=== fsm_scu ===
## src/rtl/fsm_scu.sv

```systemverilog
// Checkpoint (save) control unit. It copies the register file into NVM, bracketed by
// a marker write that invalidates the image first and commits it with MAGIC last.
module fsm_scu #(
    parameter int                NREG       = 32,
    parameter int                CNT_W      = 5,
    parameter int                DATA_W     = 32,
    parameter int                ADDR_W     = 8,
    parameter int                BASE_ADDR  = 0,
    parameter int                VALID_ADDR = 32,
    parameter logic [DATA_W-1:0] MAGIC      = DATA_W'(32'hA5A5_5A5A)
) (
    input  logic              Clk,
    input  logic              Rst,
    input  logic              Pwr_off,
    input  logic              SaveReq,
    input  logic              AckMem,
    input  logic [DATA_W-1:0] RegData,
    output logic [CNT_W-1:0]  RegSel,
    output logic              MemWrEn,
    output logic [ADDR_W-1:0] MemAddr,
    output logic [DATA_W-1:0] MemWrData,
    output logic              Busy,
    output logic              SaveDone
);

    // state  | meaning
    // IDLE   | waiting for a save request
    // INVAL  | writing 0 to the marker word so a partial image is never trusted
    // WRITE  | copying register cnt to NVM
    // COMMIT | writing MAGIC to the marker word
    // DONE   | image committed; waits for SaveReq to drop before re-arming
    typedef enum logic [2:0] {
        IDLE   = 3'd0,
        INVAL  = 3'd1,
        WRITE  = 3'd2,
        COMMIT = 3'd3,
        DONE   = 3'd4
    } state_t;

    localparam logic [CNT_W-1:0]  CNT_LAST = CNT_W'(NREG - 1);
    localparam logic [ADDR_W-1:0] A_BASE   = ADDR_W'(BASE_ADDR);
    localparam logic [ADDR_W-1:0] A_VALID  = ADDR_W'(VALID_ADDR);

    state_t           state;
    logic [CNT_W-1:0] cnt;

    // Power loss aborts exactly like reset; an image cut short keeps a zero marker.
    always_ff @(posedge Clk) begin
        if (Rst || Pwr_off) begin
            state <= IDLE;
            cnt   <= '0;
        end else begin
            case (state)
                IDLE: begin
                    cnt <= '0;
                    if (SaveReq) state <= INVAL;
                end
                INVAL: begin
                    if (AckMem) state <= WRITE;
                end
                WRITE: begin
                    if (AckMem) begin
                        if (cnt == CNT_LAST) begin
                            state <= COMMIT;
                            cnt   <= '0;
                        end else begin
                            cnt <= cnt + CNT_W'(1);
                        end
                    end
                end
                COMMIT: begin
                    if (AckMem) state <= DONE;
                end
                DONE: begin
                    if (!SaveReq) state <= IDLE;
                end
                default: begin
                    state <= IDLE;
                    cnt   <= '0;
                end
            endcase
        end
    end

    always_comb begin
        RegSel    = '0;
        MemWrEn   = 1'b0;
        MemAddr   = '0;
        MemWrData = '0;
        Busy      = 1'b0;
        SaveDone  = 1'b0;
        case (state)
            INVAL: begin
                MemWrEn = 1'b1;
                MemAddr = A_VALID;
                Busy    = 1'b1;
            end
            WRITE: begin
                MemWrEn   = 1'b1;
                RegSel    = cnt;
                MemAddr   = A_BASE + ADDR_W'(cnt);
                MemWrData = RegData;
                Busy      = 1'b1;
            end
            COMMIT: begin
                MemWrEn   = 1'b1;
                MemAddr   = A_VALID;
                MemWrData = MAGIC;
                Busy      = 1'b1;
            end
            DONE: begin
                SaveDone = 1'b1;
            end
            default: begin
            end
        endcase
    end

endmodule

```

## config.mk

```make
export PLATFORM = sky130hd
export DESIGN_NAME = fsm_scu
export DESIGN_NICKNAME = d
export VERILOG_FILES = /design/src/rtl/fsm_scu.sv
export SDC_FILE = /design/constraint.sdc
export NUM_CORES = 1
export LEC_CHECK = 0
export CAP_MARGIN = 15
export CORE_MARGIN = 10
export CORE_UTILIZATION = 32
export CTS_BUF_LIST = sky130_fd_sc_hd__clkbuf_8
export CTS_CLUSTER_SIZE = 12
export DETAILED_ROUTE_END_ITERATION = 10
export GPL_ROUTABILITY_DRIVEN = 1
export PLACE_DENSITY = 0.88
export SETUP_SLACK_MARGIN = 0.2
export SYNTH_ARGS = -nofsm -noshare
export SYNTH_HDL_FRONTEND = slang
export SYNTH_SLANG_ARGS = --single-unit
```

## constraint.sdc

```tcl
create_clock -name Clk -period 2.6 [get_ports Clk]
set_input_delay 0.39 -clock Clk [delete_from_list [all_inputs] [get_ports Clk]]
set_output_delay 0.39 -clock Clk [all_outputs]
set_load 0.02 [all_outputs]
```

fsm_scu, M1 wires:
Cells faint in the background.
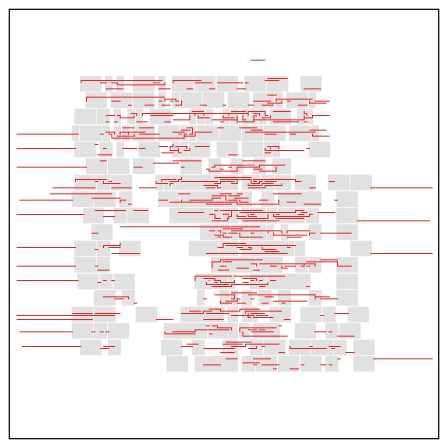
- nets with wire on the layer: 195
- share of all routed wire: 34%
- longest straight run: 23.0 µm

fsm_scu, metal 2:
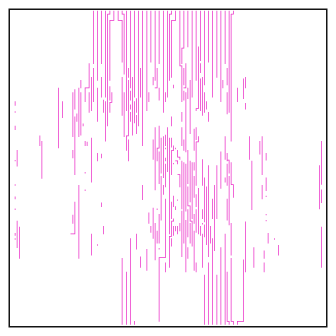
- nets with wire on the layer: 195
- longest straight run: 30.1 µm
- main direction: vertical

fsm_scu, metal 3:
Cells faint in the background.
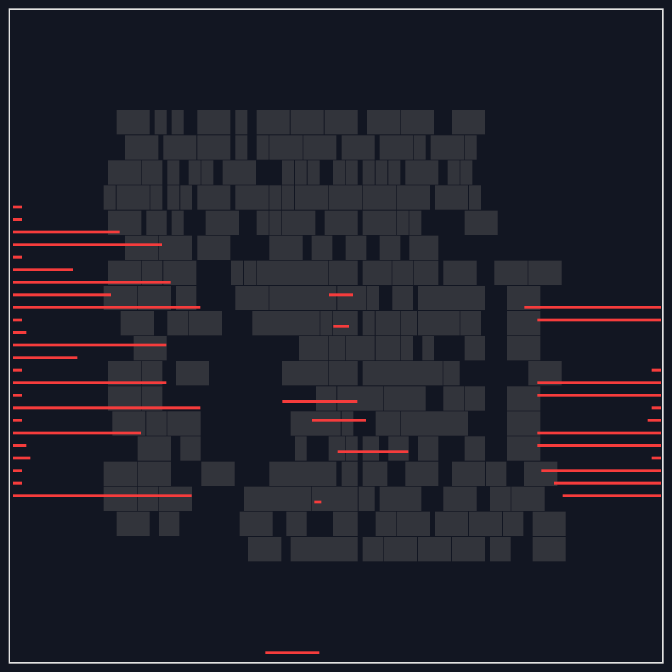
- nets with wire on the layer: 43
- longest straight run: 20.0 µm
- wire length on this layer: 330 µm

==> GITHUB_STEP_SUMMARY <==
### Metrics collected by this job

| Metric | Value |
|---|---|
| Fmax | roughly 430 MHz |
| Max reg flops | 5 |
| Largest regs | cnt: 5 flops, state: 3 flops |
| Status | finished clean |
| DRT Pass-1 Iters | 4 |
| Mux share | 0% |
| Ys flops | 8 |
| Die area | ~5000 µm² |
| Post-DP Area | 1590 µm² |
| Register bank with the most flops | cnt |
| TAP cells | 30 |
| Crit path kind | reg2out |
| Post-Synth AOI/OAI Area | under 10% |
| Number of cells in Yosys stat | about 120 |
| Core region area | between 2000 and 2500 µm² |
| Met3 Routed Length | between 300 and 400 µm |
| Critical Path RT | about 2.2 ns |
| CTS Hold Buffers Added | 0 |

=== fifo_uart_tx ===
fifo_uart_tx, M1 wires:
Cells faint in the background.
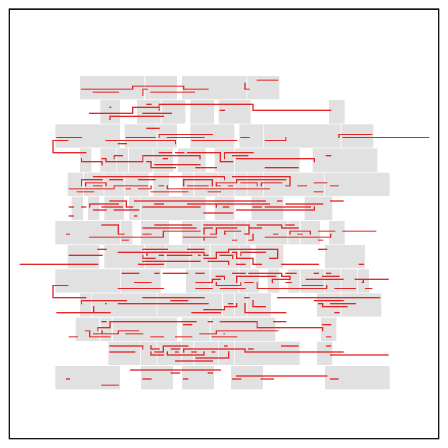
fifo_uart_tx, metal 2:
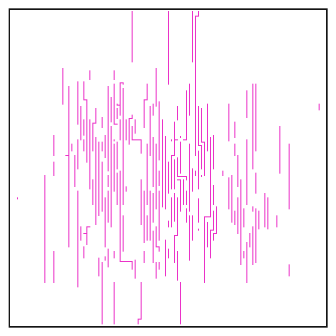
`src/rtl/tt16_uart_pkg.sv`:
```
// Shared types and line levels for the FIFO-drain UART transmitter.
package tt16_uart_pkg;

  typedef enum logic [2:0] {
    IDLE   = 3'd0,
    START  = 3'd1,
    DATA   = 3'd2,
    PARITY = 3'd3,
    STOP   = 3'd4
  } uart_state_e;

  localparam logic START_BIT  = 1'b0;
  localparam logic STOP_BIT   = 1'b1;
  localparam logic IDLE_LEVEL = 1'b1;

endpackage

```
`src/rtl/uart_bit_timer.sv`:
```
// Bit-period down-counter: bit_end_o marks the last clk of each serial bit.
module uart_bit_timer #(
  parameter int CLKS_PER_BIT = 4,
  parameter int CNT_W        = $clog2(CLKS_PER_BIT + 1)
) (
  input  logic clk,
  input  logic rst,
  input  logic load_i,
  output logic bit_end_o,
  output logic bit_end_nxt_o
);

  logic [CNT_W-1:0] cnt_q, cnt_d;

  always_comb begin
    cnt_d = cnt_q;
    if (load_i)            cnt_d = CNT_W'(CLKS_PER_BIT - 1);
    else if (cnt_q != '0)  cnt_d = cnt_q - CNT_W'(1);
  end

  always_ff @(posedge clk) begin
    if (rst) cnt_q <= '0;
    else     cnt_q <= cnt_d;
  end

  assign bit_end_o     = (cnt_q == '0);
  // Lets the owner register outputs that must line up with the last bit cycle.
  assign bit_end_nxt_o = (cnt_d == '0);

endmodule

```
`src/rtl/fifo_uart_tx.sv`:
```
// Pops FIFO nibbles and sends each as start/data(LSB first)/stop on tx.
// Define FIFO_UART_TX_PARITY_EN to add an even-parity bit after the data bits.
module fifo_uart_tx
  import tt16_uart_pkg::*;
#(
  parameter int DATA_W       = 4,
  parameter int CLKS_PER_BIT = 4
) (
  input  logic              clk,
  input  logic              rst,
  input  logic              tx_en,
  input  logic              empty,
  input  logic [DATA_W-1:0] rdata,
  output logic              rinc,
  output logic              tx,
  output logic              busy,
  output logic              frame_done
);

  localparam int CNT_W = $clog2(CLKS_PER_BIT + 1);
  localparam int BC_W  = $clog2(DATA_W + 1);

  uart_state_e       state_q, state_d;
  logic [DATA_W-1:0] shreg_q, shreg_d;
  logic [BC_W-1:0]   bit_cnt_q, bit_cnt_d;
  logic              tx_q, tx_d, busy_q, busy_d, fd_q, fd_d;
  logic              pop, load, bit_end, bit_end_nxt;

  assign pop  = (state_q == IDLE) & tx_en & ~empty & ~rst;
  assign load = pop | (bit_end & (state_q != IDLE));
  assign rinc = pop;

  uart_bit_timer #(
    .CLKS_PER_BIT (CLKS_PER_BIT),
    .CNT_W        (CNT_W)
  ) u_timer (
    .clk           (clk),
    .rst           (rst),
    .load_i        (load),
    .bit_end_o     (bit_end),
    .bit_end_nxt_o (bit_end_nxt)
  );

`ifdef FIFO_UART_TX_PARITY_EN
  logic par_q, par_d;
  assign par_d = pop ? ^rdata : par_q;
  always_ff @(posedge clk) begin
    if (rst) par_q <= 1'b0;
    else     par_q <= par_d;
  end
`endif

  always_ff @(posedge clk) begin
    if (rst) state_q <= IDLE;
    else     state_q <= state_d;
  end

  always_comb begin
    state_d   = state_q;
    shreg_d   = shreg_q;
    bit_cnt_d = bit_cnt_q;
    case (state_q)
      IDLE: if (pop) begin
        state_d   = START;
        shreg_d   = rdata;
        bit_cnt_d = '0;
      end
      START: if (bit_end) state_d = DATA;
      DATA: if (bit_end) begin
        shreg_d = shreg_q >> 1;
        if (bit_cnt_q == BC_W'(DATA_W - 1)) begin
`ifdef FIFO_UART_TX_PARITY_EN
          state_d = PARITY;
`else
          state_d = STOP;
`endif
        end else begin
          bit_cnt_d = bit_cnt_q + BC_W'(1);
        end
      end
`ifdef FIFO_UART_TX_PARITY_EN
      PARITY: if (bit_end) state_d = STOP;
`endif
      STOP: if (bit_end) state_d = IDLE;
      default: state_d = IDLE;
    endcase
  end

  // Outputs decode the next state so the registered pins align with state_q.
  always_comb begin
    tx_d = IDLE_LEVEL;
    case (state_d)
      START:  tx_d = START_BIT;
      DATA:   tx_d = shreg_d[0];
`ifdef FIFO_UART_TX_PARITY_EN
      PARITY: tx_d = par_d;
`endif
      STOP:   tx_d = STOP_BIT;
      default: tx_d = IDLE_LEVEL;
    endcase
    busy_d = (state_d != IDLE);
    fd_d   = (state_d == STOP) & bit_end_nxt;
  end

  always_ff @(posedge clk) begin
    if (rst) begin
      shreg_q   <= '0;
      bit_cnt_q <= '0;
      tx_q      <= IDLE_LEVEL;
      busy_q    <= 1'b0;
      fd_q      <= 1'b0;
    end else begin
      shreg_q   <= shreg_d;
      bit_cnt_q <= bit_cnt_d;
      tx_q      <= tx_d;
      busy_q    <= busy_d;
      fd_q      <= fd_d;
    end
  end

  assign tx         = tx_q;
  assign busy       = busy_q;
  assign frame_done = fd_q;

endmodule

```
`config.mk`:
```
export PLATFORM = sky130hd
export DESIGN_NAME = fifo_uart_tx
export DESIGN_NICKNAME = d
export VERILOG_FILES = /design/src/rtl/tt16_uart_pkg.sv /design/src/rtl/uart_bit_timer.sv /design/src/rtl/fifo_uart_tx.sv
export SDC_FILE = /design/constraint.sdc
export NUM_CORES = 1
export LEC_CHECK = 0
export CAP_MARGIN = 20
export CORE_MARGIN = 5
export CORE_UTILIZATION = 55
export DETAILED_ROUTE_END_ITERATION = 10
export HOLD_SLACK_MARGIN = 0.08
export PLACE_DENSITY = 0.9
export SETUP_SLACK_MARGIN = 0.02
export SLEW_MARGIN = 20
export SYNTH_ARGS = -nofsm -noshare
export SYNTH_HDL_FRONTEND = slang
export SYNTH_SLANG_ARGS = --single-unit
```
`constraint.sdc`:
```
create_clock -name clk -period 2.5 [get_ports clk]
set_input_delay 0.25 -clock clk [delete_from_list [all_inputs] [get_ports clk]]
set_output_delay 0.25 -clock clk [all_outputs]
set_load 0.01 [all_outputs]
```
==> GITHUB_STEP_SUMMARY <==
### Metrics collected by this job

| Metric | Value |
|---|---|
| Status | finished clean |
| Min cycle time layout | between 2 and 2.5 ns |
| NetSw | 261 µW |
| # placed instances | 114 |
| Worst path buffer plus inverter count | 1 |
| Post-synth EDFFs | 0 |
| Final net count | 116 |
| Nonclk inv count | 5 |
| Dominant kind of cell by area | multi-input combinational cells |
| Net Count, Synth | around 100 |
| Maximum VDD drop | between 0.0004 and 0.0005 V |
| Setup TNS | 0 ns |
| Leak pwr | between 0.3 and 0.4 nW |
| Clock Tree Root | clkbuf_4 |
| Main flop type after synthesis | dfxtp_1 |
| Fin. Hold Viols | 0 |
## Picture notes: 'M1 wires' of fifo_uart_tx
- share of all routed wire: 42%
- wire length on this layer: 768 µm
DRT Wirelength: 1810 µm
grt met1 use: 21.4%
Vias: 721

## Picture notes: 'metal 2' of fifo_uart_tx
- share of all routed wire: 49%
- wire length on this layer: 885 µm
- nets with wire on the layer: 100
- longest straight run: 24.5 µm
- main direction: vertical
met2 Track Usage GR: 31.8%


=== conv_host_driver ===
conv_host_driver, M1 wires:
Cells faint in the background.
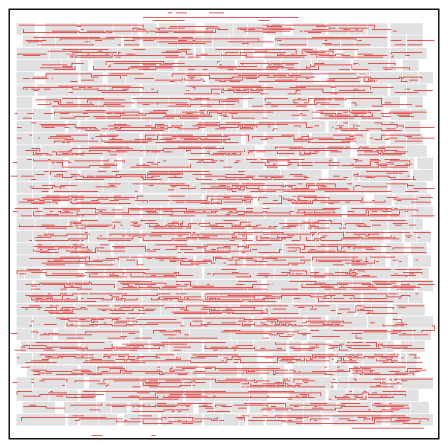
conv_host_driver, metal 2:
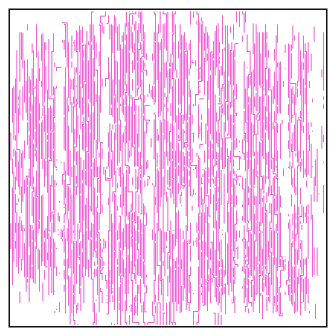
==> config.mk <==
export PLATFORM = sky130hd
export DESIGN_NAME = conv_host_driver
export DESIGN_NICKNAME = d
export VERILOG_FILES = /design/src/rtl/conv_host_pkg.sv /design/src/rtl/conv_host_driver.sv
export SDC_FILE = /design/constraint.sdc
export NUM_CORES = 1
export LEC_CHECK = 0
export ABC_AREA = 0
export CORE_UTILIZATION = 45
export CTS_BUF_LIST = sky130_fd_sc_hd__clkbuf_8
export DETAILED_ROUTE_END_ITERATION = 16
export PLACE_DENSITY = 0.82
export SYNTH_ARGS = -nofsm -noshare
export SYNTH_HDL_FRONTEND = slang
export SYNTH_SLANG_ARGS = --single-unit
==> constraint.sdc <==
create_clock -name clk -period 1.5 [get_ports clk]
set_clock_uncertainty 0.05 [all_clocks]
set_input_delay 0.225 -clock clk [delete_from_list [all_inputs] [get_ports clk]]
set_output_delay 0.225 -clock clk [all_outputs]
set_load 0.005 [all_outputs]
==> src/rtl/conv_host_pkg.sv <==
// Shared constants for the host-side driver of the 2x2 convolution core.
// States, response bit fields and frame geometry live here.
package conv_host_pkg;

    localparam int SETTLE_CYCLES_DEF = 3;
    localparam int N_LANES           = 4;
    localparam int TOG_BIT           = 9;
    localparam int MAX_W             = 9;
    localparam int RESP_W            = MAX_W + 1;

    localparam logic [2:0] ST_IDLE    = 3'd0;
    localparam logic [2:0] ST_LOAD_W  = 3'd1;
    localparam logic [2:0] ST_LOAD_I  = 3'd2;
    localparam logic [2:0] ST_SETTLE  = 3'd3;
    localparam logic [2:0] ST_CAPTURE = 3'd4;
    localparam logic [2:0] ST_RESP    = 3'd5;

endpackage

==> src/rtl/conv_host_driver.sv <==
// Shifts one frame into the conv core, waits SETTLE_CYCLES, captures {toggle,max}.
// Latency accept->rsp_valid: 4+SETTLE_CYCLES+2 cycles (+4 with weight reload).
// Backpressure: req_ready only in IDLE; response held until rsp_ready.
module conv_host_driver
    import conv_host_pkg::*;
#(
    parameter int SETTLE_CYCLES = SETTLE_CYCLES_DEF
) (
    input  logic              clk,
    input  logic              rst_n,
    input  logic              req_valid,
    output logic              req_ready,
    input  logic [31:0]       req_inputs,
    input  logic [31:0]       req_weights,
    input  logic              req_load_w,
    output logic              rsp_valid,
    input  logic              rsp_ready,
    output logic [MAX_W-1:0]  rsp_max,
    output logic              rsp_err,
    output logic [7:0]        conv_data,
    output logic              conv_wsel,
    output logic              conv_rd,
    input  logic [RESP_W-1:0] conv_resp
);

    logic [2:0]       state_q, state_d;
    logic [1:0]       cnt_q, cnt_d;
    logic [7:0]       settle_q, settle_d;
    logic [31:0]      in_q, in_d;
    logic [31:0]      w_q, w_d;
    logic [MAX_W-1:0] max_q, max_d;
    logic             err_q, err_d;
    logic             tog_q, tog_nxt;
    logic             tog_rep_q, tog_rep_d;

    // Core shifts an input byte on any cycle without rd/wsel, so rd idles high.
    always_comb begin
        conv_rd   = 1'b1;
        conv_wsel = 1'b0;
        conv_data = 8'h00;
        if (rst_n) begin
            if (state_q == ST_LOAD_W) begin
                conv_rd   = 1'b0;
                conv_wsel = 1'b1;
                conv_data = w_q[cnt_q*8 +: 8];
            end else if (state_q == ST_LOAD_I) begin
                conv_rd   = 1'b0;
                conv_data = in_q[cnt_q*8 +: 8];
            end
        end
    end

    assign req_ready = rst_n && (state_q == ST_IDLE);
    assign rsp_valid = (state_q == ST_RESP);
    assign rsp_max   = max_q;
    assign rsp_err   = err_q;

    always_comb begin
        state_d   = state_q;
        cnt_d     = cnt_q;
        settle_d  = settle_q;
        in_d      = in_q;
        w_d       = w_q;
        max_d     = max_q;
        err_d     = err_q;
        tog_nxt   = tog_q ^ conv_rd;
        // tog_rep_q: toggle value the core is presenting on conv_resp this cycle
        tog_rep_d = tog_q;
        case (state_q)
            ST_IDLE: begin
                if (req_valid) begin
                    in_d    = req_inputs;
                    w_d     = req_weights;
                    cnt_d   = 2'd0;
                    state_d = req_load_w ? ST_LOAD_W : ST_LOAD_I;
                end
            end
            ST_LOAD_W: begin
                cnt_d = cnt_q + 2'd1;
                if (cnt_q == 2'(N_LANES - 1)) state_d = ST_LOAD_I;
            end
            ST_LOAD_I: begin
                cnt_d = cnt_q + 2'd1;
                if (cnt_q == 2'(N_LANES - 1)) begin
                    settle_d = 8'd0;
                    state_d  = ST_SETTLE;
                end
            end
            ST_SETTLE: begin
                settle_d = settle_q + 8'd1;
                if (settle_q == 8'(SETTLE_CYCLES - 1)) state_d = ST_CAPTURE;
            end
            ST_CAPTURE: begin
                max_d   = conv_resp[MAX_W-1:0];
                err_d   = (conv_resp[TOG_BIT] != tog_rep_q);
                state_d = ST_RESP;
            end
            ST_RESP: begin
                if (rsp_ready) state_d = ST_IDLE;
            end
            default: state_d = ST_IDLE;
        endcase
    end

    always_ff @(posedge clk) begin
        if (!rst_n) begin
            state_q   <= ST_IDLE;
            cnt_q     <= 2'd0;
            settle_q  <= 8'd0;
            in_q      <= 32'd0;
            w_q       <= 32'd0;
            max_q     <= '0;
            err_q     <= 1'b0;
            tog_q     <= 1'b0;
            tog_rep_q <= 1'b0;
        end else begin
            state_q   <= state_d;
            cnt_q     <= cnt_d;
            settle_q  <= settle_d;
            in_q      <= in_d;
            w_q       <= w_d;
            max_q     <= max_d;
            err_q     <= err_d;
            tog_q     <= tog_nxt;
            tog_rep_q <= tog_rep_d;
        end
    end

endmodule

==> GITHUB_STEP_SUMMARY <==
### Metrics collected by this job

| Metric | Value |
|---|---|
| Status | complete, but fails checks |
| Failing checks | negative setup slack |
| CTS tree | built |
| Final setup viols | between 90 and 100 |
| Critical Path RT | ~1.2 ns |
| Main logic family | simple AND/OR/NAND/NOR gates |
| Post-synth EDFFs | 0 |
| GR Util All Layers | between 30% and 40% |
| Worst R2R End | w_q[26]$_SDFFE_PN0P_ |
| Top power group | combinational logic |
| XORs/XNORs by Area | less than 1% |
| Startpoint types | register |
| Async SR Flop Fraction | 0% |
| Net Count, Synth | around 540 |
| Largest cells by area after synthesis | dfxtp_1 (45%), nand2_1 (15%), a21oi_1 (10%) |
| Worst path cell trace | buf_12 > buf_6 > mux4_2 > nand2_2 > a21oi_2 > buf_2 |
| Hold path depth | 3 |
| Initial antenna violation count | 1 |
| Worst setup margin | -0.746 ns |
| Synth Instances | between 400 and 500 |
| Routed wl met2 | a little over 10000 µm |
| Final Core Density | 93.8% |
| Clock Path Buffers | 2 |
| Final ANT Viol Nets | 0 |
| Max-cap violations | 0 |
| Post-synthesis adder-cell area fraction | less than 1% |
About 'M1 wires' of conv_host_driver:
- share of all routed wire: 35%
- wire length on this layer: 7370 µm

About 'metal 2' of conv_host_driver:
- longest straight run: 43.2 µm
- wire length on this layer: 10100 µm
- nets with wire on the layer: 688
- main direction: vertical
Vias: 4771
met2 Track Usage GR: 69.0%
DRT Wirelength: 21200 µm


=== wbuart_streamer ===
wbuart_streamer, M1 wires:
Cells faint in the background.
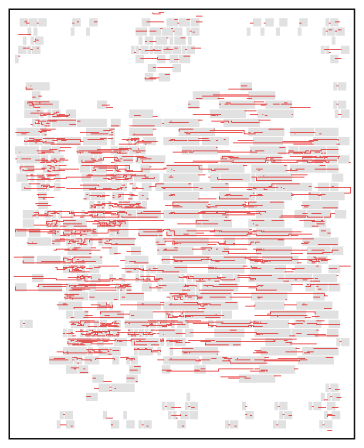
<file path="config.mk">
export PLATFORM = sky130hd
export DESIGN_NAME = wbuart_streamer
export DESIGN_NICKNAME = d
export VERILOG_FILES = /design/src/rtl/wbuart_streamer.sv
export SDC_FILE = /design/constraint.sdc
export NUM_CORES = 1
export LEC_CHECK = 0
export CAP_MARGIN = 40
export CORE_ASPECT_RATIO = 1.25
export CORE_UTILIZATION = 40
export DETAILED_ROUTE_END_ITERATION = 12
export GPL_ROUTABILITY_DRIVEN = 0
export GPL_TIMING_DRIVEN = 0
export PLACE_DENSITY = 0.74
export SLEW_MARGIN = 30
export SYNTH_ARGS = -nofsm -noshare
export SYNTH_HDL_FRONTEND = slang
export SYNTH_SLANG_ARGS = --single-unit
export TNS_END_PERCENT = 5
</file>
<file path="constraint.sdc">
create_clock -name clk_i -period 5.1 [get_ports clk_i]
set_clock_uncertainty 0.05 [all_clocks]
set_input_delay 0.765 -clock clk_i [delete_from_list [all_inputs] [get_ports clk_i]]
set_output_delay 0.765 -clock clk_i [all_outputs]
set_load 0.02 [all_outputs]
</file>
<file path="src/rtl/wbuart_streamer.sv">
// Wishbone master that drains an upstream byte stream into a UART TX data register.
// Each byte is preceded by its own status poll; bus cycles abort on ack timeout.
//
// state    | meaning
// ---------+-----------------------------------------------------------
// ST_IDLE  | no bus activity; leaves for ST_POLL once the FIFO holds a byte
// ST_POLL  | status read at BASE_ADDR+0x4, waiting for ack
// ST_WAIT  | UART reported not ready; down-counter spaces the next poll
// ST_WRITE | data write of the FIFO head at BASE_ADDR+0xC, waiting for ack
module wbuart_streamer #(
    parameter logic [31:0] BASE_ADDR   = 32'h3001_0000,
    parameter int          FIFO_AW     = 3,
    parameter int          TX_RDY_BIT  = 0,
    parameter int          POLL_GAP    = 8,
    parameter int          ACK_TIMEOUT = 64
) (
    input  logic               clk_i,
    input  logic               rst_i,
    input  logic               s_valid_i,
    input  logic [7:0]         s_data_i,
    output logic               s_ready_o,
    output logic               wbm_cyc_o,
    output logic               wbm_stb_o,
    output logic               wbm_we_o,
    output logic [31:0]        wbm_adr_o,
    output logic [31:0]        wbm_dat_o,
    output logic [3:0]         wbm_sel_o,
    input  logic               wbm_ack_i,
    input  logic [31:0]        wbm_dat_i,
    output logic [FIFO_AW:0]   fifo_level_o,
    output logic               busy_o,
    output logic               err_o
);

    localparam int                DEPTH     = 1 << FIFO_AW;
    localparam logic [FIFO_AW:0]  FULL_LVL  = (FIFO_AW+1)'(DEPTH);
    localparam logic [31:0]       STAT_ADDR = BASE_ADDR + 32'h4;
    localparam logic [31:0]       DATA_ADDR = BASE_ADDR + 32'hC;
    localparam logic [7:0]        GAP_LOAD  = 8'(POLL_GAP);
    localparam logic [7:0]        TMO_LOAD  = 8'(ACK_TIMEOUT - 1);

    typedef enum logic [1:0] {
        ST_IDLE,
        ST_POLL,
        ST_WAIT,
        ST_WRITE
    } state_t;

    state_t               state;
    logic [7:0]           mem [DEPTH];
    logic [FIFO_AW-1:0]   wr_ptr;
    logic [FIFO_AW-1:0]   rd_ptr;
    logic [FIFO_AW:0]     level_nxt;
    logic [7:0]           gap_cnt;
    logic [7:0]           tmo_cnt;
    logic                 push;
    logic                 pop;
    logic                 unused_dat;

    // Only the ready bit of the status word matters.
    assign unused_dat = ^wbm_dat_i;

    assign push = s_valid_i & s_ready_o;
    assign pop  = (state == ST_WRITE) & wbm_cyc_o & wbm_ack_i;

    always_comb begin
        level_nxt = fifo_level_o;
        if (push && !pop) begin
            level_nxt = fifo_level_o + 1'b1;
        end else if (pop && !push) begin
            level_nxt = fifo_level_o - 1'b1;
        end
    end

    always_ff @(posedge clk_i) begin
        if (push) begin
            mem[wr_ptr] <= s_data_i;
        end
    end

    always_ff @(posedge clk_i) begin
        if (rst_i) begin
            wr_ptr       <= '0;
            rd_ptr       <= '0;
            fifo_level_o <= '0;
            s_ready_o    <= 1'b1;
        end else begin
            if (push) begin
                wr_ptr <= wr_ptr + 1'b1;
            end
            if (pop) begin
                rd_ptr <= rd_ptr + 1'b1;
            end
            fifo_level_o <= level_nxt;
            s_ready_o    <= (level_nxt < FULL_LVL);
        end
    end

    // POLL and WRITE spend their first cycle with cyc low, which gives the
    // mandatory idle clock between back-to-back bus cycles.
    always_ff @(posedge clk_i) begin
        if (rst_i) begin
            state     <= ST_IDLE;
            wbm_cyc_o <= 1'b0;
            wbm_stb_o <= 1'b0;
            wbm_we_o  <= 1'b0;
            wbm_adr_o <= '0;
            wbm_dat_o <= '0;
            wbm_sel_o <= '0;
            err_o     <= 1'b0;
            busy_o    <= 1'b0;
            gap_cnt   <= '0;
            tmo_cnt   <= '0;
        end else begin
            busy_o <= 1'b1;
            case (state)
                ST_IDLE: begin
                    if (fifo_level_o != '0) begin
                        state <= ST_POLL;
                    end else begin
                        busy_o <= (level_nxt != '0);
                    end
                end
                ST_POLL, ST_WRITE: begin
                    if (!wbm_cyc_o) begin
                        wbm_cyc_o <= 1'b1;
                        wbm_stb_o <= 1'b1;
                        wbm_sel_o <= 4'hF;
                        wbm_we_o  <= (state == ST_WRITE);
                        wbm_adr_o <= (state == ST_WRITE) ? DATA_ADDR : STAT_ADDR;
                        wbm_dat_o <= (state == ST_WRITE) ? {24'h0, mem[rd_ptr]} : 32'h0;
                        tmo_cnt   <= TMO_LOAD;
                    end else if (wbm_ack_i || tmo_cnt == '0) begin
                        wbm_cyc_o <= 1'b0;
                        wbm_stb_o <= 1'b0;
                        wbm_we_o  <= 1'b0;
                        wbm_sel_o <= '0;
                        wbm_adr_o <= '0;
                        wbm_dat_o <= '0;
                        if (!wbm_ack_i) begin
                            err_o  <= 1'b1;
                            state  <= ST_IDLE;
                            busy_o <= (level_nxt != '0);
                        end else if (state == ST_WRITE) begin
                            state  <= ST_IDLE;
                            busy_o <= (level_nxt != '0);
                        end else if (wbm_dat_i[TX_RDY_BIT]) begin
                            state <= ST_WRITE;
                        end else begin
                            state   <= ST_WAIT;
                            gap_cnt <= GAP_LOAD;
                        end
                    end else begin
                        tmo_cnt <= tmo_cnt - 1'b1;
                    end
                end
                ST_WAIT: begin
                    if (gap_cnt == '0) begin
                        state <= ST_POLL;
                    end else begin
                        gap_cnt <= gap_cnt - 1'b1;
                    end
                end
                default: state <= ST_IDLE;
            endcase
        end
    end

endmodule

</file>
==> GITHUB_STEP_SUMMARY <==
### Metrics collected by this job

| Metric | Value |
|---|---|
| Status | finished clean |
| Clock power frac | 32.3% |
| Comb power | ~370 µW |
| # placed instances | between 600 and 700 |
| Worst R2R End | mem[4][6]$_DFFE_PP_ |
| Dominant logic cell type in the layout | buf_4 |
| Post-synthesis adder-cell area fraction | under 10% |
| Core region area | 12200 µm² |
| Met2 Track Usage GR | between 20% and 30% |
| Register area | approximately 2800 µm² |
| Layout filler cell count | between 1000 and 1500 |
| Worst setup path end | mem[4][6]$_DFFE_PP_ |
| Hold Path Sink | wbm_dat_o[0]$_SDFFE_PP0P_ |
| Critical Path RT | approximately 5.0 ns |
| Final net count | 557 |
| Async SR Flop Fraction | 0% |
| Beginning of the critical path | s_valid_i |
| Signal buffers share of area | about 15% |
| Hold path depth | 1 |
| Main logic family | buffers and inverters |
| PD cells | around 330 nW/µm² |
| Final Slew Violations | 0 |
| Worst path buffer plus inverter count | 2 |
| Maximum VDD drop | 0.000237 V |
## Picture notes: 'M1 wires' of wbuart_streamer
- nets with wire on the layer: 457
- main direction: horizontal


=== axis_window_3x3 ===
axis_window_3x3, M1 wires:
Cells faint in the background.
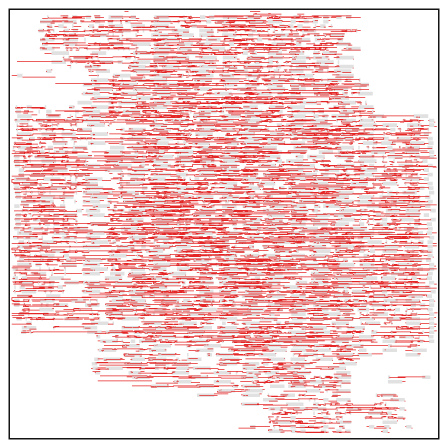
axis_window_3x3, metal 2:
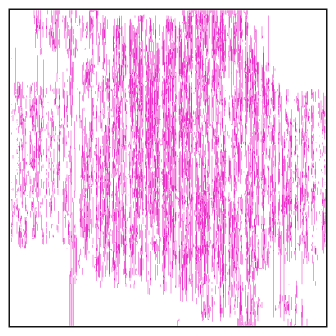
axis_window_3x3, metal 3:
Cells faint in the background.
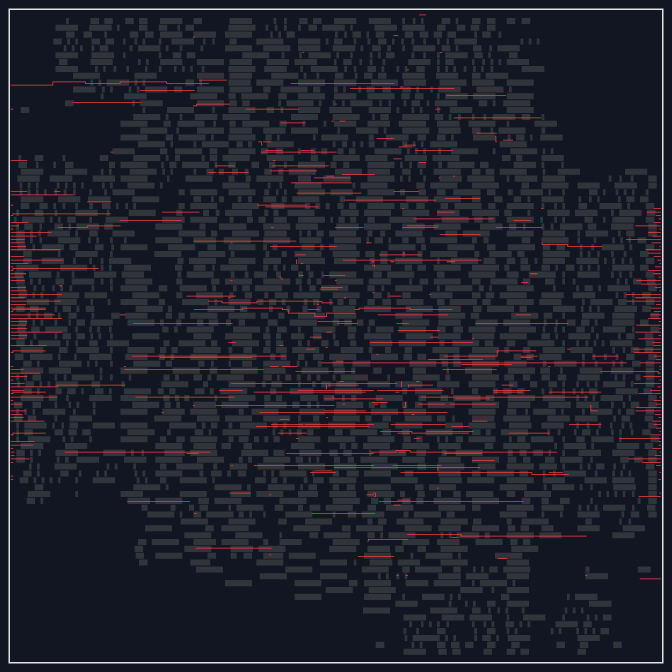
<file path="config.mk">
export PLATFORM = sky130hd
export DESIGN_NAME = axis_window_3x3
export DESIGN_NICKNAME = d
export VERILOG_FILES = /design/src/rtl/axis_window_3x3.sv
export SDC_FILE = /design/constraint.sdc
export NUM_CORES = 1
export LEC_CHECK = 0
export ABC_AREA = 0
export CAP_MARGIN = 20
export CELL_PAD_IN_SITES_DETAIL_PLACEMENT = 2
export CELL_PAD_IN_SITES_GLOBAL_PLACEMENT = 2
export CORE_UTILIZATION = 36
export DETAILED_ROUTE_END_ITERATION = 8
export PLACE_DENSITY = 0.85
export SLEW_MARGIN = 10
export SYNTH_ARGS = -nofsm -noshare
export SYNTH_HDL_FRONTEND = slang
export SYNTH_SLANG_ARGS = --single-unit
</file>
<file path="constraint.sdc">
create_clock -name clk -period 4.7 [get_ports clk]
set_input_delay 0.94 -clock clk [delete_from_list [all_inputs] [get_ports clk]]
set_output_delay 0.94 -clock clk [all_outputs]
set_load 0.01 [all_outputs]
</file>
<file path="src/rtl/axis_window_3x3.sv">
// axis_window_3x3: streaming 3x3 neighbourhood generator.
// Keeps the two previous image lines in line buffers and a 3x3 register
// window, and emits one window per interior output position (no padding).
// Single registered output stage; input ready is combinational from it.
module axis_window_3x3 #(
  parameter int DATA_WIDTH = 24,
  parameter int IMG_WIDTH  = 8,
  parameter int IMG_HEIGHT = 8
) (
  input  logic                    clk,
  input  logic                    reset_n,
  input  logic [DATA_WIDTH-1:0]   s_axis_tdata,
  input  logic                    s_axis_tvalid,
  output logic                    s_axis_tready,
  input  logic                    s_axis_tlast,
  input  logic                    s_axis_tuser,
  output logic [9*DATA_WIDTH-1:0] m_axis_tdata,
  output logic                    m_axis_tvalid,
  input  logic                    m_axis_tready,
  output logic                    m_axis_tlast,
  output logic                    m_axis_tuser,
  output logic                    err_sof,
  output logic                    err_eol
);

  localparam int CW = $clog2(IMG_WIDTH);
  localparam int RW = $clog2(IMG_HEIGHT);
  localparam logic [CW-1:0] COL_LAST = CW'(IMG_WIDTH - 1);
  localparam logic [RW-1:0] ROW_LAST = RW'(IMG_HEIGHT - 1);
  localparam logic [CW-1:0] COL_TWO  = CW'(2);
  localparam logic [RW-1:0] ROW_TWO  = RW'(2);

  logic [CW-1:0] col, col_nxt, eff_col;
  logic [RW-1:0] row, row_nxt, eff_row;
  logic          accept, at_end, gen, sof_hit, eol_hit;

  logic [DATA_WIDTH-1:0] lb_old [IMG_WIDTH];
  logic [DATA_WIDTH-1:0] lb_new [IMG_WIDTH];
  logic [DATA_WIDTH-1:0] win [3][3];

  assign s_axis_tready = !m_axis_tvalid || m_axis_tready;
  assign accept        = s_axis_tvalid && s_axis_tready;

  // Position of the current beat (tuser forces (0,0)), checks and next position
  always_comb begin
    eff_col = s_axis_tuser ? '0 : col;
    eff_row = s_axis_tuser ? '0 : row;
    sof_hit = s_axis_tuser && ((col != '0) || (row != '0));
    at_end  = (eff_col == COL_LAST);
    eol_hit = (s_axis_tlast != at_end);
    gen     = (eff_row >= ROW_TWO) && (eff_col >= COL_TWO);
    col_nxt = eff_col + CW'(1);
    row_nxt = eff_row;
    // an early tlast ends the line as well: realign to the next row
    if (at_end || s_axis_tlast) begin
      col_nxt = '0;
      row_nxt = (eff_row == ROW_LAST) ? '0 : eff_row + RW'(1);
    end
  end

  // Position counters
  always_ff @(posedge clk or negedge reset_n) begin
    if (!reset_n) begin
      col <= '0;
      row <= '0;
    end else if (accept) begin
      col <= col_nxt;
      row <= row_nxt;
    end
  end

  // Line buffers; unreset because validity gating rewrites them before use
  always_ff @(posedge clk) begin
    if (accept) begin
      lb_old[eff_col] <= lb_new[eff_col];
      lb_new[eff_col] <= s_axis_tdata;
    end
  end

  // Window shifts left; new right column is {row-2, row-1, current pixel}
  always_ff @(posedge clk or negedge reset_n) begin
    if (!reset_n) begin
      for (int r = 0; r < 3; r++)
        for (int c = 0; c < 3; c++)
          win[r][c] <= '0;
    end else if (accept) begin
      for (int r = 0; r < 3; r++) begin
        win[r][0] <= win[r][1];
        win[r][1] <= win[r][2];
      end
      win[0][2] <= lb_old[eff_col];
      win[1][2] <= lb_new[eff_col];
      win[2][2] <= s_axis_tdata;
    end
  end

  // Output stage: load on generating accept, otherwise drain on handshake
  always_ff @(posedge clk or negedge reset_n) begin
    if (!reset_n) begin
      m_axis_tvalid <= 1'b0;
      m_axis_tlast  <= 1'b0;
      m_axis_tuser  <= 1'b0;
      err_sof       <= 1'b0;
      err_eol       <= 1'b0;
    end else begin
      err_sof <= accept && sof_hit;
      err_eol <= accept && eol_hit;
      if (accept && gen) begin
        m_axis_tvalid <= 1'b1;
        m_axis_tlast  <= at_end;
        m_axis_tuser  <= (eff_row == ROW_TWO) && (eff_col == COL_TWO);
      end else if (m_axis_tready) begin
        m_axis_tvalid <= 1'b0;
      end
    end
  end

  // Window only moves on accept, which implies the held window was consumed
  always_comb begin
    m_axis_tdata = '0;
    for (int r = 0; r < 3; r++)
      for (int c = 0; c < 3; c++)
        m_axis_tdata[(3*r+c)*DATA_WIDTH +: DATA_WIDTH] = win[r][c];
  end

endmodule

</file>
==> GITHUB_STEP_SUMMARY <==
### Metrics collected by this job

| Metric | Value |
|---|---|
| Core region area | 64800 µm² |
| Max-cap violations | 0 |
| Main flop type after synthesis | edfxtp_1 |
| Post-CTS Setup Bufs | 0 |
| Signal buffers share of area | approximately 9.8% |
| Slew @ Worst Pin | between 1 and 1.5 ns |
| DP Wirelength | 50400 µm |
| Clock Path Buffers | 3 |
| Cell Area, Synth | 23700 µm² |
| Leak pwr | 11.4 nW |
| Status | finished clean |
| Num sequential | around 610 |
| Count leader, synth | nand2_1 |
| Initial antenna violation count | 0 |
| DR WL/cell | 27.3 µm |
Notes on 'M1 wires' of axis_window_3x3 above:
- share of all routed wire: 40%
- nets with wire on the layer: 1896
- longest straight run: 78.7 µm

Notes on 'metal 2' of axis_window_3x3 above:
- wire length on this layer: 41.0 mm
- nets with wire on the layer: 1919
- main direction: vertical
- share of all routed wire: 51%
- longest straight run: 95.4 µm

Notes on 'metal 3' of axis_window_3x3 above:
- nets with wire on the layer: 257
- main direction: horizontal
- share of all routed wire: 5.5%
DRT Wirelength: 79900 µm
GR Util met3: 4.28%
Vias: 15700


=== rvlab_mmcm_drp_ctrl ===
File: config.mk
export PLATFORM = sky130hd
export DESIGN_NAME = rvlab_mmcm_drp_ctrl
export DESIGN_NICKNAME = d
export VERILOG_FILES = /design/src/rtl/rvlab_mmcm_drp_ctrl.sv
export SDC_FILE = /design/constraint.sdc
export NUM_CORES = 1
export LEC_CHECK = 0
export CAP_MARGIN = 20
export CORE_UTILIZATION = 60
export DETAILED_ROUTE_END_ITERATION = 16
export GPL_TIMING_DRIVEN = 0
export PLACE_DENSITY = 0.85
export SYNTH_ARGS = -nofsm -noshare
export SYNTH_HDL_FRONTEND = slang
export SYNTH_SLANG_ARGS = --single-unit
File: constraint.sdc
create_clock -name clk_i -period 2.7 [get_ports clk_i]
set_input_delay 0.81 -clock clk_i [delete_from_list [all_inputs] [get_ports clk_i]]
set_output_delay 0.81 -clock clk_i [all_outputs]
set_load 0.005 [all_outputs]
File: src/rtl/rvlab_mmcm_drp_ctrl.sv
// MMCM runtime reconfiguration: holds RST, read-modify-writes a DRP table, releases RST, waits for relock.
// Define RVLAB_MMCM_DRP_READBACK_EN to re-read and compare every written register (err 3 on mismatch).
module rvlab_mmcm_drp_ctrl #(
  parameter int N_ENTRIES    = 8,
  parameter int RST_HOLD     = 4,
  parameter int DRDY_TIMEOUT = 64,
  parameter int LOCK_TIMEOUT = 100000,
  localparam int IW = (N_ENTRIES > 1) ? $clog2(N_ENTRIES) : 1,
  localparam int LW = $clog2(N_ENTRIES) + 1
) (
  input  logic          clk_i,
  input  logic          rst_ni,
  input  logic          tbl_we_i,
  input  logic [IW-1:0] tbl_idx_i,
  input  logic [6:0]    tbl_addr_i,
  input  logic [15:0]   tbl_mask_i,
  input  logic [15:0]   tbl_data_i,
  input  logic [LW-1:0] tbl_len_i,
  input  logic          start_i,
  output logic          busy_o,
  output logic          done_o,
  output logic [1:0]    err_o,
  output logic          mmcm_rst_o,
  input  logic          mmcm_locked_i,
  output logic          drp_en_o,
  output logic          drp_we_o,
  output logic [6:0]    drp_addr_o,
  output logic [15:0]   drp_di_o,
  input  logic [15:0]   drp_do_i,
  input  logic          drp_rdy_i
);

  localparam int CMAX_A = (RST_HOLD > DRDY_TIMEOUT) ? RST_HOLD : DRDY_TIMEOUT;
  localparam int CMAX   = (LOCK_TIMEOUT > CMAX_A) ? LOCK_TIMEOUT : CMAX_A;
  localparam int CW     = $clog2(CMAX + 1);

  localparam logic [1:0] ERR_OK   = 2'd0;
  localparam logic [1:0] ERR_DRDY = 2'd1;
  localparam logic [1:0] ERR_LOCK = 2'd2;
`ifdef RVLAB_MMCM_DRP_READBACK_EN
  localparam logic [1:0] ERR_VFY  = 2'd3;
`endif

  typedef enum logic [3:0] {
    S_IDLE, S_HOLD, S_RD, S_RD_WAIT, S_WR, S_WR_WAIT,
`ifdef RVLAB_MMCM_DRP_READBACK_EN
    S_VFY, S_VFY_WAIT,
`endif
    S_RELEASE, S_LOCK_WAIT, S_DONE
  } state_e;

  state_e                      state_q, state_d;
  logic [LW-1:0]               idx_q, idx_d, len_q, len_d;
  logic [CW-1:0]               cnt_q, cnt_d;
  logic [6:0]                  addr_q, addr_d;
  logic [15:0]                 di_q, di_d;
  logic [1:0]                  err_q, err_d;
  logic                        busy_q, busy_d, rst_q, rst_d;
  logic                        lock_s1_q, lock_s1_d, lock_s2_q, lock_s2_d;
  logic [N_ENTRIES-1:0][6:0]   tbl_addr_q, tbl_addr_d;
  logic [N_ENTRIES-1:0][15:0]  tbl_mask_q, tbl_mask_d, tbl_data_q, tbl_data_d;
  logic [IW-1:0]               cur;

  assign cur = idx_q[IW-1:0];

  always_comb begin
    state_d    = state_q;
    idx_d      = idx_q;
    len_d      = len_q;
    cnt_d      = cnt_q;
    addr_d     = addr_q;
    di_d       = di_q;
    err_d      = err_q;
    busy_d     = busy_q;
    rst_d      = rst_q;
    lock_s1_d  = mmcm_locked_i;
    lock_s2_d  = lock_s1_q;
    tbl_addr_d = tbl_addr_q;
    tbl_mask_d = tbl_mask_q;
    tbl_data_d = tbl_data_q;

    // The table is frozen for the whole run so the sequence sees a consistent snapshot.
    if (tbl_we_i && !busy_q && (int'(tbl_idx_i) < N_ENTRIES)) begin
      tbl_addr_d[tbl_idx_i] = tbl_addr_i;
      tbl_mask_d[tbl_idx_i] = tbl_mask_i;
      tbl_data_d[tbl_idx_i] = tbl_data_i;
    end

    unique case (state_q)
      S_IDLE: begin
        if (start_i) begin
          len_d   = (int'(tbl_len_i) > N_ENTRIES) ? LW'(N_ENTRIES) : tbl_len_i;
          idx_d   = '0;
          cnt_d   = '0;
          err_d   = ERR_OK;
          busy_d  = 1'b1;
          rst_d   = 1'b1;
          state_d = S_HOLD;
        end
      end
      S_HOLD: begin
        if (cnt_q == CW'(RST_HOLD - 1)) begin
          state_d = (len_q == '0) ? S_RELEASE : S_RD;
        end else begin
          cnt_d = cnt_q + CW'(1);
        end
      end
      S_RD: begin
        cnt_d   = '0;
        state_d = S_RD_WAIT;
      end
      S_RD_WAIT: begin
        if (drp_rdy_i) begin
          di_d    = (drp_do_i & ~tbl_mask_q[cur]) | (tbl_data_q[cur] & tbl_mask_q[cur]);
          state_d = S_WR;
        end else if (cnt_q == CW'(DRDY_TIMEOUT - 1)) begin
          err_d   = ERR_DRDY;
          state_d = S_RELEASE;
        end else begin
          cnt_d = cnt_q + CW'(1);
        end
      end
      S_WR: begin
        cnt_d   = '0;
        state_d = S_WR_WAIT;
      end
      S_WR_WAIT: begin
        if (drp_rdy_i) begin
`ifdef RVLAB_MMCM_DRP_READBACK_EN
          state_d = S_VFY;
`else
          idx_d   = idx_q + LW'(1);
          state_d = (idx_d == len_q) ? S_RELEASE : S_RD;
`endif
        end else if (cnt_q == CW'(DRDY_TIMEOUT - 1)) begin
          err_d   = ERR_DRDY;
          state_d = S_RELEASE;
        end else begin
          cnt_d = cnt_q + CW'(1);
        end
      end
`ifdef RVLAB_MMCM_DRP_READBACK_EN
      S_VFY: begin
        cnt_d   = '0;
        state_d = S_VFY_WAIT;
      end
      S_VFY_WAIT: begin
        if (drp_rdy_i) begin
          if (drp_do_i != di_q) begin
            err_d   = ERR_VFY;
            state_d = S_RELEASE;
          end else begin
            idx_d   = idx_q + LW'(1);
            state_d = (idx_d == len_q) ? S_RELEASE : S_RD;
          end
        end else if (cnt_q == CW'(DRDY_TIMEOUT - 1)) begin
          err_d   = ERR_DRDY;
          state_d = S_RELEASE;
        end else begin
          cnt_d = cnt_q + CW'(1);
        end
      end
`endif
      S_RELEASE: begin
        rst_d   = 1'b0;
        cnt_d   = '0;
        state_d = (err_q != ERR_OK) ? S_DONE : S_LOCK_WAIT;
      end
      S_LOCK_WAIT: begin
        // The first two cycles still show pre-reset lock through the synchroniser.
        if ((cnt_q >= CW'(2)) && lock_s2_q) begin
          state_d = S_DONE;
        end else if (cnt_q == CW'(LOCK_TIMEOUT - 1)) begin
          err_d   = ERR_LOCK;
          state_d = S_DONE;
        end else begin
          cnt_d = cnt_q + CW'(1);
        end
      end
      S_DONE: begin
        busy_d  = 1'b0;
        state_d = S_IDLE;
      end
      default: state_d = S_IDLE;
    endcase

    if (state_d == S_RD && state_q != S_RD) begin
      addr_d = tbl_addr_q[idx_d[IW-1:0]];
    end
  end

  always_ff @(posedge clk_i or negedge rst_ni) begin
    if (!rst_ni) begin
      state_q    <= S_IDLE;
      idx_q      <= '0;
      len_q      <= '0;
      cnt_q      <= '0;
      addr_q     <= '0;
      di_q       <= '0;
      err_q      <= '0;
      busy_q     <= 1'b0;
      rst_q      <= 1'b0;
      lock_s1_q  <= 1'b0;
      lock_s2_q  <= 1'b0;
      tbl_addr_q <= '0;
      tbl_mask_q <= '0;
      tbl_data_q <= '0;
    end else begin
      state_q    <= state_d;
      idx_q      <= idx_d;
      len_q      <= len_d;
      cnt_q      <= cnt_d;
      addr_q     <= addr_d;
      di_q       <= di_d;
      err_q      <= err_d;
      busy_q     <= busy_d;
      rst_q      <= rst_d;
      lock_s1_q  <= lock_s1_d;
      lock_s2_q  <= lock_s2_d;
      tbl_addr_q <= tbl_addr_d;
      tbl_mask_q <= tbl_mask_d;
      tbl_data_q <= tbl_data_d;
    end
  end

  always_comb begin
    drp_en_o = 1'b0;
    drp_we_o = 1'b0;
    case (state_q)
      S_RD: drp_en_o = 1'b1;
      S_WR: begin
        drp_en_o = 1'b1;
        drp_we_o = 1'b1;
      end
`ifdef RVLAB_MMCM_DRP_READBACK_EN
      S_VFY: drp_en_o = 1'b1;
`endif
      default: ;
    endcase
  end

  assign done_o     = (state_q == S_DONE);
  assign busy_o     = busy_q;
  assign err_o      = err_q;
  assign mmcm_rst_o = rst_q;
  assign drp_addr_o = addr_q;
  assign drp_di_o   = di_q;

endmodule
rvlab_mmcm_drp_ctrl, M1 wires:
Cells faint in the background.
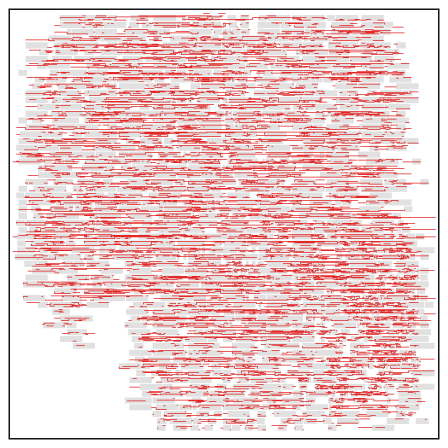
- wire length on this layer: 17200 µm
- share of all routed wire: 41%
- main direction: horizontal
- nets with wire on the layer: 1328
- longest straight run: 57.0 µm
grt met1 use: 40.4%
DRT Wirelength: 41900 µm
Vias: 11000

==> GITHUB_STEP_SUMMARY <==
### Metrics collected by this job

| Metric | Value |
|---|---|
| Vias in the first global route | between 10000 and 15000 |
| CTS tree | built |
| # clk buffers | 48 |
| Layout filler cell count | 1691 |
| Worst setup path end | drp_addr_o[0]$_DFFE_PN0P_ |
| Sequential fraction of the synthesis area | a little over half |
| GR Util met3 | under 10% |
| Clk_skew | ~0.018 ns |
| Largest regs | tbl_data_q: 128 flops, tbl_mask_q: 128 flops, tbl_addr_q: 56 flops |
| Comb pwr share | roughly a third |
| Async SR Flop Fraction | 100% |
| Maximum VDD drop | 0.000613 V |
| Max-area cell share | approximately 54% |
| Clock group | slightly below 6 mW |
| Layout clock area frac | about 7% |
| Leak pwr | ~9.5 nW |
| Status | finished clean |
| Startpoint types | primary input |
| DR vias/cell | about 6.3 |
| Die W | between 150 and 200 µm |
| Critical path depth | 11 |

=== mem_arbiter ===
mem_arbiter, M1 wires:
Cells faint in the background.
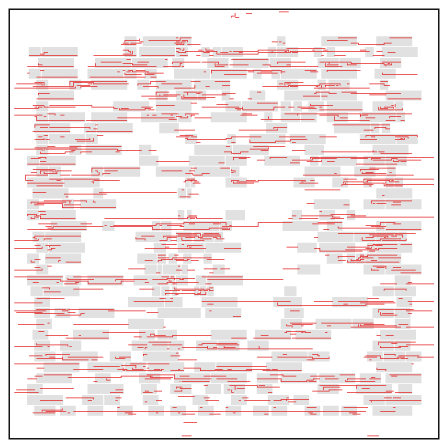
mem_arbiter, metal 2:
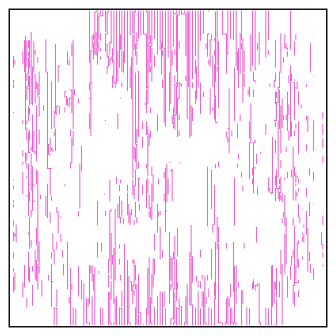
--- src/rtl/mem_arbiter.sv ---
// mem_arbiter: shares one single-ported memory between an instruction-fetch
// port and a data port. Each transaction runs IDLE -> ACCESS (MEM_LAT cycles)
// -> RESP (1 cycle) -> IDLE. Requests are only looked at in IDLE.
// Optional build macro ARB_ROUND_ROBIN_EN: when defined, simultaneous
// requests alternate between the two ports; when undefined, the data port
// always wins a tie.
module mem_arbiter #(
  parameter int MEM_LAT = 1
) (
  input  logic        clk,
  input  logic        reset_n,
  input  logic        i_req,
  input  logic [31:0] i_addr,
  output logic        i_gnt,
  output logic        i_rvalid,
  input  logic        d_req,
  input  logic        d_we,
  input  logic [31:0] d_addr,
  input  logic [31:0] d_wdata,
  output logic        d_gnt,
  output logic        d_rvalid,
  output logic [31:0] rdata,
  output logic        m_en,
  output logic        m_we,
  output logic [31:0] m_addr,
  output logic [31:0] m_wdata,
  input  logic [31:0] m_rdata
);

  typedef enum logic [1:0] {
    ST_IDLE   = 2'd0,
    ST_ACCESS = 2'd1,
    ST_RESP   = 2'd2
  } state_e;

  localparam logic [3:0] LAT_LOAD = 4'(MEM_LAT);

  state_e      state_q, state_d;
  logic [3:0]  cnt_q, cnt_d;
  logic        owner_data_q, owner_data_d;
  logic        we_q, we_d;
  logic        i_gnt_q, i_gnt_d;
  logic        d_gnt_q, d_gnt_d;
  logic        i_rvalid_q, i_rvalid_d;
  logic        d_rvalid_q, d_rvalid_d;
  logic        m_en_q, m_en_d;
  logic        m_we_q, m_we_d;
  logic [31:0] m_addr_q, m_addr_d;
  logic [31:0] m_wdata_q, m_wdata_d;
  logic [31:0] rdata_q, rdata_d;
  logic        win_data;

`ifdef ARB_ROUND_ROBIN_EN
  logic        last_data_q, last_data_d;

  // On a tie the port that did not win the previous grant goes next
  always_comb begin
    win_data = d_req;
    if (i_req && d_req) win_data = ~last_data_q;
  end
`else
  // On a tie the data port always wins; fetch may starve
  always_comb begin
    win_data = d_req;
  end
`endif

  // Next-state and next-output logic for the whole transaction sequence
  always_comb begin
    state_d      = state_q;
    cnt_d        = cnt_q;
    owner_data_d = owner_data_q;
    we_d         = we_q;
    i_gnt_d      = 1'b0;
    d_gnt_d      = 1'b0;
    i_rvalid_d   = 1'b0;
    d_rvalid_d   = 1'b0;
    m_en_d       = m_en_q;
    m_we_d       = m_we_q;
    m_addr_d     = m_addr_q;
    m_wdata_d    = m_wdata_q;
    rdata_d      = rdata_q;
`ifdef ARB_ROUND_ROBIN_EN
    last_data_d  = last_data_q;
`endif
    case (state_q)
      ST_IDLE: begin
        if (i_req || d_req) begin
          state_d      = ST_ACCESS;
          cnt_d        = LAT_LOAD;
          owner_data_d = win_data;
          we_d         = win_data & d_we;
          i_gnt_d      = ~win_data;
          d_gnt_d      = win_data;
          m_en_d       = 1'b1;
          m_we_d       = win_data & d_we;
          m_addr_d     = win_data ? d_addr : i_addr;
          m_wdata_d    = win_data ? d_wdata : 32'd0;
`ifdef ARB_ROUND_ROBIN_EN
          last_data_d  = win_data;
`endif
        end
      end
      ST_ACCESS: begin
        if (cnt_q == 4'd1) begin
          // Last access cycle: memory data is valid now, so capture it
          state_d    = ST_RESP;
          cnt_d      = 4'd0;
          rdata_d    = we_q ? 32'd0 : m_rdata;
          m_en_d     = 1'b0;
          m_we_d     = 1'b0;
          i_rvalid_d = ~owner_data_q;
          d_rvalid_d = owner_data_q;
        end else begin
          cnt_d = cnt_q - 4'd1;
        end
      end
      ST_RESP: begin
        state_d = ST_IDLE;
      end
      default: begin
        state_d = ST_IDLE;
      end
    endcase
  end

  // State and registered outputs; reset aborts any transaction in flight
  always_ff @(posedge clk or negedge reset_n) begin
    if (!reset_n) begin
      state_q      <= ST_IDLE;
      cnt_q        <= 4'd0;
      owner_data_q <= 1'b0;
      we_q         <= 1'b0;
      i_gnt_q      <= 1'b0;
      d_gnt_q      <= 1'b0;
      i_rvalid_q   <= 1'b0;
      d_rvalid_q   <= 1'b0;
      m_en_q       <= 1'b0;
      m_we_q       <= 1'b0;
      m_addr_q     <= 32'd0;
      m_wdata_q    <= 32'd0;
      rdata_q      <= 32'd0;
`ifdef ARB_ROUND_ROBIN_EN
      last_data_q  <= 1'b1;
`endif
    end else begin
      state_q      <= state_d;
      cnt_q        <= cnt_d;
      owner_data_q <= owner_data_d;
      we_q         <= we_d;
      i_gnt_q      <= i_gnt_d;
      d_gnt_q      <= d_gnt_d;
      i_rvalid_q   <= i_rvalid_d;
      d_rvalid_q   <= d_rvalid_d;
      m_en_q       <= m_en_d;
      m_we_q       <= m_we_d;
      m_addr_q     <= m_addr_d;
      m_wdata_q    <= m_wdata_d;
      rdata_q      <= rdata_d;
`ifdef ARB_ROUND_ROBIN_EN
      last_data_q  <= last_data_d;
`endif
    end
  end

  assign i_gnt    = i_gnt_q;
  assign d_gnt    = d_gnt_q;
  assign i_rvalid = i_rvalid_q;
  assign d_rvalid = d_rvalid_q;
  assign m_en     = m_en_q;
  assign m_we     = m_we_q;
  assign m_addr   = m_addr_q;
  assign m_wdata  = m_wdata_q;
  assign rdata    = rdata_q;

endmodule

--- config.mk ---
export PLATFORM = sky130hd
export DESIGN_NAME = mem_arbiter
export DESIGN_NICKNAME = d
export VERILOG_FILES = /design/src/rtl/mem_arbiter.sv
export SDC_FILE = /design/constraint.sdc
export NUM_CORES = 1
export LEC_CHECK = 0
export CAP_MARGIN = 0
export CORE_MARGIN = 4
export CORE_UTILIZATION = 50
export DETAILED_ROUTE_END_ITERATION = 8
export DONT_BUFFER_PORTS = 1
export PLACE_DENSITY = 0.62
export SLEW_MARGIN = 40
export SYNTH_ARGS = -nofsm -noshare
export SYNTH_HDL_FRONTEND = slang
export SYNTH_SLANG_ARGS = --single-unit
--- constraint.sdc ---
create_clock -name clk -period 3 [get_ports clk]
set_input_delay 0.45 -clock clk [delete_from_list [all_inputs] [get_ports clk]]
set_output_delay 0.45 -clock clk [all_outputs]
set_load 0.05 [all_outputs]
==> GITHUB_STEP_SUMMARY <==
### Metrics collected by this job

| Metric | Value |
|---|---|
| Status | finished clean |
| CTS tree | built |
| Final period utilization | 61.3% |
| Hold path depth | 1 |
| Most frequent cells in the layout | dfrtp_1 (109), mux2_4 (51), mux2_2 (45), a22o_1 (33), nor2b_1 (33) |
| Vias in the first global route | roughly 2700 |
| WL met1 | ~3800 µm |
| Clk_skew | between 0.01 and 0.015 ns |
| Setup TNS | 0 ns |
| Num sequential | 110 |
| Synth cell count leaders | dfrtp_1 (110), mux2_4 (51), mux2_2 (45) |
| Mux share | roughly a quarter |
| Layout Cells excl Fill | around 460 |
| Dominant kind of cell by area | sequential cells |
| Post-synthesis adder-cell area fraction | 0.510% |
| GR peak layer | met2 |
| Final setup viols | 0 |
| Sequential fraction of the synthesis area | 56.1% |
| Worst setup path end | rdata[12]$_DFFE_PN0P_ |
| Net Count, Synth | between 400 and 500 |
| Tool warnings | 30 |
| Post-CTS Setup Bufs | 0 |
## Picture notes: 'M1 wires' of mem_arbiter
- share of all routed wire: 39%
- main direction: horizontal
- wire length on this layer: 3830 µm

## Picture notes: 'metal 2' of mem_arbiter
- share of all routed wire: 49%
- nets with wire on the layer: 417
- main direction: vertical
- wire length on this layer: 4770 µm
DRT Wirelength: 9720 µm
met2 Track Usage GR: 25.2%
Vias: 2597


=== univ_shift_reg ===
univ_shift_reg, metal 2:
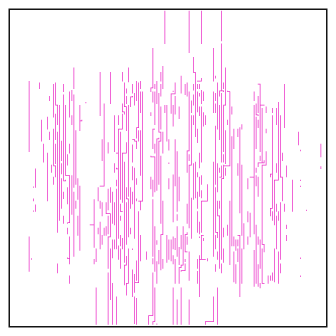
### config.mk
export PLATFORM = sky130hd
export DESIGN_NAME = univ_shift_reg
export DESIGN_NICKNAME = d
export VERILOG_FILES = /design/src/rtl/univ_shift_reg.sv
export SDC_FILE = /design/constraint.sdc
export NUM_CORES = 1
export LEC_CHECK = 0
export ABC_CLOCK_PERIOD_IN_PS = 4380
export CAP_MARGIN = 20
export CORE_MARGIN = 4
export CORE_UTILIZATION = 40
export CTS_CLUSTER_DIAMETER = 150
export DETAILED_ROUTE_END_ITERATION = 8
export HOLD_SLACK_MARGIN = 0.03
export PLACE_DENSITY = 0.66
export RECOVER_POWER = 50
export SYNTH_ARGS = -nofsm -noshare
export SYNTH_HDL_FRONTEND = slang
export SYNTH_SLANG_ARGS = --single-unit
### constraint.sdc
create_clock -name clk -period 4.38 [get_ports clk]
set_clock_uncertainty 0.05 [all_clocks]
set_input_delay 0.438 -clock clk [delete_from_list [all_inputs] [get_ports clk]]
set_output_delay 0.438 -clock clk [all_outputs]
set_load 0.1 [all_outputs]
### src/rtl/univ_shift_reg.sv
// WIDTH-bit universal shift register with true/complement outputs and an
// auto-shift sequencer that repeats one shift/rotate op a programmed number of times.
module univ_shift_reg #(
    parameter int                 WIDTH     = 8,
    parameter int                 CNT_W     = 4,
    parameter logic [WIDTH-1:0]   RESET_VAL = '0
) (
    input  logic               clk,
    input  logic               clear,
    input  logic [2:0]         mode,
    input  logic [WIDTH-1:0]   d,
    input  logic               sin_r,
    input  logic               sin_l,
    input  logic               start,
    input  logic [CNT_W-1:0]   amount,
    output logic [WIDTH-1:0]   q,
    output logic [WIDTH-1:0]   qbar,
    output logic               busy,
    output logic               done
);

    localparam logic [2:0] OP_HOLD = 3'b000;
    localparam logic [2:0] OP_LOAD = 3'b001;
    localparam logic [2:0] OP_SHR  = 3'b010;
    localparam logic [2:0] OP_SHL  = 3'b011;
    localparam logic [2:0] OP_ROTR = 3'b100;
    localparam logic [2:0] OP_ROTL = 3'b101;
    localparam logic [2:0] OP_ASR  = 3'b110;
    localparam logic [2:0] OP_INV  = 3'b111;

    typedef enum logic {
        IDLE = 1'b0,
        BUSY = 1'b1
    } state_t;

    state_t           state;
    logic [2:0]       op_l;
    logic [CNT_W-1:0] count;
    logic             repeatable;

    // Next register value for a given operation; serial inputs are taken live.
    function automatic logic [WIDTH-1:0] apply_op(
        input logic [2:0]       op,
        input logic [WIDTH-1:0] v,
        input logic [WIDTH-1:0] load_val,
        input logic             sr,
        input logic             sl
    );
        logic [WIDTH-1:0] r;
        r = v;
        case (op)
            OP_HOLD: r = v;
            OP_LOAD: r = load_val;
            OP_SHR:  r = {sr, v[WIDTH-1:1]};
            OP_SHL:  r = {v[WIDTH-2:0], sl};
            OP_ROTR: r = {v[0], v[WIDTH-1:1]};
            OP_ROTL: r = {v[WIDTH-2:0], v[WIDTH-1]};
            OP_ASR:  r = {v[WIDTH-1], v[WIDTH-1:1]};
            OP_INV:  r = ~v;
            default: r = v;
        endcase
        return r;
    endfunction

    // Only the shift/rotate family can be auto-repeated; hold, load and invert ignore start.
    assign repeatable = (mode >= OP_SHR) && (mode <= OP_ASR);

    always_ff @(posedge clk) begin
        if (clear) begin
            q     <= RESET_VAL;
            busy  <= 1'b0;
            done  <= 1'b0;
            count <= '0;
            op_l  <= OP_HOLD;
            state <= IDLE;
        end else begin
            done <= 1'b0;
            case (state)
                IDLE: begin
                    if (start && repeatable) begin
                        if (amount != '0) begin
                            op_l  <= mode;
                            count <= amount;
                            busy  <= 1'b1;
                            state <= BUSY;
                        end else begin
                            done <= 1'b1;
                        end
                    end else begin
                        q <= apply_op(mode, q, d, sin_r, sin_l);
                    end
                end
                BUSY: begin
                    q     <= apply_op(op_l, q, d, sin_r, sin_l);
                    count <= count - CNT_W'(1);
                    if (count == CNT_W'(1)) begin
                        busy  <= 1'b0;
                        done  <= 1'b1;
                        state <= IDLE;
                    end
                end
                default: state <= IDLE;
            endcase
        end
    end

    assign qbar = ~q;

endmodule

==> GITHUB_STEP_SUMMARY <==
### Metrics collected by this job

| Metric | Value |
|---|---|
| Status | finished clean |
| DRT Pass-1 Iters | 4 |
| Main flop type after synthesis | dfxtp_1 |
| Crit path kind | reg2reg |
| Register area | 360 µm² |
| Signal buffers | 37 |
| Final Wtd Congestion | between 0.8 and 0.9 |
| WL met1 | ~2200 µm |
| Final ANT Viol Nets | 0 |
| Clock Path Buffers | 2 |
| Worst R2R End | busy$_SDFFE_PP0P_ |
| CTS Buf Count | 3 |
| Worst path buffer plus inverter count | 2 |
| Dominant kind of cell by area | multi-input combinational cells |
| Post-synth EDFFs | 0 |
| Layout Cells excl Fill | roughly 290 |
| RSZ-0062 raised after global routing | no |
| Std cell rows | 22 |
| Worst setup margin | about 1.7 ns |
## Picture notes: 'metal 2' of univ_shift_reg
- main direction: vertical
- nets with wire on the layer: 199
- share of all routed wire: 46%
DRT Wirelength: 4750 µm
Vias: 1735
met2 Track Usage GR: 31.0%


=== mlp_layer_engine ===
mlp_layer_engine, M1 wires:
Cells faint in the background.
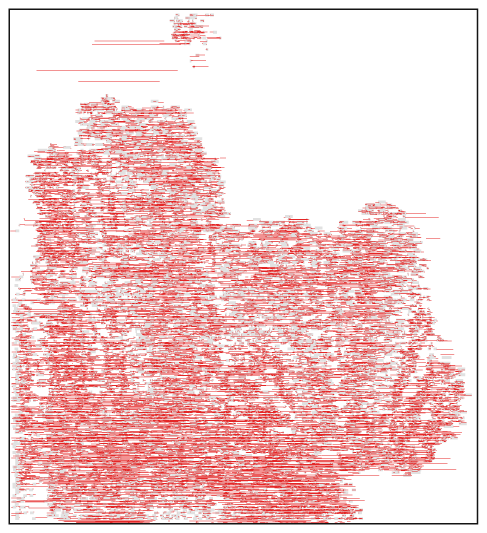
mlp_layer_engine, metal 2:
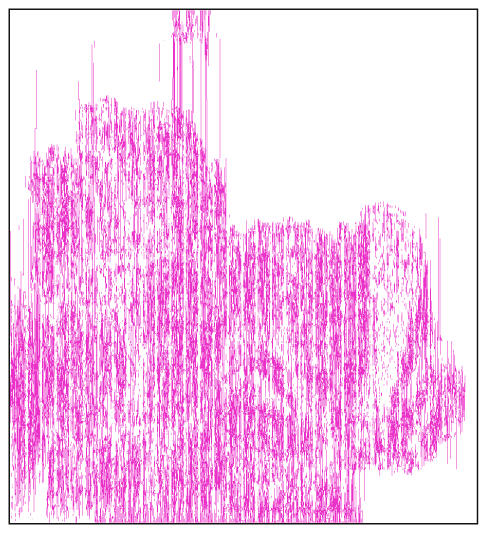
`config.mk`:
```
export PLATFORM = sky130hd
export DESIGN_NAME = mlp_layer_engine
export DESIGN_NICKNAME = d
export VERILOG_FILES = /design/src/rtl/mlp_layer_engine.sv
export SDC_FILE = /design/constraint.sdc
export NUM_CORES = 2
export LEC_CHECK = 0
export ABC_AREA = 1
export ABC_CLOCK_PERIOD_IN_PS = 12100
export CORE_ASPECT_RATIO = 1.1
export CORE_MARGIN = 2
export CORE_UTILIZATION = 30
export CTS_CLUSTER_SIZE = 8
export DETAILED_ROUTE_END_ITERATION = 6
export GPL_ROUTABILITY_DRIVEN = 0
export HOLD_SLACK_MARGIN = 0.1
export PLACE_DENSITY = 0.57
export SKIP_LAST_GASP = 1
export SYNTH_ARGS = -nofsm -noshare
export SYNTH_HDL_FRONTEND = slang
export SYNTH_SLANG_ARGS = --single-unit
```
`constraint.sdc`:
```
create_clock -name clk -period 12.1 [get_ports clk]
set_clock_uncertainty 0.15 [all_clocks]
set_input_delay 1.21 -clock clk [delete_from_list [all_inputs] [get_ports clk]]
set_output_delay 1.21 -clock clk [all_outputs]
set_load 0.01 [all_outputs]
```
`src/rtl/mlp_layer_engine.sv`:
```
// Sequential M-layer, N-neuron perceptron engine. It runs N parallel MACs, each stepping
// serially over bias and inputs, then does a ReLU/saturate writeback at the end of each layer.
//
// state | meaning
// IDLE  | waiting for an input vector, in_ready high
// MAC   | k=0 loads bias<<FRAC, k=1..N accumulates weight*activation
// ACT   | shift, saturate and ReLU all accumulators into act; advance layer or finish
// DONE  | y_out held with out_valid high until out_ready
module mlp_layer_engine #(
  parameter int N     = 4,
  parameter int M     = 4,
  parameter int WIDTH = 16,
  parameter int FRAC  = 8
) (
  input  logic                          clk,
  input  logic                          rst,
  input  logic                          in_valid,
  output logic                          in_ready,
  input  logic [N-1:0][WIDTH-1:0]       x_in,
  output logic [$clog2(M)-1:0]          layer_addr,
  input  logic [N-1:0][N:0][WIDTH-1:0]  weights_in,
  output logic                          out_valid,
  input  logic                          out_ready,
  output logic [N-1:0][WIDTH-1:0]       y_out,
  output logic                          busy
);
  localparam int ACC_W = 2 * WIDTH + $clog2(N + 1);
  localparam int KW    = $clog2(N + 1);
  localparam int AW    = (N > 1) ? $clog2(N) : 1;
  localparam int LW    = $clog2(M);

  typedef enum logic [1:0] {IDLE, MAC, ACT, DONE} state_t;

  state_t                     state_q, state_d;
  logic [N-1:0][WIDTH-1:0]    act_q, act_d;
  logic [N-1:0][ACC_W-1:0]    acc_q, acc_d;
  logic [KW-1:0]              k_q, k_d;
  logic [LW-1:0]              layer_q, layer_d;
  logic [N-1:0][WIDTH-1:0]    y_q, y_d;
  logic                       in_ready_q, in_ready_d;
  logic                       out_valid_q, out_valid_d;
  logic                       busy_q, busy_d;

  logic [AW-1:0]              km1;
  logic [N-1:0][2*WIDTH-1:0]  prod;
  logic [N-1:0][ACC_W-1:0]    sh;
  logic [N-1:0][WIDTH-1:0]    act_new;

  // km1 wraps when k_q is 0; the product is unused in that step.
  always_comb begin
    km1 = AW'(k_q - 1'b1);
    for (int j = 0; j < N; j++) begin
      prod[j] = $signed(weights_in[j][k_q]) * $signed(act_q[km1]);
      sh[j]   = $signed(acc_q[j]) >>> FRAC;
      if (sh[j][ACC_W-1])
        act_new[j] = '0;
      else if (|sh[j][ACC_W-2:WIDTH-1])
        act_new[j] = {1'b0, {(WIDTH-1){1'b1}}};
      else
        act_new[j] = sh[j][WIDTH-1:0];
    end
  end

  always_comb begin
    state_d     = state_q;
    act_d       = act_q;
    acc_d       = acc_q;
    k_d         = k_q;
    layer_d     = layer_q;
    y_d         = y_q;
    in_ready_d  = in_ready_q;
    out_valid_d = out_valid_q;
    busy_d      = busy_q;
    case (state_q)
      IDLE: begin
        if (in_valid && in_ready_q) begin
          act_d      = x_in;
          layer_d    = '0;
          k_d        = '0;
          state_d    = MAC;
          in_ready_d = 1'b0;
          busy_d     = 1'b1;
        end
      end
      MAC: begin
        for (int j = 0; j < N; j++) begin
          if (k_q == '0)
            acc_d[j] = {{(ACC_W-WIDTH){weights_in[j][0][WIDTH-1]}}, weights_in[j][0]} << FRAC;
          else
            acc_d[j] = acc_q[j] + {{(ACC_W-2*WIDTH){prod[j][2*WIDTH-1]}}, prod[j]};
        end
        if (k_q == KW'(N))
          state_d = ACT;
        else
          k_d = k_q + 1'b1;
      end
      ACT: begin
        act_d = act_new;
        if (layer_q == LW'(M - 1)) begin
          y_d         = act_new;
          state_d     = DONE;
          out_valid_d = 1'b1;
        end else begin
          layer_d = layer_q + 1'b1;
          k_d     = '0;
          state_d = MAC;
        end
      end
      DONE: begin
        if (out_ready) begin
          state_d     = IDLE;
          out_valid_d = 1'b0;
          busy_d      = 1'b0;
          in_ready_d  = 1'b1;
        end
      end
      default: state_d = IDLE;
    endcase
  end

  always_ff @(posedge clk) begin
    if (rst) begin
      state_q     <= IDLE;
      act_q       <= '0;
      acc_q       <= '0;
      k_q         <= '0;
      layer_q     <= '0;
      y_q         <= '0;
      in_ready_q  <= 1'b1;
      out_valid_q <= 1'b0;
      busy_q      <= 1'b0;
    end else begin
      state_q     <= state_d;
      act_q       <= act_d;
      acc_q       <= acc_d;
      k_q         <= k_d;
      layer_q     <= layer_d;
      y_q         <= y_d;
      in_ready_q  <= in_ready_d;
      out_valid_q <= out_valid_d;
      busy_q      <= busy_d;
    end
  end

  assign in_ready   = in_ready_q;
  assign out_valid  = out_valid_q;
  assign busy       = busy_q;
  assign layer_addr = layer_q;
  assign y_out      = y_q;

endmodule

```
==> GITHUB_STEP_SUMMARY <==
### Metrics collected by this job

| Metric | Value |
|---|---|
| Beginning of the critical path | k_q[0]$_SDFFE_PP0P_ |
| Pin count of the biggest net entering global routing | ~210 |
| CP most frequent cell | fa_1 |
| DR vias/cell | between 5 and 6 |
| # DRC | 18 |
| Sequential fraction of the synthesis area | under 10% |
| Signal buffers share of area | roughly 7.3% |
| Hold_ws | about 0.31 ns |
| Register bank with the most flops | acc_q |
| DRT Pass-1 Iters | 7 |
| Ports | between 400 and 500 |
| Layout Cells excl Fill | 11700 |
| Failing checks | design-rule violations |
| Status | complete, but fails checks |
| Net Count, Synth | 10500 |
| Main logic family | adder cells |
| Fin. Hold Viols | 0 |
| Worst r2r src | k_q[0]$_SDFFE_PP0P_ |
| Worst path buffer plus inverter count | 7 |
| Final ANT Viol Nets | 0 |
| Crit path max-delay family | adder cells |
| Async SR Flop Fraction | 0% |
| CTS Sinks | approximately 280 |
| HP Class | reg2reg |
| Mux share | 0% |
| Worst skew pair latency | 0.65 ns |
| R2R setup slack | between 0.9 and 1 ns |
Notes on 'M1 wires' of mlp_layer_engine above:
- wire length on this layer: 98.5 mm
- nets with wire on the layer: 10119
- longest straight run: 133 µm

Notes on 'metal 2' of mlp_layer_engine above:
- longest straight run: 176 µm
- nets with wire on the layer: 9036
DRT Wirelength: 258000 µm
Vias: 59900
met2 Track Usage GR: 38.6%


=== sobol_fp16_arbiter ===
sobol_fp16_arbiter, M1 wires:
Cells faint in the background.
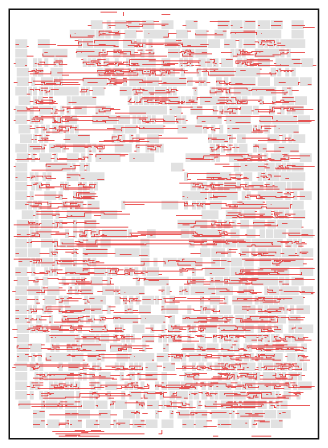
sobol_fp16_arbiter, metal 2:
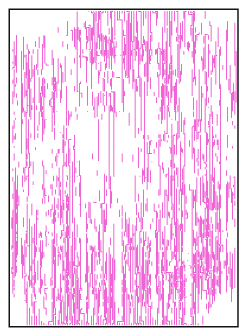
**config.mk**
```make
export PLATFORM = sky130hd
export DESIGN_NAME = sobol_fp16_arbiter
export DESIGN_NICKNAME = d
export VERILOG_FILES = /design/src/rtl/sobol_fp16_arbiter.sv
export SDC_FILE = /design/constraint.sdc
export NUM_CORES = 1
export LEC_CHECK = 0
export ABC_AREA = 1
export CAP_MARGIN = 20
export CORE_ASPECT_RATIO = 1.4
export CORE_UTILIZATION = 40
export CTS_BUF_LIST = sky130_fd_sc_hd__clkbuf_8
export DETAILED_ROUTE_END_ITERATION = 7
export PLACE_DENSITY = 0.82
export SKIP_LAST_GASP = 1
export SLEW_MARGIN = 20
export SYNTH_ARGS = -nofsm -noshare
export SYNTH_HDL_FRONTEND = slang
export SYNTH_SLANG_ARGS = --single-unit
```
**constraint.sdc**
```tcl
create_clock -name clk -period 3.33 [get_ports clk]
set_clock_uncertainty 0.1 [all_clocks]
set_input_delay 0.999 -clock clk [delete_from_list [all_inputs] [get_ports clk]]
set_output_delay 0.999 -clock clk [all_outputs]
set_load 0.03 [all_outputs]
```
**src/rtl/sobol_fp16_arbiter.sv**
```systemverilog
`default_nettype none
// ============================================================================
// Module   : sobol_fp16_arbiter
// Brief    : Round-robin share of one INT32->FP16 converter among N_REQ Sobol
//            generators, with a two-stage valid/ready pipeline to the consumer.
// Revision : 1.0 - initial release
// ============================================================================
module sobol_fp16_arbiter #(
    parameter int N_REQ = 4,
    parameter int ID_W  = 2,
    parameter int CNT_W = 16
) (
    input  logic                  clk,
    input  logic                  rst,
    input  logic [N_REQ-1:0]      req_valid,
    input  logic [32*N_REQ-1:0]   req_data,
    input  logic [N_REQ-1:0]      req_mask,
    output logic [N_REQ-1:0]      req_ready,
    output logic [31:0]           conv_int32,
    input  logic [15:0]           conv_fp16,
    output logic                  out_valid,
    output logic [15:0]           out_fp16,
    output logic [ID_W-1:0]       out_id,
    input  logic                  out_ready,
    output logic [CNT_W-1:0]      out_count,
    output logic                  busy
);

    localparam logic [ID_W:0]   c_N_REQ   = (ID_W+1)'(N_REQ);
    localparam logic [ID_W-1:0] c_LAST_ID = ID_W'(N_REQ - 1);

    logic [31:0]      r_s1_data;
    logic [ID_W-1:0]  r_s1_id;
    logic             r_s1_valid;
    logic [15:0]      r_out_fp16;
    logic [ID_W-1:0]  r_out_id;
    logic             r_out_valid;
    logic [ID_W-1:0]  r_rr_ptr;
    logic [CNT_W-1:0] r_count;

    logic [31:0]      w_req_data [N_REQ];
    logic [N_REQ-1:0] w_eligible;
    logic [N_REQ-1:0] w_grant;
    logic [ID_W:0]    w_scan;
    logic [ID_W-1:0]  w_win;
    logic [ID_W-1:0]  w_next_ptr;
    logic             w_found;
    logic             w_s1_adv;
    logic             w_s1_load;
    logic             w_accept;
    logic             w_out_fire;

    generate
        for (genvar i = 0; i < N_REQ; i++) begin : g_unpack
            assign w_req_data[i] = req_data[32*i +: 32];
        end
    endgenerate

    assign w_eligible = req_valid & req_mask;
    assign w_s1_adv   = r_s1_valid & (~r_out_valid | out_ready);
    assign w_s1_load  = ~r_s1_valid | w_s1_adv;
    assign w_out_fire = r_out_valid & out_ready;

    // Scan from rr_ptr upward with wrap; first eligible index wins.
    always_comb begin
        w_found = 1'b0;
        w_win   = '0;
        w_scan  = '0;
        for (int k = 0; k < N_REQ; k++) begin
            w_scan = {1'b0, r_rr_ptr} + k[ID_W:0];
            if (w_scan >= c_N_REQ) begin
                w_scan = w_scan - c_N_REQ;
            end
            if (!w_found && w_eligible[w_scan[ID_W-1:0]]) begin
                w_found = 1'b1;
                w_win   = w_scan[ID_W-1:0];
            end
        end
    end

    always_comb begin
        w_grant = '0;
        if (w_found) begin
            w_grant[w_win] = 1'b1;
        end
    end

    assign req_ready  = w_grant & {N_REQ{w_s1_load}};
    assign w_accept   = w_found & w_s1_load;
    assign w_next_ptr = (w_win == c_LAST_ID) ? '0 : w_win + 1'b1;

    // S1: holds the granted sample on the converter input until S2 can take it.
    always_ff @(posedge clk) begin
        if (rst) begin
            r_s1_data  <= '0;
            r_s1_id    <= '0;
            r_s1_valid <= 1'b0;
            r_rr_ptr   <= '0;
        end else if (w_accept) begin
            r_s1_data  <= w_req_data[w_win];
            r_s1_id    <= w_win;
            r_s1_valid <= 1'b1;
            r_rr_ptr   <= w_next_ptr;
        end else if (w_s1_adv) begin
            r_s1_valid <= 1'b0;
        end
    end

    always_ff @(posedge clk) begin
        if (rst) begin
            r_out_fp16  <= '0;
            r_out_id    <= '0;
            r_out_valid <= 1'b0;
        end else if (w_s1_adv) begin
            r_out_fp16  <= conv_fp16;
            r_out_id    <= r_s1_id;
            r_out_valid <= 1'b1;
        end else if (w_out_fire) begin
            r_out_valid <= 1'b0;
        end
    end

    always_ff @(posedge clk) begin
        if (rst) begin
            r_count <= '0;
        end else if (w_out_fire) begin
            r_count <= r_count + 1'b1;
        end
    end

    assign conv_int32 = r_s1_data;
    assign out_valid  = r_out_valid;
    assign out_fp16   = r_out_fp16;
    assign out_id     = r_out_id;
    assign out_count  = r_count;
    assign busy       = r_s1_valid | r_out_valid;

endmodule
`default_nettype wire

```
==> GITHUB_STEP_SUMMARY <==
### Metrics collected by this job

| Metric | Value |
|---|---|
| Status | complete, but fails checks |
| Failing checks | negative setup slack |
| RSZ-0062 raised after global routing | yes |
| HP Class | reg2reg |
| Max-area cell share | a little over a third |
| Post-synth EDFFs | 0 |
| Worst r2r src | r_rr_ptr[0]$_SDFFE_PP0P_ |
| Number of cells in Yosys stat | 698 |
| Min-delay src | out_count[14]$_SDFFE_PP0P_ |
| Mux share | 0% |
| Max reg flops | 32 |
| Final setup viols | 4 |
| Crit path max-delay family | simple AND/OR/NAND/NOR gates |
| CTS Hold Buffers Added | 0 |
| Max Used Layer | met4 |
| Post-synthesis adder-cell area fraction | 0.904% |
| Main flop type after synthesis | dfxtp_1 |
| Layout Cells excl Fill | approximately 1100 |
| Layout filler cell count | roughly 860 |
| Worst setup margin | -0.0835 ns |
| Final Core Density | between 70% and 80% |
Notes on 'M1 wires' of sobol_fp16_arbiter above:
- nets with wire on the layer: 969
- wire length on this layer: 5410 µm
grt met1 use: 28.8%
DRT Wirelength: 14500 µm
Vias: 5163

Notes on 'metal 2' of sobol_fp16_arbiter above:
- longest straight run: 42.0 µm
- share of all routed wire: 53%


=== pe_feeder ===
===== src/rtl/pe_pkg.sv =====
`default_nettype none
// ============================================================================
//  Module   : pe_pkg
//  Purpose  : Shared widths and FSM state encoding for the PE feeder.
//  Revision : 1.0  initial release
// ============================================================================
package pe_pkg;

    localparam int PIX_W   = 8;
    localparam int ROW_PIX = 8;
    localparam int ROW_W   = PIX_W * ROW_PIX;
    localparam int FILT_W  = 72;
    localparam int BIAS_W  = 16;

    typedef enum logic [1:0] {
        S_IDLE   = 2'd0,
        S_LOAD   = 2'd1,
        S_STREAM = 2'd2,
        S_WAIT   = 2'd3
    } state_t;

endpackage
`default_nettype wire


===== src/rtl/pe_row_window.sv =====
`default_nettype none
// ============================================================================
//  Module   : pe_row_window
//  Purpose  : Three-row sliding window register (shift up, load bottom, clear).
//  Revision : 1.0  initial release
// ============================================================================
module pe_row_window
    import pe_pkg::*;
(
    input  logic             clk,
    input  logic             rst,
    input  logic             i_clear,
    input  logic             i_shift,
    input  logic             i_load,
    input  logic [ROW_W-1:0] i_data,
    output logic [ROW_W-1:0] o_row1,
    output logic [ROW_W-1:0] o_row2,
    output logic [ROW_W-1:0] o_row3
);

    logic [ROW_W-1:0] r_row1;
    logic [ROW_W-1:0] r_row2;
    logic [ROW_W-1:0] r_row3;

    // Shift and load may coincide: the bottom row moves up while new data enters.
    always_ff @(posedge clk) begin
        if (rst || i_clear) begin
            r_row1 <= '0;
            r_row2 <= '0;
            r_row3 <= '0;
        end else begin
            if (i_shift) begin
                r_row1 <= r_row2;
                r_row2 <= r_row3;
            end
            if (i_load) begin
                r_row3 <= i_data;
            end
        end
    end

    assign o_row1 = r_row1;
    assign o_row2 = r_row2;
    assign o_row3 = r_row3;

endmodule
`default_nettype wire


===== src/rtl/pe_feeder.sv =====
`default_nettype none
// ============================================================================
//  Module   : pe_feeder
//  Purpose  : Streams 3-row ifmap windows and registered weights to a PE array.
//             Optional macro PE_FEEDER_ZERO_PAD_EN adds zero rows above/below.
//  Revision : 1.0  initial release
// ============================================================================
module pe_feeder
    import pe_pkg::*;
#(
    parameter int ROWS = 8
) (
    input  logic              clk,
    input  logic              rst,
    input  logic              start,
    input  logic [7:0]        base_addr,
    input  logic              w_valid,
    input  logic [FILT_W-1:0] w_filter,
    input  logic [BIAS_W-1:0] w_bias,
    output logic              mem_ren,
    output logic [7:0]        mem_addr,
    input  logic [ROW_W-1:0]  mem_rdata,
    output logic [ROW_W-1:0]  ifmapIn1,
    output logic [ROW_W-1:0]  ifmapIn2,
    output logic [ROW_W-1:0]  ifmapIn3,
    output logic [FILT_W-1:0] filter,
    output logic [BIAS_W-1:0] bias,
    output logic              out_valid,
    input  logic              out_ready,
    output logic              busy,
    output logic              done
);

    localparam int CNT_W = $clog2(ROWS + 3);
`ifdef PE_FEEDER_ZERO_PAD_EN
    localparam int NWIN = ROWS;
`else
    localparam int NWIN = ROWS - 2;
`endif
    localparam logic [CNT_W-1:0] c_LAST_WIN = CNT_W'(NWIN - 1);
    localparam logic [CNT_W-1:0] c_ONE      = CNT_W'(1);

    state_t             r_state;
    state_t             w_state_nxt;
    logic [1:0]         r_ld_cnt;
    logic [CNT_W-1:0]   r_row;      // next virtual row to fetch
    logic [CNT_W-1:0]   r_win;
    logic [7:0]         r_addr;
    logic               r_pend;
    logic               r_pend_zero;
    logic               r_done;
    logic [FILT_W-1:0]  r_filter;
    logic [BIAS_W-1:0]  r_bias;

    logic               w_virt;
    logic               w_issue;
    logic               w_shift;
    logic               w_load;
    logic               w_accept;
    logic               w_last;
    logic [ROW_W-1:0]   w_row_data;

`ifdef PE_FEEDER_ZERO_PAD_EN
    assign w_virt = (r_row == '0) || (r_row == CNT_W'(ROWS + 1));
`else
    assign w_virt = 1'b0;
`endif

    assign w_accept   = (r_state == S_IDLE) && start;
    assign w_row_data = r_pend_zero ? '0 : mem_rdata;

    always_comb begin
        w_state_nxt = r_state;
        w_issue     = 1'b0;
        w_shift     = 1'b0;
        w_load      = 1'b0;
        w_last      = 1'b0;
        case (r_state)
            S_IDLE: begin
                if (start) w_state_nxt = S_LOAD;
            end
            // Cycles 0..2 fetch rows 0..2; cycles 1..3 capture the returning data.
            S_LOAD: begin
                w_issue = (r_ld_cnt != 2'd3);
                w_shift = r_pend;
                w_load  = r_pend;
                if (r_ld_cnt == 2'd3) w_state_nxt = S_STREAM;
            end
            S_STREAM: begin
                if (out_ready) begin
                    w_shift = 1'b1;
                    if (r_win == c_LAST_WIN) begin
                        w_last      = 1'b1;
                        w_state_nxt = S_IDLE;
                    end else begin
                        w_issue     = 1'b1;
                        w_state_nxt = S_WAIT;
                    end
                end
            end
            S_WAIT: begin
                w_load      = 1'b1;
                w_state_nxt = S_STREAM;
            end
            default: w_state_nxt = S_IDLE;
        endcase
    end

    always_ff @(posedge clk) begin
        if (rst) begin
            r_state     <= S_IDLE;
            r_ld_cnt    <= '0;
            r_row       <= '0;
            r_win       <= '0;
            r_addr      <= '0;
            r_pend      <= 1'b0;
            r_pend_zero <= 1'b0;
            r_done      <= 1'b0;
            r_filter    <= '0;
            r_bias      <= '0;
        end else begin
            r_state     <= w_state_nxt;
            r_done      <= w_last;
            r_pend      <= w_issue;
            r_pend_zero <= w_issue && w_virt;
            if (w_accept) begin
                r_addr   <= base_addr;
                r_row    <= '0;
                r_win    <= '0;
                r_ld_cnt <= '0;
            end else begin
                if (r_state == S_LOAD) r_ld_cnt <= r_ld_cnt + 2'd1;
                if (w_issue) begin
                    r_row <= r_row + c_ONE;
                    if (!w_virt) r_addr <= r_addr + 8'd1;
                end
                if (r_state == S_STREAM && out_ready) r_win <= r_win + c_ONE;
            end
            if (r_state == S_IDLE && w_valid) begin
                r_filter <= w_filter;
                r_bias   <= w_bias;
            end
        end
    end

    pe_row_window u_win (
        .clk     (clk),
        .rst     (rst),
        .i_clear (w_accept),
        .i_shift (w_shift),
        .i_load  (w_load),
        .i_data  (w_row_data),
        .o_row1  (ifmapIn1),
        .o_row2  (ifmapIn2),
        .o_row3  (ifmapIn3)
    );

    assign mem_ren   = w_issue && !w_virt;
    assign mem_addr  = r_addr;
    assign out_valid = (r_state == S_STREAM);
    assign busy      = (r_state != S_IDLE);
    assign done      = r_done;
    assign filter    = r_filter;
    assign bias      = r_bias;

endmodule
`default_nettype wire


===== config.mk =====
export PLATFORM = sky130hd
export DESIGN_NAME = pe_feeder
export DESIGN_NICKNAME = d
export VERILOG_FILES = /design/src/rtl/pe_pkg.sv /design/src/rtl/pe_row_window.sv /design/src/rtl/pe_feeder.sv
export SDC_FILE = /design/constraint.sdc
export NUM_CORES = 1
export LEC_CHECK = 0
export CORE_ASPECT_RATIO = 0.5
export CORE_UTILIZATION = 43
export DETAILED_ROUTE_END_ITERATION = 7
export PLACE_DENSITY = 0.81
export SYNTH_ARGS = -nofsm -noshare
export SYNTH_HDL_FRONTEND = slang
export SYNTH_HIERARCHICAL = 1
export SYNTH_SLANG_ARGS = --single-unit

===== constraint.sdc =====
create_clock -name clk -period 2.75 [get_ports clk]
set_input_delay 0.275 -clock clk [delete_from_list [all_inputs] [get_ports clk]]
set_output_delay 0.275 -clock clk [all_outputs]
set_load 0.02 [all_outputs]

pe_feeder, M1 wires:
Cells faint in the background.
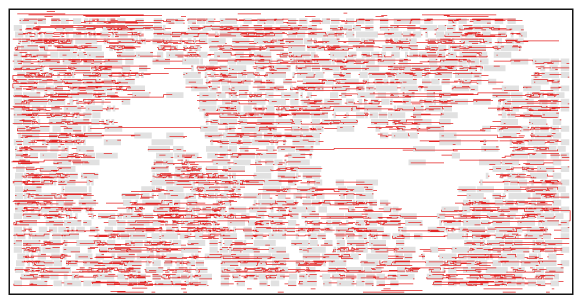
- main direction: horizontal
- share of all routed wire: 40%
- nets with wire on the layer: 1575

==> GITHUB_STEP_SUMMARY <==
### Metrics collected by this job

| Metric | Value |
|---|---|
| R2R setup slack | roughly 0.61 ns |
| Crit path kind | reg2out |
| Layout filler cell count | between 1500 and 2000 |
| Ys flops | 298 |
| DRT Pass-1 Iters | 5 |
| Seq pwr | about 4.6 mW |
| Final net count | approximately 1700 |
| Main flop type after synthesis | dfxtp_1 |
| Sequential fraction of the synthesis area | between 50% and 60% |
| Top power group | registers |
| Tool warnings | 31 |
| Worst R2R End | mem_addr[7]$_SDFFE_PP0P_ |
| Worst Path Arrival | between 2 and 2.5 ns |
| Min cycle time layout | roughly 2.4 ns |
| Cell Area, Synth | around 11000 µm² |
| Fraction of area in registers | a little over a third |
| Status | finished clean |

=== uart_transmitter ===
uart_transmitter, M1 wires:
Cells faint in the background.
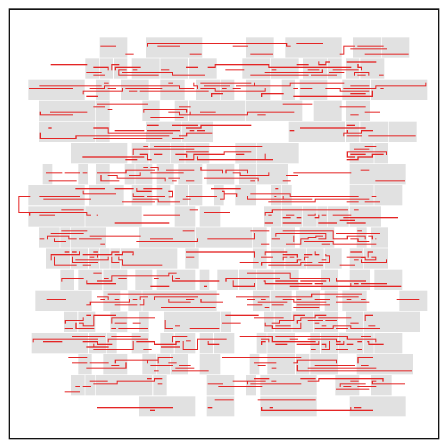
uart_transmitter, metal 2:
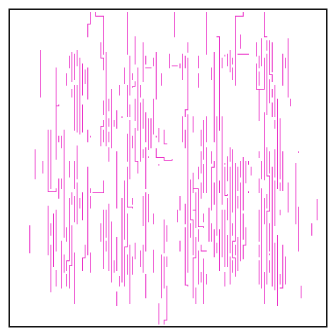
--- src/rtl/uart_pkg.sv ---
// Shared UART definitions used by both the transmitter and the receiver.
//   - CLKS_PER_BIT_DEF : default clock cycles per bit (230400 baud at 100 MHz)
//   - uart_state_e     : one-hot frame FSM state encodings
package uart_pkg;

  localparam int CLKS_PER_BIT_DEF = 434;

  // One-hot encodings: exactly one bit set per state.
  typedef enum logic [4:0] {
    QINI   = 5'b00001,
    QSTART = 5'b00010,
    QTX    = 5'b00100,
    QSTOP  = 5'b01000,
    QDONE  = 5'b10000
  } uart_state_e;

endpackage

--- src/rtl/uart_baud_tick.sv ---
// Baud counter: counts 0..CLKS_PER_BIT-1 while enabled and wraps; the
// terminal count produces a one-cycle tick marking the end of a bit.
//   clk_i    : clock, rising edge
//   rst_ni   : synchronous active-low reset
//   enable_i : advance the counter; when low the count holds
//   clear_i  : force the count back to zero (takes priority over enable)
//   tick_o   : high in the enabled cycle holding the terminal count
module uart_baud_tick #(
  parameter int CLKS_PER_BIT = 434
) (
  input  logic clk_i,
  input  logic rst_ni,
  input  logic enable_i,
  input  logic clear_i,
  output logic tick_o
);

  // Guard against a zero-width counter when CLKS_PER_BIT is 1.
  localparam int CW = (CLKS_PER_BIT > 1) ? $clog2(CLKS_PER_BIT) : 1;
  localparam logic [CW-1:0] TERM = CW'(CLKS_PER_BIT - 1);

  logic [CW-1:0] cnt_q, cnt_d;

  assign tick_o = enable_i && !clear_i && (cnt_q == TERM);

  always_comb begin
    cnt_d = cnt_q;
    if (clear_i)       cnt_d = '0;
    else if (tick_o)   cnt_d = '0;
    else if (enable_i) cnt_d = cnt_q + CW'(1);
  end

  always_ff @(posedge clk_i) begin
    if (!rst_ni) cnt_q <= '0;
    else         cnt_q <= cnt_d;
  end

endmodule

--- src/rtl/uart_transmitter.sv ---
// UART transmitter: 8N1-style frame (start bit, DATA_WIDTH data bits LSB
// first, one stop bit) on a registered, idle-high serial line.
//   CLK100MHZ : clock, rising edge
//   reset     : synchronous active-low reset
//   isTx      : enable; when low the FSM, baud counter, index and TXD hold
//   start     : send request, only honoured when idle and enabled
//   data_in   : payload, captured when start is accepted
//   TXD       : serial output
//   busy      : high in every state except idle
//   done      : one-cycle pulse in the enabled completion cycle
module uart_transmitter
  import uart_pkg::*;
#(
  parameter int DATA_WIDTH   = 8,
  parameter int CLKS_PER_BIT = CLKS_PER_BIT_DEF
) (
  input  logic                  CLK100MHZ,
  input  logic                  reset,
  input  logic                  isTx,
  input  logic                  start,
  input  logic [DATA_WIDTH-1:0] data_in,
  output logic                  TXD,
  output logic                  busy,
  output logic                  done
);

  localparam int IW = $clog2(DATA_WIDTH) + 1;
  localparam logic [IW-1:0] LAST = IW'(DATA_WIDTH - 1);

  uart_state_e           state_q, state_d;
  logic [DATA_WIDTH-1:0] sh_q, sh_d;
  logic [IW-1:0]         idx_q, idx_d;
  logic                  txd_q, txd_d;
  logic                  bit_tick;
  logic                  cnt_clr;

  // Holding the counter at zero outside the bit-timed states means the
  // start bit always begins with a fresh count.
  assign cnt_clr = (state_q == QINI) || (state_q == QDONE);

  uart_baud_tick #(
    .CLKS_PER_BIT(CLKS_PER_BIT)
  ) u_baud (
    .clk_i   (CLK100MHZ),
    .rst_ni  (reset),
    .enable_i(isTx),
    .clear_i (cnt_clr),
    .tick_o  (bit_tick)
  );

  always_comb begin
    state_d = state_q;
    sh_d    = sh_q;
    idx_d   = idx_q;
    txd_d   = txd_q;
    if (isTx) begin
      case (state_q)
        QINI: begin
          txd_d = 1'b1;
          if (start) begin
            sh_d    = data_in;
            idx_d   = '0;
            txd_d   = 1'b0;
            state_d = QSTART;
          end
        end
        QSTART: begin
          if (bit_tick) begin
            txd_d   = sh_q[0];
            state_d = QTX;
          end
        end
        QTX: begin
          if (bit_tick) begin
            if (idx_q == LAST) begin
              txd_d   = 1'b1;
              state_d = QSTOP;
            end else begin
              // Shift first so the next bit is always at position 0.
              idx_d = idx_q + IW'(1);
              sh_d  = sh_q >> 1;
              txd_d = sh_d[0];
            end
          end
        end
        QSTOP: begin
          if (bit_tick) begin
            txd_d   = 1'b1;
            state_d = QDONE;
          end
        end
        QDONE: begin
          txd_d   = 1'b1;
          state_d = QINI;
        end
        default: begin
          txd_d   = 1'b1;
          state_d = QINI;
        end
      endcase
    end
  end

  always_ff @(posedge CLK100MHZ) begin
    if (!reset) begin
      state_q <= QINI;
      sh_q    <= '0;
      idx_q   <= '0;
      txd_q   <= 1'b1;
    end else begin
      state_q <= state_d;
      sh_q    <= sh_d;
      idx_q   <= idx_d;
      txd_q   <= txd_d;
    end
  end

  assign TXD  = txd_q;
  assign busy = (state_q != QINI);
  // Gated by isTx so a stalled completion cycle never stretches the pulse.
  assign done = (state_q == QDONE) && isTx;

endmodule

--- config.mk ---
export PLATFORM = sky130hd
export DESIGN_NAME = uart_transmitter
export DESIGN_NICKNAME = d
export VERILOG_FILES = /design/src/rtl/uart_pkg.sv /design/src/rtl/uart_baud_tick.sv /design/src/rtl/uart_transmitter.sv
export SDC_FILE = /design/constraint.sdc
export NUM_CORES = 1
export LEC_CHECK = 0
export ABC_AREA = 0
export CAP_MARGIN = 20
export CORE_UTILIZATION = 55
export DETAILED_ROUTE_END_ITERATION = 6
export PLACE_DENSITY = 0.77
export SLEW_MARGIN = 30
export SYNTH_ARGS = -nofsm -noshare
export SYNTH_HDL_FRONTEND = slang
export SYNTH_HIERARCHICAL = 1
export SYNTH_SLANG_ARGS = --single-unit
export TNS_END_PERCENT = 50
--- constraint.sdc ---
create_clock -name CLK100MHZ -period 3.25 [get_ports CLK100MHZ]
set_input_delay 0.325 -clock CLK100MHZ [delete_from_list [all_inputs] [get_ports CLK100MHZ]]
set_output_delay 0.325 -clock CLK100MHZ [all_outputs]
set_load 0.01 [all_outputs]
==> GITHUB_STEP_SUMMARY <==
### Metrics collected by this job

| Metric | Value |
|---|---|
| Nature of the critical path endpoint | register |
| Die W | around 55 µm |
| Hold path depth | 2 |
| DP Wirelength | roughly 2300 µm |
| Die area | approximately 3000 µm² |
| Clock power frac | between 20% and 30% |
| Synth Area in Simple Gates | 24.2% |
| Status | finished clean |
| Fmax | roughly 360 MHz |
| CTS tree | built |
| Sequential fraction of the synthesis area | a little over a third |
| Worst skew pair latency | around 0.33 ns |
| CTS Sinks | 27 |
| Std cell rows | 18 |
| CTS Buf Count | 3 |
| Critical Path RT | between 3 and 4 ns |
| Layout filler cell count | about 230 |
| XORs/XNORs by Area | about 2.8% |
| Post-synthesis adder-cell area fraction | around 2.4% |
| Nonclk inv count | 6 |
| Crit path kind | reg2reg |
| Worst path buffer plus inverter count | 2 |
About 'M1 wires' of uart_transmitter:
- wire length on this layer: 1480 µm
- main direction: horizontal
- nets with wire on the layer: 184
- longest straight run: 17.9 µm

About 'metal 2' of uart_transmitter:
- longest straight run: 27.5 µm
- share of all routed wire: 48%


=== pipeline_hazard_unit ===
pipeline_hazard_unit, M1 wires:
Cells faint in the background.
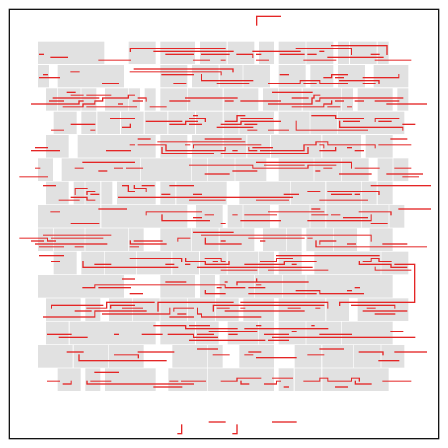
File: config.mk
export PLATFORM = sky130hd
export DESIGN_NAME = pipeline_hazard_unit
export DESIGN_NICKNAME = d
export VERILOG_FILES = /design/src/rtl/pipeline_hazard_unit.sv
export SDC_FILE = /design/constraint.sdc
export NUM_CORES = 1
export LEC_CHECK = 0
export CAP_MARGIN = 20
export CORE_MARGIN = 3
export CORE_UTILIZATION = 31
export DETAILED_ROUTE_END_ITERATION = 8
export PLACE_DENSITY = 0.77
export SLEW_MARGIN = 15
export SYNTH_ARGS = -nofsm -noshare
export SYNTH_HDL_FRONTEND = slang
export SYNTH_SLANG_ARGS = --single-unit
File: constraint.sdc
create_clock -name clk -period 1.5 [get_ports clk]
set_input_delay 0.225 -clock clk [delete_from_list [all_inputs] [get_ports clk]]
set_output_delay 0.225 -clock clk [all_outputs]
set_load 0.01 [all_outputs]
File: src/rtl/pipeline_hazard_unit.sv
// Hazard controller for the 5-stage pipeline: EX forwarding, load-use stall, branch flush, MDU hold.
// Define HAZARD_PERF_CNT_EN to add saturating stall/flush performance counters.
module pipeline_hazard_unit #(
  parameter int REG_AW  = 5,
  parameter int MDU_LAT = 4,
  parameter int CNT_W   = 32
) (
  input  logic              clk,
  input  logic              reset,
  input  logic [REG_AW-1:0] rs1D,
  input  logic [REG_AW-1:0] rs2D,
  input  logic [REG_AW-1:0] rs1E,
  input  logic [REG_AW-1:0] rs2E,
  input  logic [REG_AW-1:0] rdE,
  input  logic [REG_AW-1:0] rdM,
  input  logic [REG_AW-1:0] rdW,
  input  logic              regWriteM,
  input  logic              regWriteW,
  input  logic              memReadE,
  input  logic              pcSrcE,
  input  logic              mduStartE,
  output logic [1:0]        forwardAE,
  output logic [1:0]        forwardBE,
  output logic              stallF,
  output logic              stallD,
  output logic              stallE,
  output logic              flushD,
  output logic              flushE,
  output logic              flushM,
  output logic              mduBusy
`ifdef HAZARD_PERF_CNT_EN
  ,
  output logic [CNT_W-1:0]  stallCnt,
  output logic [CNT_W-1:0]  flushCnt
`endif
);

  localparam int              CW        = $clog2(MDU_LAT) + 1;
  localparam logic [CW-1:0]   CNT_ZERO  = CW'(0);
  localparam logic [CW-1:0]   CNT_ONE   = CW'(1);
  localparam logic [CW-1:0]   CNT_LOAD  = CW'(MDU_LAT - 1);
  localparam logic            MDU_MULTI = (MDU_LAT > 1);
  localparam logic [REG_AW-1:0] X0      = {REG_AW{1'b0}};

  logic [CW-1:0] cnt_q;
  logic [CW-1:0] cnt_d;
  logic          lw_stall;
  logic          mdu_stall;

  // MEM wins over WB so equal destinations forward the younger result
  function automatic logic [1:0] fwd_sel(input logic [REG_AW-1:0] src,
                                         input logic              we_m,
                                         input logic [REG_AW-1:0] rd_m,
                                         input logic              we_w,
                                         input logic [REG_AW-1:0] rd_w);
    logic [1:0] sel;
    if (we_m && (rd_m != X0) && (rd_m == src)) begin
      sel = 2'b10;
    end else if (we_w && (rd_w != X0) && (rd_w == src)) begin
      sel = 2'b01;
    end else begin
      sel = 2'b00;
    end
    return sel;
  endfunction

  // MDU occupancy counter next state
  always_comb begin
    cnt_d = cnt_q;
    if (mduStartE && (cnt_q == CNT_ZERO)) begin
      cnt_d = CNT_LOAD;
    end else if (cnt_q != CNT_ZERO) begin
      cnt_d = cnt_q - CNT_ONE;
    end else begin
      cnt_d = cnt_q;
    end
  end

  // MDU occupancy counter register
  always_ff @(posedge clk) begin
    if (reset) begin
      cnt_q <= CNT_ZERO;
    end else begin
      cnt_q <= cnt_d;
    end
  end

  // Hazard detection and stall/flush outputs; the MDU stall blocks any EX bubble
  always_comb begin
    forwardAE = fwd_sel(rs1E, regWriteM, rdM, regWriteW, rdW);
    forwardBE = fwd_sel(rs2E, regWriteM, rdM, regWriteW, rdW);
    lw_stall  = memReadE && (rdE != X0) && ((rdE == rs1D) || (rdE == rs2D));
    mdu_stall = mduStartE && (cnt_q != CNT_ONE) && MDU_MULTI;
    stallF    = lw_stall || mdu_stall;
    stallD    = lw_stall || mdu_stall;
    stallE    = mdu_stall;
    flushM    = mdu_stall;
    flushD    = pcSrcE && !mdu_stall;
    flushE    = (lw_stall || pcSrcE) && !mdu_stall;
    mduBusy   = (cnt_q != CNT_ZERO);
  end

`ifdef HAZARD_PERF_CNT_EN
  localparam logic [CNT_W-1:0] PERF_MAX = {CNT_W{1'b1}};
  localparam logic [CNT_W-1:0] PERF_ONE = CNT_W'(1);

  logic [CNT_W-1:0] stall_cnt_q;
  logic [CNT_W-1:0] stall_cnt_d;
  logic [CNT_W-1:0] flush_cnt_q;
  logic [CNT_W-1:0] flush_cnt_d;

  // Saturating performance counter next state
  always_comb begin
    stall_cnt_d = stall_cnt_q;
    flush_cnt_d = flush_cnt_q;
    if (stallF && (stall_cnt_q != PERF_MAX)) begin
      stall_cnt_d = stall_cnt_q + PERF_ONE;
    end else begin
      stall_cnt_d = stall_cnt_q;
    end
    if ((flushD || flushE) && (flush_cnt_q != PERF_MAX)) begin
      flush_cnt_d = flush_cnt_q + PERF_ONE;
    end else begin
      flush_cnt_d = flush_cnt_q;
    end
  end

  // Performance counter registers
  always_ff @(posedge clk) begin
    if (reset) begin
      stall_cnt_q <= {CNT_W{1'b0}};
      flush_cnt_q <= {CNT_W{1'b0}};
    end else begin
      stall_cnt_q <= stall_cnt_d;
      flush_cnt_q <= flush_cnt_d;
    end
  end

  assign stallCnt = stall_cnt_q;
  assign flushCnt = flush_cnt_q;
`else
  logic unused_cnt_w;
  assign unused_cnt_w = (CNT_W > 0);
`endif

endmodule

==> GITHUB_STEP_SUMMARY <==
### Metrics collected by this job

| Metric | Value |
|---|---|
| Std cell rows | 15 |
| Clock group | 146 µW |
| Number of cells in Yosys stat | about 75 |
| Fmax | 540 MHz |
| Clock power frac | between 10% and 20% |
| Die W | around 50 µm |
| Comb gate area | between 700 and 800 µm² |
| Final Core Density | ~89% |
| Maximum VDD drop | 0.000891 V |
| GRT overflow | 0 |
| Worst setup margin | -0.352 ns |
| Failing checks | negative setup slack |
| Status | complete, but fails checks |
| Num sequential | 3 |
| Synth cell count leaders | xor2_1 (24), inv_1 (6), xnor2_1 (6) |
| Final setup viols | 5 |
| CTS Hold Buffers Added | 0 |
## Picture notes: 'M1 wires' of pipeline_hazard_unit
- longest straight run: 20.2 µm
- share of all routed wire: 34%
- nets with wire on the layer: 188
- main direction: horizontal
- wire length on this layer: 1190 µm
grt met1 use: 24.1%
DRT Wirelength: 3470 µm
Vias: 900


=== decode_stage_flat ===
decode_stage_flat, M1 wires:
Cells faint in the background.
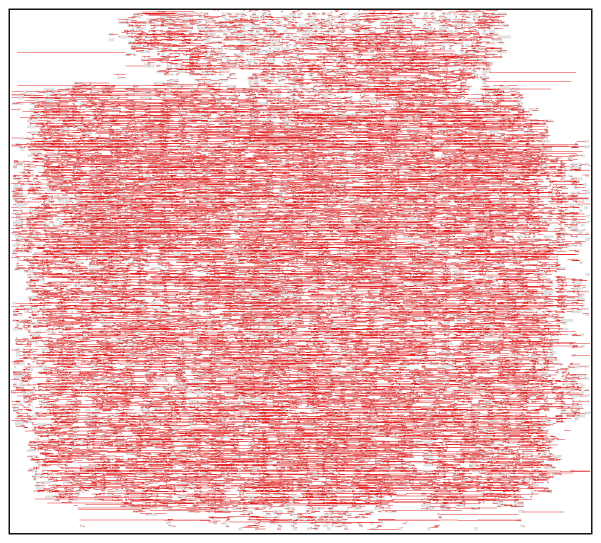
decode_stage_flat, metal 2:
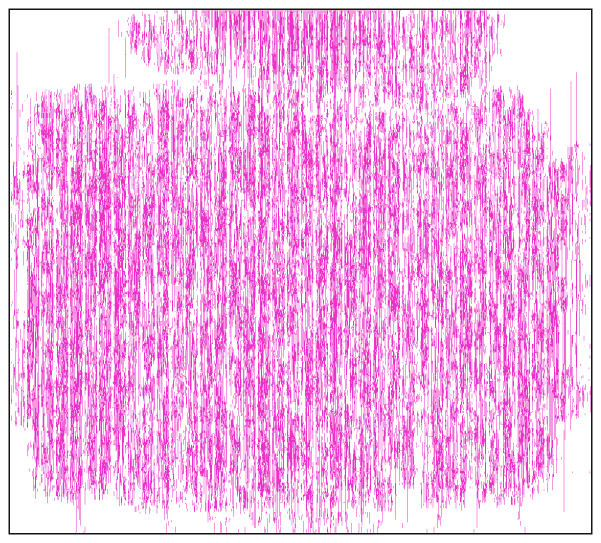
### src/rtl/decode_pkg.sv
// Shared decode definitions: opcodes, immediate extension and the register hazard match.
package decode_pkg;

  typedef enum logic [5:0] {
    OP_J    = 6'h02,
    OP_BEQ  = 6'h04,
    OP_BNE  = 6'h05,
    OP_ANDI = 6'h0C,
    OP_ORI  = 6'h0D,
    OP_XORI = 6'h0E,
    OP_LUI  = 6'h0F
  } opcode_t;

  // The 32-bit result is always sign-extended by the caller; zero-extended forms keep bit 31 clear.
  function automatic logic [31:0] imm_ext32(input logic [5:0] op, input logic [15:0] imm);
    logic [31:0] r;
    case (op)
      OP_ANDI, OP_ORI, OP_XORI: r = {16'h0000, imm};
      OP_LUI:                   r = {imm, 16'h0000};
      default:                  r = {{16{imm[15]}}, imm};
    endcase
    return r;
  endfunction

  function automatic logic hz_match(input int unsigned rd, input int unsigned rs, input int unsigned rt);
    return (rd != 0) && ((rd == rs) || (rd == rt));
  endfunction

endpackage

### src/rtl/decode_if.sv
// Pipeline-side bundle of the decode stage: IF/ID inputs, EX/MEM/WB sideband, debug and ID/EX outputs.
interface decode_if #(
  parameter int XLEN   = 32,
  parameter int NREG   = 32,
  parameter int CTRL_W = 12
);
  localparam int AW = $clog2(NREG);

  logic              if_valid;
  logic [XLEN-1:0]   if_pc;
  logic [31:0]       if_instr;
  logic [CTRL_W-1:0] ctrl_word;
  logic              ex_mem_read, ex_reg_write;
  logic [AW-1:0]     ex_rd;
  logic              mem_mem_read, mem_reg_write;
  logic [AW-1:0]     mem_rd;
  logic [XLEN-1:0]   mem_alu_data;
  logic              wb_we;
  logic [AW-1:0]     wb_addr;
  logic [XLEN-1:0]   wb_data;
  logic              hold, dbg_en;
  logic [AW-1:0]     dbg_addr;
  logic [XLEN-1:0]   dbg_data;
  logic              pc_write, ifid_write, redirect;
  logic [XLEN-1:0]   redirect_pc;
  logic              id_valid;
  logic [CTRL_W-1:0] id_ctrl;
  logic [XLEN-1:0]   id_pc, id_rs_val, id_rt_val, id_imm;
  logic [AW-1:0]     id_rs, id_rt, id_rd;
  logic [5:0]        id_opcode;
  logic [31:0]       stall_count;

  modport master (
    output if_valid, if_pc, if_instr, ctrl_word, ex_mem_read, ex_reg_write, ex_rd,
           mem_mem_read, mem_reg_write, mem_rd, mem_alu_data, wb_we, wb_addr, wb_data,
           hold, dbg_en, dbg_addr,
    input  dbg_data, pc_write, ifid_write, redirect, redirect_pc, id_valid, id_ctrl, id_pc,
           id_rs_val, id_rt_val, id_imm, id_rs, id_rt, id_rd, id_opcode, stall_count
  );

  modport slave (
    input  if_valid, if_pc, if_instr, ctrl_word, ex_mem_read, ex_reg_write, ex_rd,
           mem_mem_read, mem_reg_write, mem_rd, mem_alu_data, wb_we, wb_addr, wb_data,
           hold, dbg_en, dbg_addr,
    output dbg_data, pc_write, ifid_write, redirect, redirect_pc, id_valid, id_ctrl, id_pc,
           id_rs_val, id_rt_val, id_imm, id_rs, id_rt, id_rd, id_opcode, stall_count
  );
endinterface

### src/rtl/decode_regfile.sv
// NREG x XLEN register file: two combinational read ports plus debug port, write-first bypass.
// r0 reads as zero; a blocked write is neither stored nor bypassed.
module decode_regfile #(
  parameter int XLEN = 32,
  parameter int NREG = 32,
  parameter int AW   = $clog2(NREG)
) (
  input  logic            clk,
  input  logic            rst,
  input  logic            i_we,
  input  logic [AW-1:0]   i_waddr,
  input  logic [XLEN-1:0] i_wdata,
  input  logic            i_wr_block,
  input  logic [AW-1:0]   i_ra1,
  input  logic [AW-1:0]   i_ra2,
  input  logic [AW-1:0]   i_dbg_addr,
  output logic [XLEN-1:0] o_rd1,
  output logic [XLEN-1:0] o_rd2,
  output logic [XLEN-1:0] o_dbg_rd
);
  logic [XLEN-1:0] r_regs [NREG];
  logic            w_wr_en;

  assign w_wr_en = i_we && !i_wr_block && (i_waddr != '0);

  always_ff @(posedge clk or posedge rst) begin
    if (rst) begin
      for (int i = 0; i < NREG; i++) r_regs[i] <= '0;
    end else if (w_wr_en) begin
      r_regs[i_waddr] <= i_wdata;
    end
  end

  assign o_rd1    = (i_ra1 == '0) ? '0 : (w_wr_en && i_ra1 == i_waddr) ? i_wdata : r_regs[i_ra1];
  assign o_rd2    = (i_ra2 == '0) ? '0 : (w_wr_en && i_ra2 == i_waddr) ? i_wdata : r_regs[i_ra2];
  assign o_dbg_rd = (i_dbg_addr == '0) ? '0 :
                    (w_wr_en && i_dbg_addr == i_waddr) ? i_wdata : r_regs[i_dbg_addr];
endmodule

### src/rtl/decode_stage.sv
// ID stage: register read, load-use/branch hazard stall, branch/jump resolution, ID/EX payload register.
// ID/EX is one cycle behind IF/ID; pc_write/ifid_write/redirect are combinational; hold freezes all state.
module decode_stage
  import decode_pkg::*;
#(
  parameter int XLEN   = 32,
  parameter int NREG   = 32,
  parameter int CTRL_W = 12
) (
  input logic     clk,
  input logic     rst,
  decode_if.slave bus
);
  localparam int AW = $clog2(NREG);

  logic [5:0]        w_op;
  logic [AW-1:0]     w_rs, w_rt, w_rd;
  logic [31:0]       w_imm32;
  logic [XLEN-1:0]   w_imm, w_rs_val, w_rt_val, w_dbg, w_cmp_a, w_cmp_b;
  logic [XLEN-1:0]   w_pc4, w_br_tgt, w_j_tgt;
  logic              w_is_br, w_load_use, w_br_haz, w_stall, w_issue, w_taken, w_fwd_a, w_fwd_b;

  logic              r_valid;
  logic [CTRL_W-1:0] r_ctrl;
  logic [XLEN-1:0]   r_pc, r_rs_val, r_rt_val, r_imm;
  logic [AW-1:0]     r_rs, r_rt, r_rd;
  logic [5:0]        r_op;
  logic [31:0]       r_stall_cnt;

  assign w_op    = bus.if_instr[31:26];
  assign w_rs    = AW'(bus.if_instr[25:21]);
  assign w_rt    = AW'(bus.if_instr[20:16]);
  assign w_rd    = AW'(bus.if_instr[15:11]);
  assign w_imm32 = imm_ext32(w_op, bus.if_instr[15:0]);
  assign w_imm   = XLEN'($signed(w_imm32));

  decode_regfile #(.XLEN(XLEN), .NREG(NREG), .AW(AW)) u_regfile (
    .clk        (clk),
    .rst        (rst),
    .i_we       (bus.wb_we),
    .i_waddr    (bus.wb_addr),
    .i_wdata    (bus.wb_data),
    .i_wr_block (bus.dbg_en),
    .i_ra1      (w_rs),
    .i_ra2      (w_rt),
    .i_dbg_addr (bus.dbg_addr),
    .o_rd1      (w_rs_val),
    .o_rd2      (w_rt_val),
    .o_dbg_rd   (w_dbg)
  );
  assign bus.dbg_data = w_dbg;

  // A load in EX feeding a branch stalls here, then again as mem_mem_read: two bubbles.
  assign w_is_br    = (w_op == OP_BEQ) || (w_op == OP_BNE);
  assign w_load_use = bus.ex_mem_read && hz_match(32'(bus.ex_rd), 32'(w_rs), 32'(w_rt));
  assign w_br_haz   = w_is_br &&
                      ((bus.ex_reg_write && hz_match(32'(bus.ex_rd), 32'(w_rs), 32'(w_rt))) ||
                       (bus.mem_mem_read && hz_match(32'(bus.mem_rd), 32'(w_rs), 32'(w_rt))));
  assign w_stall    = !rst && bus.if_valid && (w_load_use || w_br_haz);
  assign w_issue    = bus.if_valid && !w_stall;

  assign w_fwd_a = bus.mem_reg_write && !bus.mem_mem_read && (bus.mem_rd != '0) && (bus.mem_rd == w_rs);
  assign w_fwd_b = bus.mem_reg_write && !bus.mem_mem_read && (bus.mem_rd != '0) && (bus.mem_rd == w_rt);
  assign w_cmp_a = w_fwd_a ? bus.mem_alu_data : w_rs_val;
  assign w_cmp_b = w_fwd_b ? bus.mem_alu_data : w_rt_val;

  assign w_pc4    = bus.if_pc + XLEN'(4);
  assign w_br_tgt = w_pc4 + (w_imm << 2);
  assign w_j_tgt  = {w_pc4[XLEN-1:28], bus.if_instr[25:0], 2'b00};
  assign w_taken  = (w_op == OP_J) ||
                    ((w_op == OP_BEQ) && (w_cmp_a == w_cmp_b)) ||
                    ((w_op == OP_BNE) && (w_cmp_a != w_cmp_b));

  assign bus.redirect    = !rst && !bus.hold && w_issue && w_taken;
  assign bus.redirect_pc = (w_op == OP_J) ? w_j_tgt : w_br_tgt;
  assign bus.pc_write    = rst || !(bus.hold || w_stall);
  assign bus.ifid_write  = rst || !(bus.hold || w_stall);

  always_ff @(posedge clk or posedge rst) begin
    if (rst) begin
      r_valid     <= 1'b0;
      r_ctrl      <= '0;
      r_pc        <= '0;
      r_rs_val    <= '0;
      r_rt_val    <= '0;
      r_imm       <= '0;
      r_rs        <= '0;
      r_rt        <= '0;
      r_rd        <= '0;
      r_op        <= '0;
      r_stall_cnt <= '0;
    end else if (!bus.hold) begin
      r_valid  <= w_issue;
      r_ctrl   <= w_issue ? bus.ctrl_word : '0;
      r_pc     <= bus.if_pc;
      r_rs_val <= w_rs_val;
      r_rt_val <= w_rt_val;
      r_imm    <= w_imm;
      r_rs     <= w_rs;
      r_rt     <= w_rt;
      r_rd     <= w_rd;
      r_op     <= w_op;
      if (w_stall && (r_stall_cnt != 32'hFFFF_FFFF)) r_stall_cnt <= r_stall_cnt + 32'd1;
    end
  end

  assign bus.id_valid    = r_valid;
  assign bus.id_ctrl     = r_ctrl;
  assign bus.id_pc       = r_pc;
  assign bus.id_rs_val   = r_rs_val;
  assign bus.id_rt_val   = r_rt_val;
  assign bus.id_imm      = r_imm;
  assign bus.id_rs       = r_rs;
  assign bus.id_rt       = r_rt;
  assign bus.id_rd       = r_rd;
  assign bus.id_opcode   = r_op;
  assign bus.stall_count = r_stall_cnt;
endmodule
### src/flat_wrapper.sv
// flat-port wrapper written by rule: the top's interface ports become plain ports
module decode_stage_flat import decode_pkg::*;
#(
  parameter int XLEN   = 32,
  parameter int NREG   = 32,
  parameter int CTRL_W = 12
)
  (clk, rst, bus_if_valid, bus_if_pc, bus_if_instr, bus_ctrl_word, bus_ex_mem_read, bus_ex_reg_write, bus_ex_rd, bus_mem_mem_read, bus_mem_reg_write, bus_mem_rd, bus_mem_alu_data, bus_wb_we, bus_wb_addr, bus_wb_data, bus_hold, bus_dbg_en, bus_dbg_addr, bus_dbg_data, bus_pc_write, bus_ifid_write, bus_redirect, bus_redirect_pc, bus_id_valid, bus_id_ctrl, bus_id_pc, bus_id_rs_val, bus_id_rt_val, bus_id_imm, bus_id_rs, bus_id_rt, bus_id_rd, bus_id_opcode, bus_stall_count);
  decode_if #(.XLEN(XLEN), .NREG(NREG), .CTRL_W(CTRL_W)) bus_i ();
  input logic clk;
  input logic rst;
  input wire logic [$bits(bus_i.if_valid)-1:0] bus_if_valid;
  input wire logic [$bits(bus_i.if_pc)-1:0] bus_if_pc;
  input wire logic [$bits(bus_i.if_instr)-1:0] bus_if_instr;
  input wire logic [$bits(bus_i.ctrl_word)-1:0] bus_ctrl_word;
  input wire logic [$bits(bus_i.ex_mem_read)-1:0] bus_ex_mem_read;
  input wire logic [$bits(bus_i.ex_reg_write)-1:0] bus_ex_reg_write;
  input wire logic [$bits(bus_i.ex_rd)-1:0] bus_ex_rd;
  input wire logic [$bits(bus_i.mem_mem_read)-1:0] bus_mem_mem_read;
  input wire logic [$bits(bus_i.mem_reg_write)-1:0] bus_mem_reg_write;
  input wire logic [$bits(bus_i.mem_rd)-1:0] bus_mem_rd;
  input wire logic [$bits(bus_i.mem_alu_data)-1:0] bus_mem_alu_data;
  input wire logic [$bits(bus_i.wb_we)-1:0] bus_wb_we;
  input wire logic [$bits(bus_i.wb_addr)-1:0] bus_wb_addr;
  input wire logic [$bits(bus_i.wb_data)-1:0] bus_wb_data;
  input wire logic [$bits(bus_i.hold)-1:0] bus_hold;
  input wire logic [$bits(bus_i.dbg_en)-1:0] bus_dbg_en;
  input wire logic [$bits(bus_i.dbg_addr)-1:0] bus_dbg_addr;
  output wire logic [$bits(bus_i.dbg_data)-1:0] bus_dbg_data;
  output wire logic [$bits(bus_i.pc_write)-1:0] bus_pc_write;
  output wire logic [$bits(bus_i.ifid_write)-1:0] bus_ifid_write;
  output wire logic [$bits(bus_i.redirect)-1:0] bus_redirect;
  output wire logic [$bits(bus_i.redirect_pc)-1:0] bus_redirect_pc;
  output wire logic [$bits(bus_i.id_valid)-1:0] bus_id_valid;
  output wire logic [$bits(bus_i.id_ctrl)-1:0] bus_id_ctrl;
  output wire logic [$bits(bus_i.id_pc)-1:0] bus_id_pc;
  output wire logic [$bits(bus_i.id_rs_val)-1:0] bus_id_rs_val;
  output wire logic [$bits(bus_i.id_rt_val)-1:0] bus_id_rt_val;
  output wire logic [$bits(bus_i.id_imm)-1:0] bus_id_imm;
  output wire logic [$bits(bus_i.id_rs)-1:0] bus_id_rs;
  output wire logic [$bits(bus_i.id_rt)-1:0] bus_id_rt;
  output wire logic [$bits(bus_i.id_rd)-1:0] bus_id_rd;
  output wire logic [$bits(bus_i.id_opcode)-1:0] bus_id_opcode;
  output wire logic [$bits(bus_i.stall_count)-1:0] bus_stall_count;
  assign bus_i.if_valid = bus_if_valid;
  assign bus_i.if_pc = bus_if_pc;
  assign bus_i.if_instr = bus_if_instr;
  assign bus_i.ctrl_word = bus_ctrl_word;
  assign bus_i.ex_mem_read = bus_ex_mem_read;
  assign bus_i.ex_reg_write = bus_ex_reg_write;
  assign bus_i.ex_rd = bus_ex_rd;
  assign bus_i.mem_mem_read = bus_mem_mem_read;
  assign bus_i.mem_reg_write = bus_mem_reg_write;
  assign bus_i.mem_rd = bus_mem_rd;
  assign bus_i.mem_alu_data = bus_mem_alu_data;
  assign bus_i.wb_we = bus_wb_we;
  assign bus_i.wb_addr = bus_wb_addr;
  assign bus_i.wb_data = bus_wb_data;
  assign bus_i.hold = bus_hold;
  assign bus_i.dbg_en = bus_dbg_en;
  assign bus_i.dbg_addr = bus_dbg_addr;
  assign bus_dbg_data = bus_i.dbg_data;
  assign bus_pc_write = bus_i.pc_write;
  assign bus_ifid_write = bus_i.ifid_write;
  assign bus_redirect = bus_i.redirect;
  assign bus_redirect_pc = bus_i.redirect_pc;
  assign bus_id_valid = bus_i.id_valid;
  assign bus_id_ctrl = bus_i.id_ctrl;
  assign bus_id_pc = bus_i.id_pc;
  assign bus_id_rs_val = bus_i.id_rs_val;
  assign bus_id_rt_val = bus_i.id_rt_val;
  assign bus_id_imm = bus_i.id_imm;
  assign bus_id_rs = bus_i.id_rs;
  assign bus_id_rt = bus_i.id_rt;
  assign bus_id_rd = bus_i.id_rd;
  assign bus_id_opcode = bus_i.id_opcode;
  assign bus_stall_count = bus_i.stall_count;
  decode_stage #(.XLEN(XLEN), .NREG(NREG), .CTRL_W(CTRL_W)) u_core (.clk(clk), .rst(rst), .bus(bus_i));
endmodule
### config.mk
export PLATFORM = sky130hd
export DESIGN_NAME = decode_stage_flat
export DESIGN_NICKNAME = d
export VERILOG_FILES = /design/src/rtl/decode_pkg.sv /design/src/rtl/decode_if.sv /design/src/rtl/decode_regfile.sv /design/src/rtl/decode_stage.sv /design/src/flat_wrapper.sv
export SDC_FILE = /design/constraint.sdc
export NUM_CORES = 2
export LEC_CHECK = 0
export ABC_AREA = 1
export CAP_MARGIN = 20
export CELL_PAD_IN_SITES_DETAIL_PLACEMENT = 1
export CELL_PAD_IN_SITES_GLOBAL_PLACEMENT = 2
export CORE_ASPECT_RATIO = 0.9
export CORE_UTILIZATION = 31
export CTS_BUF_LIST = sky130_fd_sc_hd__clkbuf_8
export DETAILED_ROUTE_END_ITERATION = 7
export GPL_TIMING_DRIVEN = 0
export PLACE_DENSITY_LB_ADDON = 0.25
export REMOVE_ABC_BUFFERS = 1
export SETUP_SLACK_MARGIN = 0.05
export SKIP_CTS_REPAIR_TIMING = 1
export SYNTH_ARGS = -nofsm -noshare
export SYNTH_HDL_FRONTEND = slang
export SYNTH_HIERARCHICAL = 1
export SYNTH_SLANG_ARGS = --single-unit
export TNS_END_PERCENT = 50
### constraint.sdc
create_clock -name clk -period 39.1 [get_ports clk]
set_input_delay 9.775 -clock clk [delete_from_list [all_inputs] [get_ports clk]]
set_output_delay 9.775 -clock clk [all_outputs]
set_load 0.05 [all_outputs]
==> GITHUB_STEP_SUMMARY <==
### Metrics collected by this job

| Metric | Value |
|---|---|
| Status | complete, but fails checks |
| Failing checks | design-rule violations |
| Layout Cells excl Fill | approximately 16000 |
| # DRC | 20 |
| DR WL/cell | ~27 µm |
| Die W | 546 µm |
| Cell Area, Synth | 82700 µm² |
| DP Wirelength | approximately 270000 µm |
| Num sequential | 1218 |
| Most frequent cells in the layout | nand2_1 (4338), nand3_1 (1997), o21ai_0 (1543), inv_1 (1313), dfrtp_1 (1218) |
| Max Used Layer | met5 |
| Layout filler cell count | 33700 |
| Worst setup margin | ~12 ns |
| Clk_skew | roughly 0.077 ns |
| Post-synth cell types | 47 |
| Design Power | 4.11 mW |
Notes on 'M1 wires' of decode_stage_flat above:
- main direction: horizontal
- nets with wire on the layer: 12097

Notes on 'metal 2' of decode_stage_flat above:
- share of all routed wire: 44%
- longest straight run: 175 µm
- wire length on this layer: 197 mm
- main direction: vertical
DRT Wirelength: 452000 µm
met2 Track Usage GR: 50.8%
Vias: 94100


=== byte_to_bitstream ===
### src/rtl/bitstream_pkg.sv
// Shared definitions for the byte/bitstream serializer and deserializer pair.
// Holds the byte and bit-counter widths, the serializer state type, the
// bit-order selector constants and a helper that picks the leading bit of a byte.
package bitstream_pkg;

  localparam int BYTE_W    = 8;
  localparam int BIT_CNT_W = 3;

  localparam bit MSB_FIRST_ORDER = 1'b1;
  localparam bit LSB_FIRST_ORDER = 1'b0;

  typedef enum logic {
    IDLE  = 1'b0,
    SHIFT = 1'b1
  } ser_state_t;

  // Bit that goes on the wire first for a byte held in a shift register.
  function automatic logic lead_bit(input logic [BYTE_W-1:0] b, input bit msb_first);
    return msb_first ? b[BYTE_W-1] : b[0];
  endfunction

endpackage

### src/rtl/byte_fifo.sv
// Synchronous FIFO_DEPTH x 8 byte FIFO.
// Ports:
//   clk, rst        - clock, synchronous active-high reset (empties the FIFO)
//   wr_en, wr_data  - push a byte; ignored while full
//   rd_en           - pop the head byte; ignored while empty
//   rd_data         - head entry, combinational
//   full, empty     - occupancy flags
// Pointers carry one extra wrap bit so full and empty can be told apart
// when the index bits match.
module byte_fifo
  import bitstream_pkg::*;
#(
  parameter int FIFO_DEPTH = 4
) (
  input  logic              clk,
  input  logic              rst,
  input  logic              wr_en,
  input  logic [BYTE_W-1:0] wr_data,
  input  logic              rd_en,
  output logic [BYTE_W-1:0] rd_data,
  output logic              full,
  output logic              empty
);

  localparam int IDX_W = $clog2(FIFO_DEPTH);
  localparam int PTR_W = IDX_W + 1;

  logic [BYTE_W-1:0] r_mem [FIFO_DEPTH];
  logic [PTR_W-1:0]  r_wr_ptr;
  logic [PTR_W-1:0]  r_rd_ptr;
  logic              w_push;
  logic              w_pop;

  assign full  = (r_wr_ptr[IDX_W-1:0] == r_rd_ptr[IDX_W-1:0]) &&
                 (r_wr_ptr[IDX_W] != r_rd_ptr[IDX_W]);
  assign empty = (r_wr_ptr == r_rd_ptr);

  assign w_push = wr_en && !full;
  assign w_pop  = rd_en && !empty;

  assign rd_data = r_mem[r_rd_ptr[IDX_W-1:0]];

  always_ff @(posedge clk) begin
    if (rst) begin
      r_wr_ptr <= '0;
      r_rd_ptr <= '0;
    end else begin
      if (w_push) r_wr_ptr <= r_wr_ptr + PTR_W'(1);
      if (w_pop)  r_rd_ptr <= r_rd_ptr + PTR_W'(1);
    end
  end

  // Storage needs no reset: stale entries are unreachable once pointers clear.
  always_ff @(posedge clk) begin
    if (w_push) r_mem[r_wr_ptr[IDX_W-1:0]] <= wr_data;
  end

endmodule

### src/rtl/byte_to_bitstream.sv
// Byte-to-serial converter: bytes enter a small FIFO over valid/ready and
// leave as a gap-free one-bit-per-clock stream with a per-bit valid.
// Ports:
//   clk, rst        - clock, synchronous active-high reset
//   data_in         - byte offered for transfer
//   data_in_valid   - data_in is valid this cycle
//   data_in_ready   - FIFO not full (no path from data_in_valid)
//   data_out        - serial bit (registered)
//   data_out_valid  - data_out carries a bit this cycle (registered)
//   busy            - a byte is shifting or the FIFO holds data
//
// state | meaning
// IDLE  | nothing on the wire; load the head byte as soon as the FIFO has one
// SHIFT | a byte is on the wire, r_bit_cnt = index of the bit being presented
module byte_to_bitstream
  import bitstream_pkg::*;
#(
  parameter int FIFO_DEPTH = 4,
  parameter bit MSB_FIRST  = MSB_FIRST_ORDER
) (
  input  logic              clk,
  input  logic              rst,
  input  logic [BYTE_W-1:0] data_in,
  input  logic              data_in_valid,
  output logic              data_in_ready,
  output logic              data_out,
  output logic              data_out_valid,
  output logic              busy
);

  ser_state_t           r_state;
  logic [BYTE_W-1:0]    r_shreg;
  logic [BIT_CNT_W-1:0] r_bit_cnt;
  logic                 r_data_out;
  logic                 r_data_out_valid;

  logic                 w_full;
  logic                 w_empty;
  logic                 w_pop;
  logic                 w_last_bit;
  logic [BYTE_W-1:0]    w_head;
  logic [BYTE_W-1:0]    w_shifted;

  byte_fifo #(
    .FIFO_DEPTH(FIFO_DEPTH)
  ) u_fifo (
    .clk     (clk),
    .rst     (rst),
    .wr_en   (data_in_valid),
    .wr_data (data_in),
    .rd_en   (w_pop),
    .rd_data (w_head),
    .full    (w_full),
    .empty   (w_empty)
  );

  assign w_last_bit = (r_state == SHIFT) && (r_bit_cnt == BIT_CNT_W'(BYTE_W - 1));
  // Pop from IDLE, or on the last bit so the next byte follows without a gap.
  assign w_pop      = !w_empty && ((r_state == IDLE) || w_last_bit);
  assign w_shifted  = MSB_FIRST ? (r_shreg << 1) : (r_shreg >> 1);

  always_ff @(posedge clk) begin
    if (rst) begin
      r_state          <= IDLE;
      r_shreg          <= '0;
      r_bit_cnt        <= '0;
      r_data_out       <= 1'b0;
      r_data_out_valid <= 1'b0;
    end else begin
      case (r_state)
        IDLE: begin
          if (!w_empty) begin
            r_shreg          <= w_head;
            r_bit_cnt        <= '0;
            r_data_out       <= lead_bit(w_head, MSB_FIRST);
            r_data_out_valid <= 1'b1;
            r_state          <= SHIFT;
          end
        end
        SHIFT: begin
          if (!w_last_bit) begin
            r_shreg    <= w_shifted;
            r_bit_cnt  <= r_bit_cnt + BIT_CNT_W'(1);
            r_data_out <= lead_bit(w_shifted, MSB_FIRST);
          end else if (!w_empty) begin
            r_shreg          <= w_head;
            r_bit_cnt        <= '0;
            r_data_out       <= lead_bit(w_head, MSB_FIRST);
            r_data_out_valid <= 1'b1;
          end else begin
            r_shreg          <= '0;
            r_bit_cnt        <= '0;
            r_data_out       <= 1'b0;
            r_data_out_valid <= 1'b0;
            r_state          <= IDLE;
          end
        end
        default: r_state <= IDLE;
      endcase
    end
  end

  assign data_in_ready  = !w_full;
  assign data_out       = r_data_out;
  assign data_out_valid = r_data_out_valid;
  assign busy           = (r_state == SHIFT) || !w_empty;

endmodule

### config.mk
export PLATFORM = sky130hd
export DESIGN_NAME = byte_to_bitstream
export DESIGN_NICKNAME = d
export VERILOG_FILES = /design/src/rtl/bitstream_pkg.sv /design/src/rtl/byte_fifo.sv /design/src/rtl/byte_to_bitstream.sv
export SDC_FILE = /design/constraint.sdc
export NUM_CORES = 1
export LEC_CHECK = 0
export ABC_AREA = 1
export CORE_MARGIN = 2
export CORE_UTILIZATION = 43
export CTS_CLUSTER_DIAMETER = 40
export CTS_CLUSTER_SIZE = 24
export DETAILED_ROUTE_END_ITERATION = 8
export PLACE_DENSITY_LB_ADDON = 0.2
export SYNTH_ARGS = -nofsm -noshare
export SYNTH_HDL_FRONTEND = slang
export SYNTH_SLANG_ARGS = --single-unit
### constraint.sdc
create_clock -name clk -period 4.5 [get_ports clk]
set_input_delay 0.45 -clock clk [delete_from_list [all_inputs] [get_ports clk]]
set_output_delay 0.45 -clock clk [all_outputs]
set_load 0.01 [all_outputs]
==> GITHUB_STEP_SUMMARY <==
### Metrics collected by this job

| Metric | Value |
|---|---|
| Seq pwr | around 640 µW |
| Most frequent cells in the layout | nor2_1 (51), nand2_1 (40), edfxtp_1 (32), o21ai_0 (24), dfxtp_1 (21) |
| Dominant kind of cell by area | sequential cells |
| Clock Path Buffers | 2 |
| DIE HEIGHT | 77.0 µm |
| Worst Path Arrival | between 1.5 and 2 ns |
| Status | finished clean |
| Layout Cells excl Fill | 323 |
| Max reg flops | 32 |
| Startpoint types | register |
| Std cell rows | 26 |
| Area grow syn2layout | 12.0% |
| CTS H-tree lvls | 2 |
| DP Wirelength | about 2900 µm |
| Reg clk slew, reported paths | about 0.10 ns |
| Met3 Routed Length | between 100 and 150 µm |
| Final Core Density | 50.2% |
| CTS tree | built |
| Pint | about 830 µW |
| Max-area cell share | 42.0% |
| Die area | 5920 µm² |
| GR Util All Layers | between 10% and 20% |
| Fraction of area in registers | 53.9% |
| Worst setup path end | busy |
| NetSw | approximately 440 µW |
| Comb gate area | between 700 and 800 µm² |
| Main logic family | simple AND/OR/NAND/NOR gates |
| Ports | 15 |
byte_to_bitstream, M1 wires:
Cells faint in the background.
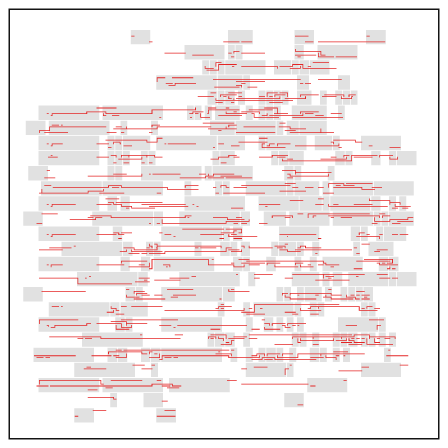
- wire length on this layer: 1740 µm
- nets with wire on the layer: 250
- main direction: horizontal
- share of all routed wire: 43%
- longest straight run: 18.9 µm
Vias: 1511
DRT Wirelength: 4070 µm
grt met1 use: 16.7%

byte_to_bitstream, metal 2:
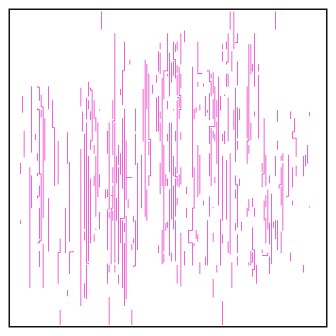
- longest straight run: 38.1 µm
- share of all routed wire: 53%
met2 Track Usage GR: 26.6%


=== dcc_sar_ctrl ===
--- src/rtl/dcc_pkg.sv ---
// Shared types and default sizing for the duty-cycle-correction loop.
// The delay-line wrapper imports the same constants so tap widths stay in step.
package dcc_pkg;

    localparam int DCC_DELAY_BITS = 5;
    localparam int DCC_SETTLE     = 4;
    localparam int DCC_SAMPLES    = 3;

    typedef enum logic [2:0] {
        IDLE,
        SETTLE,
        SAMPLE,
        DECIDE,
        LOCKED,
        TRACK
    } dcc_state_e;

endpackage

--- src/rtl/dcc_sar_ctrl_sync2.sv ---
// Two-flop bit synchronizer with synchronous active-high reset.
module sync2 (
    input  logic clk_in,
    input  logic rst,
    input  logic d,
    output logic q
);

    logic meta;

    always_ff @(posedge clk_in) begin
        if (rst) begin
            meta <= 1'b0;
            q    <= 1'b0;
        end else begin
            meta <= d;
            q    <= meta;
        end
    end

endmodule

--- src/rtl/dcc_sar_ctrl.sv ---
// DCC loop controller: SAR search of the delay-line tap code, then optional
// one-LSB drift tracking, each decision a majority vote over detector samples.
module dcc_sar_ctrl
    import dcc_pkg::*;
#(
    parameter int delay_bits    = DCC_DELAY_BITS,
    parameter int SETTLE_CYCLES = DCC_SETTLE,
    parameter int SAMPLES       = DCC_SAMPLES
) (
    input  logic                  clk_in,
    input  logic                  rst,
    input  logic                  start,
    input  logic                  track_en,
    input  logic                  pd_in,
    output logic [delay_bits-1:0] gamma,
    output logic                  busy,
    output logic                  locked
);

    localparam int IDX_W = (delay_bits > 1) ? $clog2(delay_bits) : 1;
    localparam int CNT_W = $clog2(SETTLE_CYCLES);
    localparam logic [CNT_W-1:0] CNT_MAX  = CNT_W'(SETTLE_CYCLES - 1);
    localparam logic [3:0]       SCNT_MAX = 4'(SAMPLES - 1);
    localparam logic [4:0]       SAMP5    = 5'(SAMPLES);

    dcc_state_e            state, state_n;
    logic                  mode, mode_n;      // 1: track round, 0: SAR round
    logic [IDX_W-1:0]      bit_idx, bit_idx_n;
    logic [CNT_W-1:0]      cnt, cnt_n;
    logic [3:0]            scnt, scnt_n;
    logic [3:0]            ones, ones_n;
    logic [delay_bits-1:0] gamma_n;
    logic                  busy_n, locked_n;
    logic                  pd_s;

    function automatic logic vote_high(input logic [3:0] n);
        logic [4:0] dbl;
        dbl = {n, 1'b0};
        return dbl > SAMP5;
    endfunction

    // Saturating one-LSB move; a tied vote holds the code.
    function automatic logic [delay_bits-1:0] track_step(input logic [delay_bits-1:0] g,
                                                         input logic [3:0] n);
        logic [4:0] dbl;
        dbl = {n, 1'b0};
        if (dbl > SAMP5)
            track_step = (g == '0) ? g : g - 1'b1;
        else if (dbl < SAMP5)
            track_step = (&g) ? g : g + 1'b1;
        else
            track_step = g;
    endfunction

    sync2 u_pd_sync (
        .clk_in (clk_in),
        .rst    (rst),
        .d      (pd_in),
        .q      (pd_s)
    );

    always_ff @(posedge clk_in) begin
        if (rst) begin
            state   <= IDLE;
            mode    <= 1'b0;
            bit_idx <= '0;
            cnt     <= '0;
            scnt    <= '0;
            ones    <= '0;
            gamma   <= '0;
            busy    <= 1'b0;
            locked  <= 1'b0;
        end else begin
            state   <= state_n;
            mode    <= mode_n;
            bit_idx <= bit_idx_n;
            cnt     <= cnt_n;
            scnt    <= scnt_n;
            ones    <= ones_n;
            gamma   <= gamma_n;
            busy    <= busy_n;
            locked  <= locked_n;
        end
    end

    always_comb begin
        state_n   = state;
        mode_n    = mode;
        bit_idx_n = bit_idx;
        cnt_n     = cnt;
        scnt_n    = scnt;
        ones_n    = ones;
        gamma_n   = gamma;
        busy_n    = busy;
        locked_n  = locked;
        case (state)
            IDLE, LOCKED: begin
                if (start) begin
                    bit_idx_n = IDX_W'(delay_bits - 1);
                    gamma_n   = '0;
                    gamma_n[delay_bits-1] = 1'b1;
                    busy_n    = 1'b1;
                    locked_n  = 1'b0;
                    mode_n    = 1'b0;
                    cnt_n     = CNT_MAX;
                    state_n   = SETTLE;
                end else if (state == LOCKED && track_en) begin
                    mode_n  = 1'b1;
                    cnt_n   = CNT_MAX;
                    state_n = TRACK;
                end
            end
            // TRACK is the settle phase of a track round.
            SETTLE, TRACK: begin
                if (cnt == '0) begin
                    ones_n  = '0;
                    scnt_n  = SCNT_MAX;
                    state_n = SAMPLE;
                end else begin
                    cnt_n = cnt - 1'b1;
                end
            end
            SAMPLE: begin
                ones_n = ones + {3'b000, pd_s};
                if (scnt == '0)
                    state_n = DECIDE;
                else
                    scnt_n = scnt - 1'b1;
            end
            DECIDE: begin
                cnt_n = CNT_MAX;
                if (mode) begin
                    gamma_n = track_step(gamma, ones);
                    state_n = track_en ? TRACK : LOCKED;
                end else begin
                    if (vote_high(ones))
                        gamma_n[bit_idx] = 1'b0;
                    if (bit_idx == '0) begin
                        busy_n   = 1'b0;
                        locked_n = 1'b1;
                        mode_n   = track_en;
                        state_n  = track_en ? TRACK : LOCKED;
                    end else begin
                        bit_idx_n          = bit_idx - 1'b1;
                        gamma_n[bit_idx_n] = 1'b1;
                        state_n            = SETTLE;
                    end
                end
            end
            default: state_n = IDLE;
        endcase
    end

endmodule

--- config.mk ---
export PLATFORM = sky130hd
export DESIGN_NAME = dcc_sar_ctrl
export DESIGN_NICKNAME = d
export VERILOG_FILES = /design/src/rtl/dcc_pkg.sv /design/src/rtl/dcc_sar_ctrl_sync2.sv /design/src/rtl/dcc_sar_ctrl.sv
export SDC_FILE = /design/constraint.sdc
export NUM_CORES = 1
export LEC_CHECK = 0
export CAP_MARGIN = 30
export CORE_MARGIN = 1
export CORE_UTILIZATION = 49
export DETAILED_ROUTE_END_ITERATION = 16
export PLACE_DENSITY = 0.69
export SLEW_MARGIN = 30
export SYNTH_ARGS = -nofsm -noshare
export SYNTH_HDL_FRONTEND = slang
export SYNTH_SLANG_ARGS = --single-unit
--- constraint.sdc ---
create_clock -name clk_in -period 2.2 [get_ports clk_in]
set_input_delay 0.66 -clock clk_in [delete_from_list [all_inputs] [get_ports clk_in]]
set_output_delay 0.66 -clock clk_in [all_outputs]
set_load 0.02 [all_outputs]
==> GITHUB_STEP_SUMMARY <==
### Metrics collected by this job

| Metric | Value |
|---|---|
| Status | finished clean |
| Largest cells by area after synthesis | dfxtp_1 (32%), ha_1 (8.4%), nor2_1 (4.3%) |
| Register area | ~520 µm² |
| Slew @ Worst Pin | approximately 0.45 ns |
| Final net count | ~220 |
| GRT overflow | 0 |
| Synth cell count leaders | dfxtp_1 (26), nor2_1 (19), a21oi_1 (12), inv_1 (12), ha_1 (11) |
| First-pass GRT wire length | approximately 6000 µm |
| Most frequent cells in the layout | dfxtp_1 (24), nor2_1 (18), inv_1 (12), a21oi_1 (11), clkdlybuf4s50_1 (11) |
| Max-area cell share | about a third |
| WL met1 | roughly 1800 µm |
| Fmax | between 400 and 500 MHz |
| Critical-path cell with the highest stage delay | clkdlybuf4s50_1 |
| Crit path max-delay family | buffers and inverters |
| Yosys top cell by area | dfxtp_1 |
| Signal buffers | 15 |
| Syn_area_per_cell | between 8 and 9 µm² |
| Fin. Hold Viols | 0 |
| Final Core Density | 59.7% |
| # clk buffers | 3 |
| Worst r2r src | ones[3]$_SDFFE_PP0P_ |
| Leak pwr | between 0.7 and 0.8 nW |
| Startpoint types | register |
| HP Class | reg2reg |
| Final setup viols | 0 |
| Comb gates | roughly 140 |
| Seq pwr share | between 40% and 50% |
dcc_sar_ctrl, M1 wires:
Cells faint in the background.
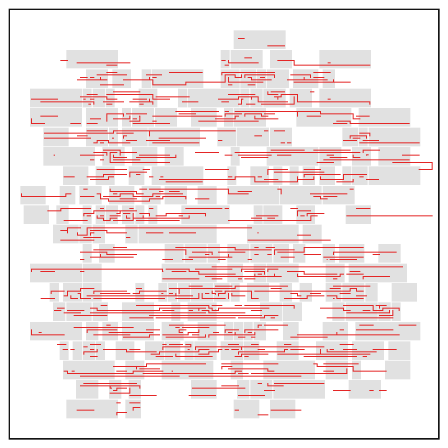
- wire length on this layer: 1780 µm
- main direction: horizontal
- longest straight run: 26.7 µm
- share of all routed wire: 49%

dcc_sar_ctrl, metal 2:
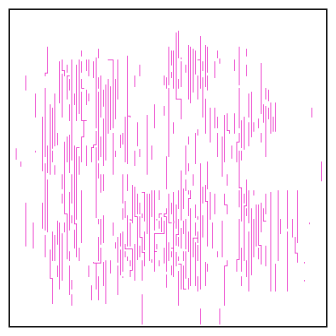
- nets with wire on the layer: 188
- longest straight run: 23.8 µm

dcc_sar_ctrl, metal 3:
Cells faint in the background.
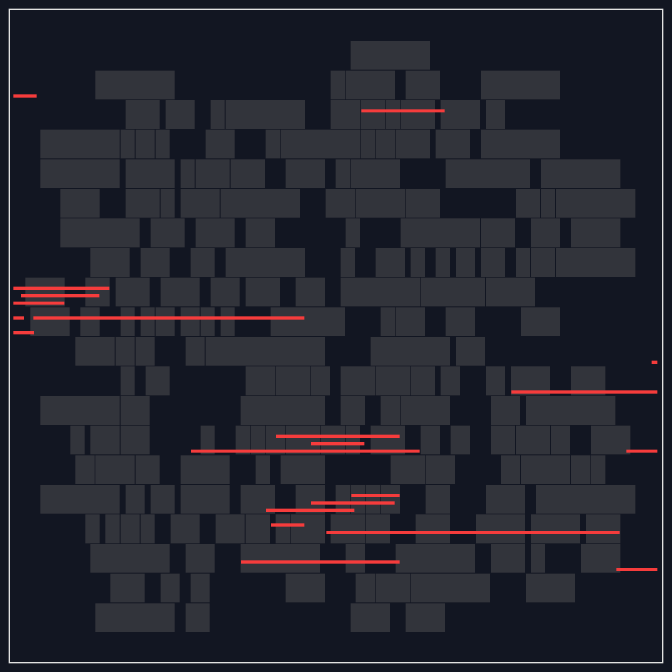
- main direction: horizontal
- share of all routed wire: 4.8%


=== seq_divider_flat ===
seq_divider_flat, M1 wires:
Cells faint in the background.
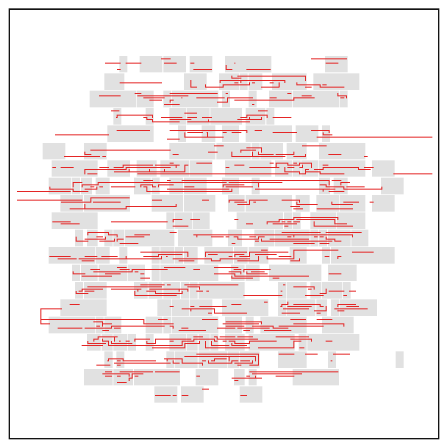
--- config.mk ---
export PLATFORM = sky130hd
export DESIGN_NAME = seq_divider_flat
export DESIGN_NICKNAME = d
export VERILOG_FILES = /design/src/rtl/seq_divider_if.sv /design/src/rtl/seq_divider.sv /design/src/flat_wrapper.sv
export SDC_FILE = /design/constraint.sdc
export NUM_CORES = 1
export LEC_CHECK = 0
export CORE_MARGIN = 5
export CORE_UTILIZATION = 43
export CTS_BUF_LIST = sky130_fd_sc_hd__clkbuf_8 sky130_fd_sc_hd__clkbuf_16
export DETAILED_ROUTE_END_ITERATION = 8
export PLACE_DENSITY = 0.69
export SETUP_SLACK_MARGIN = 0.2
export SYNTH_ARGS = -nofsm -noshare
export SYNTH_HDL_FRONTEND = slang
export SYNTH_SLANG_ARGS = --single-unit
--- constraint.sdc ---
create_clock -name clk -period 2.2 [get_ports clk]
set_input_delay 0.66 -clock clk [delete_from_list [all_inputs] [get_ports clk]]
set_output_delay 0.66 -clock clk [all_outputs]
set_load 0.005 [all_outputs]
--- src/rtl/seq_divider_if.sv ---
// Handshake and operand/result bundle for seq_divider.
// The master side drives Start and the operands; the slave side (the divider)
// returns Busy/Done and the registered results.
interface seq_divider_if #(
    parameter int WIDTH = 4
);
    logic             Start;
    logic [WIDTH-1:0] Dividend;
    logic [WIDTH-1:0] Divisor;
    logic             Busy;
    logic             Done;
    logic [WIDTH-1:0] Quotient;
    logic [WIDTH-1:0] Remainder;
    logic             Div_Zero;
    logic             Overflow;

    modport master (
        output Start, Dividend, Divisor,
        input  Busy, Done, Quotient, Remainder, Div_Zero, Overflow
    );

    modport slave (
        input  Start, Dividend, Divisor,
        output Busy, Done, Quotient, Remainder, Div_Zero, Overflow
    );
endinterface

--- src/rtl/seq_divider.sv ---
// Sequential restoring divider: one quotient bit per clock, WIDTH iterations.
// Start/Busy/Done handshake; results are held until the next completion.
// Optional macro SIGNED_DIV_EN: two's-complement operands, with the iteration
// run on magnitudes and signs fixed up on entry to DONE (truncation toward zero).
module seq_divider #(
    parameter int WIDTH = 4
) (
    input  logic         clk,
    input  logic         rst,
    seq_divider_if.slave bus
);
    localparam int CW = $clog2(WIDTH);
    localparam logic [CW-1:0] LAST = CW'(WIDTH - 1);

    typedef enum logic [1:0] {
        IDLE  = 2'd0,
        CALC  = 2'd1,
        DZERO = 2'd2,   // one-cycle wait so a zero-divisor op completes one edge after accept
        DONE  = 2'd3
    } state_t;

    state_t           state_q;
    // The partial remainder always stays below the divisor, so WIDTH bits hold it;
    // the extra bit only exists in the trial subtraction.
    logic [WIDTH-1:0] r_q;
    logic [WIDTH-1:0] q_q;
    logic [WIDTH-1:0] dvs_q;
    logic [CW-1:0]    cnt_q;
    logic             busy_q;
    logic             done_q;
    logic [WIDTH-1:0] quot_q;
    logic [WIDTH-1:0] rem_q;
    logic             dz_q;
    logic             ovf_q;

    logic [WIDTH:0]   r_shift;
    logic [WIDTH:0]   trial;
    logic [WIDTH-1:0] r_d;
    logic [WIDTH-1:0] q_d;
    logic [WIDTH-1:0] dvd_mag;
    logic [WIDTH-1:0] dvs_mag;
    logic [WIDTH-1:0] quot_fin;
    logic [WIDTH-1:0] rem_fin;
    logic             ovf_fin;

`ifdef SIGNED_DIV_EN
    logic qneg_q;       // quotient must be negated at the end
    logic rneg_q;       // remainder must be negated (dividend was negative)
    logic ovf_pend_q;   // most-negative / -1 detected at accept
    logic dvd_neg;
    logic dvs_neg;
    logic ovf_case;
`endif

    // Operand conditioning at accept and one restoring-division step per cycle
    always_comb begin
`ifdef SIGNED_DIV_EN
        dvd_neg  = bus.Dividend[WIDTH-1];
        dvs_neg  = bus.Divisor[WIDTH-1];
        dvd_mag  = dvd_neg ? (~bus.Dividend + WIDTH'(1)) : bus.Dividend;
        dvs_mag  = dvs_neg ? (~bus.Divisor + WIDTH'(1)) : bus.Divisor;
        ovf_case = (bus.Dividend == {1'b1, {(WIDTH-1){1'b0}}}) && (bus.Divisor == '1);
`else
        dvd_mag  = bus.Dividend;
        dvs_mag  = bus.Divisor;
`endif
        r_shift = {r_q, q_q[WIDTH-1]};
        trial   = r_shift - {1'b0, dvs_q};
        r_d     = trial[WIDTH] ? r_shift[WIDTH-1:0] : trial[WIDTH-1:0];
        q_d     = {q_q[WIDTH-2:0], ~trial[WIDTH]};
`ifdef SIGNED_DIV_EN
        quot_fin = qneg_q ? (~q_d + WIDTH'(1)) : q_d;
        rem_fin  = rneg_q ? (~r_d + WIDTH'(1)) : r_d;
        ovf_fin  = ovf_pend_q;
`else
        quot_fin = q_d;
        rem_fin  = r_d;
        ovf_fin  = 1'b0;
`endif
    end

    // Control FSM with registered handshake outputs and result registers
    always_ff @(posedge clk) begin
        if (rst) begin
            state_q <= IDLE;
            r_q     <= '0;
            q_q     <= '0;
            dvs_q   <= '0;
            cnt_q   <= '0;
            busy_q  <= 1'b0;
            done_q  <= 1'b0;
            quot_q  <= '0;
            rem_q   <= '0;
            dz_q    <= 1'b0;
            ovf_q   <= 1'b0;
`ifdef SIGNED_DIV_EN
            qneg_q     <= 1'b0;
            rneg_q     <= 1'b0;
            ovf_pend_q <= 1'b0;
`endif
        end else begin
            case (state_q)
                IDLE, DONE: begin
                    done_q  <= 1'b0;
                    busy_q  <= 1'b0;
                    state_q <= IDLE;
                    if (bus.Start) begin
                        if (bus.Divisor == '0) begin
                            // Keep the raw dividend: it becomes the remainder
                            q_q     <= bus.Dividend;
                            state_q <= DZERO;
                        end else begin
                            r_q     <= '0;
                            q_q     <= dvd_mag;
                            dvs_q   <= dvs_mag;
                            cnt_q   <= '0;
                            busy_q  <= 1'b1;
                            state_q <= CALC;
`ifdef SIGNED_DIV_EN
                            qneg_q     <= dvd_neg ^ dvs_neg;
                            rneg_q     <= dvd_neg;
                            ovf_pend_q <= ovf_case;
`endif
                        end
                    end
                end
                DZERO: begin
                    quot_q  <= '1;
                    rem_q   <= q_q;
                    dz_q    <= 1'b1;
                    ovf_q   <= 1'b0;
                    done_q  <= 1'b1;
                    state_q <= DONE;
                end
                CALC: begin
                    r_q   <= r_d;
                    q_q   <= q_d;
                    cnt_q <= cnt_q + CW'(1);
                    if (cnt_q == LAST) begin
                        quot_q  <= quot_fin;
                        rem_q   <= rem_fin;
                        dz_q    <= 1'b0;
                        ovf_q   <= ovf_fin;
                        busy_q  <= 1'b0;
                        done_q  <= 1'b1;
                        state_q <= DONE;
                    end
                end
                default: state_q <= IDLE;
            endcase
        end
    end

    assign bus.Busy      = busy_q;
    assign bus.Done      = done_q;
    assign bus.Quotient  = quot_q;
    assign bus.Remainder = rem_q;
    assign bus.Div_Zero  = dz_q;
    assign bus.Overflow  = ovf_q;
endmodule

--- src/flat_wrapper.sv ---
// flat-port wrapper written by rule: the top's interface ports become plain ports
module seq_divider_flat 
#(
    parameter int WIDTH = 4
)
  (clk, rst, bus_Start, bus_Dividend, bus_Divisor, bus_Busy, bus_Done, bus_Quotient, bus_Remainder, bus_Div_Zero, bus_Overflow);
  seq_divider_if #(.WIDTH(WIDTH)) bus_i ();
  input  logic clk;
  input  logic rst;
  input wire logic [$bits(bus_i.Start)-1:0] bus_Start;
  input wire logic [$bits(bus_i.Dividend)-1:0] bus_Dividend;
  input wire logic [$bits(bus_i.Divisor)-1:0] bus_Divisor;
  output wire logic [$bits(bus_i.Busy)-1:0] bus_Busy;
  output wire logic [$bits(bus_i.Done)-1:0] bus_Done;
  output wire logic [$bits(bus_i.Quotient)-1:0] bus_Quotient;
  output wire logic [$bits(bus_i.Remainder)-1:0] bus_Remainder;
  output wire logic [$bits(bus_i.Div_Zero)-1:0] bus_Div_Zero;
  output wire logic [$bits(bus_i.Overflow)-1:0] bus_Overflow;
  assign bus_i.Start = bus_Start;
  assign bus_i.Dividend = bus_Dividend;
  assign bus_i.Divisor = bus_Divisor;
  assign bus_Busy = bus_i.Busy;
  assign bus_Done = bus_i.Done;
  assign bus_Quotient = bus_i.Quotient;
  assign bus_Remainder = bus_i.Remainder;
  assign bus_Div_Zero = bus_i.Div_Zero;
  assign bus_Overflow = bus_i.Overflow;
  seq_divider #(.WIDTH(WIDTH)) u_core (.clk(clk), .rst(rst), .bus(bus_i));
endmodule
==> GITHUB_STEP_SUMMARY <==
### Metrics collected by this job

| Metric | Value |
|---|---|
| Status | finished clean |
| Net Count, Synth | ~180 |
| Buffers added on ports | 21 |
| Post-DP Area | 1710 µm² |
| Min cycle time layout | 2.08 ns |
| GR peak layer | met2 |
| Core region area | 3080 µm² |
| Top power group | combinational logic |
| Largest cells by area after synthesis | dfxtp_1 (39%), nor2_1 (5.9%), ha_1 (5.4%) |
| PD cells | ~1300 nW/µm² |
| Final Core Density | 60.0% |
| Area grow syn2layout | 32.5% |
| Worst R2R End | u_core.bus.Remainder[1]$_SDFFE_PP0P_ |
| Yosys synthesis chip area | ~1400 µm² |
| Syn_area_per_cell | 8.77 µm² |
| Comb pwr share | 58.7% |
| Reg clk slew, reported paths | about 0.090 ns |
| Crit-path max cell delay | ~0.35 ns |
| Beginning of the critical path | u_core.q_q[3]$_SDFFE_PP0P_ |
| Setup slack at placement | ~0.024 ns |
| Mux share | under 10% |
Notes on 'M1 wires' of seq_divider_flat above:
- main direction: horizontal
- longest straight run: 24.8 µm
- nets with wire on the layer: 192
DRT Wirelength: 3010 µm
grt met1 use: 18.7%
Vias: 1174


=== mbox_rr_arbiter ===
**config.mk**
```make
export PLATFORM = sky130hd
export DESIGN_NAME = mbox_rr_arbiter
export DESIGN_NICKNAME = d
export VERILOG_FILES = /design/src/rtl/mbox_rr_arbiter.sv
export SDC_FILE = /design/constraint.sdc
export NUM_CORES = 1
export LEC_CHECK = 0
export CORE_AREA = 2 2 70 72
export DETAILED_ROUTE_END_ITERATION = 8
export DIE_AREA = 0 0 72 74
export GPL_TIMING_DRIVEN = 1
export PLACE_DENSITY = 0.66
export SETUP_SLACK_MARGIN = 0.4
export SYNTH_ARGS = -nofsm -noshare
export SYNTH_HDL_FRONTEND = slang
export SYNTH_SLANG_ARGS = --single-unit
```
**constraint.sdc**
```tcl
create_clock -name clk -period 1.9 [get_ports clk]
set_input_delay 0.285 -clock clk [delete_from_list [all_inputs] [get_ports clk]]
set_output_delay 0.285 -clock clk [all_outputs]
set_load 0.02 [all_outputs]
```
**src/rtl/mbox_rr_arbiter.sv**
```systemverilog
// Round-robin arbiter for the shared mailbox port: one-hot registered grant,
// optional lock across transfers, watchdog release on a stalled transfer.
module mbox_rr_arbiter #(
    parameter int N_NUMB_CPU  = 4,
    parameter int TIMEOUT_CYC = 255,
    parameter int ID_W        = $clog2(N_NUMB_CPU)
) (
    input  logic                  clk,
    input  logic                  rstn,
    input  logic [N_NUMB_CPU-1:0] req_i,
    input  logic [N_NUMB_CPU-1:0] lock_i,
    input  logic                  done_i,
    output logic [N_NUMB_CPU-1:0] gnt_o,
    output logic                  gnt_valid_o,
    output logic [ID_W-1:0]       gnt_id_o,
    output logic [N_NUMB_CPU-1:0] timeout_o,
    output logic                  busy_o
);

    typedef enum logic [1:0] {
        ST_IDLE    = 2'd0,
        ST_GRANT   = 2'd1,
        ST_RELEASE = 2'd2
    } state_t;

    state_t                r_state;
    state_t                w_next_state;
    logic [ID_W-1:0]       r_ptr;
    logic [ID_W-1:0]       r_id;
    logic [N_NUMB_CPU-1:0] r_gnt;
    logic [N_NUMB_CPU-1:0] r_timeout;
    logic                  r_busy;
    logic [15:0]           r_timer;

    logic [ID_W-1:0]       w_winner;
    logic                  w_any_req;
    logic                  w_owner_req;
    logic                  w_keep;
    logic                  w_timer_hit;
    logic                  w_timeout_evt;
    logic [N_NUMB_CPU-1:0] w_gnt_nxt;
    logic [N_NUMB_CPU-1:0] w_timeout_nxt;
    logic                  w_busy_nxt;

    // First requester at or after ptr, wrapping explicitly at N_NUMB_CPU-1.
    function automatic logic [ID_W-1:0] rr_pick(input logic [N_NUMB_CPU-1:0] req,
                                                input logic [ID_W-1:0]       ptr);
        logic [ID_W-1:0] pick;
        logic            found;
        int              k;
        int              j;
        pick  = '0;
        found = 1'b0;
        for (int i = 0; i < N_NUMB_CPU; i++) begin
            k = int'(ptr) + i;
            j = (k >= N_NUMB_CPU) ? (k - N_NUMB_CPU) : k;
            if (!found && req[j]) begin
                found = 1'b1;
                pick  = ID_W'(j);
            end else begin
                found = found;
            end
        end
        return pick;
    endfunction

    assign w_any_req     = |req_i;
    assign w_winner      = rr_pick(req_i, r_ptr);
    assign w_owner_req   = req_i[r_id];
    assign w_keep        = done_i & lock_i[r_id] & w_owner_req;
    assign w_timer_hit   = (r_timer == 16'(TIMEOUT_CYC - 1));
    // done_i outranks the watchdog, so a coincident completion never pulses timeout.
    assign w_timeout_evt = (r_state == ST_GRANT) & ~done_i & w_owner_req & w_timer_hit;

    // State register.
    always_ff @(posedge clk) begin
        if (!rstn) begin
            r_state <= ST_IDLE;
        end else begin
            r_state <= w_next_state;
        end
    end

    // Next-state decode.
    always_comb begin
        w_next_state = r_state;
        case (r_state)
            ST_IDLE: begin
                if (w_any_req) w_next_state = ST_GRANT;
                else           w_next_state = ST_IDLE;
            end
            ST_GRANT: begin
                if (w_keep)            w_next_state = ST_GRANT;
                else if (done_i)       w_next_state = ST_RELEASE;
                else if (!w_owner_req) w_next_state = ST_RELEASE;
                else if (w_timer_hit)  w_next_state = ST_RELEASE;
                else                   w_next_state = ST_GRANT;
            end
            ST_RELEASE: w_next_state = ST_IDLE;
            default:    w_next_state = ST_IDLE;
        endcase
    end

    // Next values of the registered outputs.
    always_comb begin
        w_gnt_nxt     = '0;
        w_timeout_nxt = '0;
        w_busy_nxt    = (w_next_state != ST_IDLE);
        case (r_state)
            ST_IDLE: begin
                if (w_any_req) w_gnt_nxt[w_winner] = 1'b1;
                else           w_gnt_nxt = '0;
            end
            ST_GRANT: begin
                if (w_next_state == ST_GRANT) w_gnt_nxt = r_gnt;
                else                          w_gnt_nxt = '0;
                if (w_timeout_evt) w_timeout_nxt[r_id] = 1'b1;
                else               w_timeout_nxt = '0;
            end
            default: begin
                w_gnt_nxt     = '0;
                w_timeout_nxt = '0;
            end
        endcase
    end

    // Grant, owner, pointer and watchdog registers.
    always_ff @(posedge clk) begin
        if (!rstn) begin
            r_gnt     <= '0;
            r_timeout <= '0;
            r_busy    <= 1'b0;
            r_id      <= '0;
            r_ptr     <= '0;
            r_timer   <= 16'd0;
        end else begin
            r_gnt     <= w_gnt_nxt;
            r_timeout <= w_timeout_nxt;
            r_busy    <= w_busy_nxt;
            if (r_state == ST_IDLE && w_any_req) begin
                r_id <= w_winner;
            end
            if (r_state == ST_RELEASE) begin
                r_ptr <= (r_id == ID_W'(N_NUMB_CPU - 1)) ? '0 : (r_id + ID_W'(1));
            end
            if (r_state == ST_GRANT && !w_keep) begin
                r_timer <= (r_timer == 16'hFFFF) ? r_timer : (r_timer + 16'd1);
            end else begin
                r_timer <= 16'd0;
            end
        end
    end

    assign gnt_o       = r_gnt;
    assign gnt_valid_o = |r_gnt;
    assign gnt_id_o    = r_id;
    assign timeout_o   = r_timeout;
    assign busy_o      = r_busy;

endmodule
```
mbox_rr_arbiter, M1 wires:
Cells faint in the background.
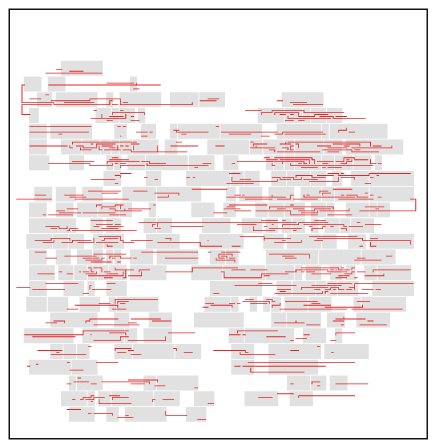
- main direction: horizontal
- wire length on this layer: 1630 µm
- nets with wire on the layer: 222
- longest straight run: 27.1 µm

==> GITHUB_STEP_SUMMARY <==
### Metrics collected by this job

| Metric | Value |
|---|---|
| Worst r2r src | gnt_id_o[0]$_SDFFE_PN0P_ |
| Startpoint types | register |
| GR peak layer | met2 |
| Reg clk slew, reported paths | 0.06 ns |
| Post-route design area | 2500 µm² |
| GR Util All Layers | about 15% |
| Fin. Hold Viols | 0 |
| GR Util met3 | 4.61% |
| Fmax | 610 MHz |
| # DRC | 0 |
| Min cycle time layout | 1.64 ns |
| Final Core Density | between 50% and 60% |
| Vias in the first global route | 1411 |
| Synth cell count leaders | dfxtp_1 (31), nor2_1 (18), nand2_1 (11) |
| DRT iter0 DRCs | between 60 and 70 |
| Pin count of the biggest net entering global routing | 10 |
| Main logic family | simple AND/OR/NAND/NOR gates |
| HP Class | reg2reg |
| Initial antenna violation count | 0 |
| Setup slack at placement | -0.0356 ns |
| DR vias/cell | between 5 and 6 |
| Hold Path Sink | r_ptr[0]$_SDFFE_PN0N_ |
| Async SR Flop Fraction | 0% |
| Status | finished clean |
| DP Wirelength | between 2000 and 2500 µm |
mbox_rr_arbiter, metal 2:
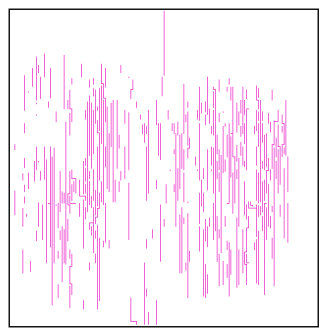
- main direction: vertical
- share of all routed wire: 52%
Vias: 1458
DRT Wirelength: 3870 µm
met2 Track Usage GR: 26.1%


=== rk_fft_agu_param ===
rk_fft_agu_param, M1 wires:
Cells faint in the background.
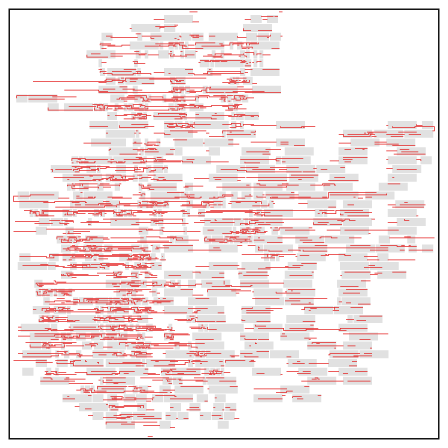
rk_fft_agu_param, metal 2:
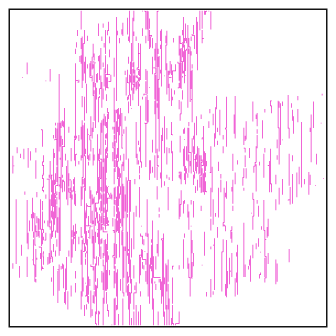
## src/rtl/rk_fft_agu_param.sv

```systemverilog
// Address generation unit for the memory-based radix-2^LOG_R NTT/FFT core.
// Walks NUM_STG butterfly passes plus a final output pass (FFT mode), or a
// single digit-reversed transpose pass (RC mode). For every accepted beat it
// emits a conflict-free two-bank memory address, a twiddle ROM address, DTFAG
// digit indices and a stage tag. The stage tag is also delayed by STG_DLY cycles.
module rk_fft_agu_param #(
  parameter int LOG_R   = 4,
  parameter int NUM_STG = 3,
  parameter int DRAIN   = 48,
  parameter int STG_DLY = 48,
  localparam int NB     = LOG_R * NUM_STG,
  localparam int SW     = $clog2(NUM_STG + 1)
) (
  input  logic          clk,
  input  logic          rst,
  input  logic          start,
  input  logic          mode,
  input  logic          en,
  output logic          busy,
  output logic          done,
  output logic          addr_vld,
  output logic [NB-2:0] ma,
  output logic          bank,
  output logic [NB-1:0] roma,
  output logic          final_stg,
  output logic [SW-1:0] stg,
  output logic [SW-1:0] fft_stage_dly,
  output logic [NB-1:0] dtfag_idx
);

  localparam int DCW = $clog2(DRAIN + 1);

  localparam logic [1:0] ST_IDLE  = 2'd0;
  localparam logic [1:0] ST_RUN   = 2'd1;
  localparam logic [1:0] ST_DRAIN = 2'd2;

  localparam logic [NB-1:0]  P_MAX  = {NB{1'b1}};
  localparam logic [SW-1:0]  S_LAST = SW'(NUM_STG);
  localparam logic [DCW-1:0] D_LAST = DCW'(DRAIN - 1);

  logic [1:0]     state_r;
  logic [NB-1:0]  p_r;
  logic [SW-1:0]  s_r;
  logic [NB-1:0]  odo_r;
  logic           mode_r;
  logic [DCW-1:0] dcnt_r;
  logic [SW-1:0]  dly_r [STG_DLY];

  logic           accept_s;
  logic           last_s;
  logic [NB-1:0]  ba_s;
  logic [NB-1:0]  roma_s;

  // Rotate right by amt bit positions (amt < NB).
  function automatic logic [NB-1:0] rotr(input logic [NB-1:0] v, input int amt);
    logic [2*NB-1:0] d;
    d = {v, v} >> amt;
    return d[NB-1:0];
  endfunction

  // Reverse the order of the LOG_R-bit digits.
  function automatic logic [NB-1:0] digit_rev(input logic [NB-1:0] v);
    logic [NB-1:0] r;
    r = '0;
    for (int d = 0; d < NUM_STG; d++) begin
      r[d*LOG_R +: LOG_R] = v[(NUM_STG-1-d)*LOG_R +: LOG_R];
    end
    return r;
  endfunction

  // Base-2^LOG_R odometer step: lowest digit first, carry ripples upward.
  function automatic logic [NB-1:0] odo_inc(input logic [NB-1:0] v);
    logic [NB-1:0] r;
    logic          carry;
    r     = v;
    carry = 1'b1;
    for (int d = 0; d < NUM_STG; d++) begin
      if (carry) begin
        if (v[d*LOG_R +: LOG_R] == {LOG_R{1'b1}}) begin
          r[d*LOG_R +: LOG_R] = {LOG_R{1'b0}};
          carry = 1'b1;
        end else begin
          r[d*LOG_R +: LOG_R] = v[d*LOG_R +: LOG_R] + LOG_R'(1);
          carry = 1'b0;
        end
      end else begin
        carry = 1'b0;
      end
    end
    return r;
  endfunction

  // Beat acceptance, last-beat detection and address mapping for the current (p, s).
  always_comb begin
    accept_s = (state_r == ST_RUN) && en;
    last_s   = accept_s && (p_r == P_MAX) && (mode_r || (s_r == S_LAST));
    if (mode_r) begin
      ba_s = digit_rev(p_r);
    end else begin
      ba_s = rotr(p_r, (LOG_R * int'(s_r)) % NB);
    end
    // The final output pass and the transpose pass need no twiddles.
    if (mode_r || (s_r == S_LAST)) begin
      roma_s = '0;
    end else begin
      roma_s = ba_s << (LOG_R * int'(s_r));
    end
  end

  // Sequencer FSM, pass/point counters, odometer and registered address outputs.
  always_ff @(posedge clk or posedge rst) begin
    if (rst) begin
      state_r   <= ST_IDLE;
      p_r       <= '0;
      s_r       <= '0;
      odo_r     <= '0;
      mode_r    <= 1'b0;
      dcnt_r    <= '0;
      busy      <= 1'b0;
      done      <= 1'b0;
      addr_vld  <= 1'b0;
      ma        <= '0;
      bank      <= 1'b0;
      roma      <= '0;
      final_stg <= 1'b0;
      stg       <= '0;
      dtfag_idx <= '0;
    end else begin
      done     <= 1'b0;
      addr_vld <= 1'b0;
      case (state_r)
        ST_IDLE: begin
          if (start) begin
            p_r       <= '0;
            s_r       <= '0;
            odo_r     <= '0;
            dtfag_idx <= '0;
            mode_r    <= mode;
            busy      <= 1'b1;
            state_r   <= ST_RUN;
          end
        end
        ST_RUN: begin
          if (accept_s) begin
            addr_vld  <= 1'b1;
            ma        <= ba_s[NB-1:1];
            bank      <= ^ba_s;
            roma      <= roma_s;
            final_stg <= ~mode_r && (s_r == S_LAST);
            stg       <= s_r;
            dtfag_idx <= odo_r;
            odo_r     <= odo_inc(odo_r);
            p_r       <= p_r + NB'(1);
            if (last_s) begin
              dcnt_r  <= '0;
              state_r <= ST_DRAIN;
            end else if (p_r == P_MAX) begin
              s_r <= s_r + SW'(1);
            end
          end
        end
        ST_DRAIN: begin
          if (dcnt_r == D_LAST) begin
            done    <= 1'b1;
            busy    <= 1'b0;
            state_r <= ST_IDLE;
          end else begin
            dcnt_r <= dcnt_r + DCW'(1);
          end
        end
        default: begin
          state_r <= ST_IDLE;
        end
      endcase
    end
  end

  // Free-running delay line for the stage tag; shifts every cycle regardless of en.
  always_ff @(posedge clk or posedge rst) begin
    if (rst) begin
      for (int i = 0; i < STG_DLY; i++) begin
        dly_r[i] <= '0;
      end
    end else begin
      dly_r[0] <= stg;
      for (int i = 1; i < STG_DLY; i++) begin
        dly_r[i] <= dly_r[i-1];
      end
    end
  end

  assign fft_stage_dly = dly_r[STG_DLY-1];

endmodule
```

## config.mk

```make
export PLATFORM = sky130hd
export DESIGN_NAME = rk_fft_agu_param
export DESIGN_NICKNAME = d
export VERILOG_FILES = /design/src/rtl/rk_fft_agu_param.sv
export SDC_FILE = /design/constraint.sdc
export NUM_CORES = 1
export LEC_CHECK = 0
export CORE_UTILIZATION = 38
export DETAILED_ROUTE_END_ITERATION = 16
export PLACE_DENSITY = 0.67
export RECOVER_POWER = 50
export SLEW_MARGIN = 10
export SYNTH_ARGS = -nofsm -noshare
export SYNTH_HDL_FRONTEND = slang
export SYNTH_SLANG_ARGS = --single-unit
```

## constraint.sdc

```tcl
create_clock -name clk -period 5.1 [get_ports clk]
set_input_delay 0.765 -clock clk [delete_from_list [all_inputs] [get_ports clk]]
set_output_delay 0.765 -clock clk [all_outputs]
set_load 0.005 [all_outputs]
```

==> GITHUB_STEP_SUMMARY <==
### Metrics collected by this job

| Metric | Value |
|---|---|
| Register bank with the most flops | dly_r |
| Final Slew Violations | between 200 and 250 |
| WL met1 | between 5000 and 6000 µm |
| Post-synth EDFFs | 0 |
| Worst path cell trace | inv_1 > ha_1 > nand2b_1 > nor2b_1 > o22ai_1 > xor2_1 > xnor2_1 > xnor3_1 > o21ai_1 |
| Switching Share | ~29% |
| Ys flops | roughly 170 |
| TAP cells | between 200 and 250 |
| Layout Cells excl Fill | roughly 800 |
| Final setup viols | 0 |
| PD cells | roughly 560 nW/µm² |
| Diode count | 0 |
| Min-delay src | dly_r[40]$_DFF_PP0_ |
| Max-cap violations | 2 |
| Failing checks | max-capacitance violations, max-slew violations |
| Clk_skew | roughly 0.0049 ns |
| Hold_ws | ~0.35 ns |
| Comb gate area | between 1500 and 2000 µm² |
| Dominant kind of cell by area | sequential cells |
| DRT iter0 DRCs | 227 |
| Net Count, Synth | 540 |
| Status | complete, but fails checks |
## Picture notes: 'M1 wires' of rk_fft_agu_param
- main direction: horizontal
- nets with wire on the layer: 542

## Picture notes: 'metal 2' of rk_fft_agu_param
- main direction: vertical
- wire length on this layer: 6160 µm
- nets with wire on the layer: 493
- longest straight run: 47.9 µm
Vias: 4006
met2 Track Usage GR: 24.4%
DRT Wirelength: 12400 µm


=== mem_loader ===
[config.mk]
export PLATFORM = sky130hd
export DESIGN_NAME = mem_loader
export DESIGN_NICKNAME = d
export VERILOG_FILES = /design/src/rtl/mem_loader_pkg.sv /design/src/rtl/mem_loader_word_assembler.sv /design/src/rtl/mem_loader.sv
export SDC_FILE = /design/constraint.sdc
export NUM_CORES = 1
export LEC_CHECK = 0
export CORE_ASPECT_RATIO = 1.75
export CORE_UTILIZATION = 52
export CTS_BUF_LIST = sky130_fd_sc_hd__clkbuf_8
export DETAILED_ROUTE_END_ITERATION = 6
export PLACE_DENSITY = 0.88
export SYNTH_ARGS = -nofsm -noshare
export SYNTH_HDL_FRONTEND = slang
export SYNTH_SLANG_ARGS = --single-unit
[constraint.sdc]
create_clock -name clk -period 3 [get_ports clk]
set_input_delay 0.45 -clock clk [delete_from_list [all_inputs] [get_ports clk]]
set_output_delay 0.45 -clock clk [all_outputs]
set_load 0.01 [all_outputs]
[src/rtl/mem_loader_pkg.sv]
// Shared constants and types for the byte-stream memory loader.
package mem_loader_pkg;

  // Frame header byte and word geometry
  localparam logic [7:0] SYNC_DEFAULT   = 8'hA5;
  localparam int         BYTES_PER_WORD = 4;

  // Loader FSM states
  typedef enum logic [2:0] {
    ST_IDLE,
    ST_BASE,
    ST_COUNT,
    ST_DATA,
    ST_CHECK,
    ST_DONE,
    ST_ERR
  } state_t;

  // A count byte of zero stands for a full 256-word frame
  function automatic logic [8:0] frame_words(input logic [7:0] n);
    return (n == 8'h00) ? 9'd256 : {1'b0, n};
  endfunction

endpackage

[src/rtl/mem_loader_word_assembler.sv]
// Collects little-endian bytes into a word and strobes word_ready one cycle
// after the last byte of the word is taken.
module mem_loader_word_assembler
  import mem_loader_pkg::*;
#(
  parameter int WORD = 32
) (
  input  logic            clk,
  input  logic            reset,
  input  logic            clear,
  input  logic            byte_vld,
  input  logic [7:0]      byte_in,
  output logic [1:0]      byte_idx,
  output logic [WORD-1:0] word,
  output logic            word_ready
);

  // Holds the first three bytes of the word; the newest byte enters at the
  // top so the oldest ends up in the low lane.
  logic [WORD-9:0] lanes;
  logic            last_lane;

  assign last_lane = (byte_idx == 2'(BYTES_PER_WORD - 1));

  // Lane shift register: data only, no reset needed
  always_ff @(posedge clk) begin
    if (byte_vld && !last_lane) begin
      lanes <= {byte_in, lanes[WORD-9:8]};
    end
  end

  // Byte counter, completed-word register and one-cycle word strobe
  always_ff @(posedge clk or negedge reset) begin
    if (!reset) begin
      byte_idx   <= '0;
      word       <= '0;
      word_ready <= 1'b0;
    end else begin
      word_ready <= 1'b0;
      if (clear) begin
        byte_idx <= '0;
      end else if (byte_vld) begin
        if (last_lane) begin
          word       <= {byte_in, lanes};
          word_ready <= 1'b1;
          byte_idx   <= '0;
        end else begin
          byte_idx <= byte_idx + 2'd1;
        end
      end
    end
  end

endmodule

[src/rtl/mem_loader.sv]
// Frame-based program/data loader: parses SYNC/BASE/N/payload/CHK frames from
// a host byte link, writes assembled words into processor memory and holds
// the core in stall while a frame is in flight or has failed its checksum.
module mem_loader
  import mem_loader_pkg::*;
#(
  parameter int         WORD   = 32,
  parameter int         ADDR_W = 8,
  parameter logic [7:0] SYNC   = SYNC_DEFAULT
) (
  input  logic              clk,
  input  logic              reset,
  input  logic              rx_valid,
  input  logic [7:0]        rx_data,
  output logic              rx_ready,
  output logic              mem_write,
  output logic [WORD-1:0]   mem_in,
  output logic [ADDR_W-1:0] mem_addr,
  output logic              stall_o,
  output logic              load_done,
  output logic              load_err
);

  state_t            state;
  logic [7:0]        chk;
  logic [ADDR_W-1:0] base;
  logic [ADDR_W-1:0] word_idx;
  logic [8:0]        words_left;
  logic [1:0]        byte_idx;
  logic              accept;
  logic              asm_vld;
  logic              asm_clear;
  logic              word_done;

  assign accept    = rx_valid & rx_ready;
  assign asm_vld   = accept && (state == ST_DATA);
  assign asm_clear = accept && (state == ST_COUNT);
  assign word_done = asm_vld && (byte_idx == 2'(BYTES_PER_WORD - 1));

  // The assembler's registered strobe and word are the memory write port:
  // they appear one cycle after the fourth byte's handshake.
  mem_loader_word_assembler #(
    .WORD(WORD)
  ) u_word_assembler (
    .clk       (clk),
    .reset     (reset),
    .clear     (asm_clear),
    .byte_vld  (asm_vld),
    .byte_in   (rx_data),
    .byte_idx  (byte_idx),
    .word      (mem_in),
    .word_ready(mem_write)
  );

  // Frame FSM with running checksum, address counter and registered outputs
  always_ff @(posedge clk or negedge reset) begin
    if (!reset) begin
      state      <= ST_IDLE;
      rx_ready   <= 1'b1;
      stall_o    <= 1'b0;
      load_done  <= 1'b0;
      load_err   <= 1'b0;
      chk        <= '0;
      base       <= '0;
      word_idx   <= '0;
      words_left <= '0;
      mem_addr   <= '0;
    end else begin
      load_done <= 1'b0;
      case (state)
        // IDLE and ERR both discard everything but SYNC; ERR keeps the core held
        ST_IDLE, ST_ERR: begin
          if (accept && rx_data == SYNC) begin
            state    <= ST_BASE;
            stall_o  <= 1'b1;
            load_err <= 1'b0;
            chk      <= '0;
          end
        end
        ST_BASE: begin
          if (accept) begin
            base  <= ADDR_W'(rx_data);
            chk   <= chk ^ rx_data;
            state <= ST_COUNT;
          end
        end
        ST_COUNT: begin
          if (accept) begin
            words_left <= frame_words(rx_data);
            word_idx   <= '0;
            chk        <= chk ^ rx_data;
            state      <= ST_DATA;
          end
        end
        ST_DATA: begin
          if (accept) begin
            chk <= chk ^ rx_data;
            if (word_done) begin
              // Address is latched here so it lines up with the write strobe
              mem_addr   <= base + word_idx;
              word_idx   <= word_idx + 1'b1;
              words_left <= words_left - 9'd1;
              if (words_left == 9'd1) begin
                state <= ST_CHECK;
              end
            end
          end
        end
        ST_CHECK: begin
          if (accept) begin
            if (rx_data == chk) begin
              state     <= ST_DONE;
              load_done <= 1'b1;
              rx_ready  <= 1'b0;
            end else begin
              state    <= ST_ERR;
              load_err <= 1'b1;
            end
          end
        end
        // Single cycle: release the core on the way back to IDLE
        ST_DONE: begin
          state    <= ST_IDLE;
          stall_o  <= 1'b0;
          rx_ready <= 1'b1;
        end
        default: begin
          state    <= ST_IDLE;
          rx_ready <= 1'b1;
        end
      endcase
    end
  end

endmodule
mem_loader, M1 wires:
Cells faint in the background.
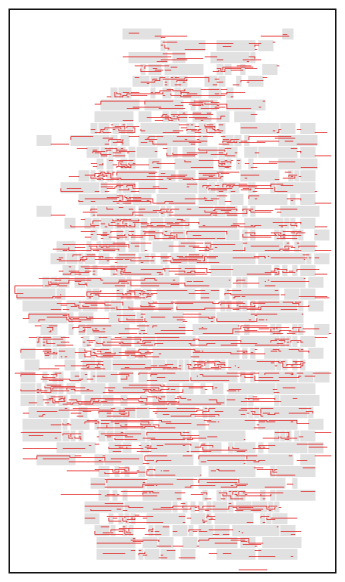
- longest straight run: 17.0 µm
- share of all routed wire: 38%
- wire length on this layer: 4020 µm

mem_loader, metal 2:
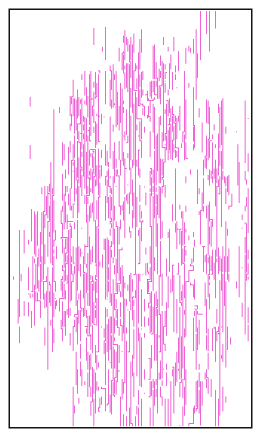
- share of all routed wire: 54%
- longest straight run: 56.6 µm
- main direction: vertical
DRT Wirelength: 10700 µm
Vias: 3717
met2 Track Usage GR: 42.9%

==> GITHUB_STEP_SUMMARY <==
### Metrics collected by this job

| Metric | Value |
|---|---|
| Worst Path Arrival | around 2.6 ns |
| Die area | roughly 9700 µm² |
| Async SR Flop Fraction | between 70% and 80% |
| Post-Synth AOI/OAI Area | a little under an eighth |
| Initial antenna violation count | 0 |
| GR Util met3 | under 10% |
| Area grow syn2layout | 19.3% |
| Final Core Density | a little under two thirds |
| Startpoint types | register |
| Status | finished clean |
| Num sequential | ~110 |
| Switching Share | 22.8% |
| Comb pwr share | around 3% |
| TAP cells | 120 |
| Clock Tree Root | clkbuf_8 |
| Layout Cells excl Fill | about 650 |
| Number of cells in Yosys stat | between 400 and 500 |
| Post-synth EDFFs | 24 |
| Comb gates | about 330 |

=== i2s_receiver ===
## config.mk

```make
export PLATFORM = sky130hd
export DESIGN_NAME = i2s_receiver
export DESIGN_NICKNAME = d
export VERILOG_FILES = /design/src/rtl/i2s_receiver.sv
export SDC_FILE = /design/constraint.sdc
export NUM_CORES = 1
export LEC_CHECK = 0
export CAP_MARGIN = 20
export CORE_AREA = 5 5 86 88
export CTS_BUF_LIST = sky130_fd_sc_hd__clkbuf_4 sky130_fd_sc_hd__clkbuf_8
export CTS_CLUSTER_SIZE = 20
export DETAILED_ROUTE_END_ITERATION = 8
export DIE_AREA = 0 0 91 93
export RECOVER_POWER = 50
export SYNTH_ARGS = -nofsm -noshare
export SYNTH_HDL_FRONTEND = slang
export SYNTH_SLANG_ARGS = --single-unit
```

## constraint.sdc

```tcl
create_clock -name clk -period 3.1 [get_ports clk]
set_input_delay 0.62 -clock clk [delete_from_list [all_inputs] [get_ports clk]]
set_output_delay 0.62 -clock clk [all_outputs]
set_load 0.01 [all_outputs]
```

## src/rtl/i2s_receiver.sv

```systemverilog
// I2S receive deserializer: synchronizes the serial bit clock, word select and
// data into the clk domain, reassembles MSB-first words per channel and
// presents each completed word with a one-cycle valid strobe.
`timescale 1ns/1ps

module i2s_receiver #(
    parameter int unsigned NUM_BITS = 24,
    parameter int unsigned NUM_CHAN = 2
) (
    input  logic                clk,
    input  logic                rst,
    input  logic                s_clk,
    input  logic                word_select,
    input  logic                serial_data,
    output logic [NUM_BITS-1:0] sample_data,
    output logic                sample_chan,
    output logic                sample_valid,
    output logic                frame_err,
    output logic                locked
);

    localparam int unsigned CNT_W = $clog2(NUM_BITS + 1);
    localparam logic [CNT_W-1:0] CNT_FULL = CNT_W'(NUM_BITS);

    typedef enum logic [1:0] {
        ST_IDLE  = 2'd0,
        ST_ARMED = 2'd1,
        ST_SHIFT = 2'd2,
        ST_WAIT  = 2'd3
    } state_t;

    // Reset synchronizer outputs
    logic rst_meta;
    logic rst_n_sync;

    // Input synchronizers and bit-clock edge detect
    logic sclk_meta;
    logic sclk_sync;
    logic sclk_prev;
    logic ws_meta;
    logic ws_sync;
    logic sd_meta;
    logic sd_sync;
    logic s_clk_pos;

    // Word-select history, one sample per bit-clock rising edge
    logic ws_last_q;
    logic ws_last_d;
    logic ws_primed_q;
    logic ws_primed_d;
    logic ws_trans;

    // Framing state and datapath
    state_t                state_q;
    state_t                state_d;
    logic [NUM_BITS-1:0]   shift_q;
    logic [NUM_BITS-1:0]   shift_d;
    logic [NUM_BITS-1:0]   shift_nxt;
    logic [CNT_W-1:0]      count_q;
    logic [CNT_W-1:0]      count_d;
    logic [CNT_W-1:0]      count_inc;
    logic                  chan_q;
    logic                  chan_d;
    logic [NUM_CHAN-1:0]   good_q;
    logic [NUM_CHAN-1:0]   good_d;

    // Next values for the registered outputs
    logic [NUM_BITS-1:0]   sample_data_d;
    logic                  sample_chan_d;
    logic                  sample_valid_d;
    logic                  frame_err_d;
    logic                  locked_d;

    // Reset asserts immediately and releases two clk edges after rst rises
    always_ff @(posedge clk or negedge rst) begin
        if (!rst) begin
            rst_meta   <= 1'b0;
            rst_n_sync <= 1'b0;
        end else begin
            rst_meta   <= 1'b1;
            rst_n_sync <= rst_meta;
        end
    end

    // Two-flop synchronizers; sclk_prev feeds the rising-edge detector
    always_ff @(posedge clk or negedge rst_n_sync) begin
        if (!rst_n_sync) begin
            sclk_meta <= 1'b0;
            sclk_sync <= 1'b0;
            sclk_prev <= 1'b0;
            ws_meta   <= 1'b0;
            ws_sync   <= 1'b0;
            sd_meta   <= 1'b0;
            sd_sync   <= 1'b0;
        end else begin
            sclk_meta <= s_clk;
            sclk_sync <= sclk_meta;
            sclk_prev <= sclk_sync;
            ws_meta   <= word_select;
            ws_sync   <= ws_meta;
            sd_meta   <= serial_data;
            sd_sync   <= sd_meta;
        end
    end

    // One-clk strobe per bit-clock rising edge; WS/SD share the same sync depth
    assign s_clk_pos = sclk_sync & ~sclk_prev;

    // A transition needs a prior sample, so the first edge after reset only primes
    assign ws_trans = ws_primed_q & (ws_sync != ws_last_q);

    assign shift_nxt = {shift_q[NUM_BITS-2:0], sd_sync};
    assign count_inc = count_q + CNT_W'(1);

    // State, datapath and output registers
    always_ff @(posedge clk or negedge rst_n_sync) begin
        if (!rst_n_sync) begin
            state_q      <= ST_IDLE;
            shift_q      <= '0;
            count_q      <= '0;
            chan_q       <= 1'b0;
            good_q       <= '0;
            ws_last_q    <= 1'b0;
            ws_primed_q  <= 1'b0;
            sample_data  <= '0;
            sample_chan  <= 1'b0;
            sample_valid <= 1'b0;
            frame_err    <= 1'b0;
            locked       <= 1'b0;
        end else begin
            state_q      <= state_d;
            shift_q      <= shift_d;
            count_q      <= count_d;
            chan_q       <= chan_d;
            good_q       <= good_d;
            ws_last_q    <= ws_last_d;
            ws_primed_q  <= ws_primed_d;
            sample_data  <= sample_data_d;
            sample_chan  <= sample_chan_d;
            sample_valid <= sample_valid_d;
            frame_err    <= frame_err_d;
            locked       <= locked_d;
        end
    end

    // Framing FSM: advances only on bit-clock rising edges
    always_comb begin
        state_d        = state_q;
        shift_d        = shift_q;
        count_d        = count_q;
        chan_d         = chan_q;
        good_d         = good_q;
        ws_last_d      = ws_last_q;
        ws_primed_d    = ws_primed_q;
        sample_data_d  = sample_data;
        sample_chan_d  = sample_chan;
        sample_valid_d = 1'b0;
        frame_err_d    = 1'b0;
        locked_d       = locked;

        if (s_clk_pos) begin
            ws_last_d   = ws_sync;
            ws_primed_d = 1'b1;

            case (state_q)
                ST_IDLE: begin
                    // Partial slot after reset is dropped; wait for a slot boundary
                    if (ws_trans) begin
                        state_d = ST_ARMED;
                    end
                end

                ST_ARMED: begin
                    if (ws_trans) begin
                        // Zero-length slot
                        frame_err_d = 1'b1;
                        good_d      = '0;
                        locked_d    = 1'b0;
                    end else begin
                        shift_d = {{(NUM_BITS-1){1'b0}}, sd_sync};
                        count_d = CNT_W'(1);
                        chan_d  = ws_sync;
                        state_d = ST_SHIFT;
                    end
                end

                ST_SHIFT: begin
                    if (count_inc == CNT_FULL) begin
                        // Completing edge wins over a simultaneous WS change
                        shift_d        = shift_nxt;
                        count_d        = count_inc;
                        sample_data_d  = shift_nxt;
                        sample_chan_d  = chan_q;
                        sample_valid_d = 1'b1;
                        good_d         = good_q | (NUM_CHAN'(1) << chan_q);
                        locked_d       = &good_d;
                        state_d        = ws_trans ? ST_ARMED : ST_WAIT;
                    end else if (ws_trans) begin
                        // Slot ended early; this edge's bit belongs to the old slot
                        frame_err_d = 1'b1;
                        good_d      = '0;
                        locked_d    = 1'b0;
                        shift_d     = '0;
                        count_d     = '0;
                        state_d     = ST_ARMED;
                    end else begin
                        shift_d = shift_nxt;
                        count_d = count_inc;
                    end
                end

                ST_WAIT: begin
                    // Slot padding beyond NUM_BITS is ignored
                    if (ws_trans) begin
                        state_d = ST_ARMED;
                    end
                end

                default: begin
                    state_d = ST_IDLE;
                end
            endcase
        end
    end

endmodule

```

==> GITHUB_STEP_SUMMARY <==
### Metrics collected by this job

| Metric | Value |
|---|---|
| Max-cap violations | 1 |
| Async SR Flop Fraction | 100% |
| Slew HR | -9.31% |
| Num sequential | 72 |
| Max reg flops | 24 |
| Status | complete, but fails checks |
| Critical path depth | 7 |
| Synth Area in Simple Gates | 6.62% |
| Largest regs | sample_data: 24 flops, shift_q: 23 flops, count_q: 5 flops |
| Worst Path Arrival | ~2.5 ns |
| Final Slew Violations | ~44 |
| CTS tree | built |
| DRT iter0 DRCs | ~120 |
| Failing checks | max-capacitance violations, max-slew violations |
| Setup TNS | 0 ns |
| Max-area cell share | between 60% and 70% |
i2s_receiver, M1 wires:
Cells faint in the background.
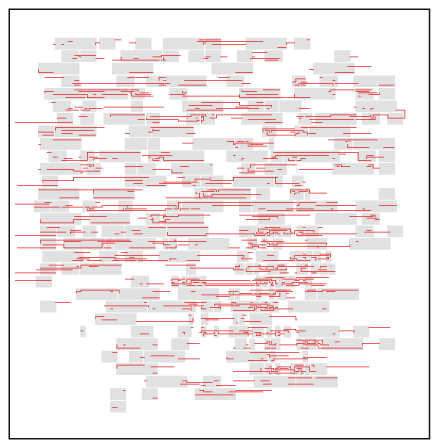
- wire length on this layer: 2360 µm
- share of all routed wire: 48%
- main direction: horizontal
- longest straight run: 25.8 µm
- nets with wire on the layer: 230
DRT Wirelength: 4910 µm
grt met1 use: 17.6%
Vias: 1763

i2s_receiver, metal 2:
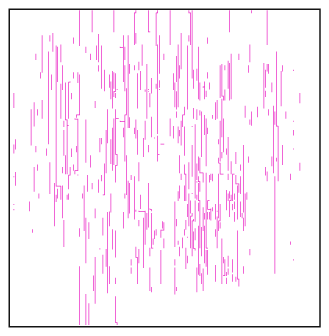
- longest straight run: 41.3 µm
- share of all routed wire: 46%
- nets with wire on the layer: 223
- main direction: vertical
- wire length on this layer: 2250 µm


=== shared_gate_arbiter_flat ===
<file path="src/rtl/gate_pkg.sv">
// Shared types and the bitwise gate evaluator for the shared gate arbiter.
package gate_pkg;

    localparam int unsigned GATE_MAX_W = 64;

    typedef enum logic [1:0] {
        OP_AND  = 2'd0,
        OP_OR   = 2'd1,
        OP_XOR  = 2'd2,
        OP_NAND = 2'd3
    } op_e;

    typedef enum logic {
        S_IDLE = 1'b0,
        S_RESP = 1'b1
    } state_e;

    // Evaluated at maximum width; callers truncate to their operand width.
    function automatic logic [GATE_MAX_W-1:0] gate_eval(
        input logic [GATE_MAX_W-1:0] a,
        input logic [GATE_MAX_W-1:0] b,
        input op_e                   op
    );
        logic [GATE_MAX_W-1:0] res;
        res = '0;
        case (op)
            OP_AND:  res = a & b;
            OP_OR:   res = a | b;
            OP_XOR:  res = a ^ b;
            OP_NAND: res = ~(a & b);
            default: res = '0;
        endcase
        return res;
    endfunction

endpackage

</file>
<file path="src/rtl/shared_gate_arbiter_if.sv">
// Requester and response handshake bundle for the shared gate arbiter.
interface shared_gate_arbiter_if
    import gate_pkg::*;
#(
    parameter int unsigned NUM_REQ = 4,
    parameter int unsigned WIDTH   = 8
);
    localparam int unsigned ID_W = $clog2(NUM_REQ);

    logic [NUM_REQ-1:0]            req_valid;
    logic [NUM_REQ-1:0]            req_ready;
    logic [NUM_REQ-1:0][WIDTH-1:0] req_a;
    logic [NUM_REQ-1:0][WIDTH-1:0] req_b;
    op_e  [NUM_REQ-1:0]            req_op;
    logic                          rsp_valid;
    logic                          rsp_ready;
    logic [ID_W-1:0]               rsp_id;
    logic [WIDTH-1:0]              rsp_data;

    // Requesters plus response consumer.
    modport master (
        output req_valid, req_a, req_b, req_op, rsp_ready,
        input  req_ready, rsp_valid, rsp_id, rsp_data
    );

    // The arbiter itself.
    modport slave (
        input  req_valid, req_a, req_b, req_op, rsp_ready,
        output req_ready, rsp_valid, rsp_id, rsp_data
    );

endinterface

</file>
<file path="src/rtl/rr_arbiter.sv">
// Combinational round-robin picker: first valid request at or after i_ptr.
module rr_arbiter #(
    parameter int unsigned NUM_REQ = 4
) (
    input  logic [NUM_REQ-1:0]         i_req,
    input  logic [$clog2(NUM_REQ)-1:0] i_ptr,
    output logic [NUM_REQ-1:0]         o_grant_c,
    output logic [$clog2(NUM_REQ)-1:0] o_idx_c,
    output logic                       o_any_c
);
    localparam int unsigned ID_W = $clog2(NUM_REQ);

    logic [ID_W-1:0] w_idx;

    // Modulo wrap keeps non-power-of-two counts from touching unused indices.
    always_comb begin
        o_grant_c = '0;
        o_idx_c   = '0;
        o_any_c   = 1'b0;
        w_idx     = '0;
        for (int unsigned k = 0; k < NUM_REQ; k++) begin
            w_idx = ID_W'((32'(i_ptr) + k) % NUM_REQ);
            if (!o_any_c && i_req[w_idx]) begin
                o_any_c = 1'b1;
                o_idx_c = w_idx;
            end
        end
        if (o_any_c) begin
            o_grant_c[o_idx_c] = 1'b1;
        end
    end

endmodule

</file>
<file path="src/rtl/shared_gate_arbiter.sv">
// Round-robin sequencer sharing one registered bitwise gate unit among requesters.
module shared_gate_arbiter
    import gate_pkg::*;
#(
    parameter int unsigned NUM_REQ = 4,
    parameter int unsigned WIDTH   = 8
) (
    input  logic                 clk,
    input  logic                 rst,
    shared_gate_arbiter_if.slave bus,
    output logic                 busy,
    output logic [15:0]          txn_count
);
    localparam int unsigned ID_W  = $clog2(NUM_REQ);
    localparam int unsigned CNT_W = 16;

    state_e             r_state;
    state_e             w_state_next;
    logic [ID_W-1:0]    r_rr_ptr;
    logic               r_rsp_valid;
    logic               r_busy;
    logic [ID_W-1:0]    r_rsp_id;
    logic [WIDTH-1:0]   r_rsp_data;
    logic [CNT_W-1:0]   r_txn_count;

    logic [NUM_REQ-1:0] w_grant;
    logic [ID_W-1:0]    w_grant_idx;
    logic               w_any_grant;
    logic               w_load;
    logic               w_done;
    logic [WIDTH-1:0]   w_result;
    logic [ID_W-1:0]    w_ptr_next;

    rr_arbiter #(
        .NUM_REQ (NUM_REQ)
    ) u_arb (
        .i_req     (bus.req_valid),
        .i_ptr     (r_rr_ptr),
        .o_grant_c (w_grant),
        .o_idx_c   (w_grant_idx),
        .o_any_c   (w_any_grant)
    );

    assign w_result   = WIDTH'(gate_eval(GATE_MAX_W'(bus.req_a[w_grant_idx]),
                                         GATE_MAX_W'(bus.req_b[w_grant_idx]),
                                         bus.req_op[w_grant_idx]));
    assign w_ptr_next = (w_grant_idx == ID_W'(NUM_REQ - 1)) ? '0 : w_grant_idx + ID_W'(1);

    // State register.
    always_ff @(posedge clk or posedge rst) begin
        if (rst) begin
            r_state <= S_IDLE;
        end else begin
            r_state <= w_state_next;
        end
    end

    // Next state; ready is gated by rst so nothing is accepted while held in reset.
    always_comb begin
        w_state_next  = r_state;
        w_load        = 1'b0;
        w_done        = 1'b0;
        bus.req_ready = '0;
        case (r_state)
            S_IDLE: begin
                if (w_any_grant && !rst) begin
                    bus.req_ready = w_grant;
                    w_load        = 1'b1;
                    w_state_next  = S_RESP;
                end
            end
            S_RESP: begin
                if (bus.rsp_ready) begin
                    w_done       = 1'b1;
                    w_state_next = S_IDLE;
                end
            end
            default: w_state_next = S_IDLE;
        endcase
    end

    // Result, pointer and counter registers.
    always_ff @(posedge clk or posedge rst) begin
        if (rst) begin
            r_rr_ptr    <= '0;
            r_rsp_valid <= 1'b0;
            r_busy      <= 1'b0;
            r_rsp_id    <= '0;
            r_rsp_data  <= '0;
            r_txn_count <= '0;
        end else if (w_load) begin
            r_rr_ptr    <= w_ptr_next;
            r_rsp_valid <= 1'b1;
            r_busy      <= 1'b1;
            r_rsp_id    <= w_grant_idx;
            r_rsp_data  <= w_result;
        end else if (w_done) begin
            r_rsp_valid <= 1'b0;
            r_busy      <= 1'b0;
            r_txn_count <= r_txn_count + CNT_W'(1);
        end
    end

    assign bus.rsp_valid = r_rsp_valid;
    assign bus.rsp_id    = r_rsp_id;
    assign bus.rsp_data  = r_rsp_data;
    assign busy          = r_busy;
    assign txn_count     = r_txn_count;

endmodule
</file>
<file path="src/flat_wrapper.sv">
// flat-port wrapper written by rule: the top's interface ports become plain ports
module shared_gate_arbiter_flat import gate_pkg::*;
#(
    parameter int unsigned NUM_REQ = 4,
    parameter int unsigned WIDTH   = 8
)
  (clk, rst, busy, txn_count, bus_req_valid, bus_req_a, bus_req_b, bus_req_op, bus_rsp_ready, bus_req_ready, bus_rsp_valid, bus_rsp_id, bus_rsp_data);
  shared_gate_arbiter_if #(.NUM_REQ(NUM_REQ), .WIDTH(WIDTH)) bus_i ();
  input  logic clk;
  input  logic rst;
  output logic busy;
  output logic [15:0] txn_count;
  input wire logic [$bits(bus_i.req_valid)-1:0] bus_req_valid;
  input wire logic [$bits(bus_i.req_a)-1:0] bus_req_a;
  input wire logic [$bits(bus_i.req_b)-1:0] bus_req_b;
  input wire logic [$bits(bus_i.req_op)-1:0] bus_req_op;
  input wire logic [$bits(bus_i.rsp_ready)-1:0] bus_rsp_ready;
  output wire logic [$bits(bus_i.req_ready)-1:0] bus_req_ready;
  output wire logic [$bits(bus_i.rsp_valid)-1:0] bus_rsp_valid;
  output wire logic [$bits(bus_i.rsp_id)-1:0] bus_rsp_id;
  output wire logic [$bits(bus_i.rsp_data)-1:0] bus_rsp_data;
  assign bus_i.req_valid = bus_req_valid;
  assign bus_i.req_a = bus_req_a;
  assign bus_i.req_b = bus_req_b;
  assign bus_i.req_op = bus_req_op;
  assign bus_i.rsp_ready = bus_rsp_ready;
  assign bus_req_ready = bus_i.req_ready;
  assign bus_rsp_valid = bus_i.rsp_valid;
  assign bus_rsp_id = bus_i.rsp_id;
  assign bus_rsp_data = bus_i.rsp_data;
  shared_gate_arbiter #(.NUM_REQ(NUM_REQ), .WIDTH(WIDTH)) u_core (.clk(clk), .rst(rst), .bus(bus_i), .busy(busy), .txn_count(txn_count));
endmodule
</file>
<file path="config.mk">
export PLATFORM = sky130hd
export DESIGN_NAME = shared_gate_arbiter_flat
export DESIGN_NICKNAME = d
export VERILOG_FILES = /design/src/rtl/gate_pkg.sv /design/src/rtl/shared_gate_arbiter_if.sv /design/src/rtl/rr_arbiter.sv /design/src/rtl/shared_gate_arbiter.sv /design/src/flat_wrapper.sv
export SDC_FILE = /design/constraint.sdc
export NUM_CORES = 1
export LEC_CHECK = 0
export ABC_AREA = 1
export CAP_MARGIN = 20
export CORE_MARGIN = 3
export CORE_UTILIZATION = 35
export CTS_CLUSTER_DIAMETER = 30
export DETAILED_ROUTE_END_ITERATION = 8
export PLACE_DENSITY = 0.68
export SLEW_MARGIN = 20
export SYNTH_ARGS = -nofsm -noshare
export SYNTH_HDL_FRONTEND = slang
export SYNTH_SLANG_ARGS = --single-unit
</file>
<file path="constraint.sdc">
create_clock -name clk -period 2.3 [get_ports clk]
set_input_delay 0.46 -clock clk [delete_from_list [all_inputs] [get_ports clk]]
set_output_delay 0.46 -clock clk [all_outputs]
set_load 0.005 [all_outputs]
</file>
shared_gate_arbiter_flat, M1 wires:
Cells faint in the background.
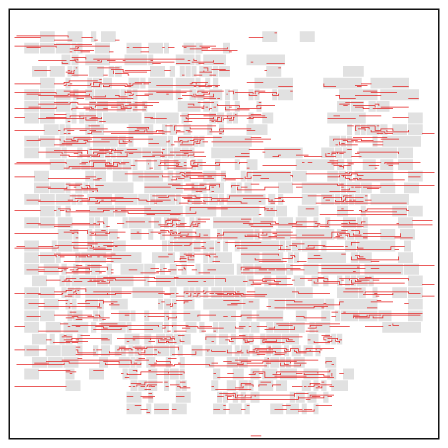
- wire length on this layer: 4240 µm
- main direction: horizontal
- share of all routed wire: 46%
- longest straight run: 33.6 µm
- nets with wire on the layer: 627

shared_gate_arbiter_flat, routing congestion:
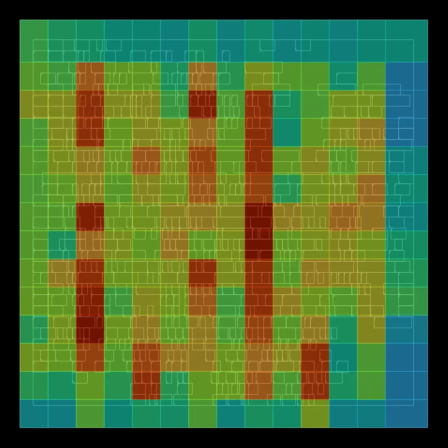
grt met1 use: 24.6%
GR peak layer: met2
DR WL/cell: 12.6 µm
GR Util All Layers: 18.6%

shared_gate_arbiter_flat, metal 2:
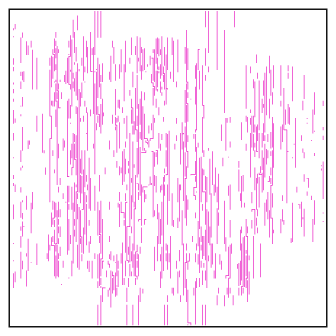
- wire length on this layer: 4240 µm
- longest straight run: 32.6 µm
- nets with wire on the layer: 576
met2 Track Usage GR: 30.7%
DRT Wirelength: 9210 µm

==> GITHUB_STEP_SUMMARY <==
### Metrics collected by this job

| Metric | Value |
|---|---|
| Share of cells above drive strength 1 | a little under a third |
| Count leader, synth | nand2_1 |
| DIE HEIGHT | between 100 and 150 µm |
| CP most frequent cell | nand2_1 |
| Cell Area, Synth | roughly 3100 µm² |
| CTS Hold Buffers Added | 0 |
| Final period utilization | 118% |
| Final setup viols | 12 |
| Worst setup margin | -0.418 ns |
| Final net count | approximately 730 |
| Status | complete, but fails checks |
| Signal buffers | around 170 |
| Diode count | 0 |
| Reg clk slew, reported paths | about 0.060 ns |
| Crit path kind | reg2reg |
| Most frequent cells in the layout | nand2_1 (113), clkdlybuf4s50_1 (102), inv_1 (66), buf_4 (47), nand3_1 (38) |
| Failing checks | negative setup slack |
| Mux share | 0.364% |
| Hold path depth | 1 |
| Critical path depth | 20 |
| Final Core Density | around three fifths |
| Ports | about 110 |
| Ys flops | 30 |

=== sys_ctrl ===
## config.mk

```make
export PLATFORM = sky130hd
export DESIGN_NAME = sys_ctrl
export DESIGN_NICKNAME = d
export VERILOG_FILES = /design/src/rtl/sys_ctrl_pkg.sv /design/src/rtl/sys_ctrl.sv
export SDC_FILE = /design/constraint.sdc
export NUM_CORES = 1
export LEC_CHECK = 0
export ABC_CLOCK_PERIOD_IN_PS = 1900
export CELL_PAD_IN_SITES_DETAIL_PLACEMENT = 0
export CELL_PAD_IN_SITES_GLOBAL_PLACEMENT = 2
export CORE_MARGIN = 4
export CORE_UTILIZATION = 29
export CTS_CLUSTER_DIAMETER = 80
export DETAILED_ROUTE_END_ITERATION = 10
export GPL_TIMING_DRIVEN = 0
export PLACE_DENSITY_LB_ADDON = 0.1
export REMOVE_ABC_BUFFERS = 1
export SLEW_MARGIN = 40
export SYNTH_ARGS = -nofsm -noshare
export SYNTH_HDL_FRONTEND = slang
export SYNTH_SLANG_ARGS = --single-unit
```

## constraint.sdc

```tcl
create_clock -name CLK -period 1.9 [get_ports CLK]
set_input_delay 0.38 -clock CLK [delete_from_list [all_inputs] [get_ports CLK]]
set_output_delay 0.38 -clock CLK [all_outputs]
set_load 0.02 [all_outputs]
```

## src/rtl/sys_ctrl_pkg.sv

```systemverilog
// Shared definitions for the system controller: command codes, FSM state
// encoding and the fixed register-file addresses used for ALU operands.
package sys_ctrl_pkg;

  // Command bytes recognised in the idle state
  localparam logic [7:0] CmdRegWr   = 8'hAA;
  localparam logic [7:0] CmdRegRd   = 8'hBB;
  localparam logic [7:0] CmdAluOp   = 8'hCC;
  localparam logic [7:0] CmdAluNoOp = 8'hDD;

  // FSM state encoding
  localparam int unsigned StateWidth = 4;

  localparam logic [StateWidth-1:0] StIdle    = 4'd0;
  localparam logic [StateWidth-1:0] StWrAddr  = 4'd1;
  localparam logic [StateWidth-1:0] StWrData  = 4'd2;
  localparam logic [StateWidth-1:0] StRdAddr  = 4'd3;
  localparam logic [StateWidth-1:0] StRdWait  = 4'd4;
  localparam logic [StateWidth-1:0] StOpA     = 4'd5;
  localparam logic [StateWidth-1:0] StOpB     = 4'd6;
  localparam logic [StateWidth-1:0] StAluFun  = 4'd7;
  localparam logic [StateWidth-1:0] StAluWait = 4'd8;
  localparam logic [StateWidth-1:0] StSendRd  = 4'd9;
  localparam logic [StateWidth-1:0] StSendLo  = 4'd10;
  localparam logic [StateWidth-1:0] StSendHi  = 4'd11;

  // Register-file locations the ALU reads its operands from
  localparam int unsigned OpAAddr = 0;
  localparam int unsigned OpBAddr = 1;

endpackage

```

## src/rtl/sys_ctrl.sv

```systemverilog
// System controller: decodes command bytes from the receive path, drives
// register-file reads/writes and ALU requests, and pushes results into the
// transmit FIFO. All outputs come straight from flops.
module sys_ctrl
  import sys_ctrl_pkg::*;
#(
  parameter int unsigned DATA_WIDTH = 8,
  parameter int unsigned ADDR_WIDTH = 4
) (
  input  logic                    CLK,
  input  logic                    RST,
  input  logic [DATA_WIDTH-1:0]   rx_data,
  input  logic                    rx_valid,
  output logic                    rf_wr_en,
  output logic                    rf_rd_en,
  output logic [ADDR_WIDTH-1:0]   rf_addr,
  output logic [DATA_WIDTH-1:0]   rf_wr_data,
  input  logic [DATA_WIDTH-1:0]   rf_rd_data,
  input  logic                    rf_rd_valid,
  output logic                    alu_en,
  output logic [3:0]              alu_fun,
  input  logic [2*DATA_WIDTH-1:0] alu_out,
  input  logic                    alu_valid,
  output logic [DATA_WIDTH-1:0]   tx_data,
  output logic                    tx_valid,
  input  logic                    tx_full
);

  logic [StateWidth-1:0]   state_q, state_d;
  logic [ADDR_WIDTH-1:0]   addr_q, addr_d;
  logic [DATA_WIDTH-1:0]   rd_data_q, rd_data_d;
  logic [2*DATA_WIDTH-1:0] alu_res_q, alu_res_d;

  logic                    rf_wr_en_q, rf_wr_en_d;
  logic                    rf_rd_en_q, rf_rd_en_d;
  logic [ADDR_WIDTH-1:0]   rf_addr_q, rf_addr_d;
  logic [DATA_WIDTH-1:0]   rf_wr_data_q, rf_wr_data_d;
  logic                    alu_en_q, alu_en_d;
  logic [3:0]              alu_fun_q, alu_fun_d;
  logic [DATA_WIDTH-1:0]   tx_data_q, tx_data_d;
  logic                    tx_valid_q, tx_valid_d;

  // Next-state and next-output logic; strobes default low so each fires once
  always_comb begin
    state_d      = state_q;
    addr_d       = addr_q;
    rd_data_d    = rd_data_q;
    alu_res_d    = alu_res_q;
    rf_wr_en_d   = 1'b0;
    rf_rd_en_d   = 1'b0;
    alu_en_d     = 1'b0;
    tx_valid_d   = 1'b0;
    rf_addr_d    = rf_addr_q;
    rf_wr_data_d = rf_wr_data_q;
    alu_fun_d    = alu_fun_q;
    tx_data_d    = tx_data_q;

    case (state_q)
      StIdle: begin
        if (rx_valid) begin
          if (rx_data == DATA_WIDTH'(CmdRegWr)) begin
            state_d = StWrAddr;
          end else if (rx_data == DATA_WIDTH'(CmdRegRd)) begin
            state_d = StRdAddr;
          end else if (rx_data == DATA_WIDTH'(CmdAluOp)) begin
            state_d = StOpA;
          end else if (rx_data == DATA_WIDTH'(CmdAluNoOp)) begin
            state_d = StAluFun;
          end
          // Unknown bytes are dropped; remain idle
        end
      end

      StWrAddr: begin
        if (rx_valid) begin
          addr_d  = rx_data[ADDR_WIDTH-1:0];
          state_d = StWrData;
        end
      end

      StWrData: begin
        if (rx_valid) begin
          rf_wr_en_d   = 1'b1;
          rf_addr_d    = addr_q;
          rf_wr_data_d = rx_data;
          state_d      = StIdle;
        end
      end

      StRdAddr: begin
        if (rx_valid) begin
          rf_rd_en_d = 1'b1;
          rf_addr_d  = rx_data[ADDR_WIDTH-1:0];
          state_d    = StRdWait;
        end
      end

      StRdWait: begin
        if (rf_rd_valid) begin
          rd_data_d = rf_rd_data;
          state_d   = StSendRd;
        end
      end

      StOpA: begin
        if (rx_valid) begin
          rf_wr_en_d   = 1'b1;
          rf_addr_d    = ADDR_WIDTH'(OpAAddr);
          rf_wr_data_d = rx_data;
          state_d      = StOpB;
        end
      end

      StOpB: begin
        if (rx_valid) begin
          rf_wr_en_d   = 1'b1;
          rf_addr_d    = ADDR_WIDTH'(OpBAddr);
          rf_wr_data_d = rx_data;
          state_d      = StAluFun;
        end
      end

      StAluFun: begin
        if (rx_valid) begin
          alu_en_d  = 1'b1;
          alu_fun_d = rx_data[3:0];
          state_d   = StAluWait;
        end
      end

      StAluWait: begin
        if (alu_valid) begin
          alu_res_d = alu_out;
          state_d   = StSendLo;
        end
      end

      StSendRd: begin
        if (!tx_full) begin
          tx_valid_d = 1'b1;
          tx_data_d  = rd_data_q;
          state_d    = StIdle;
        end
      end

      StSendLo: begin
        if (!tx_full) begin
          tx_valid_d = 1'b1;
          tx_data_d  = alu_res_q[DATA_WIDTH-1:0];
          state_d    = StSendHi;
        end
      end

      StSendHi: begin
        if (!tx_full) begin
          tx_valid_d = 1'b1;
          tx_data_d  = alu_res_q[2*DATA_WIDTH-1:DATA_WIDTH];
          state_d    = StIdle;
        end
      end

      default: begin
        state_d = StIdle;
      end
    endcase
  end

  // State, captured data and registered outputs; reset clears everything
  always_ff @(posedge CLK or posedge RST) begin
    if (RST) begin
      state_q      <= StIdle;
      addr_q       <= '0;
      rd_data_q    <= '0;
      alu_res_q    <= '0;
      rf_wr_en_q   <= 1'b0;
      rf_rd_en_q   <= 1'b0;
      rf_addr_q    <= '0;
      rf_wr_data_q <= '0;
      alu_en_q     <= 1'b0;
      alu_fun_q    <= '0;
      tx_data_q    <= '0;
      tx_valid_q   <= 1'b0;
    end else begin
      state_q      <= state_d;
      addr_q       <= addr_d;
      rd_data_q    <= rd_data_d;
      alu_res_q    <= alu_res_d;
      rf_wr_en_q   <= rf_wr_en_d;
      rf_rd_en_q   <= rf_rd_en_d;
      rf_addr_q    <= rf_addr_d;
      rf_wr_data_q <= rf_wr_data_d;
      alu_en_q     <= alu_en_d;
      alu_fun_q    <= alu_fun_d;
      tx_data_q    <= tx_data_d;
      tx_valid_q   <= tx_valid_d;
    end
  end

  assign rf_wr_en   = rf_wr_en_q;
  assign rf_rd_en   = rf_rd_en_q;
  assign rf_addr    = rf_addr_q;
  assign rf_wr_data = rf_wr_data_q;
  assign alu_en     = alu_en_q;
  assign alu_fun    = alu_fun_q;
  assign tx_data    = tx_data_q;
  assign tx_valid   = tx_valid_q;

endmodule

```

sys_ctrl, M1 wires:
Cells faint in the background.
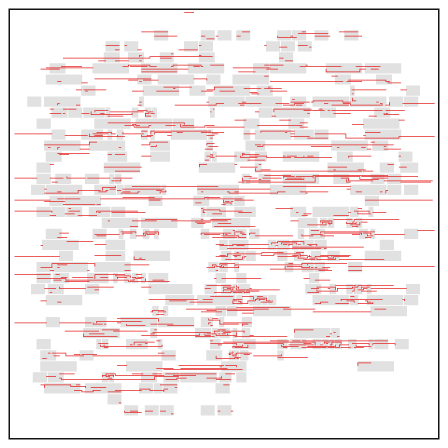
- longest straight run: 32.2 µm
- nets with wire on the layer: 300

==> GITHUB_STEP_SUMMARY <==
### Metrics collected by this job

| Metric | Value |
|---|---|
| Diode count | 0 |
| Worst path cell trace | clkdlybuf4s50_1 > nor4bb_4 > o2111a_1 > o211ai_1 > mux2_2 |
| Clock Path Buffers | 2 |
| Nature of the critical path endpoint | register |
| Pint | 4.14 mW |
| Status | finished clean |
| First-pass GRT wire length | ~11000 µm |
| XORs/XNORs by Area | less than 1% |
| # placed instances | between 400 and 500 |
| Worst skew pair latency | ~0.33 ns |
| TAP cells | approximately 130 |
| Core region area | a little over 9000 µm² |
| Signal buffers | between 70 and 80 |
| Signal buffers share of area | 19.9% |
| Cell Area, Synth | roughly 2800 µm² |
| Yosys synthesis chip area | between 2000 and 3000 µm² |
| Post-CTS Setup Bufs | 10 |
| CTS resizes | 10 |
| Max-area cell share | 54.4% |
| Sequential fraction of the synthesis area | between 50% and 60% |
| Slew @ Worst Pin | slightly below 0.6 ns |
| Comb gate area | roughly 1200 µm² |
| Clock power frac | between 15 and 20% |
| DR WL/cell | 15.5 µm |
| Synth Area in Simple Gates | 11.7% |
| Fraction of area in registers | 38.6% |
| Final setup viols | 0 |
| Post-DP Area | 3530 µm² |

=== div_seq ===
div_seq, M1 wires:
Cells faint in the background.
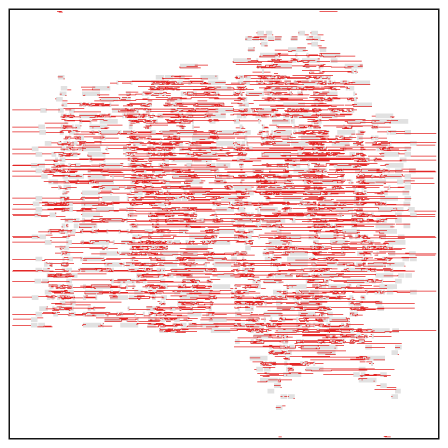
==> config.mk <==
export PLATFORM = sky130hd
export DESIGN_NAME = div_seq
export DESIGN_NICKNAME = d
export VERILOG_FILES = /design/src/rtl/div_seq_pkg.sv /design/src/rtl/div_step.sv /design/src/rtl/div_seq.sv
export SDC_FILE = /design/constraint.sdc
export NUM_CORES = 1
export LEC_CHECK = 0
export CAP_MARGIN = 30
export CORE_MARGIN = 10
export CORE_UTILIZATION = 30
export DETAILED_ROUTE_END_ITERATION = 8
export MAX_ROUTING_LAYER = met4
export PLACE_DENSITY = 0.54
export SYNTH_ARGS = -nofsm -noshare
export SYNTH_HDL_FRONTEND = slang
export SYNTH_SLANG_ARGS = --single-unit
==> constraint.sdc <==
create_clock -name clk -period 9.8 [get_ports clk]
set_input_delay 1.96 -clock clk [delete_from_list [all_inputs] [get_ports clk]]
set_output_delay 1.96 -clock clk [all_outputs]
set_load 0.02 [all_outputs]
==> src/rtl/div_seq_pkg.sv <==
// Shared types and constants for the iterative divide sequencer.
package div_seq_pkg;

  typedef enum logic [1:0] {
    DIV  = 2'b00,
    DIVU = 2'b01,
    REM  = 2'b10,
    REMU = 2'b11
  } div_op_t;

  typedef enum logic [1:0] {
    IDLE,
    CALC,
    FIX,
    DONE
  } div_state_t;

  localparam int          DIV_STEPS   = 32;
  localparam int          DIV_CNT_W   = $clog2(DIV_STEPS);
  localparam logic [31:0] DIV_INT_MIN = 32'h8000_0000;

  // Signed ops (DIV, REM) take operand signs into account.
  function automatic logic op_is_signed(input div_op_t op);
    return (op == DIV) || (op == REM);
  endfunction

  // Remainder ops return the remainder instead of the quotient.
  function automatic logic op_is_rem(input div_op_t op);
    return (op == REM) || (op == REMU);
  endfunction

endpackage

==> src/rtl/div_step.sv <==
// One restoring-division iteration: shift {rem, quo} left, trial-subtract
// the divisor, keep the difference only when it does not go negative.
module div_step #(
  parameter int XLEN = 32
) (
  input  logic [XLEN:0]   rem_i,
  input  logic [XLEN-1:0] quo_i,
  input  logic [XLEN-1:0] divisor_i,
  output logic [XLEN:0]   rem_o,
  output logic [XLEN-1:0] quo_o
);

  // One guard bit above the remainder so the borrow is visible as a sign.
  logic [XLEN+1:0] shifted;
  logic [XLEN+1:0] trial;
  logic            fits;

  assign shifted = {rem_i, quo_i[XLEN-1]};
  assign trial   = shifted - {2'b00, divisor_i};
  assign fits    = ~trial[XLEN+1];

  assign rem_o = fits ? trial[XLEN:0] : shifted[XLEN:0];
  assign quo_o = {quo_i[XLEN-2:0], fits};

endmodule

==> src/rtl/div_seq.sv <==
// Iterative signed/unsigned divide/remainder sequencer for the execute stage.
// Magnitudes are divided by a 32-step restoring loop, signs are applied in FIX.
module div_seq
  import div_seq_pkg::*;
#(
  parameter int XLEN = 32
) (
  input  logic            clk,
  input  logic            rst,
  input  logic            start_in,
  input  logic [1:0]      op_in,
  input  logic [XLEN-1:0] a_in,
  input  logic [XLEN-1:0] b_in,
  input  logic            flush_in,
  output logic            busy_out,
  output logic            done_out,
  output logic [XLEN-1:0] rslt_out,
  output logic            stall_out
);

  div_state_t             state_q;
  div_op_t                op_q;
  logic                   sign_a_q;
  logic                   sign_b_q;
  logic [XLEN:0]          rem_q;
  logic [XLEN-1:0]        quo_q;
  logic [XLEN-1:0]        dvsr_q;
  logic [DIV_CNT_W-1:0]   cnt_q;
  logic [XLEN-1:0]        rslt_q;
  logic                   done_q;

  logic [XLEN:0]          rem_d;
  logic [XLEN-1:0]        quo_d;

  div_op_t                op_sel;
  logic                   in_signed;
  logic                   sign_a;
  logic                   sign_b;
  logic [XLEN-1:0]        abs_a;
  logic [XLEN-1:0]        abs_b;
  logic                   div_zero;
  logic                   sgn_ovf;
  logic                   accept;
  logic [XLEN-1:0]        special_rslt;
  logic [XLEN-1:0]        quo_fix;
  logic [XLEN-1:0]        rem_fix;

  // Request decode: operand magnitudes and early-out detection.
  assign op_sel    = div_op_t'(op_in);
  assign in_signed = op_is_signed(op_sel);
  assign sign_a    = in_signed & a_in[XLEN-1];
  assign sign_b    = in_signed & b_in[XLEN-1];
  // INT_MIN negates to itself, which is the right unsigned magnitude.
  assign abs_a     = sign_a ? -a_in : a_in;
  assign abs_b     = sign_b ? -b_in : b_in;
  assign div_zero  = (b_in == '0);
  assign sgn_ovf   = in_signed & (a_in == XLEN'(DIV_INT_MIN)) & (b_in == '1);
  assign accept    = (state_q == IDLE) & start_in & ~flush_in;

  // Preloaded result for divide-by-zero and signed overflow.
  // NOTE: the default first assignment keeps this block free of inferred latches.
  always_comb begin
    special_rslt = '0;
    if (div_zero) begin
      special_rslt = op_is_rem(op_sel) ? a_in : '1;
    end else if (!op_is_rem(op_sel)) begin
      special_rslt = XLEN'(DIV_INT_MIN);
    end
  end

  // Sign correction applied once the magnitude loop has finished.
  assign quo_fix = ((op_q == DIV) && (sign_a_q ^ sign_b_q)) ? -quo_q : quo_q;
  assign rem_fix = ((op_q == REM) && sign_a_q) ? -rem_q[XLEN-1:0] : rem_q[XLEN-1:0];

  div_step #(
    .XLEN(XLEN)
  ) u_step (
    .rem_i    (rem_q),
    .quo_i    (quo_q),
    .divisor_i(dvsr_q),
    .rem_o    (rem_d),
    .quo_o    (quo_d)
  );

  // Sequencer FSM with its datapath and output registers; flush wins over all.
  // NOTE: state registers use non-blocking assignments so every register
  // samples pre-edge values regardless of statement order.
  always_ff @(posedge clk or posedge rst) begin
    if (rst) begin
      state_q  <= IDLE;
      op_q     <= DIV;
      sign_a_q <= 1'b0;
      sign_b_q <= 1'b0;
      rem_q    <= '0;
      quo_q    <= '0;
      dvsr_q   <= '0;
      cnt_q    <= '0;
      rslt_q   <= '0;
      done_q   <= 1'b0;
    end else begin
      done_q <= 1'b0;
      if (flush_in) begin
        state_q <= IDLE;
      end else begin
        unique case (state_q)
          IDLE: begin
            if (start_in) begin
              op_q     <= op_sel;
              sign_a_q <= sign_a;
              sign_b_q <= sign_b;
              dvsr_q   <= abs_b;
              if (div_zero || sgn_ovf) begin
                rslt_q  <= special_rslt;
                done_q  <= 1'b1;
                state_q <= DONE;
              end else begin
                rem_q   <= '0;
                quo_q   <= abs_a;
                cnt_q   <= DIV_CNT_W'(DIV_STEPS - 1);
                state_q <= CALC;
              end
            end
          end
          CALC: begin
            rem_q <= rem_d;
            quo_q <= quo_d;
            cnt_q <= cnt_q - DIV_CNT_W'(1);
            if (cnt_q == '0) begin
              state_q <= FIX;
            end
          end
          FIX: begin
            rslt_q  <= op_is_rem(op_q) ? rem_fix : quo_fix;
            done_q  <= 1'b1;
            state_q <= DONE;
          end
          DONE: begin
            state_q <= IDLE;
          end
          default: state_q <= IDLE;
        endcase
      end
    end
  end

  assign busy_out  = (state_q != IDLE);
  assign done_out  = done_q;
  assign rslt_out  = rslt_q;
  assign stall_out = (state_q == CALC) | (state_q == FIX) | accept;

endmodule

==> GITHUB_STEP_SUMMARY <==
### Metrics collected by this job

| Metric | Value |
|---|---|
| Status | finished clean |
| Max Used Layer | met4 |
| DP Wirelength | about 26000 µm |
| Comb gates | between 1000 and 1500 |
| Clock group | roughly 760 µW |
| Comb pwr share | a little under half |
| Seq pwr | about 980 µW |
| Worst Path Arrival | approximately 4.1 ns |
| Slew HR | 29.8% |
| CTS H-tree lvls | 4 |
| Hold path depth | 2 |
| Startpoint types | primary input |
| Hold Path Sink | dvsr_q[11]$_DFFE_PP0P_ |
| Layout Cells excl Fill | ~1900 |
| XORs/XNORs by Area | between 10% and 20% |
| GR Util All Layers | 16.1% |
| Register bank with the most flops | rem_q |
| Fraction of area in registers | roughly a quarter |
Notes on 'M1 wires' of div_seq above:
- share of all routed wire: 51%
- longest straight run: 69.5 µm
- main direction: horizontal
Vias: 10400
grt met1 use: 23.2%
DRT Wirelength: 35300 µm


=== run_monitor ===
===== src/rtl/run_monitor.sv =====
// Run-control and PC trace monitor: starts a run, counts cycles and retired
// instructions, records a circular PC trace and stops on halt PC, bad instruction or watchdog.
module run_monitor #(
  parameter int                ADDR_W      = 8,
  parameter int                DATA_W      = 8,
  parameter int                TRACE_DEPTH = 8,
  parameter int                TIMEOUT     = 1024,
  parameter int                CNT_W       = 16,
  parameter logic [ADDR_W-1:0] HALT_ADDR   = '1,
  localparam int               PTR_W       = $clog2(TRACE_DEPTH)
) (
  input  logic              clk,
  input  logic              rst,
  input  logic              start,
  input  logic              stall,
  input  logic [ADDR_W-1:0] pc,
  input  logic [DATA_W-1:0] instr,
  input  logic              instr_valid,
  output logic              running,
  output logic              halted,
  output logic              done,
  output logic [1:0]        halt_code,
  output logic [CNT_W-1:0]  cycle_count,
  output logic [CNT_W-1:0]  retire_count,
  output logic [PTR_W:0]    trace_fill,
  input  logic [PTR_W-1:0]  trace_rd_idx,
  output logic [ADDR_W-1:0] trace_rd_pc
);

  typedef enum logic [1:0] {
    ST_IDLE = 2'd0,
    ST_RUN  = 2'd1,
    ST_HALT = 2'd2
  } state_e;

  localparam logic [1:0] CODE_NONE    = 2'b00;
  localparam logic [1:0] CODE_HALTPC  = 2'b01;
  localparam logic [1:0] CODE_INVALID = 2'b10;
  localparam logic [1:0] CODE_TIMEOUT = 2'b11;

  localparam logic [CNT_W-1:0] CNT_MAX     = '1;
  localparam logic [CNT_W-1:0] TIMEOUT_CNT = CNT_W'(TIMEOUT - 1);
  localparam logic [PTR_W:0]   FILL_MAX    = (PTR_W + 1)'(TRACE_DEPTH);

  state_e             state_q, state_d;
  logic [CNT_W-1:0]   cycle_q, cycle_d;
  logic [CNT_W-1:0]   retire_q, retire_d;
  logic [1:0]         code_q, code_d;
  logic               done_q, done_d;
  logic [PTR_W:0]     fill_q, fill_d;
  logic [PTR_W-1:0]   wr_ptr_q, wr_ptr_d;
  logic               trace_we;
  logic               halt_hit;
  logic [1:0]         halt_sel;
  logic [PTR_W-1:0]   rd_ptr;
  logic [ADDR_W-1:0]  trace_mem [TRACE_DEPTH];
  logic               unused_instr;

  // The instruction word is observed but not yet recorded in the trace.
  assign unused_instr = ^instr;

  always_comb begin
    halt_hit = 1'b1;
    halt_sel = CODE_NONE;
    if (pc == HALT_ADDR)            halt_sel = CODE_HALTPC;
    else if (!instr_valid)          halt_sel = CODE_INVALID;
    else if (cycle_q == TIMEOUT_CNT) halt_sel = CODE_TIMEOUT;
    else                            halt_hit = 1'b0;
  end

  always_comb begin
    state_d  = state_q;
    cycle_d  = cycle_q;
    retire_d = retire_q;
    code_d   = code_q;
    done_d   = 1'b0;
    fill_d   = fill_q;
    wr_ptr_d = wr_ptr_q;
    trace_we = 1'b0;
    case (state_q)
      ST_IDLE, ST_HALT: begin
        if (start) begin
          state_d  = ST_RUN;
          cycle_d  = '0;
          retire_d = '0;
          code_d   = CODE_NONE;
          fill_d   = '0;
          wr_ptr_d = '0;
        end
      end
      ST_RUN: begin
        cycle_d = (cycle_q == CNT_MAX) ? cycle_q : cycle_q + CNT_W'(1);
        if (!stall) begin
          retire_d = (retire_q == CNT_MAX) ? retire_q : retire_q + CNT_W'(1);
          trace_we = 1'b1;
          wr_ptr_d = wr_ptr_q + PTR_W'(1);
          fill_d   = (fill_q == FILL_MAX) ? fill_q : fill_q + (PTR_W + 1)'(1);
        end
        // Halt checks also apply on stalled cycles; the halting cycle is still counted.
        if (halt_hit) begin
          state_d = ST_HALT;
          code_d  = halt_sel;
          done_d  = 1'b1;
        end
      end
      default: state_d = ST_IDLE;
    endcase
  end

  always_ff @(posedge clk) begin
    if (rst) begin
      state_q  <= ST_IDLE;
      cycle_q  <= '0;
      retire_q <= '0;
      code_q   <= CODE_NONE;
      done_q   <= 1'b0;
      fill_q   <= '0;
      wr_ptr_q <= '0;
    end else begin
      state_q  <= state_d;
      cycle_q  <= cycle_d;
      retire_q <= retire_d;
      code_q   <= code_d;
      done_q   <= done_d;
      fill_q   <= fill_d;
      wr_ptr_q <= wr_ptr_d;
    end
  end

  // Storage is never reset; stale entries are hidden by the fill count.
  always_ff @(posedge clk) begin
    if (trace_we && !rst) trace_mem[wr_ptr_q] <= pc;
  end

  assign rd_ptr      = wr_ptr_q - PTR_W'(1) - trace_rd_idx;
  assign trace_rd_pc = ({1'b0, trace_rd_idx} < fill_q) ? trace_mem[rd_ptr] : '0;

  assign running      = (state_q == ST_RUN);
  assign halted       = (state_q == ST_HALT);
  assign done         = done_q;
  assign halt_code    = code_q;
  assign cycle_count  = cycle_q;
  assign retire_count = retire_q;
  assign trace_fill   = fill_q;

endmodule


===== config.mk =====
export PLATFORM = sky130hd
export DESIGN_NAME = run_monitor
export DESIGN_NICKNAME = d
export VERILOG_FILES = /design/src/rtl/run_monitor.sv
export SDC_FILE = /design/constraint.sdc
export NUM_CORES = 1
export LEC_CHECK = 0
export CORE_UTILIZATION = 54
export DETAILED_ROUTE_END_ITERATION = 10
export GPL_TIMING_DRIVEN = 0
export MAX_ROUTING_LAYER = met4
export PLACE_DENSITY_LB_ADDON = 0.12
export SLEW_MARGIN = 20
export SYNTH_ARGS = -nofsm -noshare
export SYNTH_HDL_FRONTEND = slang
export SYNTH_SLANG_ARGS = --single-unit

===== constraint.sdc =====
create_clock -name clk -period 4.3 [get_ports clk]
set_input_delay 0.86 -clock clk [delete_from_list [all_inputs] [get_ports clk]]
set_output_delay 0.86 -clock clk [all_outputs]
set_load 0.02 [all_outputs]

Run_monitor, M1 wires:
Cells faint in the background.
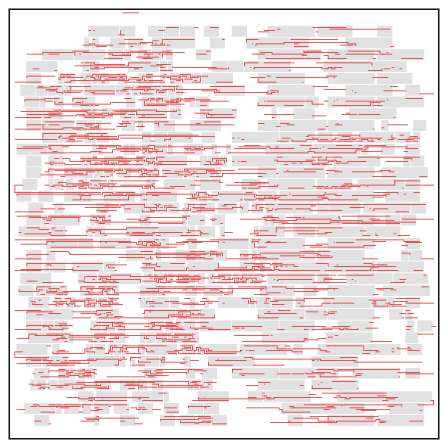
- share of all routed wire: 44%
- nets with wire on the layer: 478
Vias: 3775
DRT Wirelength: 12000 µm
grt met1 use: 34.2%

==> GITHUB_STEP_SUMMARY <==
### Metrics collected by this job

| Metric | Value |
|---|---|
| Buffers added on ports | roughly 64 |
| Nature of the critical path endpoint | output port |
| Fraction of area in registers | 45.9% |
| Register bank with the most flops | trace_mem |
| CTS Buf Count | 9 |
| Pint | around 1.4 mW |
| Post-synth cell types | between 60 and 70 |
| Largest cells by area after synthesis | edfxtp_1 (38%), dfxtp_1 (17%), mux4_2 (7.1%) |
| Comb gates | 277 |
| Max-cap violations | 0 |
| Seq pwr | ~1.1 mW |
| Sequential fraction of the synthesis area | 55.5% |
| Status | finished clean |
| XORs/XNORs by Area | less than 1% |
| NetSw | just over 500 µW |
| DIE HEIGHT | between 90 and 100 µm |
| Worst r2r src | state_q[1]$_SDFFE_PP0P_ |
| CTS Hold Buffers Added | 0 |
| Critical Path RT | roughly 3.4 ns |
| Async SR Flop Fraction | 0% |
| Core region area | just under 9000 µm² |
| # DRC | 0 |
| Hold path depth | 2 |
| GR Util met3 | 4.18% |
| Combinational share of cell area | 35.4% |

=== fp_divider_iter ===
`src/rtl/fp_div_pkg.sv`:
```
// Shared types and format constants for the iterative floating-point divider.
//   state_e      : control FSM states
//   round_mode_e : rounding mode selected with each request
//   FP32_/FP16_  : exponent and stored-mantissa widths of the common formats
`timescale 1ns/1ps
package fp_div_pkg;

  typedef enum logic [2:0] {
    IDLE   = 3'd0,
    UNPACK = 3'd1,
    DIVIDE = 3'd2,
    NORM   = 3'd3,
    ROUND  = 3'd4,
    DONE   = 3'd5
  } state_e;

  typedef enum logic {
    RM_TRUNC = 1'b0,
    RM_RNE   = 1'b1
  } round_mode_e;

  localparam int FP32_EXP_W = 8;
  localparam int FP32_MAN_W = 23;
  localparam int FP16_EXP_W = 5;
  localparam int FP16_MAN_W = 10;

endpackage

```
`src/rtl/fp_div_mant_core.sv`:
```
// Restoring mantissa divider: one quotient bit per cycle, MAN_W+3 cycles.
//   clk, reset : clock, synchronous active-high reset
//   start      : load dividend/divisor (1.m form) and begin iterating
//   dividend   : MAN_W+1 bits, hidden one included
//   divisor    : MAN_W+1 bits, hidden one included
//   quotient   : MAN_W+3 bits, MSB is the integer bit of the quotient
//   rem_nz     : final partial remainder is nonzero
//   done       : high during the cycle that produces the last quotient bit
`timescale 1ns/1ps
module fp_div_mant_core #(
  parameter int MAN_W = 23
) (
  input  logic             clk,
  input  logic             reset,
  input  logic             start,
  input  logic [MAN_W:0]   dividend,
  input  logic [MAN_W:0]   divisor,
  output logic [MAN_W+2:0] quotient,
  output logic             rem_nz,
  output logic             done
);

  localparam int STEPS = MAN_W + 3;
  localparam int CNT_W = $clog2(STEPS + 1);
  localparam logic [CNT_W-1:0] LAST_CNT = CNT_W'(STEPS - 1);

  logic [MAN_W+1:0] rem_r;
  logic [MAN_W:0]   den_r;
  logic [CNT_W-1:0] cnt_r;
  logic             run_r;
  logic [MAN_W+2:0] q_r;
  logic [MAN_W+2:0] diff_s;
  logic             ge_s;
  logic [MAN_W+1:0] rem_next_s;

  // Trial subtraction; the extra top bit of diff_s is the borrow.
  always_comb begin
    diff_s = {1'b0, rem_r} - {2'b00, den_r};
    ge_s   = ~diff_s[MAN_W+2];
    if (ge_s) begin
      rem_next_s = diff_s[MAN_W+1:0];
    end else begin
      rem_next_s = rem_r;
    end
  end

  assign done     = run_r && (cnt_r == LAST_CNT);
  assign quotient = q_r;
  assign rem_nz   = |rem_r;

  // Iteration state: load on start, then shift in one quotient bit per cycle.
  always_ff @(posedge clk) begin
    if (reset) begin
      rem_r <= {(MAN_W+2){1'b0}};
      den_r <= {(MAN_W+1){1'b0}};
      cnt_r <= {CNT_W{1'b0}};
      run_r <= 1'b0;
      q_r   <= {(MAN_W+3){1'b0}};
    end else if (start) begin
      rem_r <= {1'b0, dividend};
      den_r <= divisor;
      cnt_r <= {CNT_W{1'b0}};
      run_r <= 1'b1;
      q_r   <= {(MAN_W+3){1'b0}};
    end else if (run_r) begin
      // Remainder after a restore is below the divisor, so the top bit is free for the shift.
      rem_r <= {rem_next_s[MAN_W:0], 1'b0};
      q_r   <= {q_r[MAN_W+1:0], ge_s};
      cnt_r <= cnt_r + CNT_W'(1);
      if (done) begin
        run_r <= 1'b0;
      end
    end
  end

endmodule

```
`src/rtl/fp_divider_iter.sv`:
```
// Iterative IEEE-style floating-point divider (subnormals flushed to zero).
//   clk, reset   : clock, synchronous active-high reset
//   A, B         : dividend, divisor (sign | exponent | mantissa)
//   En           : start request, honoured only while Busy is low
//   RoundMode    : 0 truncate, 1 round-to-nearest-even, captured with En
//   Result       : quotient, held until the next completion
//   Ready        : one-cycle completion pulse
//   Busy         : high from the accepting edge until Ready drops
//   NaN, DivByZero, Overflow, Underflow, Inexact : status of the last result
// Result, flags and Ready are registered from the DONE state, so they appear
// on the edge that leaves DONE.
`timescale 1ns/1ps
module fp_divider_iter
  import fp_div_pkg::*;
#(
  parameter int EXP_W = FP32_EXP_W,
  parameter int MAN_W = FP32_MAN_W
) (
  input  logic                   clk,
  input  logic                   reset,
  input  logic [EXP_W+MAN_W:0]   A,
  input  logic [EXP_W+MAN_W:0]   B,
  input  logic                   En,
  input  logic                   RoundMode,
  output logic [EXP_W+MAN_W:0]   Result,
  output logic                   Ready,
  output logic                   Busy,
  output logic                   NaN,
  output logic                   DivByZero,
  output logic                   Overflow,
  output logic                   Underflow,
  output logic                   Inexact
);

  localparam int W  = 1 + EXP_W + MAN_W;
  localparam int EW = EXP_W + 2;
  localparam logic signed [EW-1:0] BIAS     = EW'((1 << (EXP_W - 1)) - 1);
  localparam logic signed [EW-1:0] EXP_MAX  = EW'((1 << EXP_W) - 1);
  localparam logic signed [EW-1:0] EXP_ZERO = EW'(0);
  localparam logic signed [EW-1:0] EXP_ONE  = EW'(1);
  localparam logic [EXP_W-1:0]     EXP_ONES = {EXP_W{1'b1}};

  state_e            state_r, state_s;
  logic [W-1:0]      a_r, b_r;
  round_mode_e       mode_r;
  logic              sign_r;
  logic signed [EW-1:0] exp_r;
  logic [MAN_W:0]    mant_r;
  logic              guard_r, sticky_r;
  logic [W-1:0]      pend_res_r;
  logic [4:0]        pend_flags_r;   // {nan, div_by_zero, overflow, underflow, inexact}

  logic              accept_s;
  logic              sign_a_s, sign_b_s, sign_q_s;
  logic [EXP_W-1:0]  exp_a_s, exp_b_s;
  logic [MAN_W-1:0]  man_a_s, man_b_s;
  logic              a_nan_s, a_inf_s, a_zero_s, b_nan_s, b_inf_s, b_zero_s;
  logic              special_s;
  logic [W-1:0]      spec_res_s;
  logic [4:0]        spec_flags_s;
  logic signed [EW-1:0] exp_diff_s;
  logic [MAN_W+2:0]  q_s;
  logic              rem_nz_s, core_done_s, core_start_s;
  logic [MAN_W:0]    norm_mant_s;
  logic              norm_guard_s, norm_sticky_s;
  logic signed [EW-1:0] norm_exp_s, exp_fin_s;
  logic              rnd_inc_s, inexact_s;
  logic [MAN_W+1:0]  rnd_sum_s;
  logic [MAN_W-1:0]  rnd_frac_s;
  logic [W-1:0]      rnd_res_s;
  logic [4:0]        rnd_flags_s;

  assign accept_s = (state_r == IDLE) && En && !Busy;

  assign sign_a_s = a_r[W-1];
  assign sign_b_s = b_r[W-1];
  assign sign_q_s = sign_a_s ^ sign_b_s;
  assign exp_a_s  = a_r[W-2:MAN_W];
  assign exp_b_s  = b_r[W-2:MAN_W];
  assign man_a_s  = a_r[MAN_W-1:0];
  assign man_b_s  = b_r[MAN_W-1:0];
  assign a_nan_s  = (exp_a_s == EXP_ONES) && (|man_a_s);
  assign a_inf_s  = (exp_a_s == EXP_ONES) && !(|man_a_s);
  assign a_zero_s = (exp_a_s == {EXP_W{1'b0}});   // subnormals count as zero
  assign b_nan_s  = (exp_b_s == EXP_ONES) && (|man_b_s);
  assign b_inf_s  = (exp_b_s == EXP_ONES) && !(|man_b_s);
  assign b_zero_s = (exp_b_s == {EXP_W{1'b0}});

  assign exp_diff_s   = $signed({2'b00, exp_a_s}) - $signed({2'b00, exp_b_s}) + BIAS;
  assign core_start_s = (state_r == UNPACK) && !special_s;

  // Special-operand classification, in priority order.
  always_comb begin
    special_s    = 1'b1;
    spec_res_s   = {W{1'b0}};
    spec_flags_s = 5'b00000;
    if (a_nan_s || b_nan_s || (a_zero_s && b_zero_s) || (a_inf_s && b_inf_s)) begin
      spec_res_s   = {1'b0, EXP_ONES, 1'b1, {(MAN_W-1){1'b0}}};
      spec_flags_s = 5'b10000;
    end else if (a_inf_s) begin
      spec_res_s = {sign_q_s, EXP_ONES, {MAN_W{1'b0}}};
    end else if (b_zero_s) begin
      spec_res_s   = {sign_q_s, EXP_ONES, {MAN_W{1'b0}}};
      spec_flags_s = 5'b01000;
    end else if (b_inf_s || a_zero_s) begin
      spec_res_s = {sign_q_s, {(W-1){1'b0}}};
    end else begin
      special_s = 1'b0;
    end
  end

  fp_div_mant_core #(.MAN_W(MAN_W)) u_core (
    .clk      (clk),
    .reset    (reset),
    .start    (core_start_s),
    .dividend ({1'b1, man_a_s}),
    .divisor  ({1'b1, man_b_s}),
    .quotient (q_s),
    .rem_nz   (rem_nz_s),
    .done     (core_done_s)
  );

  // Normalisation: a quotient below one is shifted left by a single place.
  always_comb begin
    if (q_s[MAN_W+2]) begin
      norm_mant_s   = q_s[MAN_W+2:2];
      norm_guard_s  = q_s[1];
      norm_sticky_s = q_s[0] | rem_nz_s;
      norm_exp_s    = exp_r;
    end else begin
      norm_mant_s   = q_s[MAN_W+1:1];
      norm_guard_s  = q_s[0];
      norm_sticky_s = rem_nz_s;
      norm_exp_s    = exp_r - EXP_ONE;
    end
  end

  // Rounding, carry renormalisation and range limiting.
  always_comb begin
    rnd_inc_s = (mode_r == RM_RNE) && guard_r && (sticky_r || mant_r[0]);
    rnd_sum_s = {1'b0, mant_r} + {{(MAN_W+1){1'b0}}, rnd_inc_s};
    inexact_s = guard_r | sticky_r;
    if (rnd_sum_s[MAN_W+1]) begin
      rnd_frac_s = rnd_sum_s[MAN_W:1];
      exp_fin_s  = exp_r + EXP_ONE;
    end else begin
      rnd_frac_s = rnd_sum_s[MAN_W-1:0];
      exp_fin_s  = exp_r;
    end
    if (exp_fin_s >= EXP_MAX) begin
      rnd_res_s   = {sign_r, EXP_ONES, {MAN_W{1'b0}}};
      rnd_flags_s = 5'b00101;
    end else if (exp_fin_s <= EXP_ZERO) begin
      rnd_res_s   = {sign_r, {(W-1){1'b0}}};
      rnd_flags_s = 5'b00011;
    end else begin
      rnd_res_s   = {sign_r, exp_fin_s[EXP_W-1:0], rnd_frac_s};
      rnd_flags_s = {4'b0000, inexact_s};
    end
  end

  // Next-state logic.
  always_comb begin
    state_s = state_r;
    case (state_r)
      IDLE:    if (accept_s) state_s = UNPACK; else state_s = IDLE;
      UNPACK:  if (special_s) state_s = DONE; else state_s = DIVIDE;
      DIVIDE:  if (core_done_s) state_s = NORM; else state_s = DIVIDE;
      NORM:    state_s = ROUND;
      ROUND:   state_s = DONE;
      DONE:    state_s = IDLE;
      default: state_s = IDLE;
    endcase
  end

  // State register.
  always_ff @(posedge clk) begin
    if (reset) begin
      state_r <= IDLE;
    end else begin
      state_r <= state_s;
    end
  end

  // Operand capture and per-stage datapath registers.
  always_ff @(posedge clk) begin
    if (reset) begin
      a_r          <= {W{1'b0}};
      b_r          <= {W{1'b0}};
      mode_r       <= RM_TRUNC;
      sign_r       <= 1'b0;
      exp_r        <= EXP_ZERO;
      mant_r       <= {(MAN_W+1){1'b0}};
      guard_r      <= 1'b0;
      sticky_r     <= 1'b0;
      pend_res_r   <= {W{1'b0}};
      pend_flags_r <= 5'b00000;
    end else begin
      if (accept_s) begin
        a_r    <= A;
        b_r    <= B;
        mode_r <= round_mode_e'(RoundMode);
      end
      case (state_r)
        UNPACK: begin
          sign_r <= sign_q_s;
          exp_r  <= exp_diff_s;
          if (special_s) begin
            pend_res_r   <= spec_res_s;
            pend_flags_r <= spec_flags_s;
          end
        end
        NORM: begin
          mant_r   <= norm_mant_s;
          guard_r  <= norm_guard_s;
          sticky_r <= norm_sticky_s;
          exp_r    <= norm_exp_s;
        end
        ROUND: begin
          pend_res_r   <= rnd_res_s;
          pend_flags_r <= rnd_flags_s;
        end
        default: begin
        end
      endcase
    end
  end

  // Registered outputs: published from DONE, Busy spans accept through Ready.
  always_ff @(posedge clk) begin
    if (reset) begin
      Result    <= {W{1'b0}};
      Ready     <= 1'b0;
      Busy      <= 1'b0;
      NaN       <= 1'b0;
      DivByZero <= 1'b0;
      Overflow  <= 1'b0;
      Underflow <= 1'b0;
      Inexact   <= 1'b0;
    end else begin
      Ready <= (state_r == DONE);
      if (state_r == DONE) begin
        Result <= pend_res_r;
        {NaN, DivByZero, Overflow, Underflow, Inexact} <= pend_flags_r;
      end
      if (accept_s) begin
        Busy <= 1'b1;
      end else if (Ready) begin
        Busy <= 1'b0;
      end
    end
  end

endmodule

```
`config.mk`:
```
export PLATFORM = sky130hd
export DESIGN_NAME = fp_divider_iter
export DESIGN_NICKNAME = d
export VERILOG_FILES = /design/src/rtl/fp_div_pkg.sv /design/src/rtl/fp_div_mant_core.sv /design/src/rtl/fp_divider_iter.sv
export SDC_FILE = /design/constraint.sdc
export NUM_CORES = 1
export LEC_CHECK = 0
export ABC_AREA = 1
export CORE_MARGIN = 4
export CORE_UTILIZATION = 59
export CTS_BUF_LIST = sky130_fd_sc_hd__clkbuf_16
export DETAILED_ROUTE_END_ITERATION = 7
export PLACE_DENSITY = 0.81
export SKIP_LAST_GASP = 1
export SYNTH_ARGS = -nofsm -noshare
export SYNTH_HDL_FRONTEND = slang
export SYNTH_SLANG_ARGS = --single-unit
```
`constraint.sdc`:
```
create_clock -name clk -period 3.2 [get_ports clk]
set_input_delay 0.64 -clock clk [delete_from_list [all_inputs] [get_ports clk]]
set_output_delay 0.64 -clock clk [all_outputs]
set_load 0.01 [all_outputs]
```
fp_divider_iter, M1 wires:
Cells faint in the background.
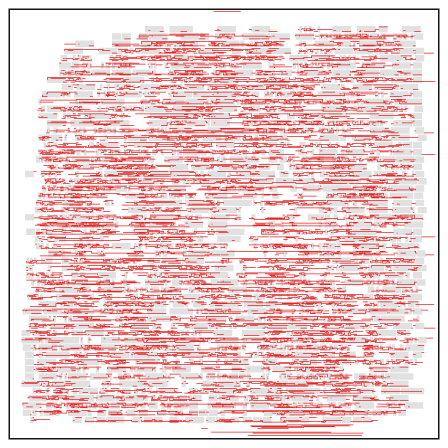
- share of all routed wire: 44%
- wire length on this layer: 16400 µm
- main direction: horizontal
- longest straight run: 46.0 µm
- nets with wire on the layer: 2105

fp_divider_iter, metal 2:
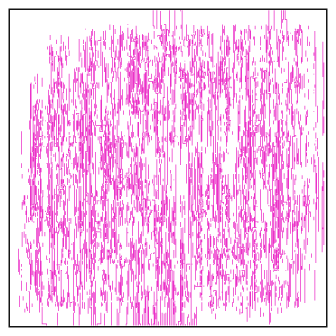
- nets with wire on the layer: 1756
- main direction: vertical
- wire length on this layer: 17300 µm
- longest straight run: 60.5 µm
DRT Wirelength: 36800 µm
Vias: 13400

==> GITHUB_STEP_SUMMARY <==
### Metrics collected by this job

| Metric | Value |
|---|---|
| Final ANT Viol Nets | 0 |
| Comb pwr share | between 50% and 60% |
| Critical-path cell with the highest stage delay | dfxtp_1 |
| Clock Tree Root | clkbuf_16 |
| Main logic family | simple AND/OR/NAND/NOR gates |
| Leak pwr | 6.57 nW |
| R2R setup slack | approximately 0.29 ns |
| Register area | ~5200 µm² |
| Crit path kind | reg2reg |
| Ys flops | around 260 |
| Worst setup margin | about 0.29 ns |
| HP Class | reg2reg |
| Critical Path RT | 3.66 ns |
| Status | finished clean |
| Fin. Hold Viols | 0 |
| Slew HR | between 40% and 50% |
| # clk buffers | 27 |
| Max-area cell share | between 30% and 40% |
| Combinational share of cell area | 44.8% |
| Design Power | between 15 and 20 mW |
| Met3 Routed Length | between 2000 and 2500 µm |
| Setup TNS | 0 ns |
| Critical path depth | 14 |
| Clock group | between 3 and 4 mW |
| Clk_skew | about 0.013 ns |
| Nature of the critical path endpoint | register |
| NetSw | about 9.5 mW |
fp_divider_iter, metal 3:
Cells faint in the background.
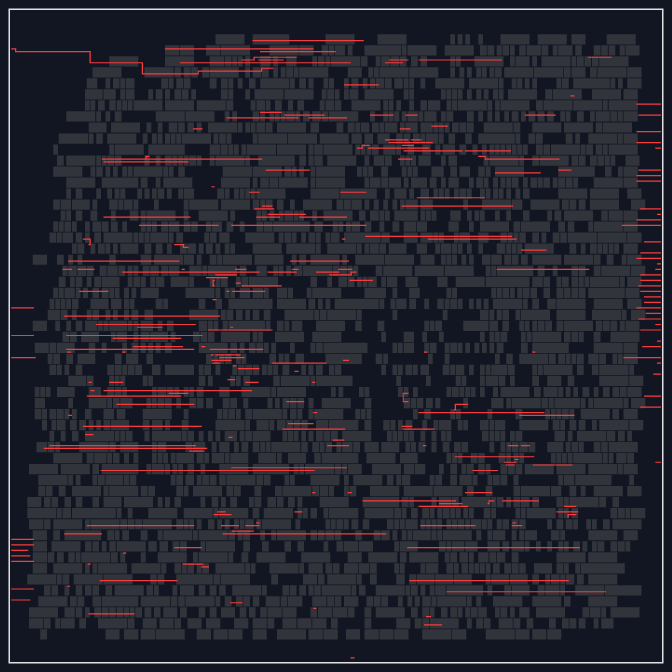
- nets with wire on the layer: 164
- share of all routed wire: 5.7%
- main direction: horizontal
- longest straight run: 52.4 µm
GR Util met3: 3.16%


=== pipeline_ctrl ===
[config.mk]
export PLATFORM = sky130hd
export DESIGN_NAME = pipeline_ctrl
export DESIGN_NICKNAME = d
export VERILOG_FILES = /design/src/rtl/pipeline_ctrl_pkg.sv /design/src/rtl/pipeline_ctrl_hazard_detect.sv /design/src/rtl/pipeline_ctrl.sv
export SDC_FILE = /design/constraint.sdc
export NUM_CORES = 1
export LEC_CHECK = 0
export CAP_MARGIN = 5
export CORE_UTILIZATION = 40
export CTS_BUF_LIST = sky130_fd_sc_hd__clkbuf_4 sky130_fd_sc_hd__clkbuf_8 sky130_fd_sc_hd__clkbuf_16
export DETAILED_ROUTE_END_ITERATION = 12
export MAX_ROUTING_LAYER = met4
export PLACE_DENSITY = 0.88
export SETUP_SLACK_MARGIN = 0.4
export SLEW_MARGIN = 20
export SYNTH_ARGS = -nofsm -noshare
export SYNTH_HDL_FRONTEND = slang
export SYNTH_SLANG_ARGS = --single-unit
[constraint.sdc]
create_clock -name CLK -period 2.6 [get_ports CLK]
set_input_delay 0.52 -clock CLK [delete_from_list [all_inputs] [get_ports CLK]]
set_output_delay 0.52 -clock CLK [all_outputs]
set_load 0.1 [all_outputs]
[src/rtl/pipeline_ctrl_pkg.sv]
// Shared types and helpers for the pipeline hazard/stall controller.
// Forwarding build option: FORWARDING_EN (see pipeline_ctrl.sv).
package pipeline_ctrl_pkg;

   typedef enum logic [1:0] {
      ST_RUN     = 2'd0,
      ST_MEMWAIT = 2'd1,
      ST_HALT    = 2'd2
   } state_e;

   localparam logic [1:0]  FWD_DE = 2'b00;
   localparam logic [1:0]  FWD_EM = 2'b10;
   localparam logic [1:0]  FWD_MW = 2'b01;

   localparam logic [31:0] NOP_INSTR = 32'h0000_0013;

   // x0 is hardwired to zero, so a write to it never creates a dependency
   function automatic logic rd_hit(input logic [4:0] rs, input logic [4:0] rd,
                                   input logic we);
      return we && (rd != 5'd0) && (rd == rs);
   endfunction

   function automatic logic [1:0] fwd_sel(input logic [4:0] rs,
                                          input logic [4:0] rd_em, input logic we_em,
                                          input logic [4:0] rd_mw, input logic we_mw);
      if (rd_hit(rs, rd_em, we_em))
         return FWD_EM;
      else if (rd_hit(rs, rd_mw, we_mw))
         return FWD_MW;
      else
         return FWD_DE;
   endfunction

endpackage

[src/rtl/pipeline_ctrl_hazard_detect.sv]
// Combinational RAW / load-use detection and operand-forwarding select.
// FORWARDING_EN selects load-use-only stalling plus bypass; otherwise stall on any RAW.
module pipeline_ctrl_hazard_detect
   import pipeline_ctrl_pkg::*;
(
   input  logic [4:0] rs1_id_i,
   input  logic [4:0] rs2_id_i,
   input  logic [4:0] rs1_de_i,
   input  logic [4:0] rs2_de_i,
   input  logic [4:0] rd_de_i,
   input  logic       regwrite_de_i,
   input  logic       memread_de_i,
   input  logic [4:0] rd_em_i,
   input  logic       regwrite_em_i,
   input  logic [4:0] rd_mw_i,
   input  logic       regwrite_mw_i,
   output logic       stall_req_o,
   output logic [1:0] fwd_a_o,
   output logic [1:0] fwd_b_o
);

   logic de_hit;
   logic em_hit;
   logic mw_hit;

   assign de_hit = rd_hit(rs1_id_i, rd_de_i, regwrite_de_i) | rd_hit(rs2_id_i, rd_de_i, regwrite_de_i);
   assign em_hit = rd_hit(rs1_id_i, rd_em_i, regwrite_em_i) | rd_hit(rs2_id_i, rd_em_i, regwrite_em_i);
   assign mw_hit = rd_hit(rs1_id_i, rd_mw_i, regwrite_mw_i) | rd_hit(rs2_id_i, rd_mw_i, regwrite_mw_i);

`ifdef FORWARDING_EN
   logic unused_fwd_hits;
   assign unused_fwd_hits = em_hit ^ mw_hit;

   // Only a load result is too late to bypass into the dependent instruction
   assign stall_req_o = memread_de_i & de_hit;
   assign fwd_a_o     = fwd_sel(rs1_de_i, rd_em_i, regwrite_em_i, rd_mw_i, regwrite_mw_i);
   assign fwd_b_o     = fwd_sel(rs2_de_i, rd_em_i, regwrite_em_i, rd_mw_i, regwrite_mw_i);
`else
   logic unused_nofwd_in;
   assign unused_nofwd_in = ^{rs1_de_i, rs2_de_i, memread_de_i};

   // Without bypass paths, the consumer waits in ID until every producer has written back
   assign stall_req_o = de_hit | em_hit | mw_hit;
   assign fwd_a_o     = FWD_DE;
   assign fwd_b_o     = FWD_DE;
`endif

endmodule

[src/rtl/pipeline_ctrl.sv]
// Five-stage pipeline stall/flush/forward controller with data-memory timeout trap.
// Build option: define FORWARDING_EN to enable EX operand bypassing.
module pipeline_ctrl
   import pipeline_ctrl_pkg::*;
#(
   parameter int unsigned MEM_TO = 255
) (
   input  logic       CLK,
   input  logic       RST,
   input  logic [4:0] RS1_ID,
   input  logic [4:0] RS2_ID,
   input  logic [4:0] RS1_DE,
   input  logic [4:0] RS2_DE,
   input  logic [4:0] RD_DE,
   input  logic       RegWrite_DE,
   input  logic       MemRead_DE,
   input  logic [4:0] RD_EM,
   input  logic       RegWrite_EM,
   input  logic [4:0] RD_MW,
   input  logic       RegWrite_MW,
   input  logic       BR_TAKEN_E,
   input  logic       DMEM_REQ_M,
   input  logic       DMEM_ACK_M,
   output logic       STALL_FD,
   output logic       STALL_DE,
   output logic       STALL_EM,
   output logic       FLUSH_FD,
   output logic       FLUSH_DE,
   output logic       BUBBLE_MW,
   output logic [1:0] FWD_A,
   output logic [1:0] FWD_B,
   output logic       TRAP
);

   localparam logic [7:0] MEM_TO_C = 8'(MEM_TO);

   state_e     state_q, state_d;
   logic [7:0] wcnt_q, wcnt_d;
   logic       mem_wait;
   logic       hold_all;
   logic       hz_stall;

   assign mem_wait = DMEM_REQ_M & ~DMEM_ACK_M;

   pipeline_ctrl_hazard_detect hazard_detect (
      .rs1_id_i      (RS1_ID),
      .rs2_id_i      (RS2_ID),
      .rs1_de_i      (RS1_DE),
      .rs2_de_i      (RS2_DE),
      .rd_de_i       (RD_DE),
      .regwrite_de_i (RegWrite_DE),
      .memread_de_i  (MemRead_DE),
      .rd_em_i       (RD_EM),
      .regwrite_em_i (RegWrite_EM),
      .rd_mw_i       (RD_MW),
      .regwrite_mw_i (RegWrite_MW),
      .stall_req_o   (hz_stall),
      .fwd_a_o       (FWD_A),
      .fwd_b_o       (FWD_B)
   );

   always_comb begin
      state_d = state_q;
      wcnt_d  = wcnt_q;
      case (state_q)
         ST_RUN: begin
            if (mem_wait) begin
               state_d = ST_MEMWAIT;
               wcnt_d  = 8'd0;
            end
         end
         ST_MEMWAIT: begin
            if (DMEM_ACK_M) begin
               state_d = ST_RUN;
            end else begin
               if (wcnt_q != MEM_TO_C)
                  wcnt_d = wcnt_q + 8'd1;
               if ((wcnt_q + 8'd1) >= MEM_TO_C)
                  state_d = ST_HALT;
            end
         end
         ST_HALT: begin
            state_d = ST_HALT;
         end
         default: begin
            state_d = ST_RUN;
         end
      endcase
   end

   always_ff @(posedge CLK) begin
      if (RST) begin
         state_q <= ST_RUN;
         wcnt_q  <= 8'd0;
      end else begin
         state_q <= state_d;
         wcnt_q  <= wcnt_d;
      end
   end

   // The ACK cycle releases the pipeline, so a held branch in EX is resolved right then
   assign hold_all = (state_q == ST_HALT)
                   | ((state_q == ST_MEMWAIT) & ~DMEM_ACK_M)
                   | ((state_q == ST_RUN) & mem_wait);

   always_comb begin
      STALL_FD  = 1'b0;
      STALL_DE  = 1'b0;
      STALL_EM  = 1'b0;
      FLUSH_FD  = 1'b0;
      FLUSH_DE  = 1'b0;
      BUBBLE_MW = 1'b0;
      if (hold_all) begin
         STALL_FD  = 1'b1;
         STALL_DE  = 1'b1;
         STALL_EM  = 1'b1;
         BUBBLE_MW = 1'b1;
      end else if (BR_TAKEN_E) begin
         FLUSH_FD = 1'b1;
         FLUSH_DE = 1'b1;
      end else if (hz_stall) begin
         STALL_FD = 1'b1;
         FLUSH_DE = 1'b1;
      end
   end

   assign TRAP = (state_q == ST_HALT);

endmodule

pipeline_ctrl, M1 wires:
Cells faint in the background.
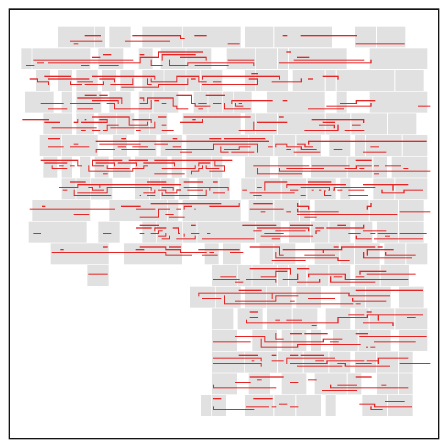
- main direction: horizontal
- wire length on this layer: 1290 µm
DRT Wirelength: 3300 µm
grt met1 use: 24.6%
Vias: 1228

==> GITHUB_STEP_SUMMARY <==
### Metrics collected by this job

| Metric | Value |
|---|---|
| DRT iter0 DRCs | 21 |
| CTS H-tree lvls | 1 |
| Final setup viols | 2 |
| Layout clock area frac | around 2.1% |
| Fmax | about 380 MHz |
| CP most frequent cell | buf_4 |
| NetSw | 223 µW |
| Worst setup margin | -0.0284 ns |
| Synth Area in Simple Gates | approximately 25% |
| Failing checks | negative setup slack |
| Design Power | around 600 µW |
| Critical-path cell with the highest stage delay | o22ai_1 |
| Worst R2R End | wcnt_q[4]$_SDFFE_PP0P_ |
| Fin. Hold Viols | 0 |
| Combinational share of cell area | 49.9% |
| Reg clk slew, reported paths | approximately 0.060 ns |
| Status | complete, but fails checks |
| Top power group | combinational logic |
| XORs/XNORs by Area | around a quarter |


==> notes/layouts.md <==
Pictures saved along the way, in no particular order.

Metal 2.
picture 1
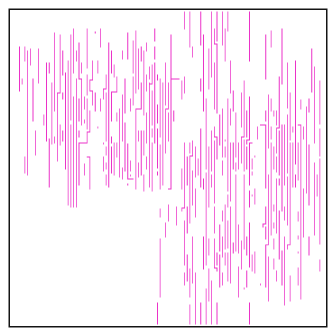
picture 2
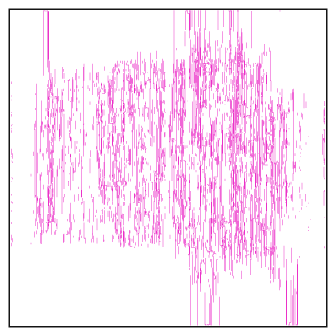
picture 3
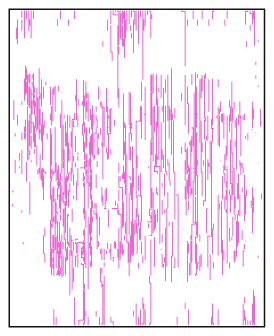
picture 4
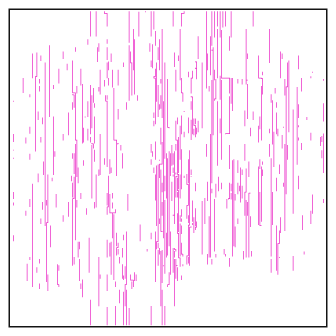
picture 5
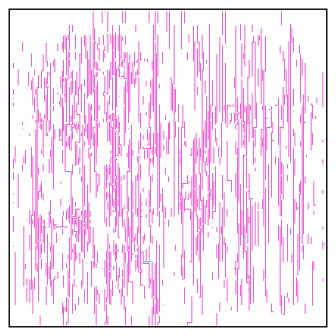
picture 6
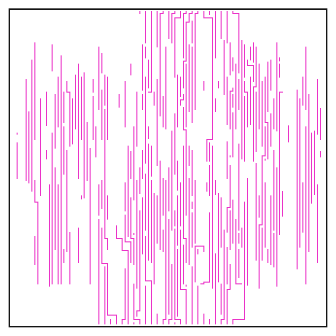
Picture 2 comes from div_seq.
Picture 3 comes from wbuart_streamer.
Picture 6 comes from pipeline_hazard_unit.
Picture 1 comes from pipeline_ctrl.
Picture 4 comes from sys_ctrl.
Picture 5 comes from run_monitor.

Key to picture 1:
- main direction: vertical
- share of all routed wire: 52%


==> gallery <==
Metal 2.
Plate I
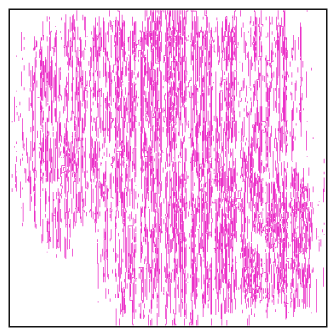
Plate II
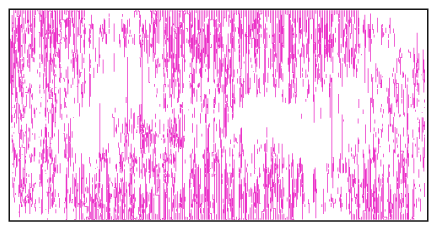
Plate III
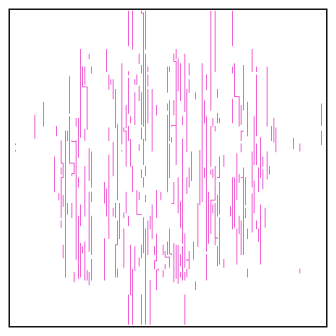
Plate III: seq_divider_flat
Plate II: pe_feeder
Plate I: rvlab_mmcm_drp_ctrl

Key to Plate I:
- longest straight run: 71.1 µm
- wire length on this layer: 20.7 mm
- nets with wire on the layer: 1336
- share of all routed wire: 50%
- main direction: vertical

No activity file was given, so power comes from the tool's default toggle rates.
